######## design 1 ########
Fig. 1: design 1, metal 1
Supply wires on this layer in gray.
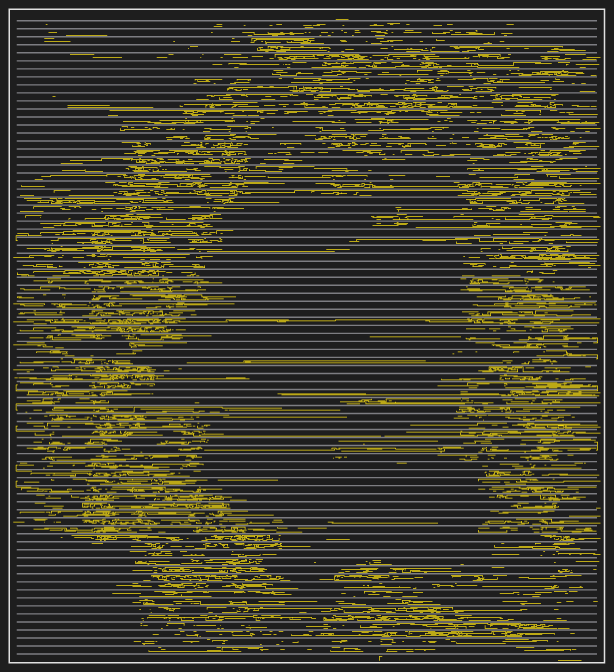

$ cat src/rtl/des_round_engine.sv
// Iterative DES round core: one Feistel round per clock over 16 rounds, with the key
// schedule rotated in place. The round function f is supplied externally and combinationally.
module des_round_engine (
   input  logic        clk,
   input  logic        rst,
   input  logic        in_valid,
   output logic        in_ready,
   input  logic [63:0] in_data,
   input  logic [63:0] in_key,
   input  logic        in_decrypt,
   output logic [31:0] f_r,
   output logic [47:0] f_k,
   input  logic [31:0] f_out,
   output logic        out_valid,
   input  logic        out_ready,
   output logic [63:0] out_data,
   output logic        busy
);

   // state   | meaning
   // IDLE    | waiting for a block; in_ready high
   // ROUND   | Feistel rounds 0..15, one per cycle
   // DONE    | result held on out_data until out_ready
   localparam logic [1:0] S_IDLE  = 2'd0;
   localparam logic [1:0] S_ROUND = 2'd1;
   localparam logic [1:0] S_DONE  = 2'd2;

   // Tables use FIPS 1-based bit numbering, bit 1 being the MSB.
   localparam int PC1_TAB [56] = '{
      57, 49, 41, 33, 25, 17,  9,  1, 58, 50, 42, 34, 26, 18,
      10,  2, 59, 51, 43, 35, 27, 19, 11,  3, 60, 52, 44, 36,
      63, 55, 47, 39, 31, 23, 15,  7, 62, 54, 46, 38, 30, 22,
      14,  6, 61, 53, 45, 37, 29, 21, 13,  5, 28, 20, 12,  4
   };

   localparam int PC2_TAB [48] = '{
      14, 17, 11, 24,  1,  5,  3, 28, 15,  6, 21, 10,
      23, 19, 12,  4, 26,  8, 16,  7, 27, 20, 13,  2,
      41, 52, 31, 37, 47, 55, 30, 40, 51, 45, 33, 48,
      44, 49, 39, 56, 34, 53, 46, 42, 50, 36, 29, 32
   };

   function automatic logic [55:0] pc1 (input logic [63:0] key);
      logic [55:0] res;
      logic [5:0]  idx;
      res = '0;
      for (int j = 0; j < 56; j++) begin
         idx = 6'(64 - PC1_TAB[j]);
         res = {res[54:0], key[idx]};
      end
      return res;
   endfunction

   function automatic logic [47:0] pc2 (input logic [55:0] cd);
      logic [47:0] res;
      logic [5:0]  idx;
      res = '0;
      for (int j = 0; j < 48; j++) begin
         idx = 6'(56 - PC2_TAB[j]);
         res = {res[46:0], cd[idx]};
      end
      return res;
   endfunction

   // Decrypt walks the schedule backwards, so round 0 reuses the loaded C/D (K16).
   function automatic logic [1:0] shift_amt (input logic [3:0] rnd, input logic dec);
      logic [1:0] amt;
      if (rnd == 4'd0)
         amt = dec ? 2'd0 : 2'd1;
      else if (rnd == 4'd1 || rnd == 4'd8 || rnd == 4'd15)
         amt = 2'd1;
      else
         amt = 2'd2;
      return amt;
   endfunction

   function automatic logic [27:0] rot28 (input logic [27:0] x, input logic [1:0] amt,
                                          input logic right);
      logic [27:0] res;
      case (amt)
         2'd1:    res = right ? {x[0], x[27:1]}   : {x[26:0], x[27]};
         2'd2:    res = right ? {x[1:0], x[27:2]} : {x[25:0], x[27:26]};
         default: res = x;
      endcase
      return res;
   endfunction

   logic [1:0]  state_q, state_d;
   logic [3:0]  round_q, round_d;
   logic [31:0] l_q, l_d;
   logic [31:0] r_q, r_d;
   logic [27:0] c_q, c_d;
   logic [27:0] d_q, d_d;
   logic        mode_q, mode_d;
   logic [63:0] out_q, out_d;

   logic [1:0]  amt;
   logic [27:0] c_n;
   logic [27:0] d_n;
   logic [47:0] subkey;
   logic [55:0] cd_load;
   logic        in_round;

   always_comb begin
      amt      = shift_amt(round_q, mode_q);
      c_n      = rot28(c_q, amt, mode_q);
      d_n      = rot28(d_q, amt, mode_q);
      subkey   = pc2({c_n, d_n});
      cd_load  = pc1(in_key);
      in_round = (state_q == S_ROUND);
   end

   always_comb begin
      state_d = state_q;
      round_d = round_q;
      l_d     = l_q;
      r_d     = r_q;
      c_d     = c_q;
      d_d     = d_q;
      mode_d  = mode_q;
      out_d   = out_q;
      case (state_q)
         S_IDLE: begin
            if (in_valid) begin
               l_d     = in_data[63:32];
               r_d     = in_data[31:0];
               c_d     = cd_load[55:28];
               d_d     = cd_load[27:0];
               mode_d  = in_decrypt;
               round_d = 4'd0;
               state_d = S_ROUND;
            end
         end
         S_ROUND: begin
            c_d     = c_n;
            d_d     = d_n;
            l_d     = r_q;
            r_d     = l_q ^ f_out;
            round_d = round_q + 4'd1;
            // Last round skips the swap, giving {R16,L16} for the final permutation.
            if (round_q == 4'd15) begin
               out_d   = {l_q ^ f_out, r_q};
               state_d = S_DONE;
            end
         end
         S_DONE: begin
            if (out_ready)
               state_d = S_IDLE;
         end
         default: state_d = S_IDLE;
      endcase
   end

   always_ff @(posedge clk or posedge rst) begin
      if (rst) begin
         state_q <= S_IDLE;
         round_q <= '0;
         l_q     <= '0;
         r_q     <= '0;
         c_q     <= '0;
         d_q     <= '0;
         mode_q  <= 1'b0;
         out_q   <= '0;
      end else begin
         state_q <= state_d;
         round_q <= round_d;
         l_q     <= l_d;
         r_q     <= r_d;
         c_q     <= c_d;
         d_q     <= d_d;
         mode_q  <= mode_d;
         out_q   <= out_d;
      end
   end

   assign in_ready  = (state_q == S_IDLE);
   assign out_valid = (state_q == S_DONE);
   assign busy      = (state_q != S_IDLE);
   assign out_data  = out_q;
   assign f_r       = in_round ? r_q : 32'd0;
   assign f_k       = in_round ? subkey : 48'd0;

endmodule

$ cat config.mk
export PLATFORM = sky130hd
export DESIGN_NAME = des_round_engine
export DESIGN_NICKNAME = d
export VERILOG_FILES = /design/src/rtl/des_round_engine.sv
export SDC_FILE = /design/constraint.sdc
export NUM_CORES = 1
export LEC_CHECK = 0
export ABC_AREA = 1
export CAP_MARGIN = 40
export CORE_ASPECT_RATIO = 1.1
export CORE_MARGIN = 2
export CORE_UTILIZATION = 25
export CTS_CLUSTER_SIZE = 8
export DETAILED_ROUTE_END_ITERATION = 8
export PLACE_DENSITY = 0.57
export SYNTH_ARGS = -nofsm -noshare
export SYNTH_HDL_FRONTEND = slang
export SYNTH_SLANG_ARGS = --single-unit
$ cat constraint.sdc
create_clock -name clk -period 15.6 [get_ports clk]
set_clock_uncertainty 0.1 [all_clocks]
set_input_delay 3.12 -clock clk [delete_from_list [all_inputs] [get_ports clk]]
set_output_delay 3.12 -clock clk [all_outputs]
set_load 0.1 [all_outputs]
######## design 2 ########
File: src/rtl/cpu_exec_core.sv
`timescale 1ns/1ps
// cpu_exec_core: multi-cycle regfile + 74181-style ALU execution core with C/Z/N flags.
// Ports:
//   clk, reset (async active-low)
//   op_valid/op_ready handshake with op_dst, op_src_a, op_src_b, op_b_imm, op_imm,
//     op_mode, op_sel, op_cin, op_use_carry, op_wb operation fields
//   ext_we/ext_waddr/ext_wdata host register load (honoured only in IDLE)
//   dbg_raddr/dbg_rdata combinational register read
//   res_valid (one-cycle pulse), res_data, flag_c/flag_z/flag_n, busy
module cpu_exec_core #(
    parameter int DATA_WIDTH = 16,
    parameter int NUM_REGS   = 8,
    parameter int ADDR_WIDTH = $clog2(NUM_REGS)
) (
    input  logic                  clk,
    input  logic                  reset,
    input  logic                  op_valid,
    output logic                  op_ready,
    input  logic [ADDR_WIDTH-1:0] op_dst,
    input  logic [ADDR_WIDTH-1:0] op_src_a,
    input  logic [ADDR_WIDTH-1:0] op_src_b,
    input  logic                  op_b_imm,
    input  logic [DATA_WIDTH-1:0] op_imm,
    input  logic                  op_mode,
    input  logic [3:0]            op_sel,
    input  logic                  op_cin,
    input  logic                  op_use_carry,
    input  logic                  op_wb,
    input  logic                  ext_we,
    input  logic [ADDR_WIDTH-1:0] ext_waddr,
    input  logic [DATA_WIDTH-1:0] ext_wdata,
    input  logic [ADDR_WIDTH-1:0] dbg_raddr,
    output logic [DATA_WIDTH-1:0] dbg_rdata,
    output logic                  res_valid,
    output logic [DATA_WIDTH-1:0] res_data,
    output logic                  flag_c,
    output logic                  flag_z,
    output logic                  flag_n,
    output logic                  busy
);
    localparam int NIB = DATA_WIDTH / 4;

    typedef enum logic [1:0] {IDLE, READ, EXEC, WB} state_t;

    state_t                state;
    logic [DATA_WIDTH-1:0] regs [NUM_REGS];
    logic [ADDR_WIDTH-1:0] q_dst, q_src_a, q_src_b;
    logic                  q_b_imm, q_mode, q_cin, q_use_carry, q_wb;
    logic [DATA_WIDTH-1:0] q_imm;
    logic [3:0]            q_sel;
    logic [DATA_WIDTH-1:0] a, b;
    logic                  ci;
    logic [DATA_WIDTH-1:0] x, y, sum, alu_f;
    logic                  carry, alu_c;
    logic                  accept;

    assign op_ready  = (state == IDLE) || (state == WB);
    assign busy      = state != IDLE;
    assign accept    = op_valid && op_ready;
    assign dbg_rdata = regs[dbg_raddr];

    // 74181 decomposed into two bitwise terms: arithmetic is x + y + cin,
    // logic mode is the carry-free form ~(x ^ y).
    assign x = a | (b & {DATA_WIDTH{q_sel[0]}}) | (~b & {DATA_WIDTH{q_sel[1]}});
    assign y = (a & b & {DATA_WIDTH{q_sel[3]}}) | (a & ~b & {DATA_WIDTH{q_sel[2]}});

    // Carry ripples nibble to nibble, one slice per 4 bits.
    always_comb begin
        carry = ci;
        sum   = '0;
        for (int i = 0; i < NIB; i++) begin
            {carry, sum[4*i +: 4]} = {1'b0, x[4*i +: 4]} + {1'b0, y[4*i +: 4]} + {4'b0, carry};
        end
    end

    assign alu_f = q_mode ? ~(x ^ y) : sum;
    assign alu_c = q_mode ? 1'b0 : carry;

    always_ff @(posedge clk or negedge reset) begin
        if (!reset) begin
            state       <= IDLE;
            for (int i = 0; i < NUM_REGS; i++) regs[i] <= '0;
            q_dst       <= '0;
            q_src_a     <= '0;
            q_src_b     <= '0;
            q_b_imm     <= 1'b0;
            q_imm       <= '0;
            q_mode      <= 1'b0;
            q_sel       <= '0;
            q_cin       <= 1'b0;
            q_use_carry <= 1'b0;
            q_wb        <= 1'b0;
            a           <= '0;
            b           <= '0;
            ci          <= 1'b0;
            res_valid   <= 1'b0;
            res_data    <= '0;
            flag_c      <= 1'b0;
            flag_z      <= 1'b0;
            flag_n      <= 1'b0;
        end else begin
            res_valid <= 1'b0;
            if (accept) begin
                q_dst       <= op_dst;
                q_src_a     <= op_src_a;
                q_src_b     <= op_src_b;
                q_b_imm     <= op_b_imm;
                q_imm       <= op_imm;
                q_mode      <= op_mode;
                q_sel       <= op_sel;
                q_cin       <= op_cin;
                q_use_carry <= op_use_carry;
                q_wb        <= op_wb;
            end
            // Host and write-back share one write port; they never overlap by state.
            if (state == IDLE && ext_we) regs[ext_waddr] <= ext_wdata;
            if (state == WB && q_wb) regs[q_dst] <= res_data;
            case (state)
                IDLE: state <= accept ? READ : IDLE;
                READ: begin
                    a     <= regs[q_src_a];
                    b     <= q_b_imm ? q_imm : regs[q_src_b];
                    ci    <= q_use_carry ? flag_c : q_cin;
                    state <= EXEC;
                end
                EXEC: begin
                    res_data  <= alu_f;
                    flag_c    <= alu_c;
                    flag_z    <= alu_f == '0;
                    flag_n    <= alu_f[DATA_WIDTH-1];
                    res_valid <= 1'b1;
                    state     <= WB;
                end
                default: state <= accept ? READ : IDLE;
            endcase
        end
    end
endmodule

File: config.mk
export PLATFORM = sky130hd
export DESIGN_NAME = cpu_exec_core
export DESIGN_NICKNAME = d
export VERILOG_FILES = /design/src/rtl/cpu_exec_core.sv
export SDC_FILE = /design/constraint.sdc
export NUM_CORES = 1
export LEC_CHECK = 0
export ABC_AREA = 1
export CORE_MARGIN = 1.5
export CORE_UTILIZATION = 35
export CTS_CLUSTER_DIAMETER = 40
export DETAILED_ROUTE_END_ITERATION = 8
export PLACE_DENSITY_LB_ADDON = 0.05
export SYNTH_ARGS = -nofsm -noshare
export SYNTH_HDL_FRONTEND = slang
export SYNTH_SLANG_ARGS = --single-unit
File: constraint.sdc
create_clock -name clk -period 13.1 [get_ports clk]
set_input_delay 2.62 -clock clk [delete_from_list [all_inputs] [get_ports clk]]
set_output_delay 2.62 -clock clk [all_outputs]
set_load 0.02 [all_outputs]
Fig. 2: design 1, signal wires by layer
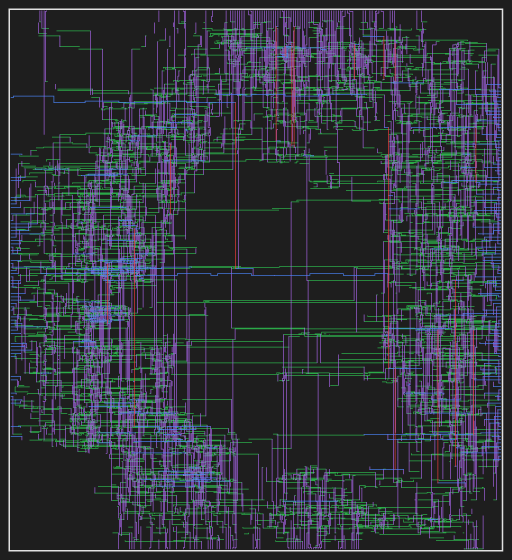
Purple marks metal 2, wire length 20.0 mm. Green marks metal 1, wire length 17,300 um. Red marks metal 4, wire length 736 um. Blue marks metal 3, wire length 2,270 um.
drt total wl: 40,400 um
GRT Util Overall: 0.183
via count: 11,300
WL/cell: 16.4 um

Fig. 3: design 1, placement view
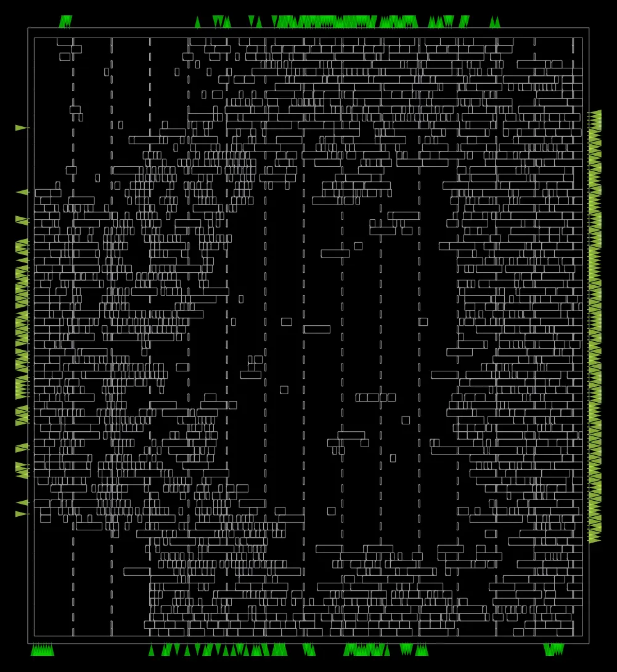
# rows: 79
Core Box Area: 42,300 um^2
Seq area share: 0.271
Fillers: 4,137
post-layout util: 0.418

## Picture notes: Fig. 1
The longest straight run is 107 um. The layer holds 43% of the routed length. The layer carries 17,300 um of wire. 1,830 nets have wire on it.
met1 Usage GRT: 0.234

==> impl_metrics.ini, design 1 <==
; yosys + openroad results
[outcome]
outcome = complete, no violations

[floorplan]
dieHeight_um = 221
fp.dieW_um = 202

[setup_path]
crit_start = round_q[0]$_DFFE_PP0P_
r2r_end = r_q[23]$_DFFE_PP0P_

[logic_synthesis]
ys_cells = 1477
synth_top_cell_by_count = nand2_1
yosysChipArea_um2 = 10700
syn_area_um2 = 10700
synthArstFlopShare = 1.00

[layout]
ff_latch_area_um2 = 4780
n_all_inverters = 215
mostFrequentLayoutCells = nand2_1, clkdlybuf4s50_1, inv_1
area_growth_pct = 64.8
fin_cells = 2455
largest_reg_flops = 64
multi_input_comb_cells = 983

[final_timing]
tightest_slew_ps = 875

[detailed_routing]
drc_errors = 0
top_layer_used = met4
route.met2.wl_um = 20000
postRouteAntennaNets = 0

[placement]
gp_congestion = 0.847

[cts]
hold_buffers = 0
==> design 1: kinds of logic after synthesis <==
kind of cell               share of synthesized area
AOI/OAI and AO/OA                              0.147
xor gates and xnor gates                      0.0261
adders and majority gates                    0.00350
buffers and inverters                          0.113
DFF                                            0.446
and+or+nand+nor                                0.264
==> design 1: stage by stage <==
stage                     worst slack (ps)  utilization  hold WS [ps]  area, um^2
after floorplan                       7180            -           366       10700
after global placement                8270        0.335           366       14200
after detailed placement              8640        0.403           372       17100
after CTS                             8120        0.418           392       17700
after global routing                  7900        0.418           405       17700
final                                 8140        0.418           387       17700
Fig. 4: design 2, metal 1
Supply wires on this layer in gray.
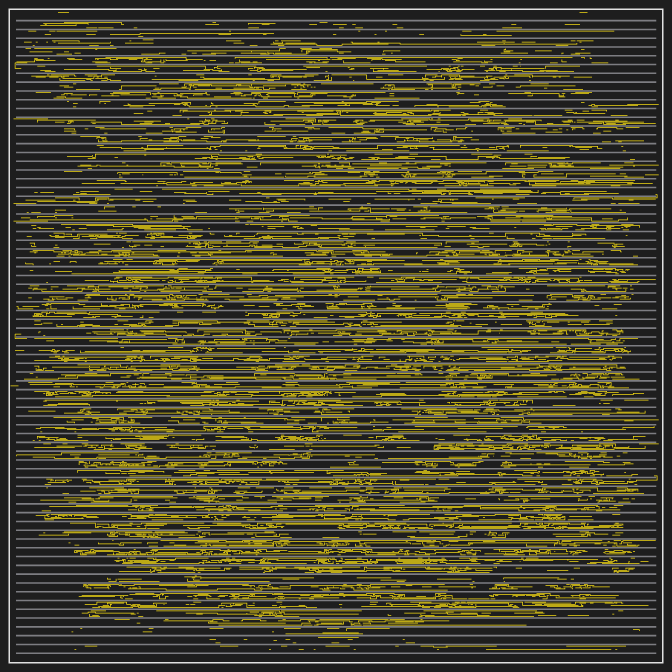
The wires run mostly horizontal. 1,840 nets have wire on it. The layer carries 25.5 mm of wire. The longest straight run is 93.4 um. The layer holds 44% of the routed length.
met1 Usage GRT: 0.384
via count: 13,800

Fig. 5: design 2, placement view
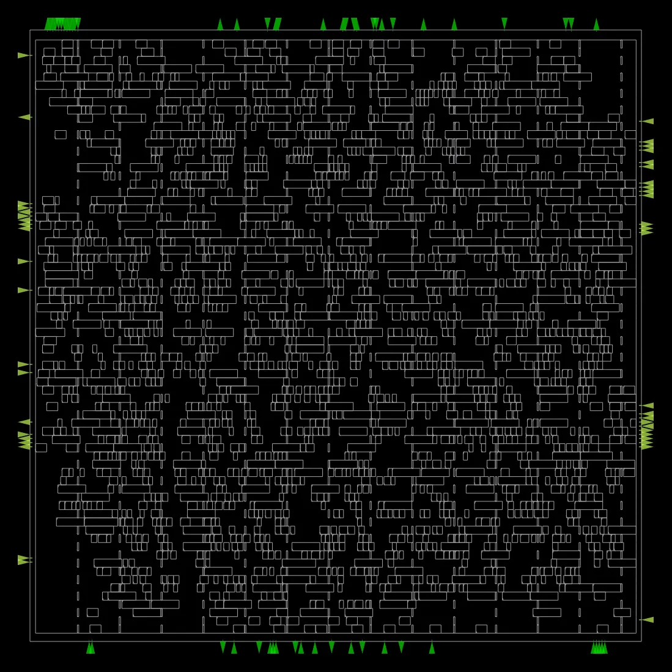
Flops: 216
post-layout util: 0.430
Seq area share: 0.324

==> impl_metrics.ini, design 2 <==
; yosys + openroad results
[outcome]
outcome = complete, no violations

[grt]
grt.overflow.total = 0

[layout]
diodes = 1
regMostFlops = regs
largest_class = multi-input combinational cells
drive_gt1_frac = 0.0794
final_area_um2 = 16700
fin_cells = 2484

[final_timing]
fmax_mhz = 118
min_period_ps = 8450
layout_setup_ws_ps = 4650
holdWs_ps = 509

[logic_synthesis]
ys_warn_count = 0
synthFlopType = dfrtp_1
synthArstFlopShare = 1.00
syn_inst = 1909
ys_seq_share = 0.391
ys_types = 27

[floorplan]
dieHeight_um = 202
io_pins = 98
fp-utilization = 0.356

[placement]
placed_area_um2 = 14900
place_hpwl_um = 35200

[setup_path]
r2r_end = flag_z$_DFFE_PN0P_
critPathLaunchType = input pin

[detailed_routing]
wl_um = 57400
drc_errors = 0

[flow_run]
log.warning_count = 33

[cts]
cts.sinks = 216
cts_setup_buffers = 0
design 2: cell families after synthesis:
group,share of synthesized area
buffers and inverters,0.101
adders and majority gates,0.0297
DFF,0.391
AOI/OAI and AO/OA,0.278
muxes,0.0171
and+or+nand+nor,0.184
design 2: per-layer routing:
layer	up-vias	wire length, um	track usage
li1	6575	-	-
met1	6647	25500	0.384
met2	508	26100	0.445
met3	115	3280	0.0405
met4	0	2480	0.136
met5	-	0	0

==> screenshots <==
Signal metal coverage by tile.
panel A
The die is cut into 20 by 20 equal tiles; black is low, pale yellow is high, scaled to the fullest tile. Values are wire area over tile area, all layers added.
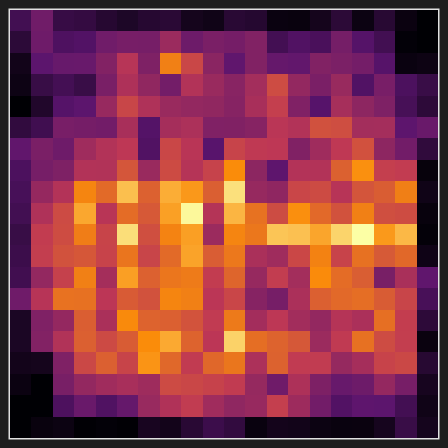
panel B
The die is cut into 20 by 22 equal tiles; black is low, pale yellow is high, scaled to the fullest tile. Values are wire area over tile area, all layers added.
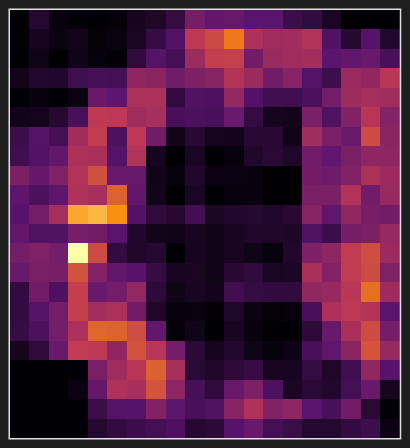
Panel A is design 2.
Panel B is design 1.

Key to panel B:
7.3% of the tiles are over half the peak. The fullest tile reaches 0.62. The densest ninth of the die: west. 11% of the tiles are nearly empty.


######## design 3 ########
Fig. 6: design 3, signal wires by layer
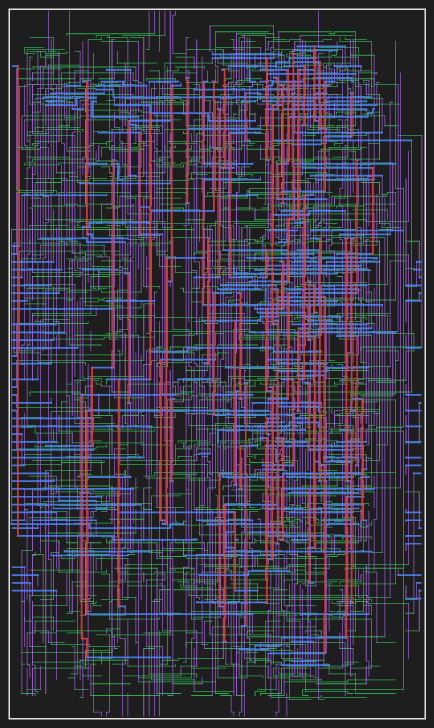

$ cat config.mk
export PLATFORM = sky130hd
export DESIGN_NAME = imem_loader
export DESIGN_NICKNAME = d
export VERILOG_FILES = /design/src/rtl/imem_loader.sv
export SDC_FILE = /design/constraint.sdc
export NUM_CORES = 1
export LEC_CHECK = 0
export ABC_AREA = 1
export CAP_MARGIN = 30
export CORE_ASPECT_RATIO = 1.75
export CORE_MARGIN = 2
export CORE_UTILIZATION = 50
export DETAILED_ROUTE_END_ITERATION = 12
export PLACE_DENSITY = 0.79
export SYNTH_ARGS = -nofsm -noshare
export SYNTH_HDL_FRONTEND = slang
export SYNTH_SLANG_ARGS = --single-unit
$ cat constraint.sdc
create_clock -name clk -period 1.5 [get_ports clk]
set_input_delay 0.45 -clock clk [delete_from_list [all_inputs] [get_ports clk]]
set_output_delay 0.45 -clock clk [all_outputs]
set_load 0.05 [all_outputs]
$ cat src/rtl/imem_loader.sv
// imem_loader: packs a byte stream big-endian into words for instruction memory.
// Define LOADER_CHECKSUM_EN to require a trailing XOR checksum byte per session.
`ifndef WORD
`define WORD 32
`endif
`ifndef INSTR_LEN
`define INSTR_LEN 32
`endif

module imem_loader #(
    parameter int SIZE = 16
) (
    input  logic                  clk,
    input  logic                  reset,
    input  logic                  start,
    input  logic [$clog2(SIZE):0] word_count,
    input  logic [7:0]            byte_in,
    input  logic                  byte_valid,
    output logic                  byte_ready,
    output logic                  mem_we,
    output logic [`WORD-1:0]      mem_addr,
    output logic [`INSTR_LEN-1:0] mem_wdata,
    output logic                  cpu_hold,
    output logic                  done,
    output logic                  error
);
    localparam int CW = $clog2(SIZE) + 1;
    localparam logic [CW-1:0] MAX_WC = CW'(SIZE);

`ifdef LOADER_CHECKSUM_EN
    typedef enum logic [2:0] {IDLE, RECV, WRITE, DONE, CHECK} state_t;
`else
    typedef enum logic [2:0] {IDLE, RECV, WRITE, DONE} state_t;
`endif

    state_t                state_q, state_d;
    logic [CW-1:0]         count_q, words_q;
    logic [1:0]            bcnt_q;
    logic [`WORD-1:0]      addr_q;
    logic [`INSTR_LEN-1:0] word_q;
    logic                  done_q, error_q;
    logic                  start_ok, start_bad, accept, last_word;
`ifdef LOADER_CHECKSUM_EN
    logic [7:0]            csum_q;
    logic                  csum_bad;
`endif

    assign last_word = (words_q + CW'(1)) == count_q;

    always_comb begin
        state_d    = state_q;
        byte_ready = 1'b0;
        mem_we     = 1'b0;
        cpu_hold   = 1'b0;
        start_ok   = 1'b0;
        start_bad  = 1'b0;
        accept     = 1'b0;
`ifdef LOADER_CHECKSUM_EN
        csum_bad   = 1'b0;
`endif
        unique case (state_q)
            IDLE: begin
                if (start) begin
                    if (word_count != '0 && word_count <= MAX_WC) begin
                        start_ok = 1'b1;
                        state_d  = RECV;
                    end else begin
                        start_bad = 1'b1;
                    end
                end
            end
            RECV: begin
                byte_ready = 1'b1;
                cpu_hold   = 1'b1;
                if (byte_valid) begin
                    accept = 1'b1;
                    if (bcnt_q == 2'd3) state_d = WRITE;
                end
            end
            WRITE: begin
                mem_we   = 1'b1;
                cpu_hold = 1'b1;
                if (!last_word) state_d = RECV;
`ifdef LOADER_CHECKSUM_EN
                else state_d = CHECK;
`else
                else state_d = DONE;
`endif
            end
            DONE: state_d = IDLE;
`ifdef LOADER_CHECKSUM_EN
            CHECK: begin
                byte_ready = 1'b1;
                cpu_hold   = 1'b1;
                if (byte_valid) begin
                    if (byte_in == csum_q) begin
                        state_d = DONE;
                    end else begin
                        csum_bad = 1'b1;
                        state_d  = IDLE;
                    end
                end
            end
`endif
            default: state_d = IDLE;
        endcase
    end

    always_ff @(posedge clk or negedge reset) begin
        if (!reset) begin
            state_q <= IDLE;
            count_q <= '0;
            words_q <= '0;
            bcnt_q  <= '0;
            addr_q  <= '0;
            word_q  <= '0;
            done_q  <= 1'b0;
            error_q <= 1'b0;
        end else begin
            state_q <= state_d;
            if (start_ok) begin
                count_q <= word_count;
                words_q <= '0;
                bcnt_q  <= '0;
                addr_q  <= '0;
                done_q  <= 1'b0;
                error_q <= 1'b0;
            end
            if (start_bad) error_q <= 1'b1;
`ifdef LOADER_CHECKSUM_EN
            if (csum_bad) error_q <= 1'b1;
`endif
            if (accept) begin
                bcnt_q <= bcnt_q + 2'd1;
                word_q <= {word_q[`INSTR_LEN-9:0], byte_in};
            end
            if (mem_we) begin
                words_q <= words_q + CW'(1);
                addr_q  <= addr_q + `WORD'(4);
            end
            if (state_d == DONE) done_q <= 1'b1;
        end
    end

`ifdef LOADER_CHECKSUM_EN
    // Running XOR over data bytes only; the checksum byte itself is excluded.
    always_ff @(posedge clk or negedge reset) begin
        if (!reset) begin
            csum_q <= '0;
        end else if (start_ok) begin
            csum_q <= '0;
        end else if (accept) begin
            csum_q <= csum_q ^ byte_in;
        end
    end
`endif

    assign mem_addr  = addr_q;
    assign mem_wdata = word_q;
    assign done      = done_q;
    assign error     = error_q;

endmodule

######## design 4 ########
$ cat config.mk
export PLATFORM = sky130hd
export DESIGN_NAME = wb_arbiter
export DESIGN_NICKNAME = d
export VERILOG_FILES = /design/src/rtl/wb_pkg.sv /design/src/rtl/wb_skid_fifo.sv /design/src/rtl/wb_arbiter.sv
export SDC_FILE = /design/constraint.sdc
export NUM_CORES = 1
export LEC_CHECK = 0
export CAP_MARGIN = 5
export CELL_PAD_IN_SITES_DETAIL_PLACEMENT = 0
export CELL_PAD_IN_SITES_GLOBAL_PLACEMENT = 1
export CORE_AREA = 2 2 235 237
export CTS_CLUSTER_DIAMETER = 200
export DETAILED_ROUTE_END_ITERATION = 6
export DIE_AREA = 0 0 237 239
export GPL_TIMING_DRIVEN = 0
export HOLD_SLACK_MARGIN = 0.08
export PLACE_DENSITY_LB_ADDON = 0.1
export SLEW_MARGIN = 20
export SYNTH_ARGS = -nofsm -noshare
export SYNTH_HDL_FRONTEND = slang
export SYNTH_HIERARCHICAL = 1
export SYNTH_SLANG_ARGS = --single-unit
$ cat constraint.sdc
create_clock -name clk -period 9.2 [get_ports clk]
set_clock_uncertainty 0.15 [all_clocks]
set_input_delay 2.3 -clock clk [delete_from_list [all_inputs] [get_ports clk]]
set_output_delay 2.3 -clock clk [all_outputs]
set_load 0.005 [all_outputs]
$ cat src/rtl/wb_pkg.sv
// Shared constants and result-entry type for the writeback arbiter slice.
// Default sizes match the accelerator register file write port.
package wb_pkg;

    localparam int WB_NUM_SRC    = 4;
    localparam int WB_DATA_WIDTH = 32;
    localparam int WB_ADDR_WIDTH = 5;

    typedef struct packed {
        logic [WB_ADDR_WIDTH-1:0] addr;
        logic [WB_DATA_WIDTH-1:0] data;
    } wb_entry_t;

endpackage

$ cat src/rtl/wb_skid_fifo.sv
// Two-entry result buffer for one writeback source; entry 0 is always the head.
// Both entries' addresses are exposed so the arbiter can answer hazard queries.
module wb_skid_fifo
    import wb_pkg::*;
#(
    parameter int ADDR_WIDTH = WB_ADDR_WIDTH,
    parameter int DATA_WIDTH = WB_DATA_WIDTH
) (
    input  logic                    clk,
    input  logic                    rst,
    input  logic                    push,
    input  logic                    pop,
    input  logic [ADDR_WIDTH-1:0]   push_addr,
    input  logic [DATA_WIDTH-1:0]   push_data,
    output logic [ADDR_WIDTH-1:0]   head_addr,
    output logic [DATA_WIDTH-1:0]   head_data,
    output logic [1:0]              count,
    output logic [1:0]              ent_vld,
    output logic [2*ADDR_WIDTH-1:0] ent_addr
);

    logic [ADDR_WIDTH-1:0] addr_q [2];
    logic [DATA_WIDTH-1:0] data_q [2];
    logic [1:0]            count_q;

    // Payload registers carry no reset; validity lives entirely in count_q.
    always_ff @(posedge clk) begin
        if (rst) begin
            count_q <= 2'd0;
        end else begin
            case ({push, pop})
                2'b10: begin
                    addr_q[count_q[0]] <= push_addr;
                    data_q[count_q[0]] <= push_data;
                    count_q            <= count_q + 2'd1;
                end
                2'b01: begin
                    addr_q[0] <= addr_q[1];
                    data_q[0] <= data_q[1];
                    count_q   <= count_q - 2'd1;
                end
                2'b11: begin
                    if (count_q == 2'd1) begin
                        addr_q[0] <= push_addr;
                        data_q[0] <= push_data;
                    end else begin
                        addr_q[0] <= addr_q[1];
                        data_q[0] <= data_q[1];
                        addr_q[1] <= push_addr;
                        data_q[1] <= push_data;
                    end
                end
                default: ;
            endcase
        end
    end

    assign head_addr = addr_q[0];
    assign head_data = data_q[0];
    assign count     = count_q;
    assign ent_vld   = {count_q == 2'd2, count_q != 2'd0};
    assign ent_addr  = {addr_q[1], addr_q[0]};

endmodule

$ cat src/rtl/wb_arbiter.sv
// Round-robin writeback arbiter: per-source 2-deep buffers feeding the single
// register-file write port through a registered stage, plus a RAW hazard query.
module wb_arbiter
    import wb_pkg::*;
#(
    parameter int NUM_SRC    = WB_NUM_SRC,
    parameter int DATA_WIDTH = WB_DATA_WIDTH,
    parameter int ADDR_WIDTH = WB_ADDR_WIDTH
) (
    input  logic                          clk,
    input  logic                          rst,
    input  logic [NUM_SRC-1:0]            src_valid,
    output logic [NUM_SRC-1:0]            src_ready,
    input  logic [NUM_SRC*ADDR_WIDTH-1:0] src_addr,
    input  logic [NUM_SRC*DATA_WIDTH-1:0] src_data,
    output logic                          wen,
    output logic [ADDR_WIDTH-1:0]         addr_w,
    output logic [DATA_WIDTH-1:0]         data_w,
    input  logic [ADDR_WIDTH-1:0]         pend_addr,
    output logic                          pend_hit
);

    localparam int PTR_W = (NUM_SRC > 1) ? $clog2(NUM_SRC) : 1;

    logic [1:0]              fifo_count [NUM_SRC];
    logic [ADDR_WIDTH-1:0]   head_addr  [NUM_SRC];
    logic [DATA_WIDTH-1:0]   head_data  [NUM_SRC];
    logic [1:0]              ent_vld    [NUM_SRC];
    logic [2*ADDR_WIDTH-1:0] ent_addr   [NUM_SRC];
    logic [NUM_SRC-1:0]      push;
    logic [NUM_SRC-1:0]      pop;
    logic [NUM_SRC-1:0]      nonempty;
    logic [PTR_W-1:0]        ptr;
    logic [PTR_W-1:0]        win;
    logic [PTR_W-1:0]        scan_idx;
    logic                    found;
    logic                    hit;

    genvar gi;
    for (gi = 0; gi < NUM_SRC; gi++) begin : g_src
        // Ready ignores a same-cycle pop so it never depends on arbitration.
        assign src_ready[gi] = ~rst && (fifo_count[gi] != 2'd2);
        assign push[gi]      = src_valid[gi] & src_ready[gi];
        assign nonempty[gi]  = (fifo_count[gi] != 2'd0);

        wb_skid_fifo #(
            .ADDR_WIDTH (ADDR_WIDTH),
            .DATA_WIDTH (DATA_WIDTH)
        ) u_fifo (
            .clk       (clk),
            .rst       (rst),
            .push      (push[gi]),
            .pop       (pop[gi]),
            .push_addr (src_addr[gi*ADDR_WIDTH +: ADDR_WIDTH]),
            .push_data (src_data[gi*DATA_WIDTH +: DATA_WIDTH]),
            .head_addr (head_addr[gi]),
            .head_data (head_data[gi]),
            .count     (fifo_count[gi]),
            .ent_vld   (ent_vld[gi]),
            .ent_addr  (ent_addr[gi])
        );
    end

    always_comb begin
        found    = 1'b0;
        win      = '0;
        scan_idx = ptr;
        for (int k = 0; k < NUM_SRC; k++) begin
            if (!found && nonempty[scan_idx]) begin
                found = 1'b1;
                win   = scan_idx;
            end
            scan_idx = (scan_idx == PTR_W'(NUM_SRC - 1)) ? '0 : scan_idx + 1'b1;
        end
    end

    always_comb begin
        pop = '0;
        if (found) begin
            pop[win] = 1'b1;
        end
    end

    always_ff @(posedge clk) begin
        if (rst) begin
            ptr <= '0;
        end else if (found) begin
            ptr <= (win == PTR_W'(NUM_SRC - 1)) ? '0 : win + 1'b1;
        end
    end

    // Register 0 is hardwired zero: such results are popped but never written.
    always_ff @(posedge clk) begin
        if (rst) begin
            wen    <= 1'b0;
            addr_w <= '0;
            data_w <= '0;
        end else if (found) begin
            wen    <= (head_addr[win] != '0);
            addr_w <= head_addr[win];
            data_w <= head_data[win];
        end else begin
            wen    <= 1'b0;
        end
    end

    always_comb begin
        hit = wen && (addr_w == pend_addr);
        for (int i = 0; i < NUM_SRC; i++) begin
            for (int e = 0; e < 2; e++) begin
                if (ent_vld[i][e] && (ent_addr[i][e*ADDR_WIDTH +: ADDR_WIDTH] == pend_addr)) begin
                    hit = 1'b1;
                end
            end
        end
    end

    assign pend_hit = hit && (pend_addr != '0);

endmodule

######## design 5 ########
File: config.mk
export PLATFORM = sky130hd
export DESIGN_NAME = regfile_dump_tx
export DESIGN_NICKNAME = d
export VERILOG_FILES = /design/src/rtl/narvie_uart_pkg.sv /design/src/rtl/regfile_dump_tx_if.sv /design/src/rtl/regfile_dump_tx_tx_byte.sv /design/src/rtl/regfile_dump_tx.sv
export SDC_FILE = /design/constraint.sdc
export NUM_CORES = 2
export LEC_CHECK = 0
export CAP_MARGIN = 20
export CORE_AREA = 2 2 405 407
export CTS_CLUSTER_SIZE = 24
export DETAILED_ROUTE_END_ITERATION = 10
export DIE_AREA = 0 0 407 409
export PLACE_DENSITY = 0.58
export SYNTH_ARGS = -nofsm -noshare
export SYNTH_HDL_FRONTEND = slang
export SYNTH_SLANG_ARGS = --single-unit
File: constraint.sdc
create_clock -name clk12 -period 7 [get_ports clk12]
set_clock_uncertainty 0.2 [all_clocks]
set_input_delay 0.7 -clock clk12 [delete_from_list [all_inputs] [get_ports clk12]]
set_output_delay 0.7 -clock clk12 [all_outputs]
set_load 0.005 [all_outputs]
File: src/rtl/narvie_uart_pkg.sv
// Shared UART constants and FSM state encoding for the narvie host link.
package narvie_uart_pkg;

  localparam int unsigned CLKS_PER_BIT_DEFAULT = 104;
  localparam int unsigned REGFILE_BYTES        = 128;

  localparam logic UART_IDLE  = 1'b1;
  localparam logic UART_START = 1'b0;

  typedef enum logic [1:0] {
    IDLE,
    START,
    DATA,
    STOP
  } uart_state_e;

endpackage

File: src/rtl/regfile_dump_tx_if.sv
// Byte stream handshake between the dump sequencer and the UART byte transmitter.
interface regfile_dump_tx_if;

  logic       valid;
  logic       ready;
  logic [7:0] data;

  modport master (output valid, output data, input  ready);
  modport slave  (input  valid, input  data, output ready);

endinterface

File: src/rtl/regfile_dump_tx_tx_byte.sv
// 8N1 transmitter: one byte per valid/ready handshake, back-to-back frames with no idle gap.
module uart_tx_byte
  import narvie_uart_pkg::*;
#(
  parameter int unsigned CLKS_PER_BIT = CLKS_PER_BIT_DEFAULT
) (
  input  logic               clk_i,
  input  logic               rst_ni,
  regfile_dump_tx_if.slave   byte_if,
  output logic               tx_o
);

  localparam int unsigned CW = (CLKS_PER_BIT > 1) ? $clog2(CLKS_PER_BIT) : 1;

  uart_state_e   state_q, state_d;
  logic [CW-1:0] baud_q, baud_d;
  logic [2:0]    bit_q, bit_d;
  logic [7:0]    shreg_q, shreg_d;
  logic          tx_q, tx_d;
  logic          baud_last;
  logic          accept;

  assign baud_last = (baud_q == CW'(CLKS_PER_BIT - 1));
  assign accept    = byte_if.valid && byte_if.ready;
  assign tx_o      = tx_q;

  always_ff @(posedge clk_i or negedge rst_ni) begin
    if (!rst_ni) begin
      state_q <= IDLE;
      baud_q  <= '0;
      bit_q   <= '0;
      shreg_q <= '0;
      tx_q    <= UART_IDLE;
    end else begin
      state_q <= state_d;
      baud_q  <= baud_d;
      bit_q   <= bit_d;
      shreg_q <= shreg_d;
      tx_q    <= tx_d;
    end
  end

  always_comb begin
    state_d = state_q;
    baud_d  = baud_q;
    bit_d   = bit_q;
    shreg_d = shreg_q;
    if (state_q != IDLE) begin
      baud_d = baud_last ? '0 : baud_q + CW'(1);
    end
    unique case (state_q)
      IDLE: begin
        if (accept) begin
          state_d = START;
          shreg_d = byte_if.data;
          baud_d  = '0;
        end
      end
      START: begin
        if (baud_last) begin
          state_d = DATA;
          bit_d   = '0;
        end
      end
      DATA: begin
        if (baud_last) begin
          bit_d   = bit_q + 3'd1;
          shreg_d = {1'b0, shreg_q[7:1]};
          if (bit_q == 3'd7) state_d = STOP;
        end
      end
      STOP: begin
        // Taking the next byte on the final stop cycle keeps frames gapless.
        if (baud_last) begin
          if (accept) begin
            state_d = START;
            shreg_d = byte_if.data;
          end else begin
            state_d = IDLE;
          end
        end
      end
      default: state_d = IDLE;
    endcase
  end

  always_comb begin
    byte_if.ready = (state_q == IDLE) || ((state_q == STOP) && baud_last);
    unique case (state_d)
      START:   tx_d = UART_START;
      DATA:    tx_d = shreg_d[0];
      default: tx_d = UART_IDLE;
    endcase
  end

endmodule

File: src/rtl/regfile_dump_tx.sv
// Snapshots the register file on request and streams it out LSB-byte-first, x0 to x31.
module regfile_dump_tx
  import narvie_uart_pkg::*;
#(
  parameter int unsigned CLKS_PER_BIT = CLKS_PER_BIT_DEFAULT,
  parameter int unsigned NUM_REGS     = REGFILE_BYTES / 4
) (
  input  logic                    clk12,
  input  logic                    rstn,
  input  logic [NUM_REGS*32-1:0]  reg_file,
  input  logic                    do_write,
  output logic                    ready,
  output logic                    done,
  output logic                    tx
);

  localparam int unsigned NUM_BYTES = NUM_REGS * 4;
  localparam int unsigned IW        = $clog2(NUM_BYTES);

  logic [NUM_REGS*32-1:0] shadow_q;
  logic [IW-1:0]          byte_idx_q;
  logic [IW-1:0]          next_idx;
  logic                   busy_q;
  logic                   done_q;
  logic                   last_byte;

  regfile_dump_tx_if byte_if ();

  assign next_idx  = byte_idx_q + IW'(1);
  assign last_byte = (byte_idx_q == IW'(NUM_BYTES - 1));
  assign ready     = !busy_q;
  assign done      = done_q;

  // Byte 0 is fed straight from reg_file so the start bit can begin the cycle after accept.
  always_comb begin
    byte_if.valid = 1'b0;
    byte_if.data  = reg_file[7:0];
    if (!busy_q) begin
      byte_if.valid = do_write;
    end else begin
      byte_if.valid = !last_byte;
      byte_if.data  = shadow_q[8*next_idx +: 8];
    end
  end

  always_ff @(posedge clk12 or negedge rstn) begin
    if (!rstn) begin
      shadow_q   <= '0;
      byte_idx_q <= '0;
      busy_q     <= 1'b0;
      done_q     <= 1'b0;
    end else begin
      done_q <= 1'b0;
      if (!busy_q) begin
        if (do_write && byte_if.ready) begin
          shadow_q   <= reg_file;
          byte_idx_q <= '0;
          busy_q     <= 1'b1;
        end
      end else if (byte_if.ready) begin
        if (last_byte) begin
          busy_q <= 1'b0;
          done_q <= 1'b1;
        end else begin
          byte_idx_q <= next_idx;
        end
      end
    end
  end

  uart_tx_byte #(
    .CLKS_PER_BIT(CLKS_PER_BIT)
  ) u_tx_byte (
    .clk_i  (clk12),
    .rst_ni (rstn),
    .byte_if(byte_if.slave),
    .tx_o   (tx)
  );

endmodule

Fig. 7: design 5, metal 1
Supply wires on this layer in gray.
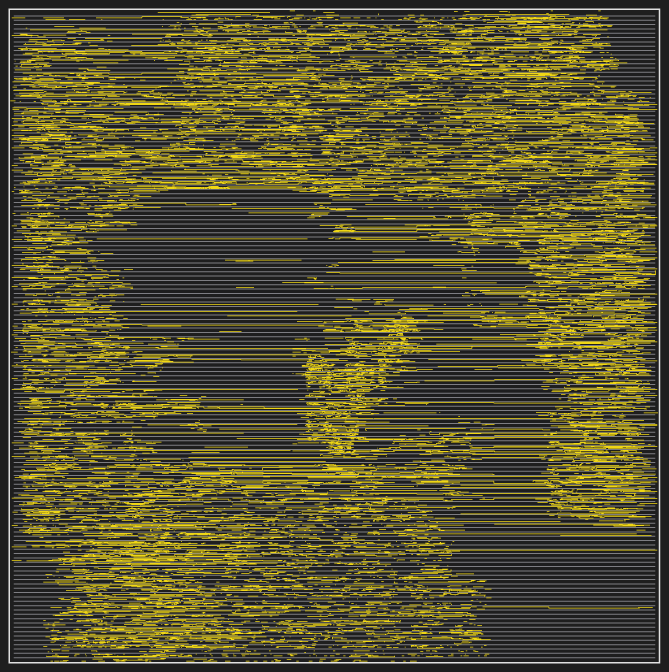
The wires run mostly horizontal. The layer carries 73.4 mm of wire. 4,508 nets have wire on it. The longest straight run is 152 um. The layer holds 41% of the routed length.
met1 Usage GRT: 0.271
drt total wl: 178,000 um

Fig. 8: design 5, signal wires by layer
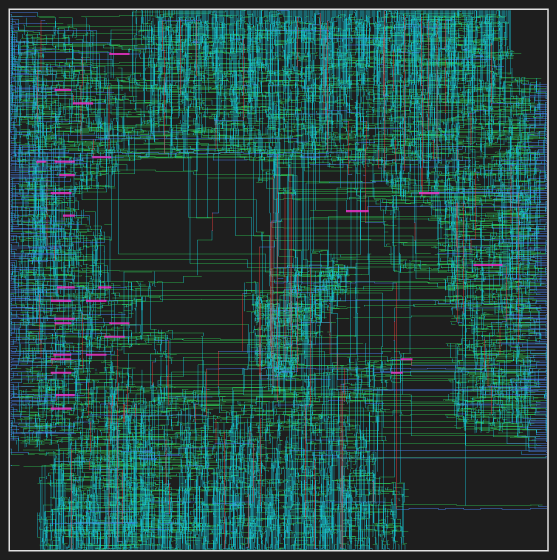
Magenta marks metal 5, wire length 347 um. Green marks metal 1, wire length 73.4 mm. Blue marks metal 3, wire length 12,500 um. Cyan marks metal 2, wire length 86.1 mm. Red marks metal 4, wire length 5,380 um.
GRT Util Overall: 0.211
WL/cell: 28.5 um
via count: 30,700

==> impl_metrics.ini, design 5 <==
; yosys + openroad results
[layout]
mostFrequentLayoutCells = dfrtp_1, mux2_2, clkdlybuf4s50_1
ff_latch_area_um2 = 26400
buffers = 1077
buf_share = 0.167
flop-count = 1054
drive_gt1_frac = 0.402

[logic_synthesis]
syn_inst = 2918
synth_top_area_share = 0.550
area_leaders = dfrtp_1, mux2_2, mux4_2, clkbuf_1, buf_2
synth_top_cell_by_count = dfrtp_1
synthArstFlopShare = 1.00
syn_area_per_cell_um2 = 16.4

[detailed_routing]
wl_met3_um = 12500
route.met2.wl_um = 86100

[floorplan]
io_pins = 1030
fp-utilization = 0.295
dieHeight_um = 409

[power_and_ir_drop]
pg_clk_uw = 7140
power.leakage_uw = 0.0275
switching_share = 0.320
p_switching_uw = 8240
comb_power_uw = 9130
pg_seq_uw = 9520
pwr-share-clk = 0.277

[cts]
clk_pin_slew_worst_paths_ps = 60
ctsResizeCount = 0
cts_buffers = 130
cts_setup_buffers = 0
ctsLongestPathBuffers = 3
cts.sinks = 1054

[grt]
antenna_found_initial = 90
use_met2 = 0.343
top_usage_layer = met2

[final_timing]
slew_headroom = 0.276
finalCritPeriodShare = 0.725
tightest_slew_ps = 1090

[setup_path]
endpoint = u_tx_byte.shreg_q[2]$_DFFE_PN0P_
endpoint_kind = flip-flop
worstRegToRegCells = 9
cp_cell_sequence = ha_4, buf_4, mux4_2, mux4_2, mux2i_1, o22ai_1, o31ai_2, a31oi_1, a211o_1
path_delay_family = multiplexers

[flow_run]
log.warning_count = 60

[placement]
preCtsSetupSlack_ps = 1900
placed_area_um2 = 60600

[outcome]
outcome = complete, no violations
## design 5: kinds of logic after synthesis
family,share of synthesized area
fa+ha+maj,0.00125
buf+inv,0.0218
compound gates,0.0150
flops,0.551
mux,0.392
xor+xnor,0.00162
simple gates,0.0168
## design 5: flip-flops by register name, indices dropped and copies added (netlist names)
| signal | count |
|---|---|
| busy_q | 1 |
| byte_idx_q | 7 |
| done | 1 |
| shadow_q | 1024 |
| u_tx_byte.baud_q | 7 |
| u_tx_byte.bit_q | 3 |
| u_tx_byte.shreg_q | 8 |
| u_tx_byte.state_q | 2 |
| u_tx_byte.tx_o | 1 |
Fig. 9: design 4, cells colored by class
Bar = 50 um. Fill, decap, tap and diode cells in gray.
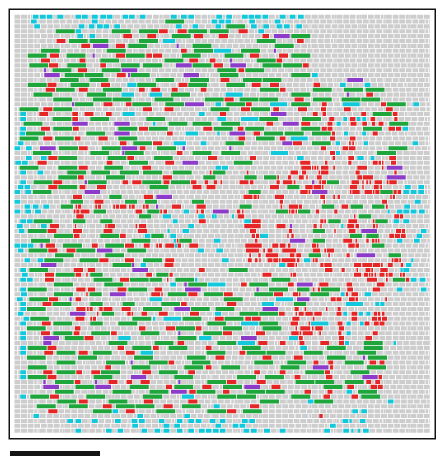
Cyan marks remaining buffers and delay cells, cells 280, share of their area 15%. Green marks sequential cells, cells 344, share of their area 50%. Purple marks clock drivers and dummy loads, cells 74, share of their area 6.5%. Red marks combinational and other logic, cells 566, share of their area 28%.
Core Box Area: 54,300 um^2
Seq area share: 0.475
# rows: 86
cell area after layout: 20,700 um^2
post-layout util: 0.381

==> impl_metrics.ini, design 4 <==
; yosys + openroad results
[detailed_routing]
drt_pass1_iterations = 4

[final_timing]
slew_headroom = 0.323
tightest_slew_ps = 1020

[cts]
ctsResizeCount = 0
clk_latency_ps = 560
cts.sinks = 344

[setup_path]
cp_num_buf_inv = 2
cp_cell_sequence = clkbuf_1, xor2_1, nor4_1, nand3_1, nand4_1, a311oi_1, a21oi_1, clkdlybuf4s50_1
r2r_end = g_src[3].u_fifo/data_q[1][7]$_DFFE_PP_

[power_and_ir_drop]
ir_drop_mv = 0.145
pwr-share-seq = 0.300

[logic_synthesis]
synth-seq-cells = 344
area_leaders = edfxtp_1, mux2_4, dfxtp_1, mux2i_1, xor2_1
syn_area_um2 = 16100
syn_area_per_cell_um2 = 16.4

[layout]
combGateArea_um2 = 5540

[outcome]
outcome = complete, no violations

[grt]
grt_pass1_wl_um = 61900
==> design 4: per-stage QoR <==
step	hold WS, ps	worst slack [ps]	area [um^2]	power, uW	instances
detailed placement	314	1860	19400	7170	1894
CTS	325	1860	20700	8810	1968
finish	323	1950	20700	8600	1968
floorplan	313	3280	16100	5660	978
global route	348	1720	20700	9090	1968
global placement	308	276	18900	6990	1878
==> design 4: cell type report <==
cell class,instances,area share
plain buffers,68,0.0328
clock buffers,51,0.0528
clock inverters,23,0.00972
inverters,27,0.00489
multi-input cells,539,0.267
flip-flops and latches,344,0.475
well taps,704,0.0425
repair buffers,212,0.115
Fig. 10: design 3, signal metal coverage by tile
The die is cut into 14 by 25 equal tiles; black is low, pale yellow is high, scaled to the fullest tile. Values are wire area over tile area, all layers added.
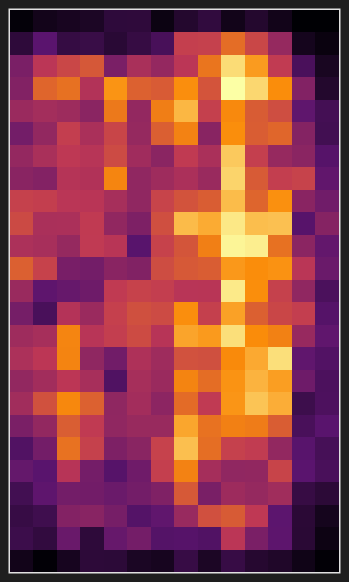
1.4% of the tiles are nearly empty. 39% of the tiles are over half the peak. The fullest tile reaches 0.91. The mean over all tiles is 0.40.
WL/cell: 25.8 um
GRT Util Overall: 0.344
via count: 4,938
drt total wl: 19,800 um

About Fig. 6:
Green marks metal 1, wire length 6,080 um. Red marks metal 4, wire length 1,710 um. Blue marks metal 3, wire length 2,220 um. Purple marks metal 2, wire length 9,830 um.

==> impl_metrics.ini, design 3 <==
; yosys + openroad results
[flow_run]
log.warning_count = 31

[setup_path]
rr_startpoint = state_q[2]$_DFF_PN0_
critPathKind = reg2reg
r2r_end = mem_addr[8]$_DFFE_PN0P_
regToRegSetupSlack_ps = -470
crit_start = state_q[2]$_DFF_PN0_

[layout]
buf_share = 0.340
ff_latch_area_um2 = 2010
n_all_inverters = 50
final_net_count = 693
flop-count = 79
clkbuf_count = 13
diodes = 1
combGateArea_um2 = 2200
buffers = 172

[power_and_ir_drop]
p_switching_uw = 3690
switching_share = 0.384
cellPowerDensity_nw_per_um2 = 1320
design_power_total_uw = 9600
comb_power_uw = 4120
maxPowerGroup = combinational cells

[placement]
io_buffers = 83
gp_congestion = 0.949
placed_area_um2 = 6090

[final_timing]
setup_viol = 80
holdWs_ps = 23.8
finClkSkew_ps = 10.6
finalCritPeriodShare = 1.31
min_period_ps = 1970
layout_setup_ws_ps = -466

[outcome]
failed_checks = setup timing
outcome = complete, but fails checks

[grt]
use_met2 = 0.628

[detailed_routing]
drc_errors = 0
drt_pass1_iterations = 6
wl_met1_um = 6080

[logic_synthesis]
yosysChipArea_um2 = 4040
ys_sh_adder = 0.00929
synthArstFlopShare = 1.00
ys_types = 28
synthTopLogicFamily = simple AND/OR/NAND/NOR gates
synth-seq-cells = 79
synth.mux.area_fraction = 0.0585
syn_area_um2 = 4040
ys_cells = 505
syn_inst = 505
ys_warn_count = 0

[cts]
hold_buffers = 0
clk_pin_slew_worst_paths_ps = 60
cts_buffers = 9
cts_tree = done

[floorplan]
core_region_area_um2 = 7910
fp.dieW_um = 72.0
dieHeight_um = 123

[min_path]
min_path_type = in2async
==> design 3: worst reg2reg max path: cells and delay by family, from the launching register on <==
family	cells	cell delay (ps)
flops	1	430
buf+inv	4	550
xor+xnor	1	360
simple gates	4	490
==> design 3: flip-flops by register name (all words and copies together) (netlist names) <==
register / cells
words_q: 5
count_q: 5
mem_wdata: 32
state_q: 3
done: 1
bcnt_q: 2
error: 1
mem_addr: 30

## Gallery

Placement view.
image #1
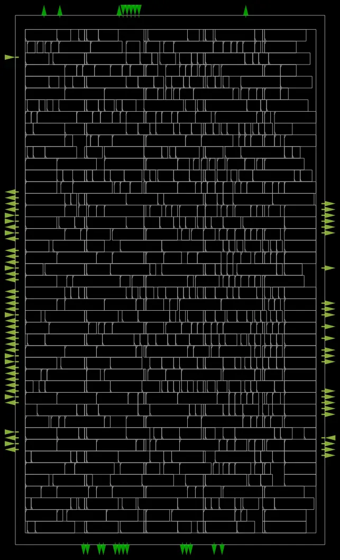
image #2
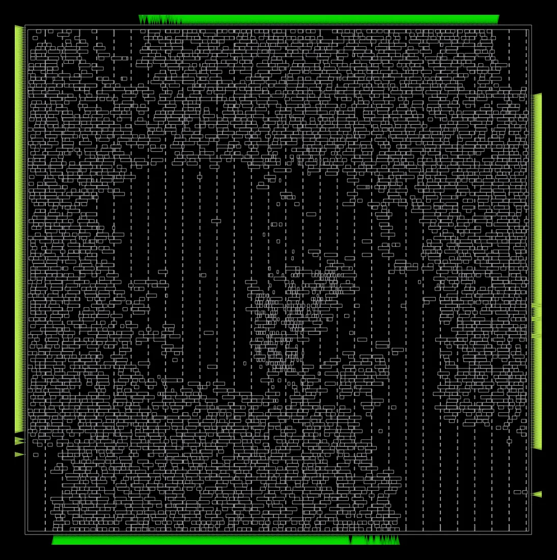
image #3
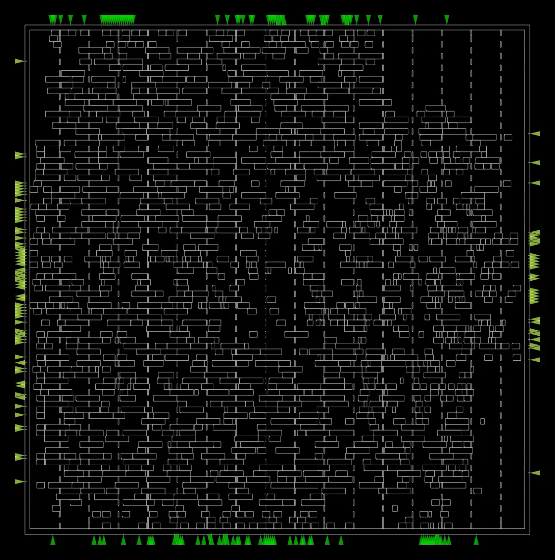
- fewest sequential cells: image #1
- highest utilization: image #1
| from | picture |
|---|---|
| design 5 | image #2 |
| design 4 | image #3 |
| design 3 | image #1 |


######## design 6 ########
Fig. 11: design 6, signal metal coverage by tile
The die is cut into 33 by 33 equal tiles; black is low, pale yellow is high, scaled to the fullest tile. Values are wire area over tile area, all layers added.
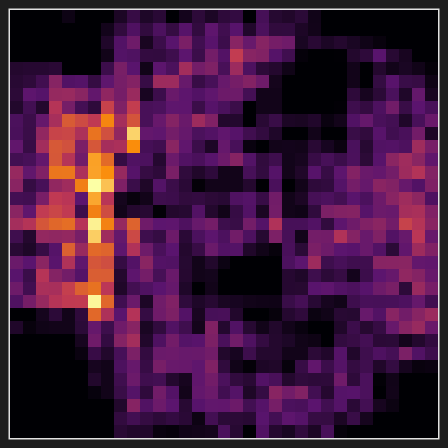

File: config.mk
export PLATFORM = sky130hd
export DESIGN_NAME = ifetch_queue
export DESIGN_NICKNAME = d
export VERILOG_FILES = /design/src/rtl/ifetch_queue.sv
export SDC_FILE = /design/constraint.sdc
export NUM_CORES = 1
export LEC_CHECK = 0
export CORE_UTILIZATION = 30
export CTS_CLUSTER_SIZE = 10
export DETAILED_ROUTE_END_ITERATION = 16
export PLACE_DENSITY = 0.58
export RECOVER_POWER = 50
export SYNTH_ARGS = -nofsm -noshare
export SYNTH_HDL_FRONTEND = slang
export SYNTH_SLANG_ARGS = --single-unit
export TNS_END_PERCENT = 20
File: constraint.sdc
create_clock -name clk -period 23.9 [get_ports clk]
set_clock_uncertainty 0.1 [all_clocks]
set_input_delay 7.17 -clock clk [delete_from_list [all_inputs] [get_ports clk]]
set_output_delay 7.17 -clock clk [all_outputs]
set_load 0.05 [all_outputs]
File: src/rtl/ifetch_queue.sv
`default_nettype none
// ============================================================================
//  Module   : ifetch_queue
//  Purpose  : Instruction fetch front end. Issues one-cycle-latency reads to
//             instruction memory under a credit rule and buffers responses
//             in a 2-entry {pc, instr} FIFO for the decode stage. Redirects
//             flush the FIFO and restart fetch at the new target.
//  Revision : 1.0  initial release
// ============================================================================
module ifetch_queue #(
  parameter logic [31:0] RESET_PC = 32'h0000_0000
) (
  input  logic        clk,
  input  logic        rst,
  output logic        imem_req,
  output logic [31:0] imem_addr,
  input  logic [31:0] imem_rdata,
  input  logic        redirect_valid,
  input  logic [31:0] redirect_pc,
  output logic        if_valid,
  output logic [31:0] if_instr,
  output logic [31:0] if_pc,
  input  logic        id_ready
);

  localparam logic [31:0] NOP_INSTR = 32'h0000_0013;

  // Fetch PC and the single outstanding request
  logic [31:0] pc_q, pc_d;
  logic        inflight_q, inflight_d;
  logic [31:0] tag_q, tag_d;
  logic        kill_q, kill_d;

  // Two-entry FIFO: head is always entry 0, so no pointers are needed
  logic [1:0]  count_q, count_d;
  logic [31:0] head_pc_q, head_pc_d;
  logic [31:0] head_instr_q, head_instr_d;
  logic [31:0] tail_pc_q, tail_pc_d;
  logic [31:0] tail_instr_q, tail_instr_d;

  logic        pop;
  logic        push;
  logic [2:0]  occ;
  logic [1:0]  cnt_after_pop;

  // Credit check, request generation and FIFO/PC next-state
  always_comb begin
    if_valid      = (count_q != 2'd0) & ~rst;
    pop           = if_valid & id_ready;
    push          = inflight_q & ~kill_q;
    occ           = {1'b0, count_q} + {2'b00, inflight_q};
    // A same-cycle pop frees a slot, so it raises the credit limit by one
    imem_req      = ~rst & ~redirect_valid & (occ < (3'd2 + {2'b00, pop}));
    imem_addr     = pc_q;

    if_instr      = if_valid ? head_instr_q : NOP_INSTR;
    if_pc         = if_valid ? head_pc_q    : 32'h0000_0000;

    pc_d          = imem_req ? (pc_q + 32'd4) : pc_q;
    inflight_d    = imem_req;
    tag_d         = imem_req ? pc_q : tag_q;
    kill_d        = redirect_valid;

    // Pop first (shift tail into head), then append the response
    head_pc_d     = pop ? tail_pc_q    : head_pc_q;
    head_instr_d  = pop ? tail_instr_q : head_instr_q;
    tail_pc_d     = tail_pc_q;
    tail_instr_d  = tail_instr_q;
    cnt_after_pop = count_q - {1'b0, pop};
    count_d       = cnt_after_pop + {1'b0, push};
    if (push) begin
      if (cnt_after_pop == 2'd0) begin
        head_pc_d    = tag_q;
        head_instr_d = imem_rdata;
      end else begin
        tail_pc_d    = tag_q;
        tail_instr_d = imem_rdata;
      end
    end

    // Redirect drops everything buffered, including a response landing now
    if (redirect_valid) begin
      count_d = 2'd0;
      pc_d    = {redirect_pc[31:2], 2'b00};
    end
  end

  // State registers; reset clears control state, data entries need no reset
  always_ff @(posedge clk) begin
    if (rst) begin
      pc_q       <= RESET_PC;
      inflight_q <= 1'b0;
      kill_q     <= 1'b0;
      count_q    <= 2'd0;
    end else begin
      pc_q       <= pc_d;
      inflight_q <= inflight_d;
      kill_q     <= kill_d;
      count_q    <= count_d;
    end
    tag_q        <= tag_d;
    head_pc_q    <= head_pc_d;
    head_instr_q <= head_instr_d;
    tail_pc_q    <= tail_pc_d;
    tail_instr_q <= tail_instr_d;
  end

endmodule
`default_nettype wire

######## design 7 ########
--- src/rtl/seqdet_pkg.sv ---
// -----------------------------------------------------------------------------
// seqdet_pkg
// Shared definitions for the pattern hit counter block:
//   NUM_PAT   - number of 3-bit patterns tracked (y000..y111)
//   CNT_W_DEF - default width of each per-pattern hit counter
//   state_t   - dump FSM state encoding
// -----------------------------------------------------------------------------
package seqdet_pkg;

    localparam int NUM_PAT   = 8;
    localparam int CNT_W_DEF = 8;

    typedef enum logic [1:0] {
        ST_IDLE = 2'd0,
        ST_DUMP = 2'd1,
        ST_DONE = 2'd2
    } state_t;

endpackage : seqdet_pkg

--- src/rtl/sat_counter.sv ---
// -----------------------------------------------------------------------------
// sat_counter
// Saturating up-counter with a read-and-clear style load.
// Ports:
//   clk       - rising-edge clock
//   rst_n     - asynchronous active-low reset (already deassert-synchronised)
//   inc       - add 1 this cycle (ignored once saturated)
//   load_zero - load 0 this cycle, or 1 if inc is also high
//   value     - current count
//   sat       - value is at its maximum (all ones)
// -----------------------------------------------------------------------------
module sat_counter
    import seqdet_pkg::*;
#(
    parameter int CNT_W = CNT_W_DEF
) (
    input  logic             clk,
    input  logic             rst_n,
    input  logic             inc,
    input  logic             load_zero,
    output logic [CNT_W-1:0] value,
    output logic             sat
);

    localparam logic [CNT_W-1:0] MAX_VAL = '1;

    // A hit landing in the same cycle the value is read out must not be lost,
    // so the load starts the new epoch at 1 instead of 0.
    always_ff @(posedge clk or negedge rst_n) begin
        if (!rst_n) begin
            value <= '0;
        end else if (load_zero) begin
            value <= inc ? CNT_W'(1) : '0;
        end else if (inc && !sat) begin
            value <= value + CNT_W'(1);
        end
    end

    assign sat = (value == MAX_VAL);

endmodule : sat_counter

--- src/rtl/pattern_hit_counter.sv ---
// -----------------------------------------------------------------------------
// pattern_hit_counter
// Counts hits for each of the eight 3-bit patterns reported by the upstream
// sequence detector and streams all eight counters out on request.
// Ports:
//   clk        - rising-edge clock
//   reset      - asynchronous active-low reset (deassertion synchronised)
//   en         - count enable
//   y000..y111 - per-pattern detect flags
//   clr        - synchronous clear of counters and dump FSM (highest priority)
//   dump_start - start streaming the eight counters (honoured in IDLE only)
//   out_valid  - out_idx/out_count hold a valid entry
//   out_ready  - consumer accepts the entry
//   out_idx    - pattern index of the current entry
//   out_count  - live value of counter[out_idx]
//   busy       - FSM is not in IDLE
//   any_sat    - at least one counter is saturated
//   state_dbg  - current dump FSM state
//
// Output handshake: an entry moves on a cycle where out_valid and out_ready
// are both high. While out_valid is high and out_ready is low, out_valid and
// out_idx hold; out_count stays tied to the selected counter and so may rise
// if that pattern keeps hitting. The transferred counter is cleared by the
// same edge (read-and-clear).
// -----------------------------------------------------------------------------
module pattern_hit_counter
    import seqdet_pkg::*;
#(
    parameter int CNT_W = CNT_W_DEF
) (
    input  logic             clk,
    input  logic             reset,
    input  logic             en,
    input  logic             y000,
    input  logic             y001,
    input  logic             y010,
    input  logic             y011,
    input  logic             y100,
    input  logic             y101,
    input  logic             y110,
    input  logic             y111,
    input  logic             clr,
    input  logic             dump_start,
    output logic             out_valid,
    input  logic             out_ready,
    output logic [2:0]       out_idx,
    output logic [CNT_W-1:0] out_count,
    output logic             busy,
    output logic             any_sat,
    output state_t           state_dbg
);

    // Assertion is asynchronous; release takes effect on the edge after the
    // one that first samples reset high.
    logic rst_sync;

    always_ff @(posedge clk or negedge reset) begin
        if (!reset) begin
            rst_sync <= 1'b0;
        end else begin
            rst_sync <= 1'b1;
        end
    end

    logic [NUM_PAT-1:0] flags;
    assign flags = {y111, y110, y101, y100, y011, y010, y001, y000};

    state_t     state, state_n;
    logic [2:0] idx, idx_n;
    logic       xfer;

    assign out_valid = (state == ST_DUMP);
    assign xfer      = out_valid && out_ready;

    always_ff @(posedge clk or negedge rst_sync) begin
        if (!rst_sync) begin
            state <= ST_IDLE;
            idx   <= 3'd0;
        end else begin
            state <= state_n;
            idx   <= idx_n;
        end
    end

    always_comb begin
        state_n = state;
        idx_n   = idx;
        if (clr) begin
            state_n = ST_IDLE;
        end else begin
            unique case (state)
                ST_IDLE: begin
                    if (dump_start) begin
                        state_n = ST_DUMP;
                        idx_n   = 3'd0;
                    end
                end
                ST_DUMP: begin
                    if (xfer) begin
                        // The last entry leaves out_idx at 7 so it keeps
                        // pointing at the final entry while not dumping.
                        if (idx == 3'd7) begin
                            state_n = ST_DONE;
                        end else begin
                            idx_n = idx + 3'd1;
                        end
                    end
                end
                ST_DONE: begin
                    state_n = ST_IDLE;
                end
                default: begin
                    state_n = ST_IDLE;
                end
            endcase
        end
    end

    logic [CNT_W-1:0]   cnt [NUM_PAT];
    logic [NUM_PAT-1:0] sat;

    for (genvar i = 0; i < NUM_PAT; i++) begin : g_cnt
        logic inc_i;
        logic load_i;

        // clr suppresses the hit so the counter lands on exactly 0.
        assign inc_i  = en && flags[i] && !clr;
        assign load_i = clr || (xfer && (idx == 3'(i)));

        sat_counter #(
            .CNT_W (CNT_W)
        ) u_cnt (
            .clk       (clk),
            .rst_n     (rst_sync),
            .inc       (inc_i),
            .load_zero (load_i),
            .value     (cnt[i]),
            .sat       (sat[i])
        );
    end

    assign out_idx   = idx;
    assign out_count = cnt[idx];
    assign busy      = (state != ST_IDLE);
    assign any_sat   = |sat;
    assign state_dbg = state;

endmodule : pattern_hit_counter

--- config.mk ---
export PLATFORM = sky130hd
export DESIGN_NAME = pattern_hit_counter
export DESIGN_NICKNAME = d
export VERILOG_FILES = /design/src/rtl/seqdet_pkg.sv /design/src/rtl/sat_counter.sv /design/src/rtl/pattern_hit_counter.sv
export SDC_FILE = /design/constraint.sdc
export NUM_CORES = 1
export LEC_CHECK = 0
export CAP_MARGIN = 20
export CELL_PAD_IN_SITES_DETAIL_PLACEMENT = 1
export CELL_PAD_IN_SITES_GLOBAL_PLACEMENT = 2
export CORE_MARGIN = 5
export CORE_UTILIZATION = 41
export DETAILED_ROUTE_END_ITERATION = 16
export GPL_TIMING_DRIVEN = 0
export HOLD_SLACK_MARGIN = 0.05
export PLACE_DENSITY_LB_ADDON = 0.1
export SYNTH_ARGS = -nofsm -noshare
export SYNTH_HDL_FRONTEND = slang
export SYNTH_SLANG_ARGS = --single-unit
--- constraint.sdc ---
create_clock -name clk -period 5.2 [get_ports clk]
set_clock_uncertainty 0.05 [all_clocks]
set_input_delay 1.56 -clock clk [delete_from_list [all_inputs] [get_ports clk]]
set_output_delay 1.56 -clock clk [all_outputs]
set_load 0.05 [all_outputs]
######## design 8 ########
===== src/rtl/pe_inject_arbiter.sv =====
// Round-robin arbiter feeding one HNoC PE injection port through a single-entry output register.
// Optional per-requester transfer counters are enabled by defining PE_INJECT_ARBITER_STATS_EN.
module pe_inject_arbiter #(
   parameter int unsigned N_REQ = 4,
   parameter int unsigned DW    = 32
) (
   input  logic                   clk,
   input  logic                   rst,
   input  logic [N_REQ*DW-1:0]    i_req_data,
   input  logic [N_REQ-1:0]       i_req_valid,
   output logic [N_REQ-1:0]       o_req_ready,
   output logic [DW-1:0]          o_data,
   output logic                   o_data_valid,
   input  logic                   i_data_ready,
   output logic [N_REQ-1:0]       o_grant
`ifdef PE_INJECT_ARBITER_STATS_EN
   ,
   output logic [N_REQ*16-1:0]    o_grant_cnt
`endif
);

   localparam int unsigned PW = (N_REQ > 1) ? $clog2(N_REQ) : 1;

   typedef enum logic {EMPTY, FULL} state_t;

   state_t            state, state_nxt;
   logic              can_accept;
   logic              found;
   logic              xfer;
   logic [PW-1:0]     ptr;
   logic [PW-1:0]     sel_idx;
   logic [N_REQ-1:0]  sel_oh;
   logic [DW-1:0]     sel_data;
   int unsigned       idx;

   // Search starts at ptr and wraps, so the first hit is the round-robin winner.
   always_comb begin
      found    = 1'b0;
      sel_idx  = '0;
      sel_oh   = '0;
      sel_data = '0;
      idx      = 0;
      for (int unsigned i = 0; i < N_REQ; i++) begin
         idx = (32'(ptr) + i) % N_REQ;
         if (!found && i_req_valid[idx]) begin
            found       = 1'b1;
            sel_idx     = PW'(idx);
            sel_oh[idx] = 1'b1;
            sel_data    = i_req_data[idx*DW +: DW];
         end
      end

      can_accept  = (state == EMPTY) || i_data_ready;
      xfer        = can_accept && found && !rst;
      o_req_ready = xfer ? sel_oh : '0;

      state_nxt = state;
      case (state)
         EMPTY:   if (xfer) state_nxt = FULL;
         FULL:    if (i_data_ready && !xfer) state_nxt = EMPTY;
         default: state_nxt = EMPTY;
      endcase
   end

   always_ff @(posedge clk) begin
      if (rst) state <= EMPTY;
      else     state <= state_nxt;
   end

   assign o_data_valid = (state == FULL);

   always_ff @(posedge clk) begin
      if (rst) begin
         o_data  <= '0;
         o_grant <= '0;
         ptr     <= '0;
      end else if (xfer) begin
         o_data  <= sel_data;
         o_grant <= sel_oh;
         ptr     <= (sel_idx == PW'(N_REQ - 1)) ? '0 : sel_idx + PW'(1);
      end else if (state == FULL && i_data_ready) begin
         o_grant <= '0;
      end
   end

`ifdef PE_INJECT_ARBITER_STATS_EN
   always_ff @(posedge clk) begin
      if (rst) begin
         o_grant_cnt <= '0;
      end else begin
         for (int unsigned k = 0; k < N_REQ; k++) begin
            if (xfer && sel_oh[k] && (o_grant_cnt[k*16 +: 16] != 16'hFFFF))
               o_grant_cnt[k*16 +: 16] <= o_grant_cnt[k*16 +: 16] + 16'd1;
         end
      end
   end
`endif

endmodule


===== config.mk =====
export PLATFORM = sky130hd
export DESIGN_NAME = pe_inject_arbiter
export DESIGN_NICKNAME = d
export VERILOG_FILES = /design/src/rtl/pe_inject_arbiter.sv
export SDC_FILE = /design/constraint.sdc
export NUM_CORES = 1
export LEC_CHECK = 0
export CAP_MARGIN = 20
export CORE_ASPECT_RATIO = 1.75
export CORE_MARGIN = 2
export CORE_UTILIZATION = 42
export DETAILED_ROUTE_END_ITERATION = 16
export PLACE_DENSITY = 0.84
export SETUP_SLACK_MARGIN = 0.2
export SLEW_MARGIN = 20
export SYNTH_ARGS = -nofsm -noshare
export SYNTH_HDL_FRONTEND = slang
export SYNTH_SLANG_ARGS = --single-unit

===== constraint.sdc =====
create_clock -name clk -period 3.6 [get_ports clk]
set_input_delay 0.72 -clock clk [delete_from_list [all_inputs] [get_ports clk]]
set_output_delay 0.72 -clock clk [all_outputs]
set_load 0.01 [all_outputs]

######## design 9 ########
--- src/rtl/mem_port_arbiter_pkg.sv ---
// rtl/mem_port_arbiter_pkg.sv - shared state encoding and requester IDs for the memory port arbiter.
package mem_port_arbiter_pkg;

  typedef enum logic [1:0] {
    IDLE   = 2'd0,
    ACCESS = 2'd1,
    WAIT   = 2'd2,
    RESP   = 2'd3
  } arb_state_t;

  localparam logic REQ_CPU = 1'b0;
  localparam logic REQ_LDR = 1'b1;

endpackage

--- src/rtl/mem_arb_pick.sv ---
// rtl/mem_arb_pick.sv - combinational winner selection; ARB_ROUND_ROBIN_EN selects alternating priority.
module mem_arb_pick
  import mem_port_arbiter_pkg::*;
(
  input  logic cpu_req,
  input  logic ldr_req,
`ifdef ARB_ROUND_ROBIN_EN
  input  logic last_id,
`endif
  output logic any_req,
  output logic winner
);

  always_comb begin
    any_req = cpu_req | ldr_req;
`ifdef ARB_ROUND_ROBIN_EN
    // On a conflict the requester that lost the previous capture goes first.
    if (cpu_req && ldr_req) begin
      winner = (last_id == REQ_LDR) ? REQ_CPU : REQ_LDR;
    end else begin
      winner = ldr_req ? REQ_LDR : REQ_CPU;
    end
`else
    winner = ldr_req ? REQ_LDR : REQ_CPU;
`endif
  end

endmodule

--- src/rtl/mem_port_arbiter.sv ---
// rtl/mem_port_arbiter.sv - two-port arbiter/sequencer for the single-ported unified memory.
// ARB_ROUND_ROBIN_EN enables round-robin arbitration (default: loader has fixed priority).
module mem_port_arbiter
  import mem_port_arbiter_pkg::*;
#(
  parameter int ADDR_W  = 32,
  parameter int DATA_W  = 32,
  parameter int MEM_LAT = 1
) (
  input  logic              clk,
  input  logic              rst_n,
  input  logic              cpu_req,
  input  logic              cpu_we,
  input  logic [ADDR_W-1:0] cpu_addr,
  input  logic [DATA_W-1:0] cpu_wdata,
  output logic              cpu_gnt,
  output logic              cpu_done,
  output logic [DATA_W-1:0] cpu_rdata,
  input  logic              ldr_req,
  input  logic              ldr_we,
  input  logic [ADDR_W-1:0] ldr_addr,
  input  logic [DATA_W-1:0] ldr_wdata,
  output logic              ldr_gnt,
  output logic              ldr_done,
  output logic [DATA_W-1:0] ldr_rdata,
  output logic              mem_en,
  output logic              mem_we,
  output logic [ADDR_W-1:0] mem_addr,
  output logic [DATA_W-1:0] mem_wdata,
  input  logic [DATA_W-1:0] mem_rdata,
  output logic              busy
);

  localparam int CNT_W = $clog2(MEM_LAT + 1);

  arb_state_t        state, state_nx;
  logic [CNT_W-1:0]  cnt;
  logic              cap_we;
  logic [ADDR_W-1:0] cap_addr;
  logic [DATA_W-1:0] cap_wdata;
  logic              cap_id;
  logic              any_req;
  logic              pick_id;

`ifdef ARB_ROUND_ROBIN_EN
  logic last_id;

  mem_arb_pick u_pick (
    .cpu_req (cpu_req),
    .ldr_req (ldr_req),
    .last_id (last_id),
    .any_req (any_req),
    .winner  (pick_id)
  );

  always_ff @(posedge clk or negedge rst_n) begin
    if (!rst_n) begin
      last_id <= REQ_LDR;
    end else if (state == IDLE && any_req) begin
      last_id <= pick_id;
    end
  end
`else
  mem_arb_pick u_pick (
    .cpu_req (cpu_req),
    .ldr_req (ldr_req),
    .any_req (any_req),
    .winner  (pick_id)
  );
`endif

  always_comb begin
    state_nx = state;
    case (state)
      IDLE:    if (any_req) state_nx = ACCESS;
      ACCESS:  state_nx = cap_we ? RESP : WAIT;
      WAIT:    if (cnt == CNT_W'(1)) state_nx = RESP;
      RESP:    state_nx = IDLE;
      default: state_nx = IDLE;
    endcase
  end

  always_ff @(posedge clk or negedge rst_n) begin
    if (!rst_n) begin
      state     <= IDLE;
      cnt       <= '0;
      cap_we    <= 1'b0;
      cap_addr  <= '0;
      cap_wdata <= '0;
      cap_id    <= REQ_CPU;
      cpu_rdata <= '0;
      ldr_rdata <= '0;
    end else begin
      state <= state_nx;
      case (state)
        IDLE: begin
          if (any_req) begin
            cap_id    <= pick_id;
            cap_we    <= (pick_id == REQ_LDR) ? ldr_we    : cpu_we;
            cap_addr  <= (pick_id == REQ_LDR) ? ldr_addr  : cpu_addr;
            cap_wdata <= (pick_id == REQ_LDR) ? ldr_wdata : cpu_wdata;
          end
        end
        ACCESS: begin
          // Writes complete with zero read data; reads start the latency count.
          if (cap_we) begin
            if (cap_id == REQ_LDR) ldr_rdata <= '0;
            else                   cpu_rdata <= '0;
          end else begin
            cnt <= CNT_W'(MEM_LAT);
          end
        end
        WAIT: begin
          cnt <= cnt - CNT_W'(1);
          if (cnt == CNT_W'(1)) begin
            if (cap_id == REQ_LDR) ldr_rdata <= mem_rdata;
            else                   cpu_rdata <= mem_rdata;
          end
        end
        default: ;
      endcase
    end
  end

  assign busy      = (state != IDLE);
  assign mem_en    = (state == ACCESS);
  assign mem_we    = mem_en & cap_we;
  assign mem_addr  = mem_en ? cap_addr  : '0;
  assign mem_wdata = mem_en ? cap_wdata : '0;
  assign cpu_gnt   = mem_en & (cap_id == REQ_CPU);
  assign ldr_gnt   = mem_en & (cap_id == REQ_LDR);
  assign cpu_done  = (state == RESP) & (cap_id == REQ_CPU);
  assign ldr_done  = (state == RESP) & (cap_id == REQ_LDR);

endmodule
--- config.mk ---
export PLATFORM = sky130hd
export DESIGN_NAME = mem_port_arbiter
export DESIGN_NICKNAME = d
export VERILOG_FILES = /design/src/rtl/mem_port_arbiter_pkg.sv /design/src/rtl/mem_arb_pick.sv /design/src/rtl/mem_port_arbiter.sv
export SDC_FILE = /design/constraint.sdc
export NUM_CORES = 1
export LEC_CHECK = 0
export CORE_MARGIN = 2
export CORE_UTILIZATION = 44
export CTS_CLUSTER_DIAMETER = 100
export DETAILED_ROUTE_END_ITERATION = 16
export PLACE_DENSITY = 0.92
export SLEW_MARGIN = 20
export SYNTH_ARGS = -nofsm -noshare
export SYNTH_HDL_FRONTEND = slang
export SYNTH_HIERARCHICAL = 1
export SYNTH_SLANG_ARGS = --single-unit
--- constraint.sdc ---
create_clock -name clk -period 3.6 [get_ports clk]
set_input_delay 0.72 -clock clk [delete_from_list [all_inputs] [get_ports clk]]
set_output_delay 0.72 -clock clk [all_outputs]
set_load 0.02 [all_outputs]
######## design 10 ########
**config.mk**
```make
export PLATFORM = sky130hd
export DESIGN_NAME = spm_arbiter
export DESIGN_NICKNAME = d
export VERILOG_FILES = /design/src/rtl/spm_arbiter.sv
export SDC_FILE = /design/constraint.sdc
export NUM_CORES = 1
export LEC_CHECK = 0
export CAP_MARGIN = 20
export CORE_ASPECT_RATIO = 1.25
export CORE_MARGIN = 2
export CORE_UTILIZATION = 35
export CTS_BUF_LIST = sky130_fd_sc_hd__clkbuf_4 sky130_fd_sc_hd__clkbuf_8
export DETAILED_ROUTE_END_ITERATION = 6
export PLACE_DENSITY_LB_ADDON = 0.25
export SLEW_MARGIN = 20
export SYNTH_ARGS = -nofsm -noshare
export SYNTH_HDL_FRONTEND = slang
export SYNTH_SLANG_ARGS = --single-unit
```
**constraint.sdc**
```tcl
create_clock -name clk -period 2.4 [get_ports clk]
set_clock_uncertainty 0.2 [all_clocks]
set_input_delay 0.48 -clock clk [delete_from_list [all_inputs] [get_ports clk]]
set_output_delay 0.48 -clock clk [all_outputs]
set_load 0.02 [all_outputs]
```
**src/rtl/spm_arbiter.sv**
```systemverilog
// spm_arbiter: round-robin arbiter sharing one signed serial-parallel multiplier
// among NUM_REQ clients. Grants one client at a time, captures its operands,
// pulses spm_start, waits for spm_done and returns the product with a one-hot
// response strobe.
// Optional feature: define SPM_ARB_TIMEOUT_EN to add a WAIT watchdog of TIMEOUT
// cycles that answers with rsp_err=1 and a zero product.
module spm_arbiter #(
  parameter int NUM_REQ = 4,
  parameter int W       = 8,
  parameter int TIMEOUT = 64
) (
  input  logic                 clk,
  input  logic                 rst,
  input  logic [NUM_REQ-1:0]   req,
  input  logic [NUM_REQ*W-1:0] a_flat,
  input  logic [NUM_REQ*W-1:0] b_flat,
  output logic [NUM_REQ-1:0]   gnt,
  output logic [NUM_REQ-1:0]   rsp_valid,
  output logic [2*W-1:0]       rsp_product,
  output logic                 rsp_err,
  output logic                 busy,
  output logic                 spm_start,
  output logic [W-1:0]         spm_x,
  output logic [W-1:0]         spm_y,
  input  logic [2*W-1:0]       spm_out,
  input  logic                 spm_done
);

  localparam int          IW = (NUM_REQ > 1) ? $clog2(NUM_REQ) : 1;
  localparam int unsigned NR = NUM_REQ;

  typedef enum logic [1:0] {
    S_IDLE,
    S_START,
    S_WAIT,
    S_RESP
  } state_t;

  state_t               state_q, state_d;
  logic [IW-1:0]        ptr_q, ptr_d;
  logic [IW-1:0]        idx_q, idx_d;
  logic [NUM_REQ-1:0]   gnt_q, gnt_d;
  logic [NUM_REQ-1:0]   rsp_valid_q, rsp_valid_d;
  logic [2*W-1:0]       rsp_product_q, rsp_product_d;
  logic                 busy_q, busy_d;
  logic                 spm_start_q, spm_start_d;
  logic [W-1:0]         spm_x_q, spm_x_d;
  logic [W-1:0]         spm_y_q, spm_y_d;

`ifdef SPM_ARB_TIMEOUT_EN
  localparam int CW = $clog2(TIMEOUT + 1);
  logic [CW-1:0]        cnt_q, cnt_d;
  logic                 rsp_err_q, rsp_err_d;
`endif

  logic [IW-1:0]        win_idx;
  logic                 win_found;
  int unsigned          cand;

  // Round-robin search: first requesting client at or above ptr, wrapping.
  always_comb begin
    win_idx   = '0;
    win_found = 1'b0;
    cand      = 0;
    for (int unsigned i = 0; i < NR; i++) begin
      cand = 32'(ptr_q) + i;
      if (cand >= NR) cand = cand - NR;
      if (!win_found && req[cand[IW-1:0]]) begin
        win_found = 1'b1;
        win_idx   = cand[IW-1:0];
      end
    end
  end

  // Next-state and registered-output computation.
  always_comb begin
    state_d       = state_q;
    ptr_d         = ptr_q;
    idx_d         = idx_q;
    gnt_d         = '0;
    rsp_valid_d   = '0;
    spm_start_d   = 1'b0;
    rsp_product_d = rsp_product_q;
    spm_x_d       = spm_x_q;
    spm_y_d       = spm_y_q;
`ifdef SPM_ARB_TIMEOUT_EN
    cnt_d         = cnt_q;
    rsp_err_d     = rsp_err_q;
`endif
    case (state_q)
      S_IDLE: begin
        if (win_found) begin
          idx_d          = win_idx;
          gnt_d[win_idx] = 1'b1;
          spm_x_d        = a_flat[win_idx*W +: W];
          spm_y_d        = b_flat[win_idx*W +: W];
          state_d        = S_START;
        end
      end
      S_START: begin
        spm_start_d = 1'b1;
`ifdef SPM_ARB_TIMEOUT_EN
        cnt_d       = '0;
`endif
        state_d     = S_WAIT;
      end
      S_WAIT: begin
        if (spm_done) begin
          rsp_product_d      = spm_out;
          rsp_valid_d[idx_q] = 1'b1;
`ifdef SPM_ARB_TIMEOUT_EN
          rsp_err_d          = 1'b0;
`endif
          state_d            = S_RESP;
        end
`ifdef SPM_ARB_TIMEOUT_EN
        // The count starts at 0 in the first WAIT cycle, so the response lands
        // exactly TIMEOUT cycles after the spm_start cycle.
        else if (cnt_q == CW'(TIMEOUT - 1)) begin
          rsp_product_d      = '0;
          rsp_valid_d[idx_q] = 1'b1;
          rsp_err_d          = 1'b1;
          state_d            = S_RESP;
        end else begin
          cnt_d = cnt_q + 1'b1;
        end
`endif
      end
      S_RESP: begin
        ptr_d   = (idx_q == IW'(NUM_REQ - 1)) ? '0 : idx_q + 1'b1;
        state_d = S_IDLE;
      end
      default: state_d = S_IDLE;
    endcase
    busy_d = (state_d != S_IDLE);
  end

  // State and output registers with synchronous active-low reset.
  always_ff @(posedge clk) begin
    if (!rst) begin
      state_q       <= S_IDLE;
      ptr_q         <= '0;
      idx_q         <= '0;
      gnt_q         <= '0;
      rsp_valid_q   <= '0;
      rsp_product_q <= '0;
      busy_q        <= 1'b0;
      spm_start_q   <= 1'b0;
      spm_x_q       <= '0;
      spm_y_q       <= '0;
`ifdef SPM_ARB_TIMEOUT_EN
      cnt_q         <= '0;
      rsp_err_q     <= 1'b0;
`endif
    end else begin
      state_q       <= state_d;
      ptr_q         <= ptr_d;
      idx_q         <= idx_d;
      gnt_q         <= gnt_d;
      rsp_valid_q   <= rsp_valid_d;
      rsp_product_q <= rsp_product_d;
      busy_q        <= busy_d;
      spm_start_q   <= spm_start_d;
      spm_x_q       <= spm_x_d;
      spm_y_q       <= spm_y_d;
`ifdef SPM_ARB_TIMEOUT_EN
      cnt_q         <= cnt_d;
      rsp_err_q     <= rsp_err_d;
`endif
    end
  end

  assign gnt         = gnt_q;
  assign rsp_valid   = rsp_valid_q;
  assign rsp_product = rsp_product_q;
  assign busy        = busy_q;
  assign spm_start   = spm_start_q;
  assign spm_x       = spm_x_q;
  assign spm_y       = spm_y_q;
`ifdef SPM_ARB_TIMEOUT_EN
  assign rsp_err     = rsp_err_q;
`else
  assign rsp_err     = 1'b0;
`endif

endmodule

```
Fig. 12: design 10, signal wires by layer
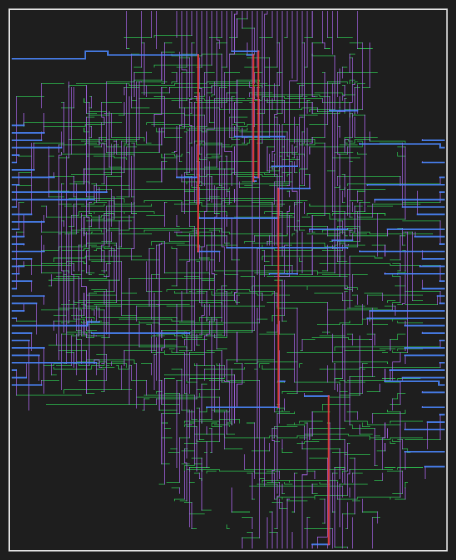
Red marks metal 4, wire length 150 um. Green marks metal 1, wire length 3,350 um. Purple marks metal 2, wire length 4,040 um. Blue marks metal 3, wire length 572 um.
WL/cell: 15.3 um
GRT Util Overall: 0.202

Fig. 13: design 10, cells colored by class
Bar = 20 um. Fill, decap, tap and diode cells in gray.
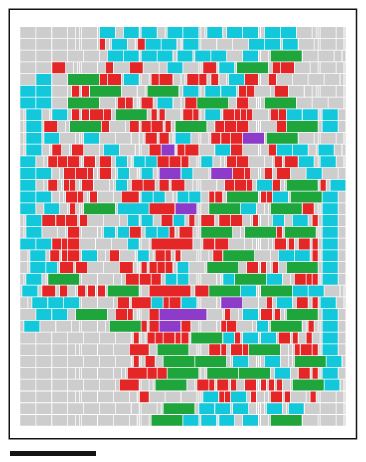
Cyan marks remaining buffers and delay cells, cells 159, share of their area 38%. Green marks sequential cells, cells 48, share of their area 24%. Purple marks clock drivers and dummy loads, cells 8, share of their area 3.0%. Red marks combinational and other logic, cells 225, share of their area 35%.
post-layout util: 0.591
Seq area share: 0.233
Core Box Area: 6980 um^2
cell area after layout: 4130 um^2
# rows: 34

==> impl_metrics.ini, design 10 <==
; yosys + openroad results
[grt]
met3_usage = 0.0458
grt_pass1_wl_um = 12800
grt_max_degree = 20

[cts]
hold_buffers = 0
cts.sinks = 48

[detailed_routing]
route.met2.wl_um = 4040
wl_met3_um = 571
postRouteAntennaNets = 0
drc_errors = 0
vias = 2800

[outcome]
outcome = complete, no violations

[power_and_ir_drop]
p_comb_frac = 0.387
cellPowerDensity_nw_per_um2 = 633
pwr-share-clk = 0.238

[min_path]
min_path_type = reg2reg
min_from = rsp_product[11]$_SDFFE_PN0P_

[placement]
preCtsSetupSlack_ps = -189

[final_timing]
finalCritPeriodShare = 0.936

[logic_synthesis]
synthFlopType = dfxtp_1
synth-seq-cells = 48
synth_top_area_share = 0.380

[layout]
fin_cells = 530
diodes = 0

[setup_path]
critPathKind = in2reg
cp_num_buf_inv = 1
cp_data_arrival_time_ps = 2280

[flow_run]
log.warning_count = 29
-- design 10: area by class of cell --
cell class	instances	area (um^2)
clock buffer	6	82.6
clock inverter	2	38.8
fill	625	2850
inverter	4	15.0
multi-input combinational	221	1390
sequential	48	961
tap	90	113
timing repair buffer	159	1530
-- design 10: kinds of logic (layout without fill, tap and decap cells) --
kind of cell	Yosys count	count (layout)	synth area share
AND-OR/OR-AND	117	117	0.340
AND/OR/NAND/NOR	98	98	0.185
flip-flops	48	48	0.380
buffers and inverters	35	171	0.0703
adder cells (fa/ha/maj)	4	4	0.0198
other	1	1	0.00148
XOR/XNOR	1	1	0.00346
Fig. 14: design 6, placement view
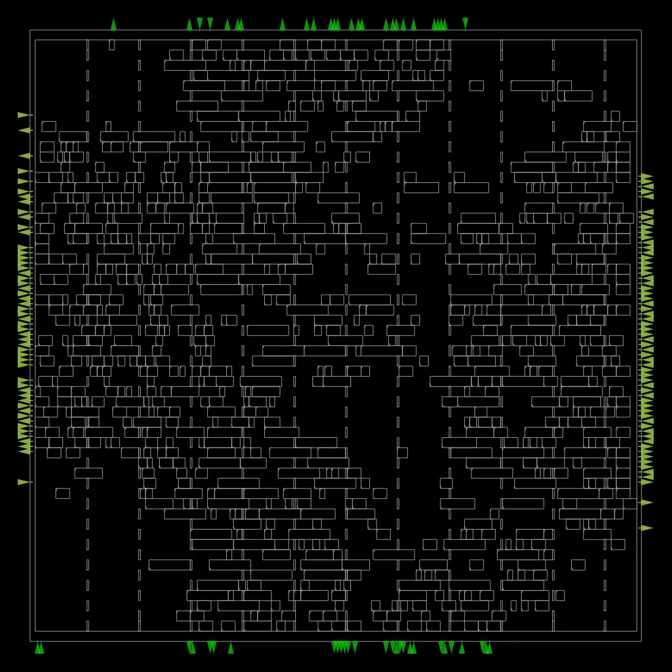
# rows: 58
Flops: 190

Fig. 15: design 6, metal 1
Supply wires on this layer in gray.
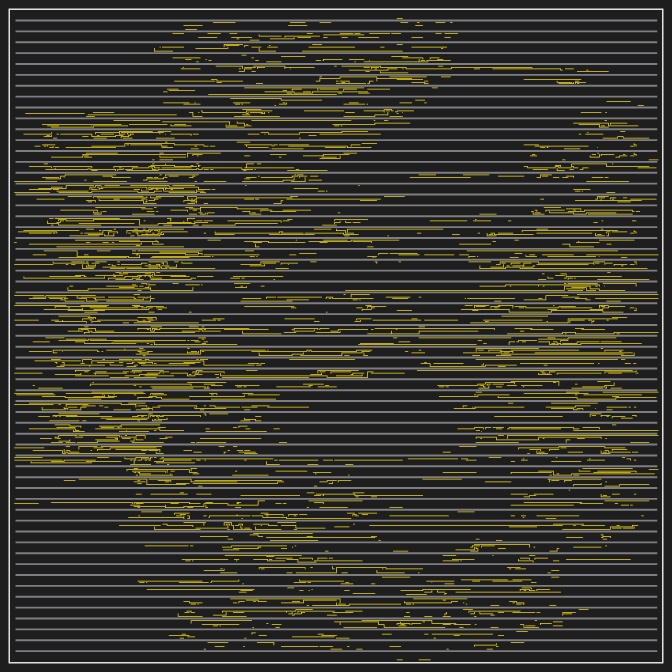
816 nets have wire on it. The layer carries 9,280 um of wire. The longest straight run is 54.7 um. The layer holds 50% of the routed length. The wires run mostly horizontal.
via count: 5,426
drt total wl: 18,600 um
met1 Usage GRT: 0.199

About Fig. 11:
The mean over all tiles is 0.11. The densest ninth of the die: west. 18% of the tiles are nearly empty. 5.3% of the tiles are over half the peak. The emptiest ninth of the die: north-east.
WL/cell: 15.8 um
GRT Util Overall: 0.142

==> impl_metrics.ini, design 6 <==
; yosys + openroad results
[outcome]
outcome = complete, but fails checks
failed_checks = capacitance limit, slew limit

[setup_path]
worstRegToRegCells = 10
cp_data_arrival_time_ps = 12360
critPathLaunchType = input pin
endpoint = imem_req
endpoint_kind = output port

[min_path]
min_path_type = reg2reg
min_from = tag_q[7]$_DFFE_PP_

[power_and_ir_drop]
pwr-share-seq = 0.501
pwr-share-clk = 0.371
comb_power_uw = 101

[final_timing]
holdWs_ps = 355
hold_viol = 0
drv_slew = 70
fmax_mhz = 50.9

[logic_synthesis]
ys_cells = 688
synthArstFlopShare = 0
ys_sh_aoi = 0.0919
syn_area_um2 = 7790

[layout]
ff_latch_area_um2 = 4720
n_all_inverters = 13
buffers = 169

[floorplan]
fp-utilization = 0.307

[flow_run]
max_cap_violations = 1

[grt]
grt_max_degree = 93
first_global_vias = 5185

[placement]
io_buffers = 161
design 6: state kept, by name, summed over array words and instances (netlist names):
name / cells
imem_addr: 30
tail_instr_q: 32
count_q: 2
inflight_q: 1
head_instr_q: 32
tag_q: 30
kill_q: 1
head_pc_q: 32
tail_pc_q: 30
design 6: metrics by stage:
stage | total power (uW) | instances
floorplan | 470 | 689
global placement | 507 | 1148
detailed placement | 510 | 1148
CTS | 806 | 1179
global route | 829 | 1179
finish | 791 | 1179
design 6: critical path: cells and delay by family:
kind	cells	cell delay (ps)
buffers and inverters	6	4430
AND-OR/OR-AND	2	740
Fig. 16: design 8, cells colored by class
Bar = 20 um. Fill, decap, tap and diode cells in gray.
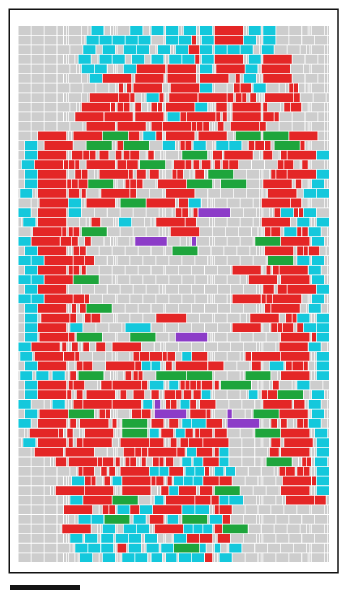
Cyan marks remaining buffers and delay cells, cells 211, share of their area 26%. Red marks combinational and other logic, cells 422, share of their area 62%. Green marks sequential cells, cells 39, share of their area 10%. Purple marks clock drivers and dummy loads, cells 8, share of their area 1.8%.
# rows: 56
Core Box Area: 13,500 um^2
cell area after layout: 7940 um^2
post-layout util: 0.590

==> impl_metrics.ini, design 8 <==
; yosys + openroad results
[outcome]
outcome = complete, no violations

[min_path]
worstHoldEndpoint = o_data[19]$_SDFFE_PP0P_
holdPathStages = 2
min_path_type = reg2reg

[cts]
cts_buffers = 5
clk_latency_ps = 290

[layout]
n_all_inverters = 3
multi_input_comb_cells = 419
clkbuf_count = 7

[logic_synthesis]
syn_area_per_cell_um2 = 10.9
area_leaders = mux4_2, dfxtp_1, a21oi_1, a221oi_1, nand3b_1
syn_inst = 531
xor_share = 0.00302
syn_nets = 672
syn_area_um2 = 5800

[floorplan]
fp.dieW_um = 92.9

[flow_run]
log.warning_count = 32

[final_timing]
holdWs_ps = 494
finalCritPeriodShare = 0.927
min_period_ps = 3340

[detailed_routing]
vias = 5919
drt_iter0_markers = 547

[setup_path]
critical_path.slowest_cell = mux4_2
regToRegSetupSlack_ps = 480
## design 8: state kept, by name (all words and copies together) (netlist names)
signal and flops:
o_grant 4, ptr 2, o_data_valid 1, o_data 32
## design 8: metrics by stage
stage | TNS, ps | cell area, um^2 | std cells
after detailed placement | -1450 | 7740 | 838
after global placement | -1210 | 7740 | 838
final | 0 | 7940 | 854
after CTS | 0 | 7890 | 848
after floorplan | 0 | 5830 | 531
after global routing | 0 | 7940 | 854
## design 8: worst min-delay path: stages (launching register included)
cell,delay (ps)
dfxtp_1,310
nand3b_1,80
o21ai_1,60
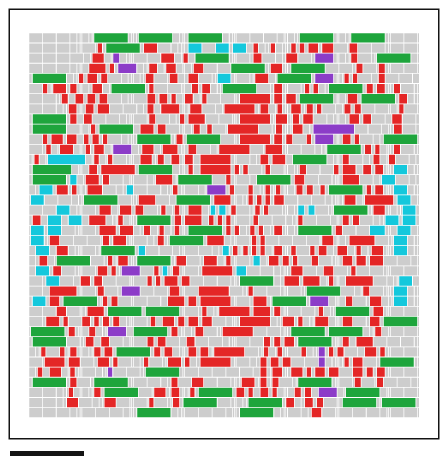
Fig. 17. Cells colored by class (design 7).
Bar = 20 um. Fill, decap, tap and diode cells in gray.
Purple marks clock drivers and dummy loads, cells 16, share of their area 4.0%. Red marks combinational and other logic, cells 384, share of their area 54%. Green marks sequential cells, cells 70, share of their area 35%. Cyan marks remaining buffers and delay cells, cells 42, share of their area 7.6%.
cell area after layout: 5210 um^2
Seq area share: 0.337
post-layout util: 0.481
# rows: 38

Fig. 18: design 7, placement view
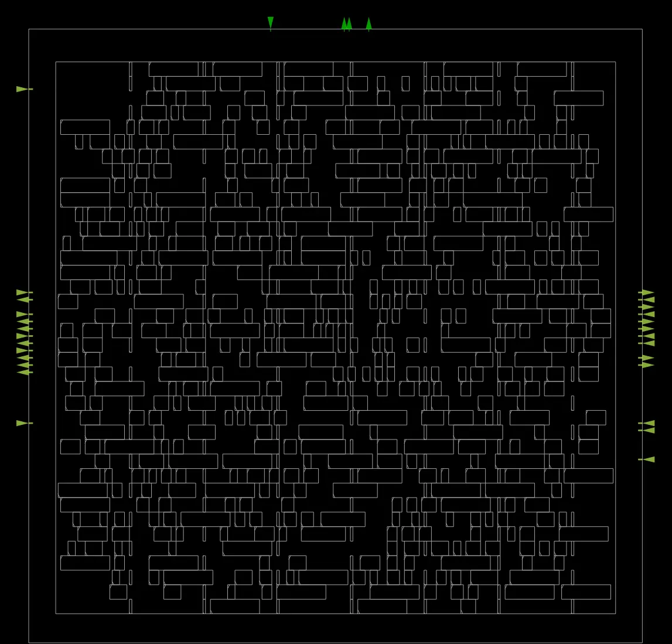
Flops: 70
n_taps: 140
Fillers: 1,262
Layout Cells excl Fill: 652
Core Box Area: 10,800 um^2

==> impl_metrics.ini, design 7 <==
; yosys + openroad results
[logic_synthesis]
syn_inst = 466
synthArstFlopShare = 1.00
syn_area_per_cell_um2 = 9.69
synthTopLogicFamily = simple AND/OR/NAND/NOR gates
xor_share = 0.0272
edf_count = 0
synthFlopType = dfrtp_1

[placement]
preCtsSetupSlack_ps = 1100
io_buffers = 29
place_inst = 636
gp_congestion = 0.852

[power_and_ir_drop]
p_int_uw = 891
power.leakage_uw = 0.00221
p_switching_uw = 373
pwr-share-clk = 0.366

[setup_path]
cp.depth = 6
cp_num_buf_inv = 3
endpoint = out_count[3]
regToRegSetupSlack_ps = 2560
path_delay_family = buffers and inverters
critical_path.max_fanout = 10
critical_path.slowest_cell = clkdlybuf4s50_1
cpPeakStageDelay_ps = 710

[floorplan]
fp.dieW_um = 115
io_pins = 30
dieHeight_um = 115

[layout]
diodes = 0
layout_top_cell = dfrtp_1

[final_timing]
drv_slew = 0
tightest_slew_ps = 514
setup_viol = 0
min_period_ps = 4460

[cts]
ctsLongestPathBuffers = 2
h-tree-depth = 3
clk_pin_slew_worst_paths_ps = 80
cts_setup_buffers = 0

[detailed_routing]
wl_um = 13300
vias = 3916
drt_iter0_markers = 224
drc_errors = 0
wl_per_cell_um = 20.4
drt_pass1_iterations = 6

[grt]
use_met2 = 0.340
grt_pass1_wl_um = 22000
grt_max_degree = 66
antenna_found_initial = 0

[outcome]
outcome = complete, no violations
==> design 7: cell type report <==
class | count | area, um^2 | share of cell area
buffer | 12 | 66.3 | 0.0127
clock inverter | 4 | 45.0 | 0.00864
sequential | 70 | 1760 | 0.337
inverter | 9 | 33.8 | 0.00648
timing repair buffer | 30 | 318 | 0.0610
multi-input combinational | 375 | 2660 | 0.511
clock buffer | 12 | 155 | 0.0298
tap | 140 | 175 | 0.0336
==> design 7: registers in the layout (all words and copies together) (netlist names) <==
| signal | flops |
|---|---|
| rst_sync | 1 |
| out_idx | 3 |
| state_dbg | 2 |
| g_cnt.u_cnt.value | 64 |
Fig. 19: design 9, signal wires by layer
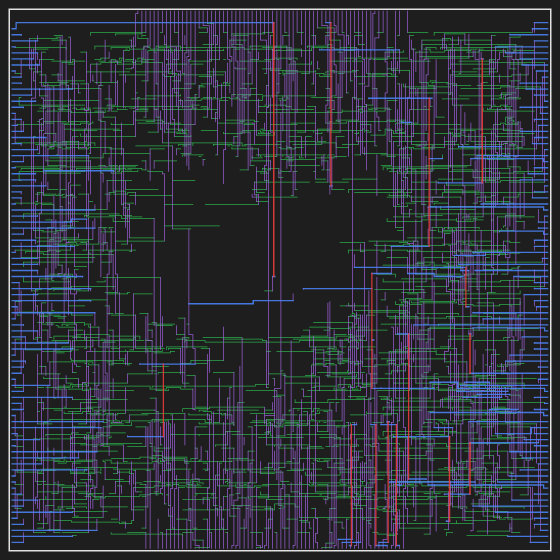
Red marks metal 4, wire length 387 um. Blue marks metal 3, wire length 1,620 um. Green marks metal 1, wire length 6,950 um. Purple marks metal 2, wire length 9,690 um.
WL/cell: 18.5 um
via count: 5,208
GRT Util Overall: 0.254
drt total wl: 18,600 um

==> impl_metrics.ini, design 9 <==
; yosys + openroad results
[outcome]
outcome = complete, no violations

[floorplan]
std_cell_rows = 42
core_region_area_um2 = 13300
n_tap_cell = 176

[logic_synthesis]
edf_count = 0
ys_sh_adder = 0.0103
synthFlopType = dfrtp_1
ys_seq_share = 0.548

[layout]
fin_cells = 1006
buf_share = 0.315
drive_gt1_frac = 0.0614

[setup_path]
rr_startpoint = state[1]$_DFFE_PN0P_
cp_data_arrival_time_ps = 2490

[placement]
place_hpwl_um = 13000

[power_and_ir_drop]
maxPowerGroup = combinational cells
[design 9: sequential cells by signal, indices dropped and copies added (netlist names)]
name,flops
cap_we,1
ldr_rdata,32
cpu_rdata,32
cnt,1
cap_wdata,32
cap_id,1
state,2
cap_addr,32
[design 9: layer usage]
metal	global-route usage	up-vias	part of all wire
met4	0.0920	0	0.021
met5	0	-	0
met3	0.0874	33	0.087
met2	0.450	242	0.52
li1	-	2428	-
met1	0.283	2505	0.37

==> gallery <==
Signal metal coverage by tile.
shot_01.png
The die is cut into 24 by 24 equal tiles; black is low, pale yellow is high, scaled to the fullest tile. Values are wire area over tile area, all layers added.
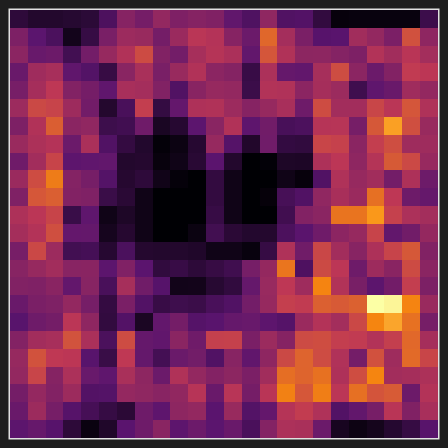
shot_02.png
The die is cut into 19 by 32 equal tiles; black is low, pale yellow is high, scaled to the fullest tile. Values are wire area over tile area, all layers added.
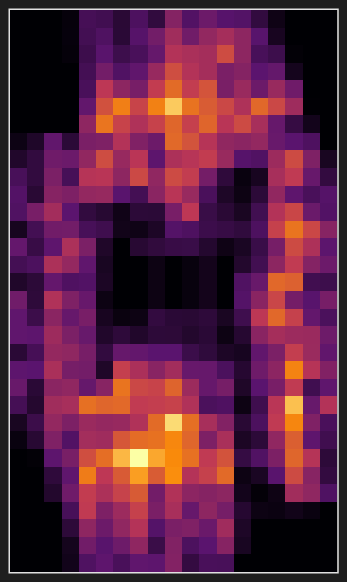
shot_03.png
The die is cut into 16 by 20 equal tiles; black is low, pale yellow is high, scaled to the fullest tile. Values are wire area over tile area, all layers added.
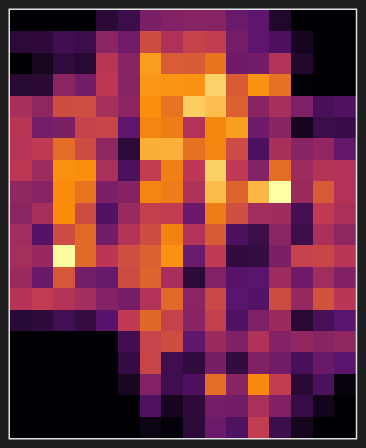
shot_04.png
The die is cut into 23 by 23 equal tiles; black is low, pale yellow is high, scaled to the fullest tile. Values are wire area over tile area, all layers added.
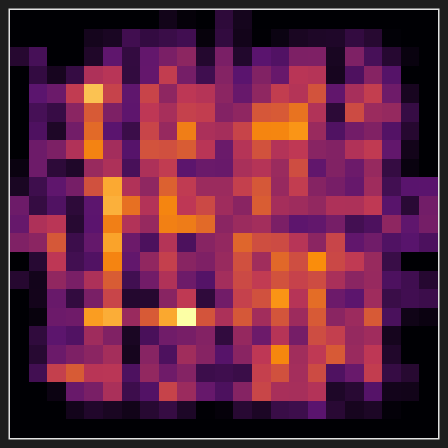
Design 10 is shot_03.png.
Design 7 is shot_04.png.
Design 8 is shot_02.png.
Design 9 is shot_01.png.


######## design 11 ########
Fig. 20: design 11, placement view
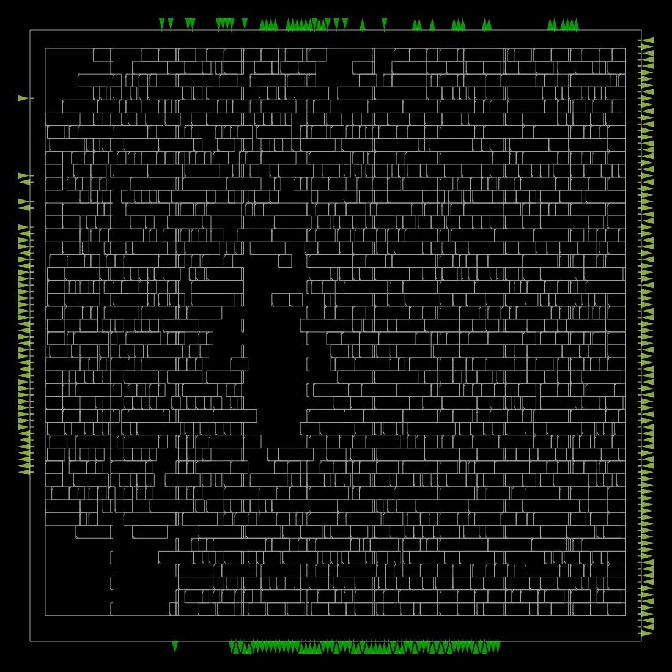

===== src/rtl/if_stage.sv =====
// if_stage: MIPS instruction fetch stage.
// Owns the PC, the imem handshake and the IF/ID register.
module if_stage #(
  parameter logic [31:0] RESET_PC = 32'h0000_3000,
  parameter logic [31:0] EXC_VEC  = 32'h0000_4180,
  parameter logic [31:0] IMEM_LO  = 32'h0000_3000,
  parameter logic [31:0] IMEM_HI  = 32'h0000_6FFC
) (
  input  logic        clk,
  input  logic        reset_n,
  input  logic [31:0] next_pc,
  input  logic        delay_slot_in,
  input  logic        stall,
  input  logic        exc_req,
  input  logic        eret,
  input  logic [31:0] epc,
  output logic        imem_req,
  output logic [31:0] imem_addr,
  input  logic        imem_ack,
  input  logic        imem_rvalid,
  input  logic [31:0] imem_rdata,
  output logic [31:0] pc_if,
  output logic [31:0] if_id_pc,
  output logic [31:0] if_id_instr,
  output logic        if_id_valid,
  output logic        if_id_ds,
  output logic [4:0]  if_id_exccode,
  output logic        fetch_busy
);

  typedef enum logic [1:0] {
    IDLE = 2'd0,
    WAIT = 2'd1,
    FULL = 2'd2
  } state_e;

  state_e      state_q, state_d;
  logic        kill_q, kill_d;
  logic [31:0] buf_q, buf_d;
  logic [31:0] pc_q, pc_d;
  logic [31:0] id_pc_q, id_pc_d;
  logic [31:0] id_instr_q, id_instr_d;
  logic        id_v_q, id_v_d;
  logic        id_ds_q, id_ds_d;
  logic [4:0]  id_exc_q, id_exc_d;

  logic        redirect;
  logic [31:0] target;
  logic        done;
  logic        advance;
  logic        pc_ok;
  logic        npc_ok;

  function automatic logic legal(input logic [31:0] a);
    return (a[1:0] == 2'b00) && (a >= IMEM_LO) && (a <= IMEM_HI);
  endfunction

  assign pc_ok    = legal(pc_q);
  assign npc_ok   = legal(next_pc);
  assign redirect = exc_req | eret;
  assign target   = exc_req ? EXC_VEC : epc;
  assign advance  = done & ~stall & ~redirect;

  assign fetch_busy    = ~done;
  assign pc_if         = pc_q;
  assign if_id_pc      = id_pc_q;
  assign if_id_instr   = id_instr_q;
  assign if_id_valid   = id_v_q;
  assign if_id_ds      = id_ds_q;
  assign if_id_exccode = id_exc_q;

  // an instruction is deliverable: bad PC, live rvalid, or parked word
  always_comb begin
    done = 1'b0;
    case (state_q)
      IDLE:    done = ~pc_ok;
      WAIT:    done = imem_rvalid & ~kill_q;
      FULL:    done = 1'b1;
      default: done = 1'b0;
    endcase
  end

  // FSM state register
  always_ff @(posedge clk) begin
    if (!reset_n) begin
      state_q <= IDLE;
      kill_q  <= 1'b0;
      buf_q   <= '0;
    end else begin
      state_q <= state_d;
      kill_q  <= kill_d;
      buf_q   <= buf_d;
    end
  end

  // FSM next state, kill tracking and stall buffer capture
  always_comb begin
    state_d = state_q;
    kill_d  = kill_q;
    buf_d   = buf_q;
    case (state_q)
      IDLE: begin
        if (imem_req && imem_ack) state_d = WAIT;
      end
      WAIT: begin
        if (imem_rvalid) begin
          kill_d = 1'b0;
          if (redirect || kill_q) begin
            state_d = IDLE;
          end else if (stall) begin
            state_d = FULL;
            buf_d   = imem_rdata;
          end else if (imem_req && imem_ack) begin
            state_d = WAIT;
          end else begin
            state_d = IDLE;
          end
        end else if (redirect) begin
          kill_d = 1'b1;
        end
      end
      FULL: begin
        if (redirect || advance) state_d = IDLE;
      end
      default: state_d = IDLE;
    endcase
  end

  // FSM outputs: fetch request, back-to-back on a consumed rvalid
  always_comb begin
    imem_req  = 1'b0;
    imem_addr = pc_q;
    if (reset_n && !redirect) begin
      case (state_q)
        IDLE: imem_req = pc_ok;
        WAIT: begin
          if (advance) begin
            imem_req  = npc_ok;
            imem_addr = next_pc;
          end
        end
        default: imem_req = 1'b0;
      endcase
    end
  end

  // PC and IF/ID next values: redirect flushes, advance loads
  always_comb begin
    pc_d       = pc_q;
    id_pc_d    = id_pc_q;
    id_instr_d = id_instr_q;
    id_v_d     = id_v_q;
    id_ds_d    = id_ds_q;
    id_exc_d   = id_exc_q;
    if (redirect) begin
      pc_d       = target;
      id_instr_d = '0;
      id_v_d     = 1'b0;
      id_ds_d    = 1'b0;
      id_exc_d   = '0;
    end else if (advance) begin
      pc_d     = next_pc;
      id_pc_d  = pc_q;
      id_v_d   = 1'b1;
      id_ds_d  = delay_slot_in;
      id_exc_d = pc_ok ? 5'd0 : 5'd4;
      case (state_q)
        WAIT:    id_instr_d = imem_rdata;
        FULL:    id_instr_d = buf_q;
        default: id_instr_d = '0;
      endcase
    end
  end

  // PC and IF/ID registers
  always_ff @(posedge clk) begin
    if (!reset_n) begin
      pc_q       <= RESET_PC;
      id_pc_q    <= '0;
      id_instr_q <= '0;
      id_v_q     <= 1'b0;
      id_ds_q    <= 1'b0;
      id_exc_q   <= '0;
    end else begin
      pc_q       <= pc_d;
      id_pc_q    <= id_pc_d;
      id_instr_q <= id_instr_d;
      id_v_q     <= id_v_d;
      id_ds_q    <= id_ds_d;
      id_exc_q   <= id_exc_d;
    end
  end

endmodule


===== config.mk =====
export PLATFORM = sky130hd
export DESIGN_NAME = if_stage
export DESIGN_NICKNAME = d
export VERILOG_FILES = /design/src/rtl/if_stage.sv
export SDC_FILE = /design/constraint.sdc
export NUM_CORES = 1
export LEC_CHECK = 0
export ABC_AREA = 1
export CORE_MARGIN = 3
export CORE_UTILIZATION = 40
export DETAILED_ROUTE_END_ITERATION = 8
export PLACE_DENSITY = 0.76
export SYNTH_ARGS = -nofsm -noshare
export SYNTH_HDL_FRONTEND = slang
export SYNTH_SLANG_ARGS = --single-unit

===== constraint.sdc =====
create_clock -name clk -period 2.1 [get_ports clk]
set_input_delay 0.42 -clock clk [delete_from_list [all_inputs] [get_ports clk]]
set_output_delay 0.42 -clock clk [all_outputs]
set_load 0.005 [all_outputs]

######## design 12 ########
$ cat src/rtl/scan_group_bridge.sv
// Bridges one group's static scan request into the group clock domain and routes it
// to a lane-sliced SRAM (with a one-word read buffer), control registers or status.
module scan_group_bridge #(
  parameter int SCAN_DW  = 32,
  parameter int SCAN_AW  = 20,
  parameter int SRAM_DW  = 128,
  parameter int SRAM_AW  = 8,
  parameter int NUM_REGS = 4,
  parameter int REG_DW   = 11,
  parameter int TIMEOUT  = 255
) (
  input  logic                       clk,
  input  logic                       rst_n,
  input  logic                       scan_id,
  input  logic                       static_wen,
  input  logic                       static_ren,
  input  logic [SCAN_AW-1:0]         static_addr,
  input  logic [SCAN_DW-1:0]         static_wdata,
  output logic [SCAN_DW-1:0]         static_rdata,
  output logic                       static_ready,
  output logic                       sram_ren,
  output logic                       sram_wen,
  output logic [SRAM_AW-1:0]         sram_addr,
  output logic [SRAM_DW-1:0]         sram_bweb,
  output logic [SRAM_DW-1:0]         sram_wdata,
  input  logic [SRAM_DW-1:0]         sram_rdata,
  input  logic                       sram_ready,
  output logic [NUM_REGS-1:0]        reg_ren,
  output logic [NUM_REGS-1:0]        reg_wen,
  output logic [REG_DW-1:0]          reg_wdata,
  input  logic [NUM_REGS*REG_DW-1:0] reg_rdata,
  input  logic [NUM_REGS-1:0]        reg_ready,
  input  logic [SCAN_DW-1:0]         status_in,
  output logic                       err_flag
);

  localparam int L   = SRAM_DW / SCAN_DW;
  localparam int LB  = $clog2(L);
  localparam int LBW = (LB > 0) ? LB : 1;
  localparam int RIW = (NUM_REGS > 1) ? $clog2(NUM_REGS) : 1;
  localparam int TW  = $clog2(TIMEOUT + 1);
  localparam logic [SCAN_AW-1:0] LOW_MASK = SCAN_AW'((64'd1 << (LB + SRAM_AW)) - 64'd1);
  localparam logic [SCAN_AW-1:0] TOP_MASK = SCAN_AW'(64'd1 << (SCAN_AW - 1));
  localparam logic [SCAN_AW-1:0] HI_MASK  = ~(LOW_MASK | TOP_MASK);
  localparam logic [SCAN_DW-1:0] TIMEOUT_DATA = SCAN_DW'(32'hDEADBEEF);

  typedef enum logic [2:0] {IDLE, SRAM_REQ, SRAM_WAIT, REG_REQ, REG_WAIT, DONE} state_t;

  // Synchronisers and edge-detect history
  logic id_s1_q, id_s2_q, wen_s1_q, wen_s2_q, ren_s1_q, ren_s2_q;
  logic wen_h_q, ren_h_q;
  logic [1:0] warm_q;

  // History is forced high until the synchronisers have refilled after reset, so a
  // level held through reset never looks like a fresh rising edge.
  always_ff @(posedge clk) begin
    if (!rst_n) begin
      id_s1_q  <= 1'b0;
      id_s2_q  <= 1'b0;
      wen_s1_q <= 1'b0;
      wen_s2_q <= 1'b0;
      ren_s1_q <= 1'b0;
      ren_s2_q <= 1'b0;
      wen_h_q  <= 1'b1;
      ren_h_q  <= 1'b1;
      warm_q   <= 2'b00;
    end else begin
      id_s1_q  <= scan_id;
      id_s2_q  <= id_s1_q;
      wen_s1_q <= static_wen;
      wen_s2_q <= wen_s1_q;
      ren_s1_q <= static_ren;
      ren_s2_q <= ren_s1_q;
      wen_h_q  <= wen_s2_q | ~warm_q[1];
      ren_h_q  <= ren_s2_q | ~warm_q[1];
      warm_q   <= {warm_q[0], 1'b1};
    end
  end

  logic wen_rise, ren_rise, accept;
  assign wen_rise = wen_s2_q & ~wen_h_q;
  assign ren_rise = ren_s2_q & ~ren_h_q;
  assign accept   = id_s2_q & (wen_rise | ren_rise);

  // Decode of the live scan address, used only in the acceptance cycle
  logic               is_sram_a, sram_hi_err_a;
  logic [SRAM_AW-1:0] word_a;
  logic [LBW-1:0]     lane_a;
  logic [7:0]         idx_a;
  logic [SRAM_DW-1:0] lane_mask_a;
  logic [NUM_REGS-1:0] onehot_a;

  assign is_sram_a     = static_addr[SCAN_AW-1];
  assign sram_hi_err_a = |(static_addr & HI_MASK);
  assign word_a        = static_addr[LB +: SRAM_AW];
  assign lane_a        = (LB > 0) ? static_addr[LBW-1:0] : '0;
  assign idx_a         = static_addr[7:0];
  assign lane_mask_a   = SRAM_DW'({SCAN_DW{1'b1}}) << (lane_a * SCAN_DW);
  assign onehot_a      = NUM_REGS'(1) << idx_a;

  state_t              state_q, state_d;
  logic [SRAM_AW-1:0]  word_q, word_d;
  logic [LBW-1:0]      lane_q, lane_d;
  logic [RIW-1:0]      sel_q, sel_d;
  logic                wr_q, wr_d;
  logic [SCAN_DW-1:0]  wdata_q, wdata_d;
  logic [TW-1:0]       cnt_q, cnt_d;
  logic                buf_valid_q, buf_valid_d;
  logic [SRAM_AW-1:0]  buf_addr_q, buf_addr_d;
  logic [SRAM_DW-1:0]  buf_data_q, buf_data_d;
  logic [SCAN_DW-1:0]  rdata_q, rdata_d;
  logic                ready_q, ready_d;
  logic                sram_ren_q, sram_ren_d, sram_wen_q, sram_wen_d;
  logic [SRAM_AW-1:0]  sram_addr_q, sram_addr_d;
  logic [SRAM_DW-1:0]  sram_bweb_q, sram_bweb_d, sram_wdata_q, sram_wdata_d;
  logic [NUM_REGS-1:0] reg_ren_q, reg_ren_d, reg_wen_q, reg_wen_d;
  logic [REG_DW-1:0]   reg_wdata_q, reg_wdata_d;
  logic                err_q, err_d;

  always_ff @(posedge clk) begin
    if (!rst_n) begin
      state_q      <= IDLE;
      word_q       <= '0;
      lane_q       <= '0;
      sel_q        <= '0;
      wr_q         <= 1'b0;
      wdata_q      <= '0;
      cnt_q        <= '0;
      buf_valid_q  <= 1'b0;
      buf_addr_q   <= '0;
      buf_data_q   <= '0;
      rdata_q      <= '0;
      ready_q      <= 1'b1;
      sram_ren_q   <= 1'b0;
      sram_wen_q   <= 1'b0;
      sram_addr_q  <= '0;
      sram_bweb_q  <= '1;
      sram_wdata_q <= '0;
      reg_ren_q    <= '0;
      reg_wen_q    <= '0;
      reg_wdata_q  <= '0;
      err_q        <= 1'b0;
    end else begin
      state_q      <= state_d;
      word_q       <= word_d;
      lane_q       <= lane_d;
      sel_q        <= sel_d;
      wr_q         <= wr_d;
      wdata_q      <= wdata_d;
      cnt_q        <= cnt_d;
      buf_valid_q  <= buf_valid_d;
      buf_addr_q   <= buf_addr_d;
      buf_data_q   <= buf_data_d;
      rdata_q      <= rdata_d;
      ready_q      <= ready_d;
      sram_ren_q   <= sram_ren_d;
      sram_wen_q   <= sram_wen_d;
      sram_addr_q  <= sram_addr_d;
      sram_bweb_q  <= sram_bweb_d;
      sram_wdata_q <= sram_wdata_d;
      reg_ren_q    <= reg_ren_d;
      reg_wen_q    <= reg_wen_d;
      reg_wdata_q  <= reg_wdata_d;
      err_q        <= err_d;
    end
  end

  always_comb begin
    state_d      = state_q;
    word_d       = word_q;
    lane_d       = lane_q;
    sel_d        = sel_q;
    wr_d         = wr_q;
    wdata_d      = wdata_q;
    cnt_d        = cnt_q;
    buf_valid_d  = buf_valid_q;
    buf_addr_d   = buf_addr_q;
    buf_data_d   = buf_data_q;
    rdata_d      = rdata_q;
    ready_d      = ready_q;
    sram_ren_d   = 1'b0;
    sram_wen_d   = 1'b0;
    sram_addr_d  = sram_addr_q;
    sram_bweb_d  = '1;
    sram_wdata_d = sram_wdata_q;
    reg_ren_d    = '0;
    reg_wen_d    = '0;
    reg_wdata_d  = reg_wdata_q;
    err_d        = err_q;

    case (state_q)
      IDLE: begin
        if (accept) begin
          ready_d = 1'b0;
          wr_d    = wen_rise;
          wdata_d = static_wdata;
          word_d  = word_a;
          lane_d  = lane_a;
          sel_d   = RIW'(idx_a);
          state_d = DONE;
          if (wen_rise && ren_rise) begin
            err_d = 1'b1;
          end else if (is_sram_a) begin
            if (sram_hi_err_a) begin
              err_d   = 1'b1;
              rdata_d = '0;
            end else if (wen_rise) begin
              sram_wen_d   = 1'b1;
              sram_addr_d  = word_a;
              sram_bweb_d  = ~lane_mask_a;
              sram_wdata_d = {L{static_wdata}};
              state_d      = SRAM_REQ;
            end else if (buf_valid_q && buf_addr_q == word_a) begin
              rdata_d = buf_data_q[lane_a*SCAN_DW +: SCAN_DW];
            end else begin
              sram_ren_d  = 1'b1;
              sram_addr_d = word_a;
              state_d     = SRAM_REQ;
            end
          end else if (int'(idx_a) < NUM_REGS) begin
            if (wen_rise) begin
              reg_wen_d   = onehot_a;
              reg_wdata_d = static_wdata[REG_DW-1:0];
            end else begin
              reg_ren_d = onehot_a;
            end
            state_d = REG_REQ;
          end else if (idx_a == 8'h80) begin
            if (!wen_rise) rdata_d = status_in;
          end else if (idx_a == 8'h81) begin
            if (wen_rise) err_d = 1'b0;
            else          rdata_d = {{(SCAN_DW-1){1'b0}}, err_q};
          end else begin
            err_d   = 1'b1;
            rdata_d = '0;
          end
        end
      end
      SRAM_REQ: begin
        cnt_d   = '0;
        state_d = SRAM_WAIT;
      end
      SRAM_WAIT: begin
        if (sram_ready) begin
          state_d = DONE;
          if (wr_q) begin
            // Keep the buffered word coherent with the lane just written
            if (buf_valid_q && buf_addr_q == word_q)
              buf_data_d[lane_q*SCAN_DW +: SCAN_DW] = wdata_q;
          end else begin
            buf_valid_d = 1'b1;
            buf_addr_d  = word_q;
            buf_data_d  = sram_rdata;
            rdata_d     = sram_rdata[lane_q*SCAN_DW +: SCAN_DW];
          end
        end else if (cnt_q == TW'(TIMEOUT - 1)) begin
          state_d     = DONE;
          err_d       = 1'b1;
          rdata_d     = TIMEOUT_DATA;
          buf_valid_d = 1'b0;
        end else begin
          cnt_d = cnt_q + 1'b1;
        end
      end
      REG_REQ: begin
        cnt_d   = '0;
        state_d = REG_WAIT;
      end
      REG_WAIT: begin
        if (reg_ready[sel_q]) begin
          state_d = DONE;
          if (!wr_q) rdata_d = SCAN_DW'(reg_rdata[sel_q*REG_DW +: REG_DW]);
        end else if (cnt_q == TW'(TIMEOUT - 1)) begin
          state_d     = DONE;
          err_d       = 1'b1;
          rdata_d     = TIMEOUT_DATA;
          buf_valid_d = 1'b0;
        end else begin
          cnt_d = cnt_q + 1'b1;
        end
      end
      DONE: begin
        ready_d = 1'b1;
        state_d = IDLE;
      end
      default: state_d = IDLE;
    endcase
  end

  assign static_rdata = rdata_q;
  assign static_ready = ready_q;
  assign sram_ren     = sram_ren_q;
  assign sram_wen     = sram_wen_q;
  assign sram_addr    = sram_addr_q;
  assign sram_bweb    = sram_bweb_q;
  assign sram_wdata   = sram_wdata_q;
  assign reg_ren      = reg_ren_q;
  assign reg_wen      = reg_wen_q;
  assign reg_wdata    = reg_wdata_q;
  assign err_flag     = err_q;

endmodule
$ cat config.mk
export PLATFORM = sky130hd
export DESIGN_NAME = scan_group_bridge
export DESIGN_NICKNAME = d
export VERILOG_FILES = /design/src/rtl/scan_group_bridge.sv
export SDC_FILE = /design/constraint.sdc
export NUM_CORES = 1
export LEC_CHECK = 0
export ABC_CLOCK_PERIOD_IN_PS = 8189
export CAP_MARGIN = 10
export CORE_AREA = 2 2 226 228
export CTS_BUF_LIST = sky130_fd_sc_hd__clkbuf_8
export CTS_CLUSTER_DIAMETER = 40
export DETAILED_ROUTE_END_ITERATION = 7
export DIE_AREA = 0 0 228 230
export GPL_TIMING_DRIVEN = 0
export MAX_ROUTING_LAYER = met4
export PLACE_DENSITY = 0.61
export RECOVER_POWER = 50
export SLEW_MARGIN = 25
export SYNTH_ARGS = -nofsm -noshare
export SYNTH_HDL_FRONTEND = slang
export SYNTH_SLANG_ARGS = --single-unit
$ cat constraint.sdc
create_clock -name clk -period 8.19 [get_ports clk]
set_clock_uncertainty 0.1 [all_clocks]
set_input_delay 1.638 -clock clk [delete_from_list [all_inputs] [get_ports clk]]
set_output_delay 1.638 -clock clk [all_outputs]
set_load 0.1 [all_outputs]
######## design 13 ########
File: config.mk
export PLATFORM = sky130hd
export DESIGN_NAME = conv_par_to_ser_buf
export DESIGN_NICKNAME = d
export VERILOG_FILES = /design/src/rtl/conv_par_to_ser_buf.sv
export SDC_FILE = /design/constraint.sdc
export NUM_CORES = 1
export LEC_CHECK = 0
export ABC_AREA = 1
export ABC_CLOCK_PERIOD_IN_PS = 3000
export CAP_MARGIN = 20
export CORE_MARGIN = 2
export CORE_UTILIZATION = 59
export CTS_CLUSTER_SIZE = 28
export DETAILED_ROUTE_END_ITERATION = 8
export HOLD_SLACK_MARGIN = 0.1
export PLACE_DENSITY = 0.8
export SETUP_SLACK_MARGIN = 0.05
export SYNTH_ARGS = -nofsm -noshare
export SYNTH_HDL_FRONTEND = slang
export SYNTH_SLANG_ARGS = --single-unit
File: constraint.sdc
create_clock -name clk -period 3 [get_ports clk]
set_input_delay 0.75 -clock clk [delete_from_list [all_inputs] [get_ports clk]]
set_output_delay 0.75 -clock clk [all_outputs]
set_load 0.005 [all_outputs]
File: src/rtl/conv_par_to_ser_buf.sv
// Wide-to-narrow width converter: IN_W-bit words are queued in a DEPTH-entry FIFO
// and emitted as IN_W/OUT_W slices over a valid/ready output handshake.
//
// state | meaning
// IDLE  | no slice on the output; pops the FIFO head as soon as one is present
// SHIFT | valid_out=1; slice idx of the shift-register word is on data_out
module conv_par_to_ser_buf #(
  parameter int IN_W      = 32,
  parameter int OUT_W     = 8,
  parameter int DEPTH     = 4,
  parameter bit MSB_FIRST = 1'b1
) (
  input  logic             clk,
  input  logic             reset_L,
  input  logic             valid_in,
  input  logic [IN_W-1:0]  data_in,
  output logic             ready_in,
  output logic             valid_out,
  output logic [OUT_W-1:0] data_out,
  input  logic             ready_out,
  output logic             busy
);

  localparam int RATIO = IN_W / OUT_W;
  localparam int AW    = $clog2(DEPTH);
  localparam int CW    = AW + 1;
  localparam int IW    = $clog2(RATIO);

  generate
    if ((IN_W % OUT_W) != 0 || RATIO < 2 || DEPTH < 2 || (DEPTH & (DEPTH - 1)) != 0) begin : g_param_err
      $error("conv_par_to_ser_buf: illegal IN_W/OUT_W/DEPTH combination");
    end
  endgenerate

  typedef enum logic {IDLE, SHIFT} state_t;

  state_t            state, state_nxt;
  logic [IN_W-1:0]   mem [DEPTH];
  logic [AW-1:0]     wr_ptr, rd_ptr;
  logic [CW-1:0]     count;
  logic [IN_W-1:0]   shreg, shreg_nxt;
  logic [IW-1:0]     idx, idx_nxt;
  logic [OUT_W-1:0]  dout, dout_nxt;
  logic              vout, vout_nxt;
  logic              push, pop, fifo_empty;
  logic [IN_W-1:0]   head, shifted;

  function automatic logic [OUT_W-1:0] first_slice(input logic [IN_W-1:0] w);
    if (MSB_FIRST) return w[IN_W-1 -: OUT_W];
    else           return w[OUT_W-1:0];
  endfunction

  // ready_in looks only at the registered count, never at ready_out
  assign ready_in   = reset_L && (count < CW'(DEPTH));
  assign push       = valid_in && ready_in;
  assign fifo_empty = (count == '0);
  assign head       = mem[rd_ptr];
  assign shifted    = MSB_FIRST ? (shreg << OUT_W) : (shreg >> OUT_W);

  assign valid_out  = vout;
  assign data_out   = dout;
  assign busy       = !fifo_empty || (state == SHIFT);

  always_comb begin
    state_nxt = state;
    idx_nxt   = idx;
    shreg_nxt = shreg;
    dout_nxt  = dout;
    vout_nxt  = vout;
    pop       = 1'b0;
    case (state)
      IDLE: begin
        if (!fifo_empty) begin
          pop       = 1'b1;
          shreg_nxt = head;
          idx_nxt   = '0;
          dout_nxt  = first_slice(head);
          vout_nxt  = 1'b1;
          state_nxt = SHIFT;
        end
      end
      SHIFT: begin
        if (vout && ready_out) begin
          if (idx == IW'(RATIO - 1)) begin
            if (!fifo_empty) begin
              pop       = 1'b1;
              shreg_nxt = head;
              idx_nxt   = '0;
              dout_nxt  = first_slice(head);
            end else begin
              vout_nxt  = 1'b0;
              dout_nxt  = '0;
              state_nxt = IDLE;
            end
          end else begin
            idx_nxt   = idx + 1'b1;
            shreg_nxt = shifted;
            dout_nxt  = first_slice(shifted);
          end
        end
      end
      default: state_nxt = IDLE;
    endcase
  end

  always_ff @(posedge clk) begin
    if (!reset_L) begin
      state  <= IDLE;
      wr_ptr <= '0;
      rd_ptr <= '0;
      count  <= '0;
      shreg  <= '0;
      idx    <= '0;
      dout   <= '0;
      vout   <= 1'b0;
    end else begin
      state <= state_nxt;
      shreg <= shreg_nxt;
      idx   <= idx_nxt;
      dout  <= dout_nxt;
      vout  <= vout_nxt;
      if (push) wr_ptr <= wr_ptr + 1'b1;
      if (pop)  rd_ptr <= rd_ptr + 1'b1;
      case ({push, pop})
        2'b10:   count <= count + 1'b1;
        2'b01:   count <= count - 1'b1;
        default: count <= count;
      endcase
    end
  end

  always_ff @(posedge clk) begin
    if (push) mem[wr_ptr] <= data_in;
  end

endmodule

######## design 14 ########
File: config.mk
export PLATFORM = sky130hd
export DESIGN_NAME = uart_rx_flat
export DESIGN_NICKNAME = d
export VERILOG_FILES = /design/src/rtl/uart_rx_if.sv /design/src/rtl/uart_rx.sv /design/src/flat_wrapper.sv
export SDC_FILE = /design/constraint.sdc
export NUM_CORES = 1
export LEC_CHECK = 0
export CAP_MARGIN = 5
export CORE_MARGIN = 8
export CORE_UTILIZATION = 57
export DETAILED_ROUTE_END_ITERATION = 10
export GPL_TIMING_DRIVEN = 0
export HOLD_SLACK_MARGIN = 0.03
export PLACE_DENSITY = 0.78
export SLEW_MARGIN = 20
export SYNTH_ARGS = -nofsm -noshare
export SYNTH_HDL_FRONTEND = slang
export SYNTH_SLANG_ARGS = --single-unit
File: constraint.sdc
create_clock -name CLK -period 2.75 [get_ports CLK]
set_input_delay 0.4125 -clock CLK [delete_from_list [all_inputs] [get_ports CLK]]
set_output_delay 0.4125 -clock CLK [all_outputs]
set_load 0.01 [all_outputs]
File: src/rtl/uart_rx_if.sv
// Serial receive line and decoded-frame outputs of uart_rx.
// The receiver uses master; the line driver/consumer uses slave.
interface uart_rx_if;
  logic       RXD;
  logic       RX_DATA_EN;
  logic [9:0] RX_DATA_R;
  logic       RX_BUSY;

  modport master (input RXD, output RX_DATA_EN, output RX_DATA_R, output RX_BUSY);
  modport slave  (output RXD, input RX_DATA_EN, input RX_DATA_R, input RX_BUSY);
endinterface

File: src/rtl/uart_rx.sv
// UART receiver: mid-bit sampling of an LSB-first frame with optional parity.
// Emits a one-clock RX_DATA_EN pulse with {frame_err, parity_err, byte}.
module uart_rx #(
  parameter int BAUD_DIV   = 868,
  parameter int PARITY_EN  = 1,
  parameter int PARITY_ODD = 0
) (
  input logic       CLK,
  input logic       RST,
  uart_rx_if.master bus
);

  localparam int unsigned CNT_W = $clog2(BAUD_DIV);
  localparam logic [CNT_W-1:0] HALF_T = CNT_W'(BAUD_DIV / 2 - 1);
  localparam logic [CNT_W-1:0] FULL_T = CNT_W'(BAUD_DIV - 1);
  localparam logic ODD = (PARITY_ODD != 0);
  localparam logic PEN = (PARITY_EN != 0);

  typedef enum logic [2:0] {
    IDLE,
    START,
    DATA,
    PARITY,
    STOP,
    WAIT_HIGH
  } state_t;

  state_t           state, state_n;
  logic [CNT_W-1:0] cnt, cnt_n;
  logic [2:0]       idx, idx_n;
  logic [7:0]       sh, sh_n;
  logic             perr, perr_n;
  logic [9:0]       data_r, data_n;
  logic             en, en_n;
  logic             rx_m, rx_s;

  always_ff @(posedge CLK) begin
    if (RST) begin
      rx_m   <= 1'b1;
      rx_s   <= 1'b1;
      state  <= IDLE;
      cnt    <= '0;
      idx    <= '0;
      sh     <= '0;
      perr   <= 1'b0;
      data_r <= '0;
      en     <= 1'b0;
    end else begin
      rx_m   <= bus.RXD;
      rx_s   <= rx_m;
      state  <= state_n;
      cnt    <= cnt_n;
      idx    <= idx_n;
      sh     <= sh_n;
      perr   <= perr_n;
      data_r <= data_n;
      en     <= en_n;
    end
  end

  always_comb begin
    state_n = state;
    cnt_n   = cnt;
    idx_n   = idx;
    sh_n    = sh;
    perr_n  = perr;
    data_n  = data_r;
    en_n    = 1'b0;
    case (state)
      IDLE: begin
        if (!rx_s) begin
          state_n = START;
          cnt_n   = '0;
        end
      end
      START: begin
        if (cnt == HALF_T) begin
          cnt_n = '0;
          // Start bit must still be low at its midpoint, else it was a glitch.
          if (!rx_s) begin
            state_n = DATA;
            idx_n   = '0;
            perr_n  = 1'b0;
          end else begin
            state_n = IDLE;
          end
        end else begin
          cnt_n = cnt + CNT_W'(1);
        end
      end
      DATA: begin
        if (cnt == FULL_T) begin
          cnt_n     = '0;
          sh_n[idx] = rx_s;
          if (idx == 3'd7) begin
            idx_n   = '0;
            state_n = PEN ? PARITY : STOP;
          end else begin
            idx_n = idx + 3'd1;
          end
        end else begin
          cnt_n = cnt + CNT_W'(1);
        end
      end
      PARITY: begin
        if (cnt == FULL_T) begin
          cnt_n   = '0;
          perr_n  = ((^sh) ^ rx_s) != ODD;
          state_n = STOP;
        end else begin
          cnt_n = cnt + CNT_W'(1);
        end
      end
      STOP: begin
        if (cnt == FULL_T) begin
          cnt_n   = '0;
          data_n  = {~rx_s, perr & PEN, sh};
          en_n    = 1'b1;
          // A low stop bit may be a break; wait for the line to recover.
          state_n = rx_s ? IDLE : WAIT_HIGH;
        end else begin
          cnt_n = cnt + CNT_W'(1);
        end
      end
      WAIT_HIGH: begin
        if (rx_s) state_n = IDLE;
      end
      default: state_n = IDLE;
    endcase
  end

  assign bus.RX_DATA_EN = en;
  assign bus.RX_DATA_R  = data_r;
  assign bus.RX_BUSY    = (state != IDLE);

endmodule

File: src/flat_wrapper.sv
// flat-port wrapper written by rule: the top's interface ports become plain ports
module uart_rx_flat 
#(
  parameter int BAUD_DIV   = 868,
  parameter int PARITY_EN  = 1,
  parameter int PARITY_ODD = 0
)
  (CLK, RST, bus_RXD, bus_RX_DATA_EN, bus_RX_DATA_R, bus_RX_BUSY);
  uart_rx_if bus_i ();
  input logic CLK;
  input logic RST;
  input wire logic [$bits(bus_i.RXD)-1:0] bus_RXD;
  output wire logic [$bits(bus_i.RX_DATA_EN)-1:0] bus_RX_DATA_EN;
  output wire logic [$bits(bus_i.RX_DATA_R)-1:0] bus_RX_DATA_R;
  output wire logic [$bits(bus_i.RX_BUSY)-1:0] bus_RX_BUSY;
  assign bus_i.RXD = bus_RXD;
  assign bus_RX_DATA_EN = bus_i.RX_DATA_EN;
  assign bus_RX_DATA_R = bus_i.RX_DATA_R;
  assign bus_RX_BUSY = bus_i.RX_BUSY;
  uart_rx #(.BAUD_DIV(BAUD_DIV), .PARITY_EN(PARITY_EN), .PARITY_ODD(PARITY_ODD)) u_core (.CLK(CLK), .RST(RST), .bus(bus_i));
endmodule
Fig. 21: design 13, signal metal coverage by tile
The die is cut into 23 by 23 equal tiles; black is low, pale yellow is high, scaled to the fullest tile. Values are wire area over tile area, all layers added.
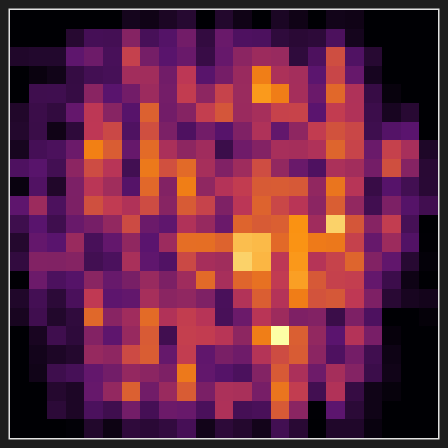
The mean over all tiles is 0.19. 20% of the tiles are over half the peak. 13% of the tiles are nearly empty. The densest ninth of the die: center. The emptiest ninth of the die: south-east. The fullest tile reaches 0.64.
GRT Util Overall: 0.253
via count: 4,962
WL/cell: 16.9 um
drt total wl: 15,200 um

==> impl_metrics.ini, design 13 <==
; yosys + openroad results
[outcome]
outcome = complete, no violations

[logic_synthesis]
synthFlopType = edfxtp_1
top_cells_by_count = nand2_1, edfxtp_1, nand3_1
syn_area_um2 = 7070

[layout]
combGateArea_um2 = 1980
diodes = 0
clk_share = 0.0629
fin_cells = 896

[power_and_ir_drop]
comb_power_uw = 2290
pwr-share-clk = 0.266
pg_seq_uw = 3000
p_int_uw = 4710

[floorplan]
fp-utilization = 0.611
n_tap_cell = 143
die-area_um2 = 12900

[final_timing]
drv_slew = 0
rsz0062_at_grt = no
min_period_ps = 2670
hold_viol = 0

[detailed_routing]
drc_errors = 0
via_per_inst = 5.54

[cts]
cts_buffers = 17
cts_tree = done
cts-root-buf = clkbuf_16

[grt]
grt_max_degree = 56
grt.overflow.total = 0

[placement]
placed_area_um2 = 7640
gp_congestion = 0.838

[setup_path]
regToRegSetupSlack_ps = 1020
cp.depth = 4

[min_path]
min_path_type = reg2reg

[flow_run]
log.warning_count = 29
design 13: stage by stage:
step | setup slack (ps) | utilization
after global placement | 267 | 0.661
after global routing | 288 | 0.705
after floorplan | 94.5 | -
final | 335 | 0.705
after CTS | 337 | 0.705
after detailed placement | 260 | 0.661
design 13: worst min-delay path: cells and delay by family (launching register included):
| family | cells | cell delay, ps |
|---|---|---|
| flip-flops | 1 | 310 |
| AND/OR/NAND/NOR | 1 | 60 |
| AND-OR/OR-AND | 1 | 50 |
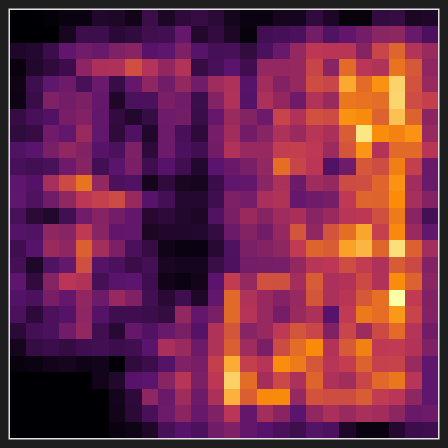
Fig. 22. Signal metal coverage by tile (design 11).
The die is cut into 26 by 26 equal tiles; black is low, pale yellow is high, scaled to the fullest tile. Values are wire area over tile area, all layers added.
21% of the tiles are over half the peak. 4.4% of the tiles are nearly empty. The mean over all tiles is 0.31. The fullest tile reaches 0.94. The emptiest ninth of the die: south-west.
WL/cell: 21.4 um
via count: 7,954
drt total wl: 30,300 um
GRT Util Overall: 0.290

About Fig. 20:
# rows: 44
Layout Cells excl Fill: 1,417
Seq area share: 0.232
n_taps: 184
Flops: 134

==> impl_metrics.ini, design 11 <==
; yosys + openroad results
[logic_synthesis]
syn_inst = 823
ys_seq_share = 0.443
synth_top_area_share = 0.443
area_leaders = dfxtp_1, nand2_1, a21oi_1, inv_1, o21ai_0
yosysChipArea_um2 = 6050

[grt]
use_met1 = 0.350
top_usage_layer = met2
grt.overflow.total = 0
use_met2 = 0.488

[final_timing]
layout_setup_ws_ps = -904
holdWs_ps = 463
finClkSkew_ps = 8.29
setup_viol = 108
fmax_mhz = 333

[layout]
combGateArea_um2 = 3490
clkbuf_count = 20
mostFrequentLayoutCells = clkdlybuf4s50_1, nand2_1, buf_4
final_area_um2 = 11600

[power_and_ir_drop]
design_power_total_uw = 7780

[setup_path]
r2r_end = pc_if[17]$_SDFF_PN0_
critPathKind = reg2out

[cts]
hold_buffers = 0
cts_buffers = 17

[floorplan]
fp-utilization = 0.413

[placement]
preCtsSetupSlack_ps = -847
io_buffers = 236

[outcome]
failed_checks = setup timing
outcome = complete, but fails checks
==> design 11: cells by family (layout without fill, tap and decap cells) <==
kind of cell,after synthesis,count (layout),synth area share
AOI/OAI and AO/OA,231,231,0.210
other,1,5,0.000620
buffers and inverters,139,545,0.103
DFF,134,134,0.443
muxes,22,22,0.0364
adders and majority gates,4,4,0.00827
and+or+nand+nor,292,292,0.199
==> design 11: routing by layer <==
| metal | wire, um | vias up |
|---|---|---|
| li1 | - | 3536 |
| met1 | 11500 | 3700 |
| met2 | 14200 | 570 |
| met3 | 2830 | 146 |
| met4 | 1780 | 2 |
| met5 | 13 | - |
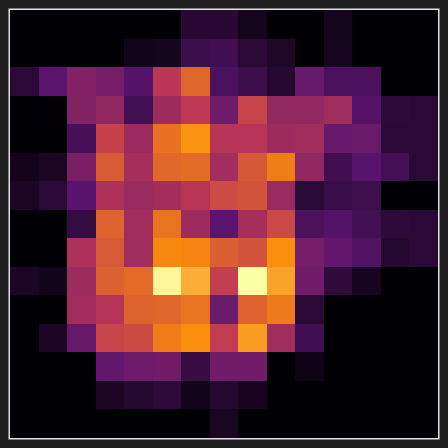
Fig. 23. Signal metal coverage by tile (design 14).
The die is cut into 15 by 15 equal tiles; black is low, pale yellow is high, scaled to the fullest tile. Values are wire area over tile area, all layers added.
33% of the tiles are nearly empty. 18% of the tiles are over half the peak. The densest ninth of the die: center. The mean over all tiles is 0.11.
via count: 1,581
drt total wl: 3920 um

==> impl_metrics.ini, design 14 <==
; yosys + openroad results
[power_and_ir_drop]
p_switching_uw = 223
pwr-share-clk = 0.394
switching_share = 0.221
power.leakage_uw = 0.000843
ir_drop_mv = 0.340
pg_clk_uw = 397

[layout]
mostFrequentLayoutCells = dfxtp_1, nor2_1, mux2i_1
comb_share = 0.484
layout_top_cell = dfxtp_1
buffers = 27
area_growth_pct = 14.7
clk_share = 0.0374

[logic_synthesis]
synthFlopType = dfxtp_1
ys_sh_adder = 0.0264
ys_seq_share = 0.402
yosysChipArea_um2 = 1890

[floorplan]
io_pins = 15
core_region_area_um2 = 3260
fp.dieW_um = 73.7
std_cell_rows = 21

[setup_path]
crit_start = u_core.cnt[0]$_SDFFE_PP0P_
endpoint = u_core.cnt[7]$_SDFFE_PP0P_

[detailed_routing]
wl_met3_um = 168
top_layer_used = met4
drt_pass1_iterations = 4
wl_met1_um = 1930

[outcome]
outcome = complete, no violations

[cts]
cts.sinks = 38
ctsLongestPathBuffers = 2

[grt]
antenna_found_initial = 0
top_usage_layer = met2

[final_timing]
finalCritPeriodShare = 0.859
==> design 14: sequential cells by signal, summed over array words and instances (netlist names) <==
| name | cells |
|---|---|
| u_core.sh | 8 |
| u_core.idx | 3 |
| u_core.bus.RX_DATA_R | 10 |
| u_core.cnt | 10 |
| u_core.rx_m | 1 |
| u_core.perr | 1 |
| u_core.rx_s | 1 |
| u_core.bus.RX_DATA_EN | 1 |
| u_core.state | 3 |
Fig. 24: design 12, signal metal coverage by tile
The die is cut into 23 by 23 equal tiles; black is low, pale yellow is high, scaled to the fullest tile. Values are wire area over tile area, all layers added.
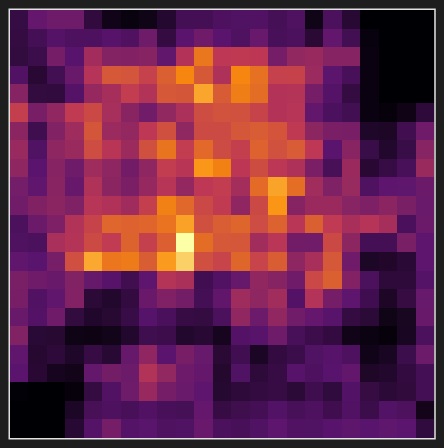
19% of the tiles are over half the peak. The mean over all tiles is 0.24. 5.3% of the tiles are nearly empty. The fullest tile reaches 0.78. The densest ninth of the die: center.
drt total wl: 75,900 um
via count: 17,300

Fig. 25: design 12, metal 1
Supply wires on this layer in gray.
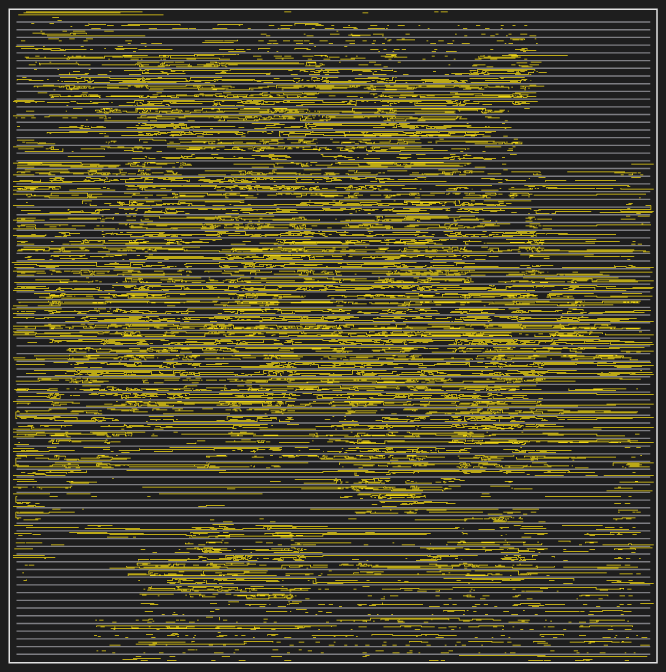
The longest straight run is 85.1 um. The layer carries 30.2 mm of wire. The wires run mostly horizontal.
met1 Usage GRT: 0.345

==> impl_metrics.ini, design 12 <==
; yosys + openroad results
[outcome]
outcome = complete, but fails checks
failed_checks = capacitance limit, slew limit

[logic_synthesis]
ys_sh_adder = 0.00460
synthArstFlopShare = 0
ys_seq_share = 0.368
area_leaders = dfxtp_1, mux4_2, buf_4, a211oi_1, nand2_1
synth_top_cell_by_area = dfxtp_1
yosysChipArea_um2 = 16300

[cts]
hold_buffers = 0
clk_latency_ps = 660
cts_tree = done
ctsResizeCount = 0

[flow_run]
max_cap_violations = 2

[floorplan]
die-area_um2 = 52400
n_tap_cell = 672

[power_and_ir_drop]
ir_drop_mv = 0.111
p_switching_uw = 835
pwr-share-clk = 0.507
comb_power_uw = 292

[layout]
diodes = 5
ff_latch_area_um2 = 6010
buf_share = 0.333

[detailed_routing]
via_per_inst = 5.37
wl_met1_um = 30200
drt_iter0_markers = 1675
drt_pass1_iterations = 6

[setup_path]
critical_path.max_fanout = 10
cpMostUsedCell = clkbuf_1
critPathKind = reg2reg

[final_timing]
slew_headroom = -0.0172
setup_viol = 0
drv_slew = 15

[placement]
io_buffers = 582

[grt]
grt_max_degree = 33
top_usage_layer = met2
## design 12: final timing paths
check,startpoint,to,cells after the start
min,warm_q[1]$_SDFF_PN0_,ren_h_q$_SDFF_PN1_,1
max,sel_q[1]$_SDFFE_PN0P_,buf_data_q[19]$_SDFFE_PN0P_,8
max reg2reg,sel_q[1]$_SDFFE_PN0P_,buf_data_q[19]$_SDFFE_PN0P_,8
min reg2reg,warm_q[1]$_SDFF_PN0_,ren_h_q$_SDFF_PN1_,1


==> gallery <==
Signal wires by layer.
Plate I
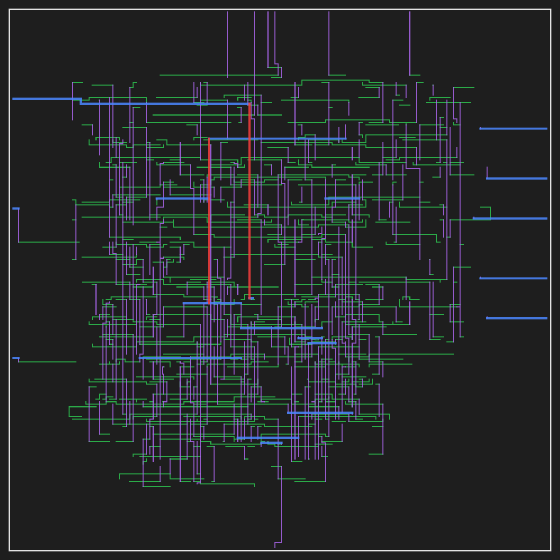
Plate II
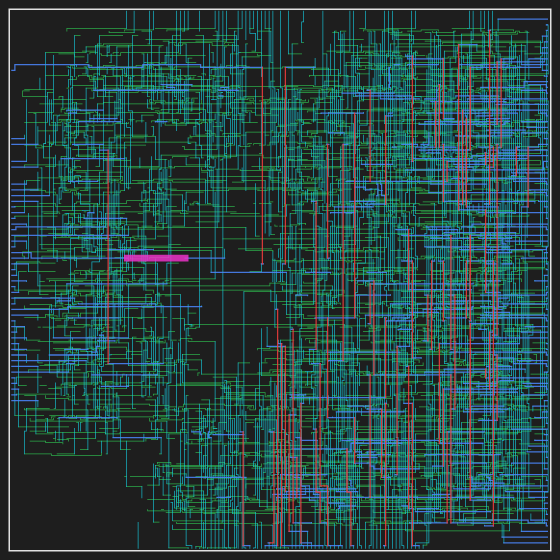
Plate III
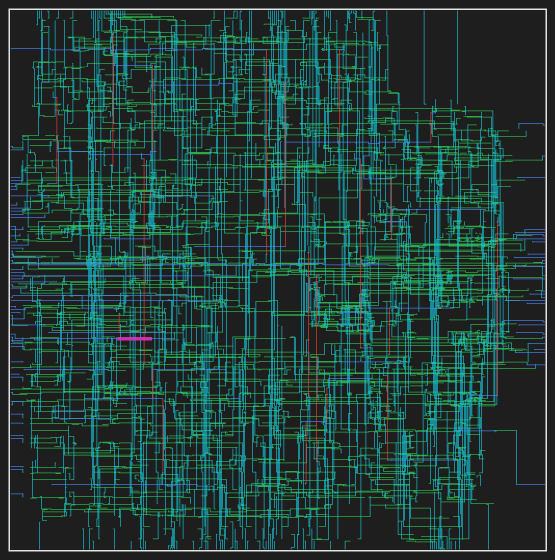
Plate IV
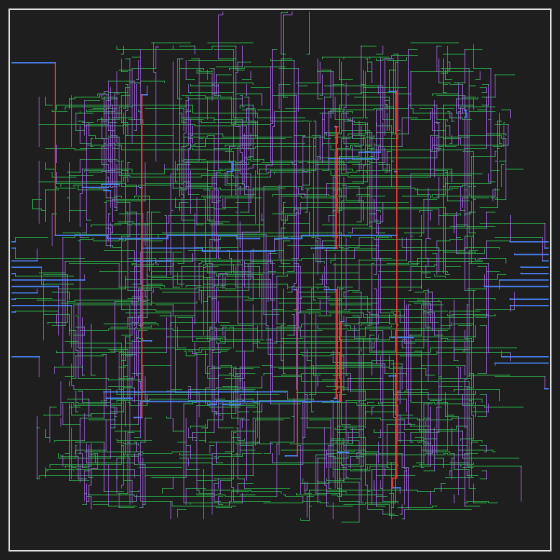
Plate V
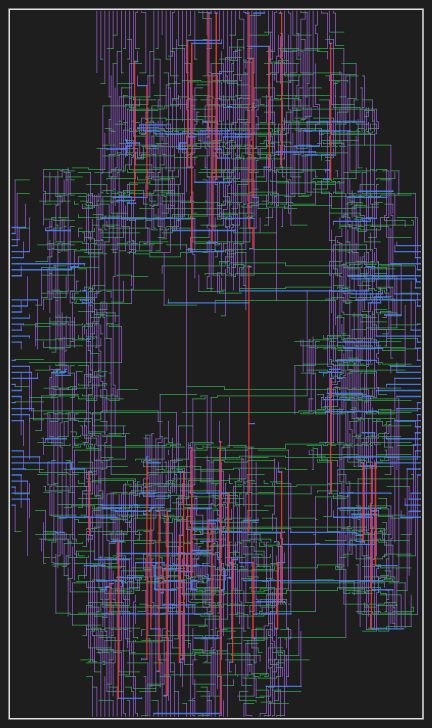
Plate VI
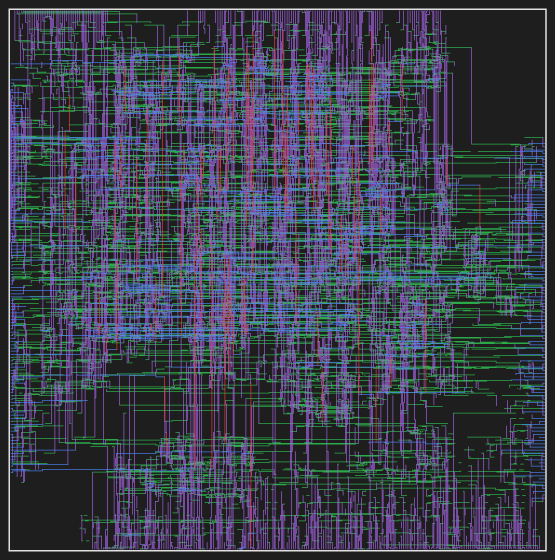
Plate II: design 11
Plate VI: design 12
Plate V: design 8
Plate I: design 14
Plate III: design 4
Plate IV: design 7
- most wire: Plate VI
- least wire: Plate I


==> gallery <==
Metal 1.
Supply wires on this layer in gray.
(a)
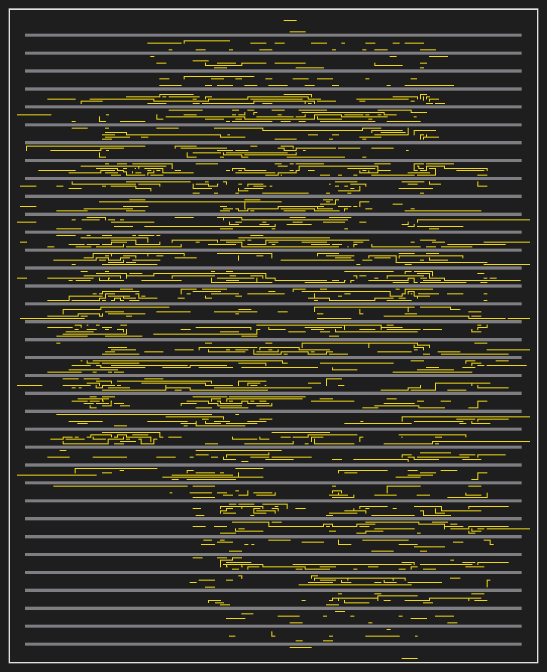
(b)
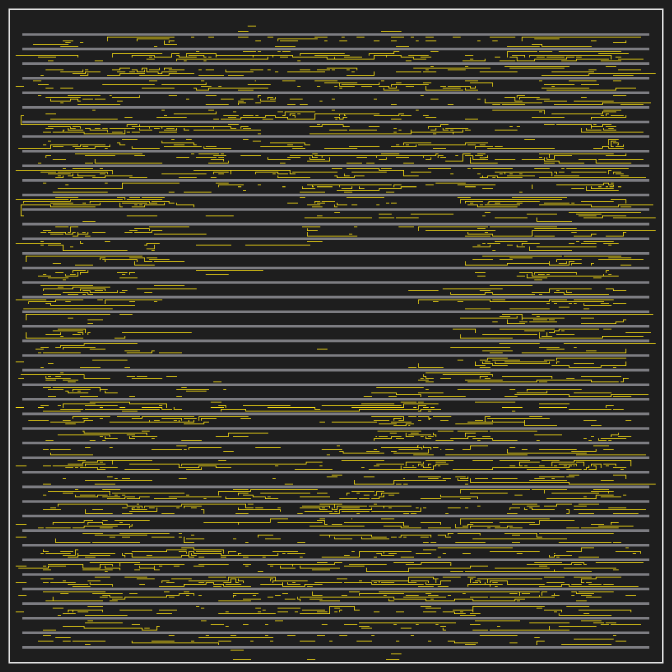
(c)
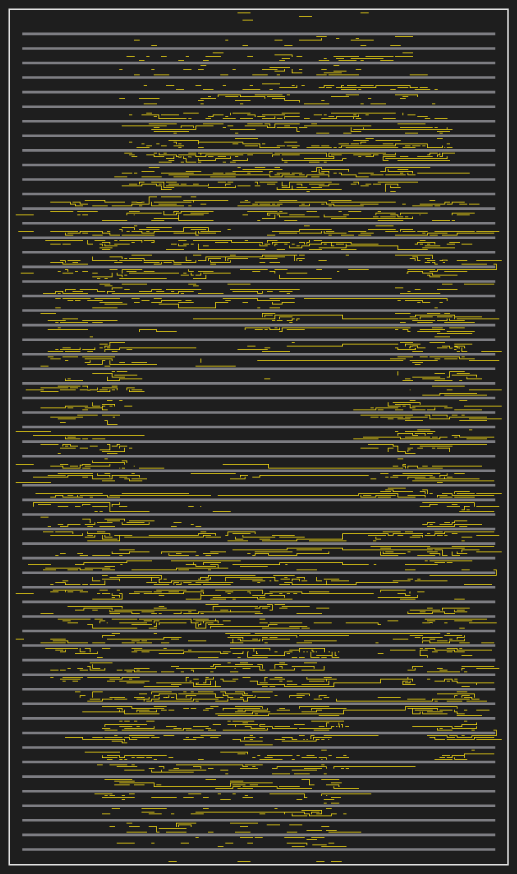
(d)
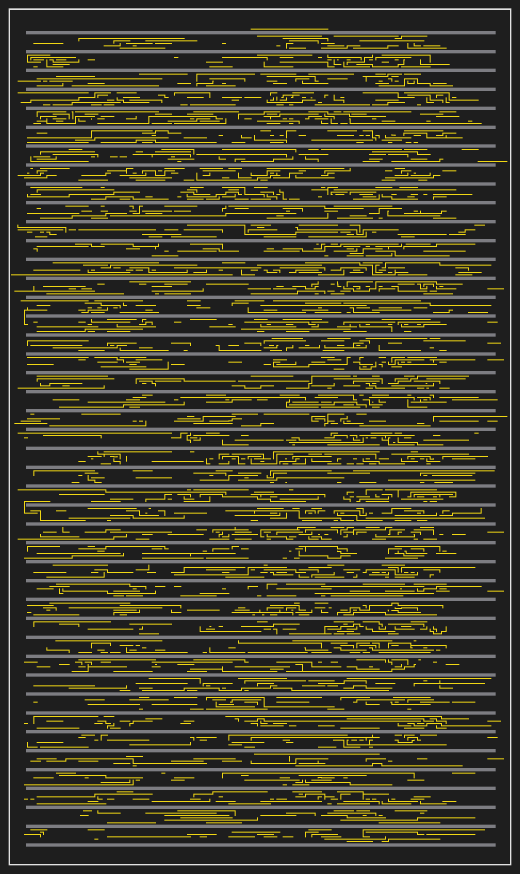
(e)
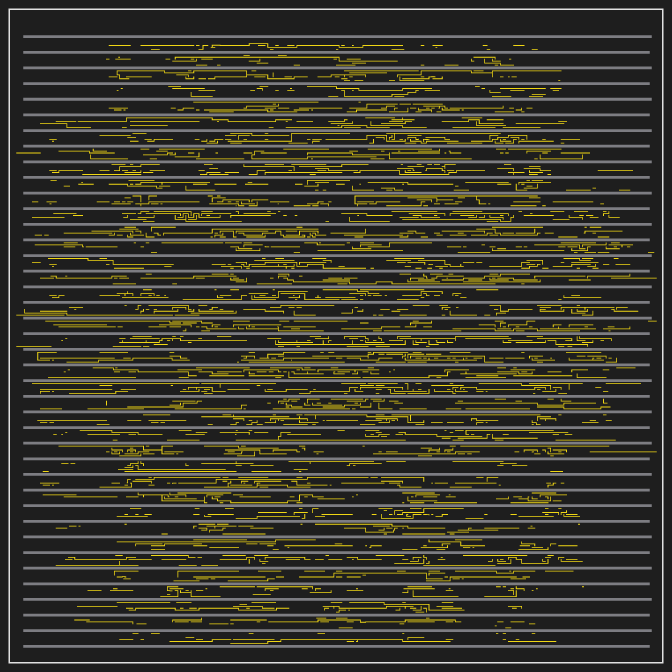
(f)
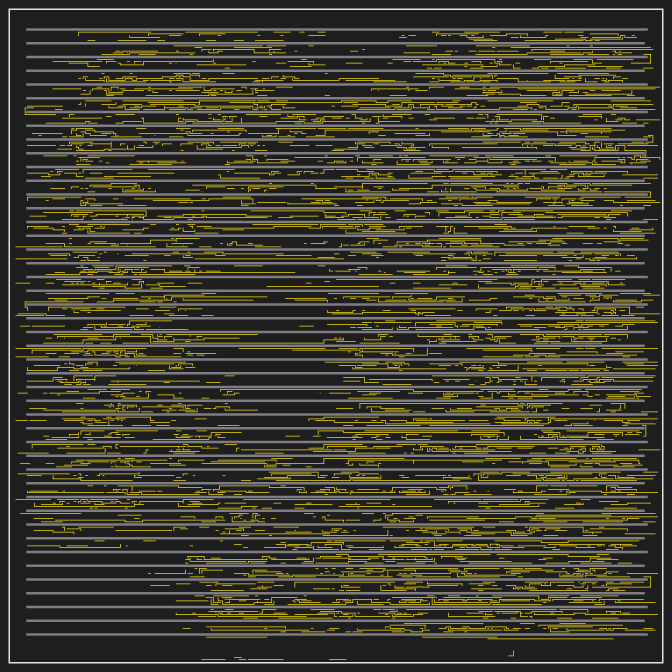
- (c) = design 8
- (e) = design 13
- (a) = design 10
- (f) = design 11
- (d) = design 3
- (b) = design 9

Key to (b):
The layer carries 6,950 um of wire. 840 nets have wire on it. The layer holds 37% of the routed length. The wires run mostly horizontal.

Power is estimated from default activity; no workload was simulated.
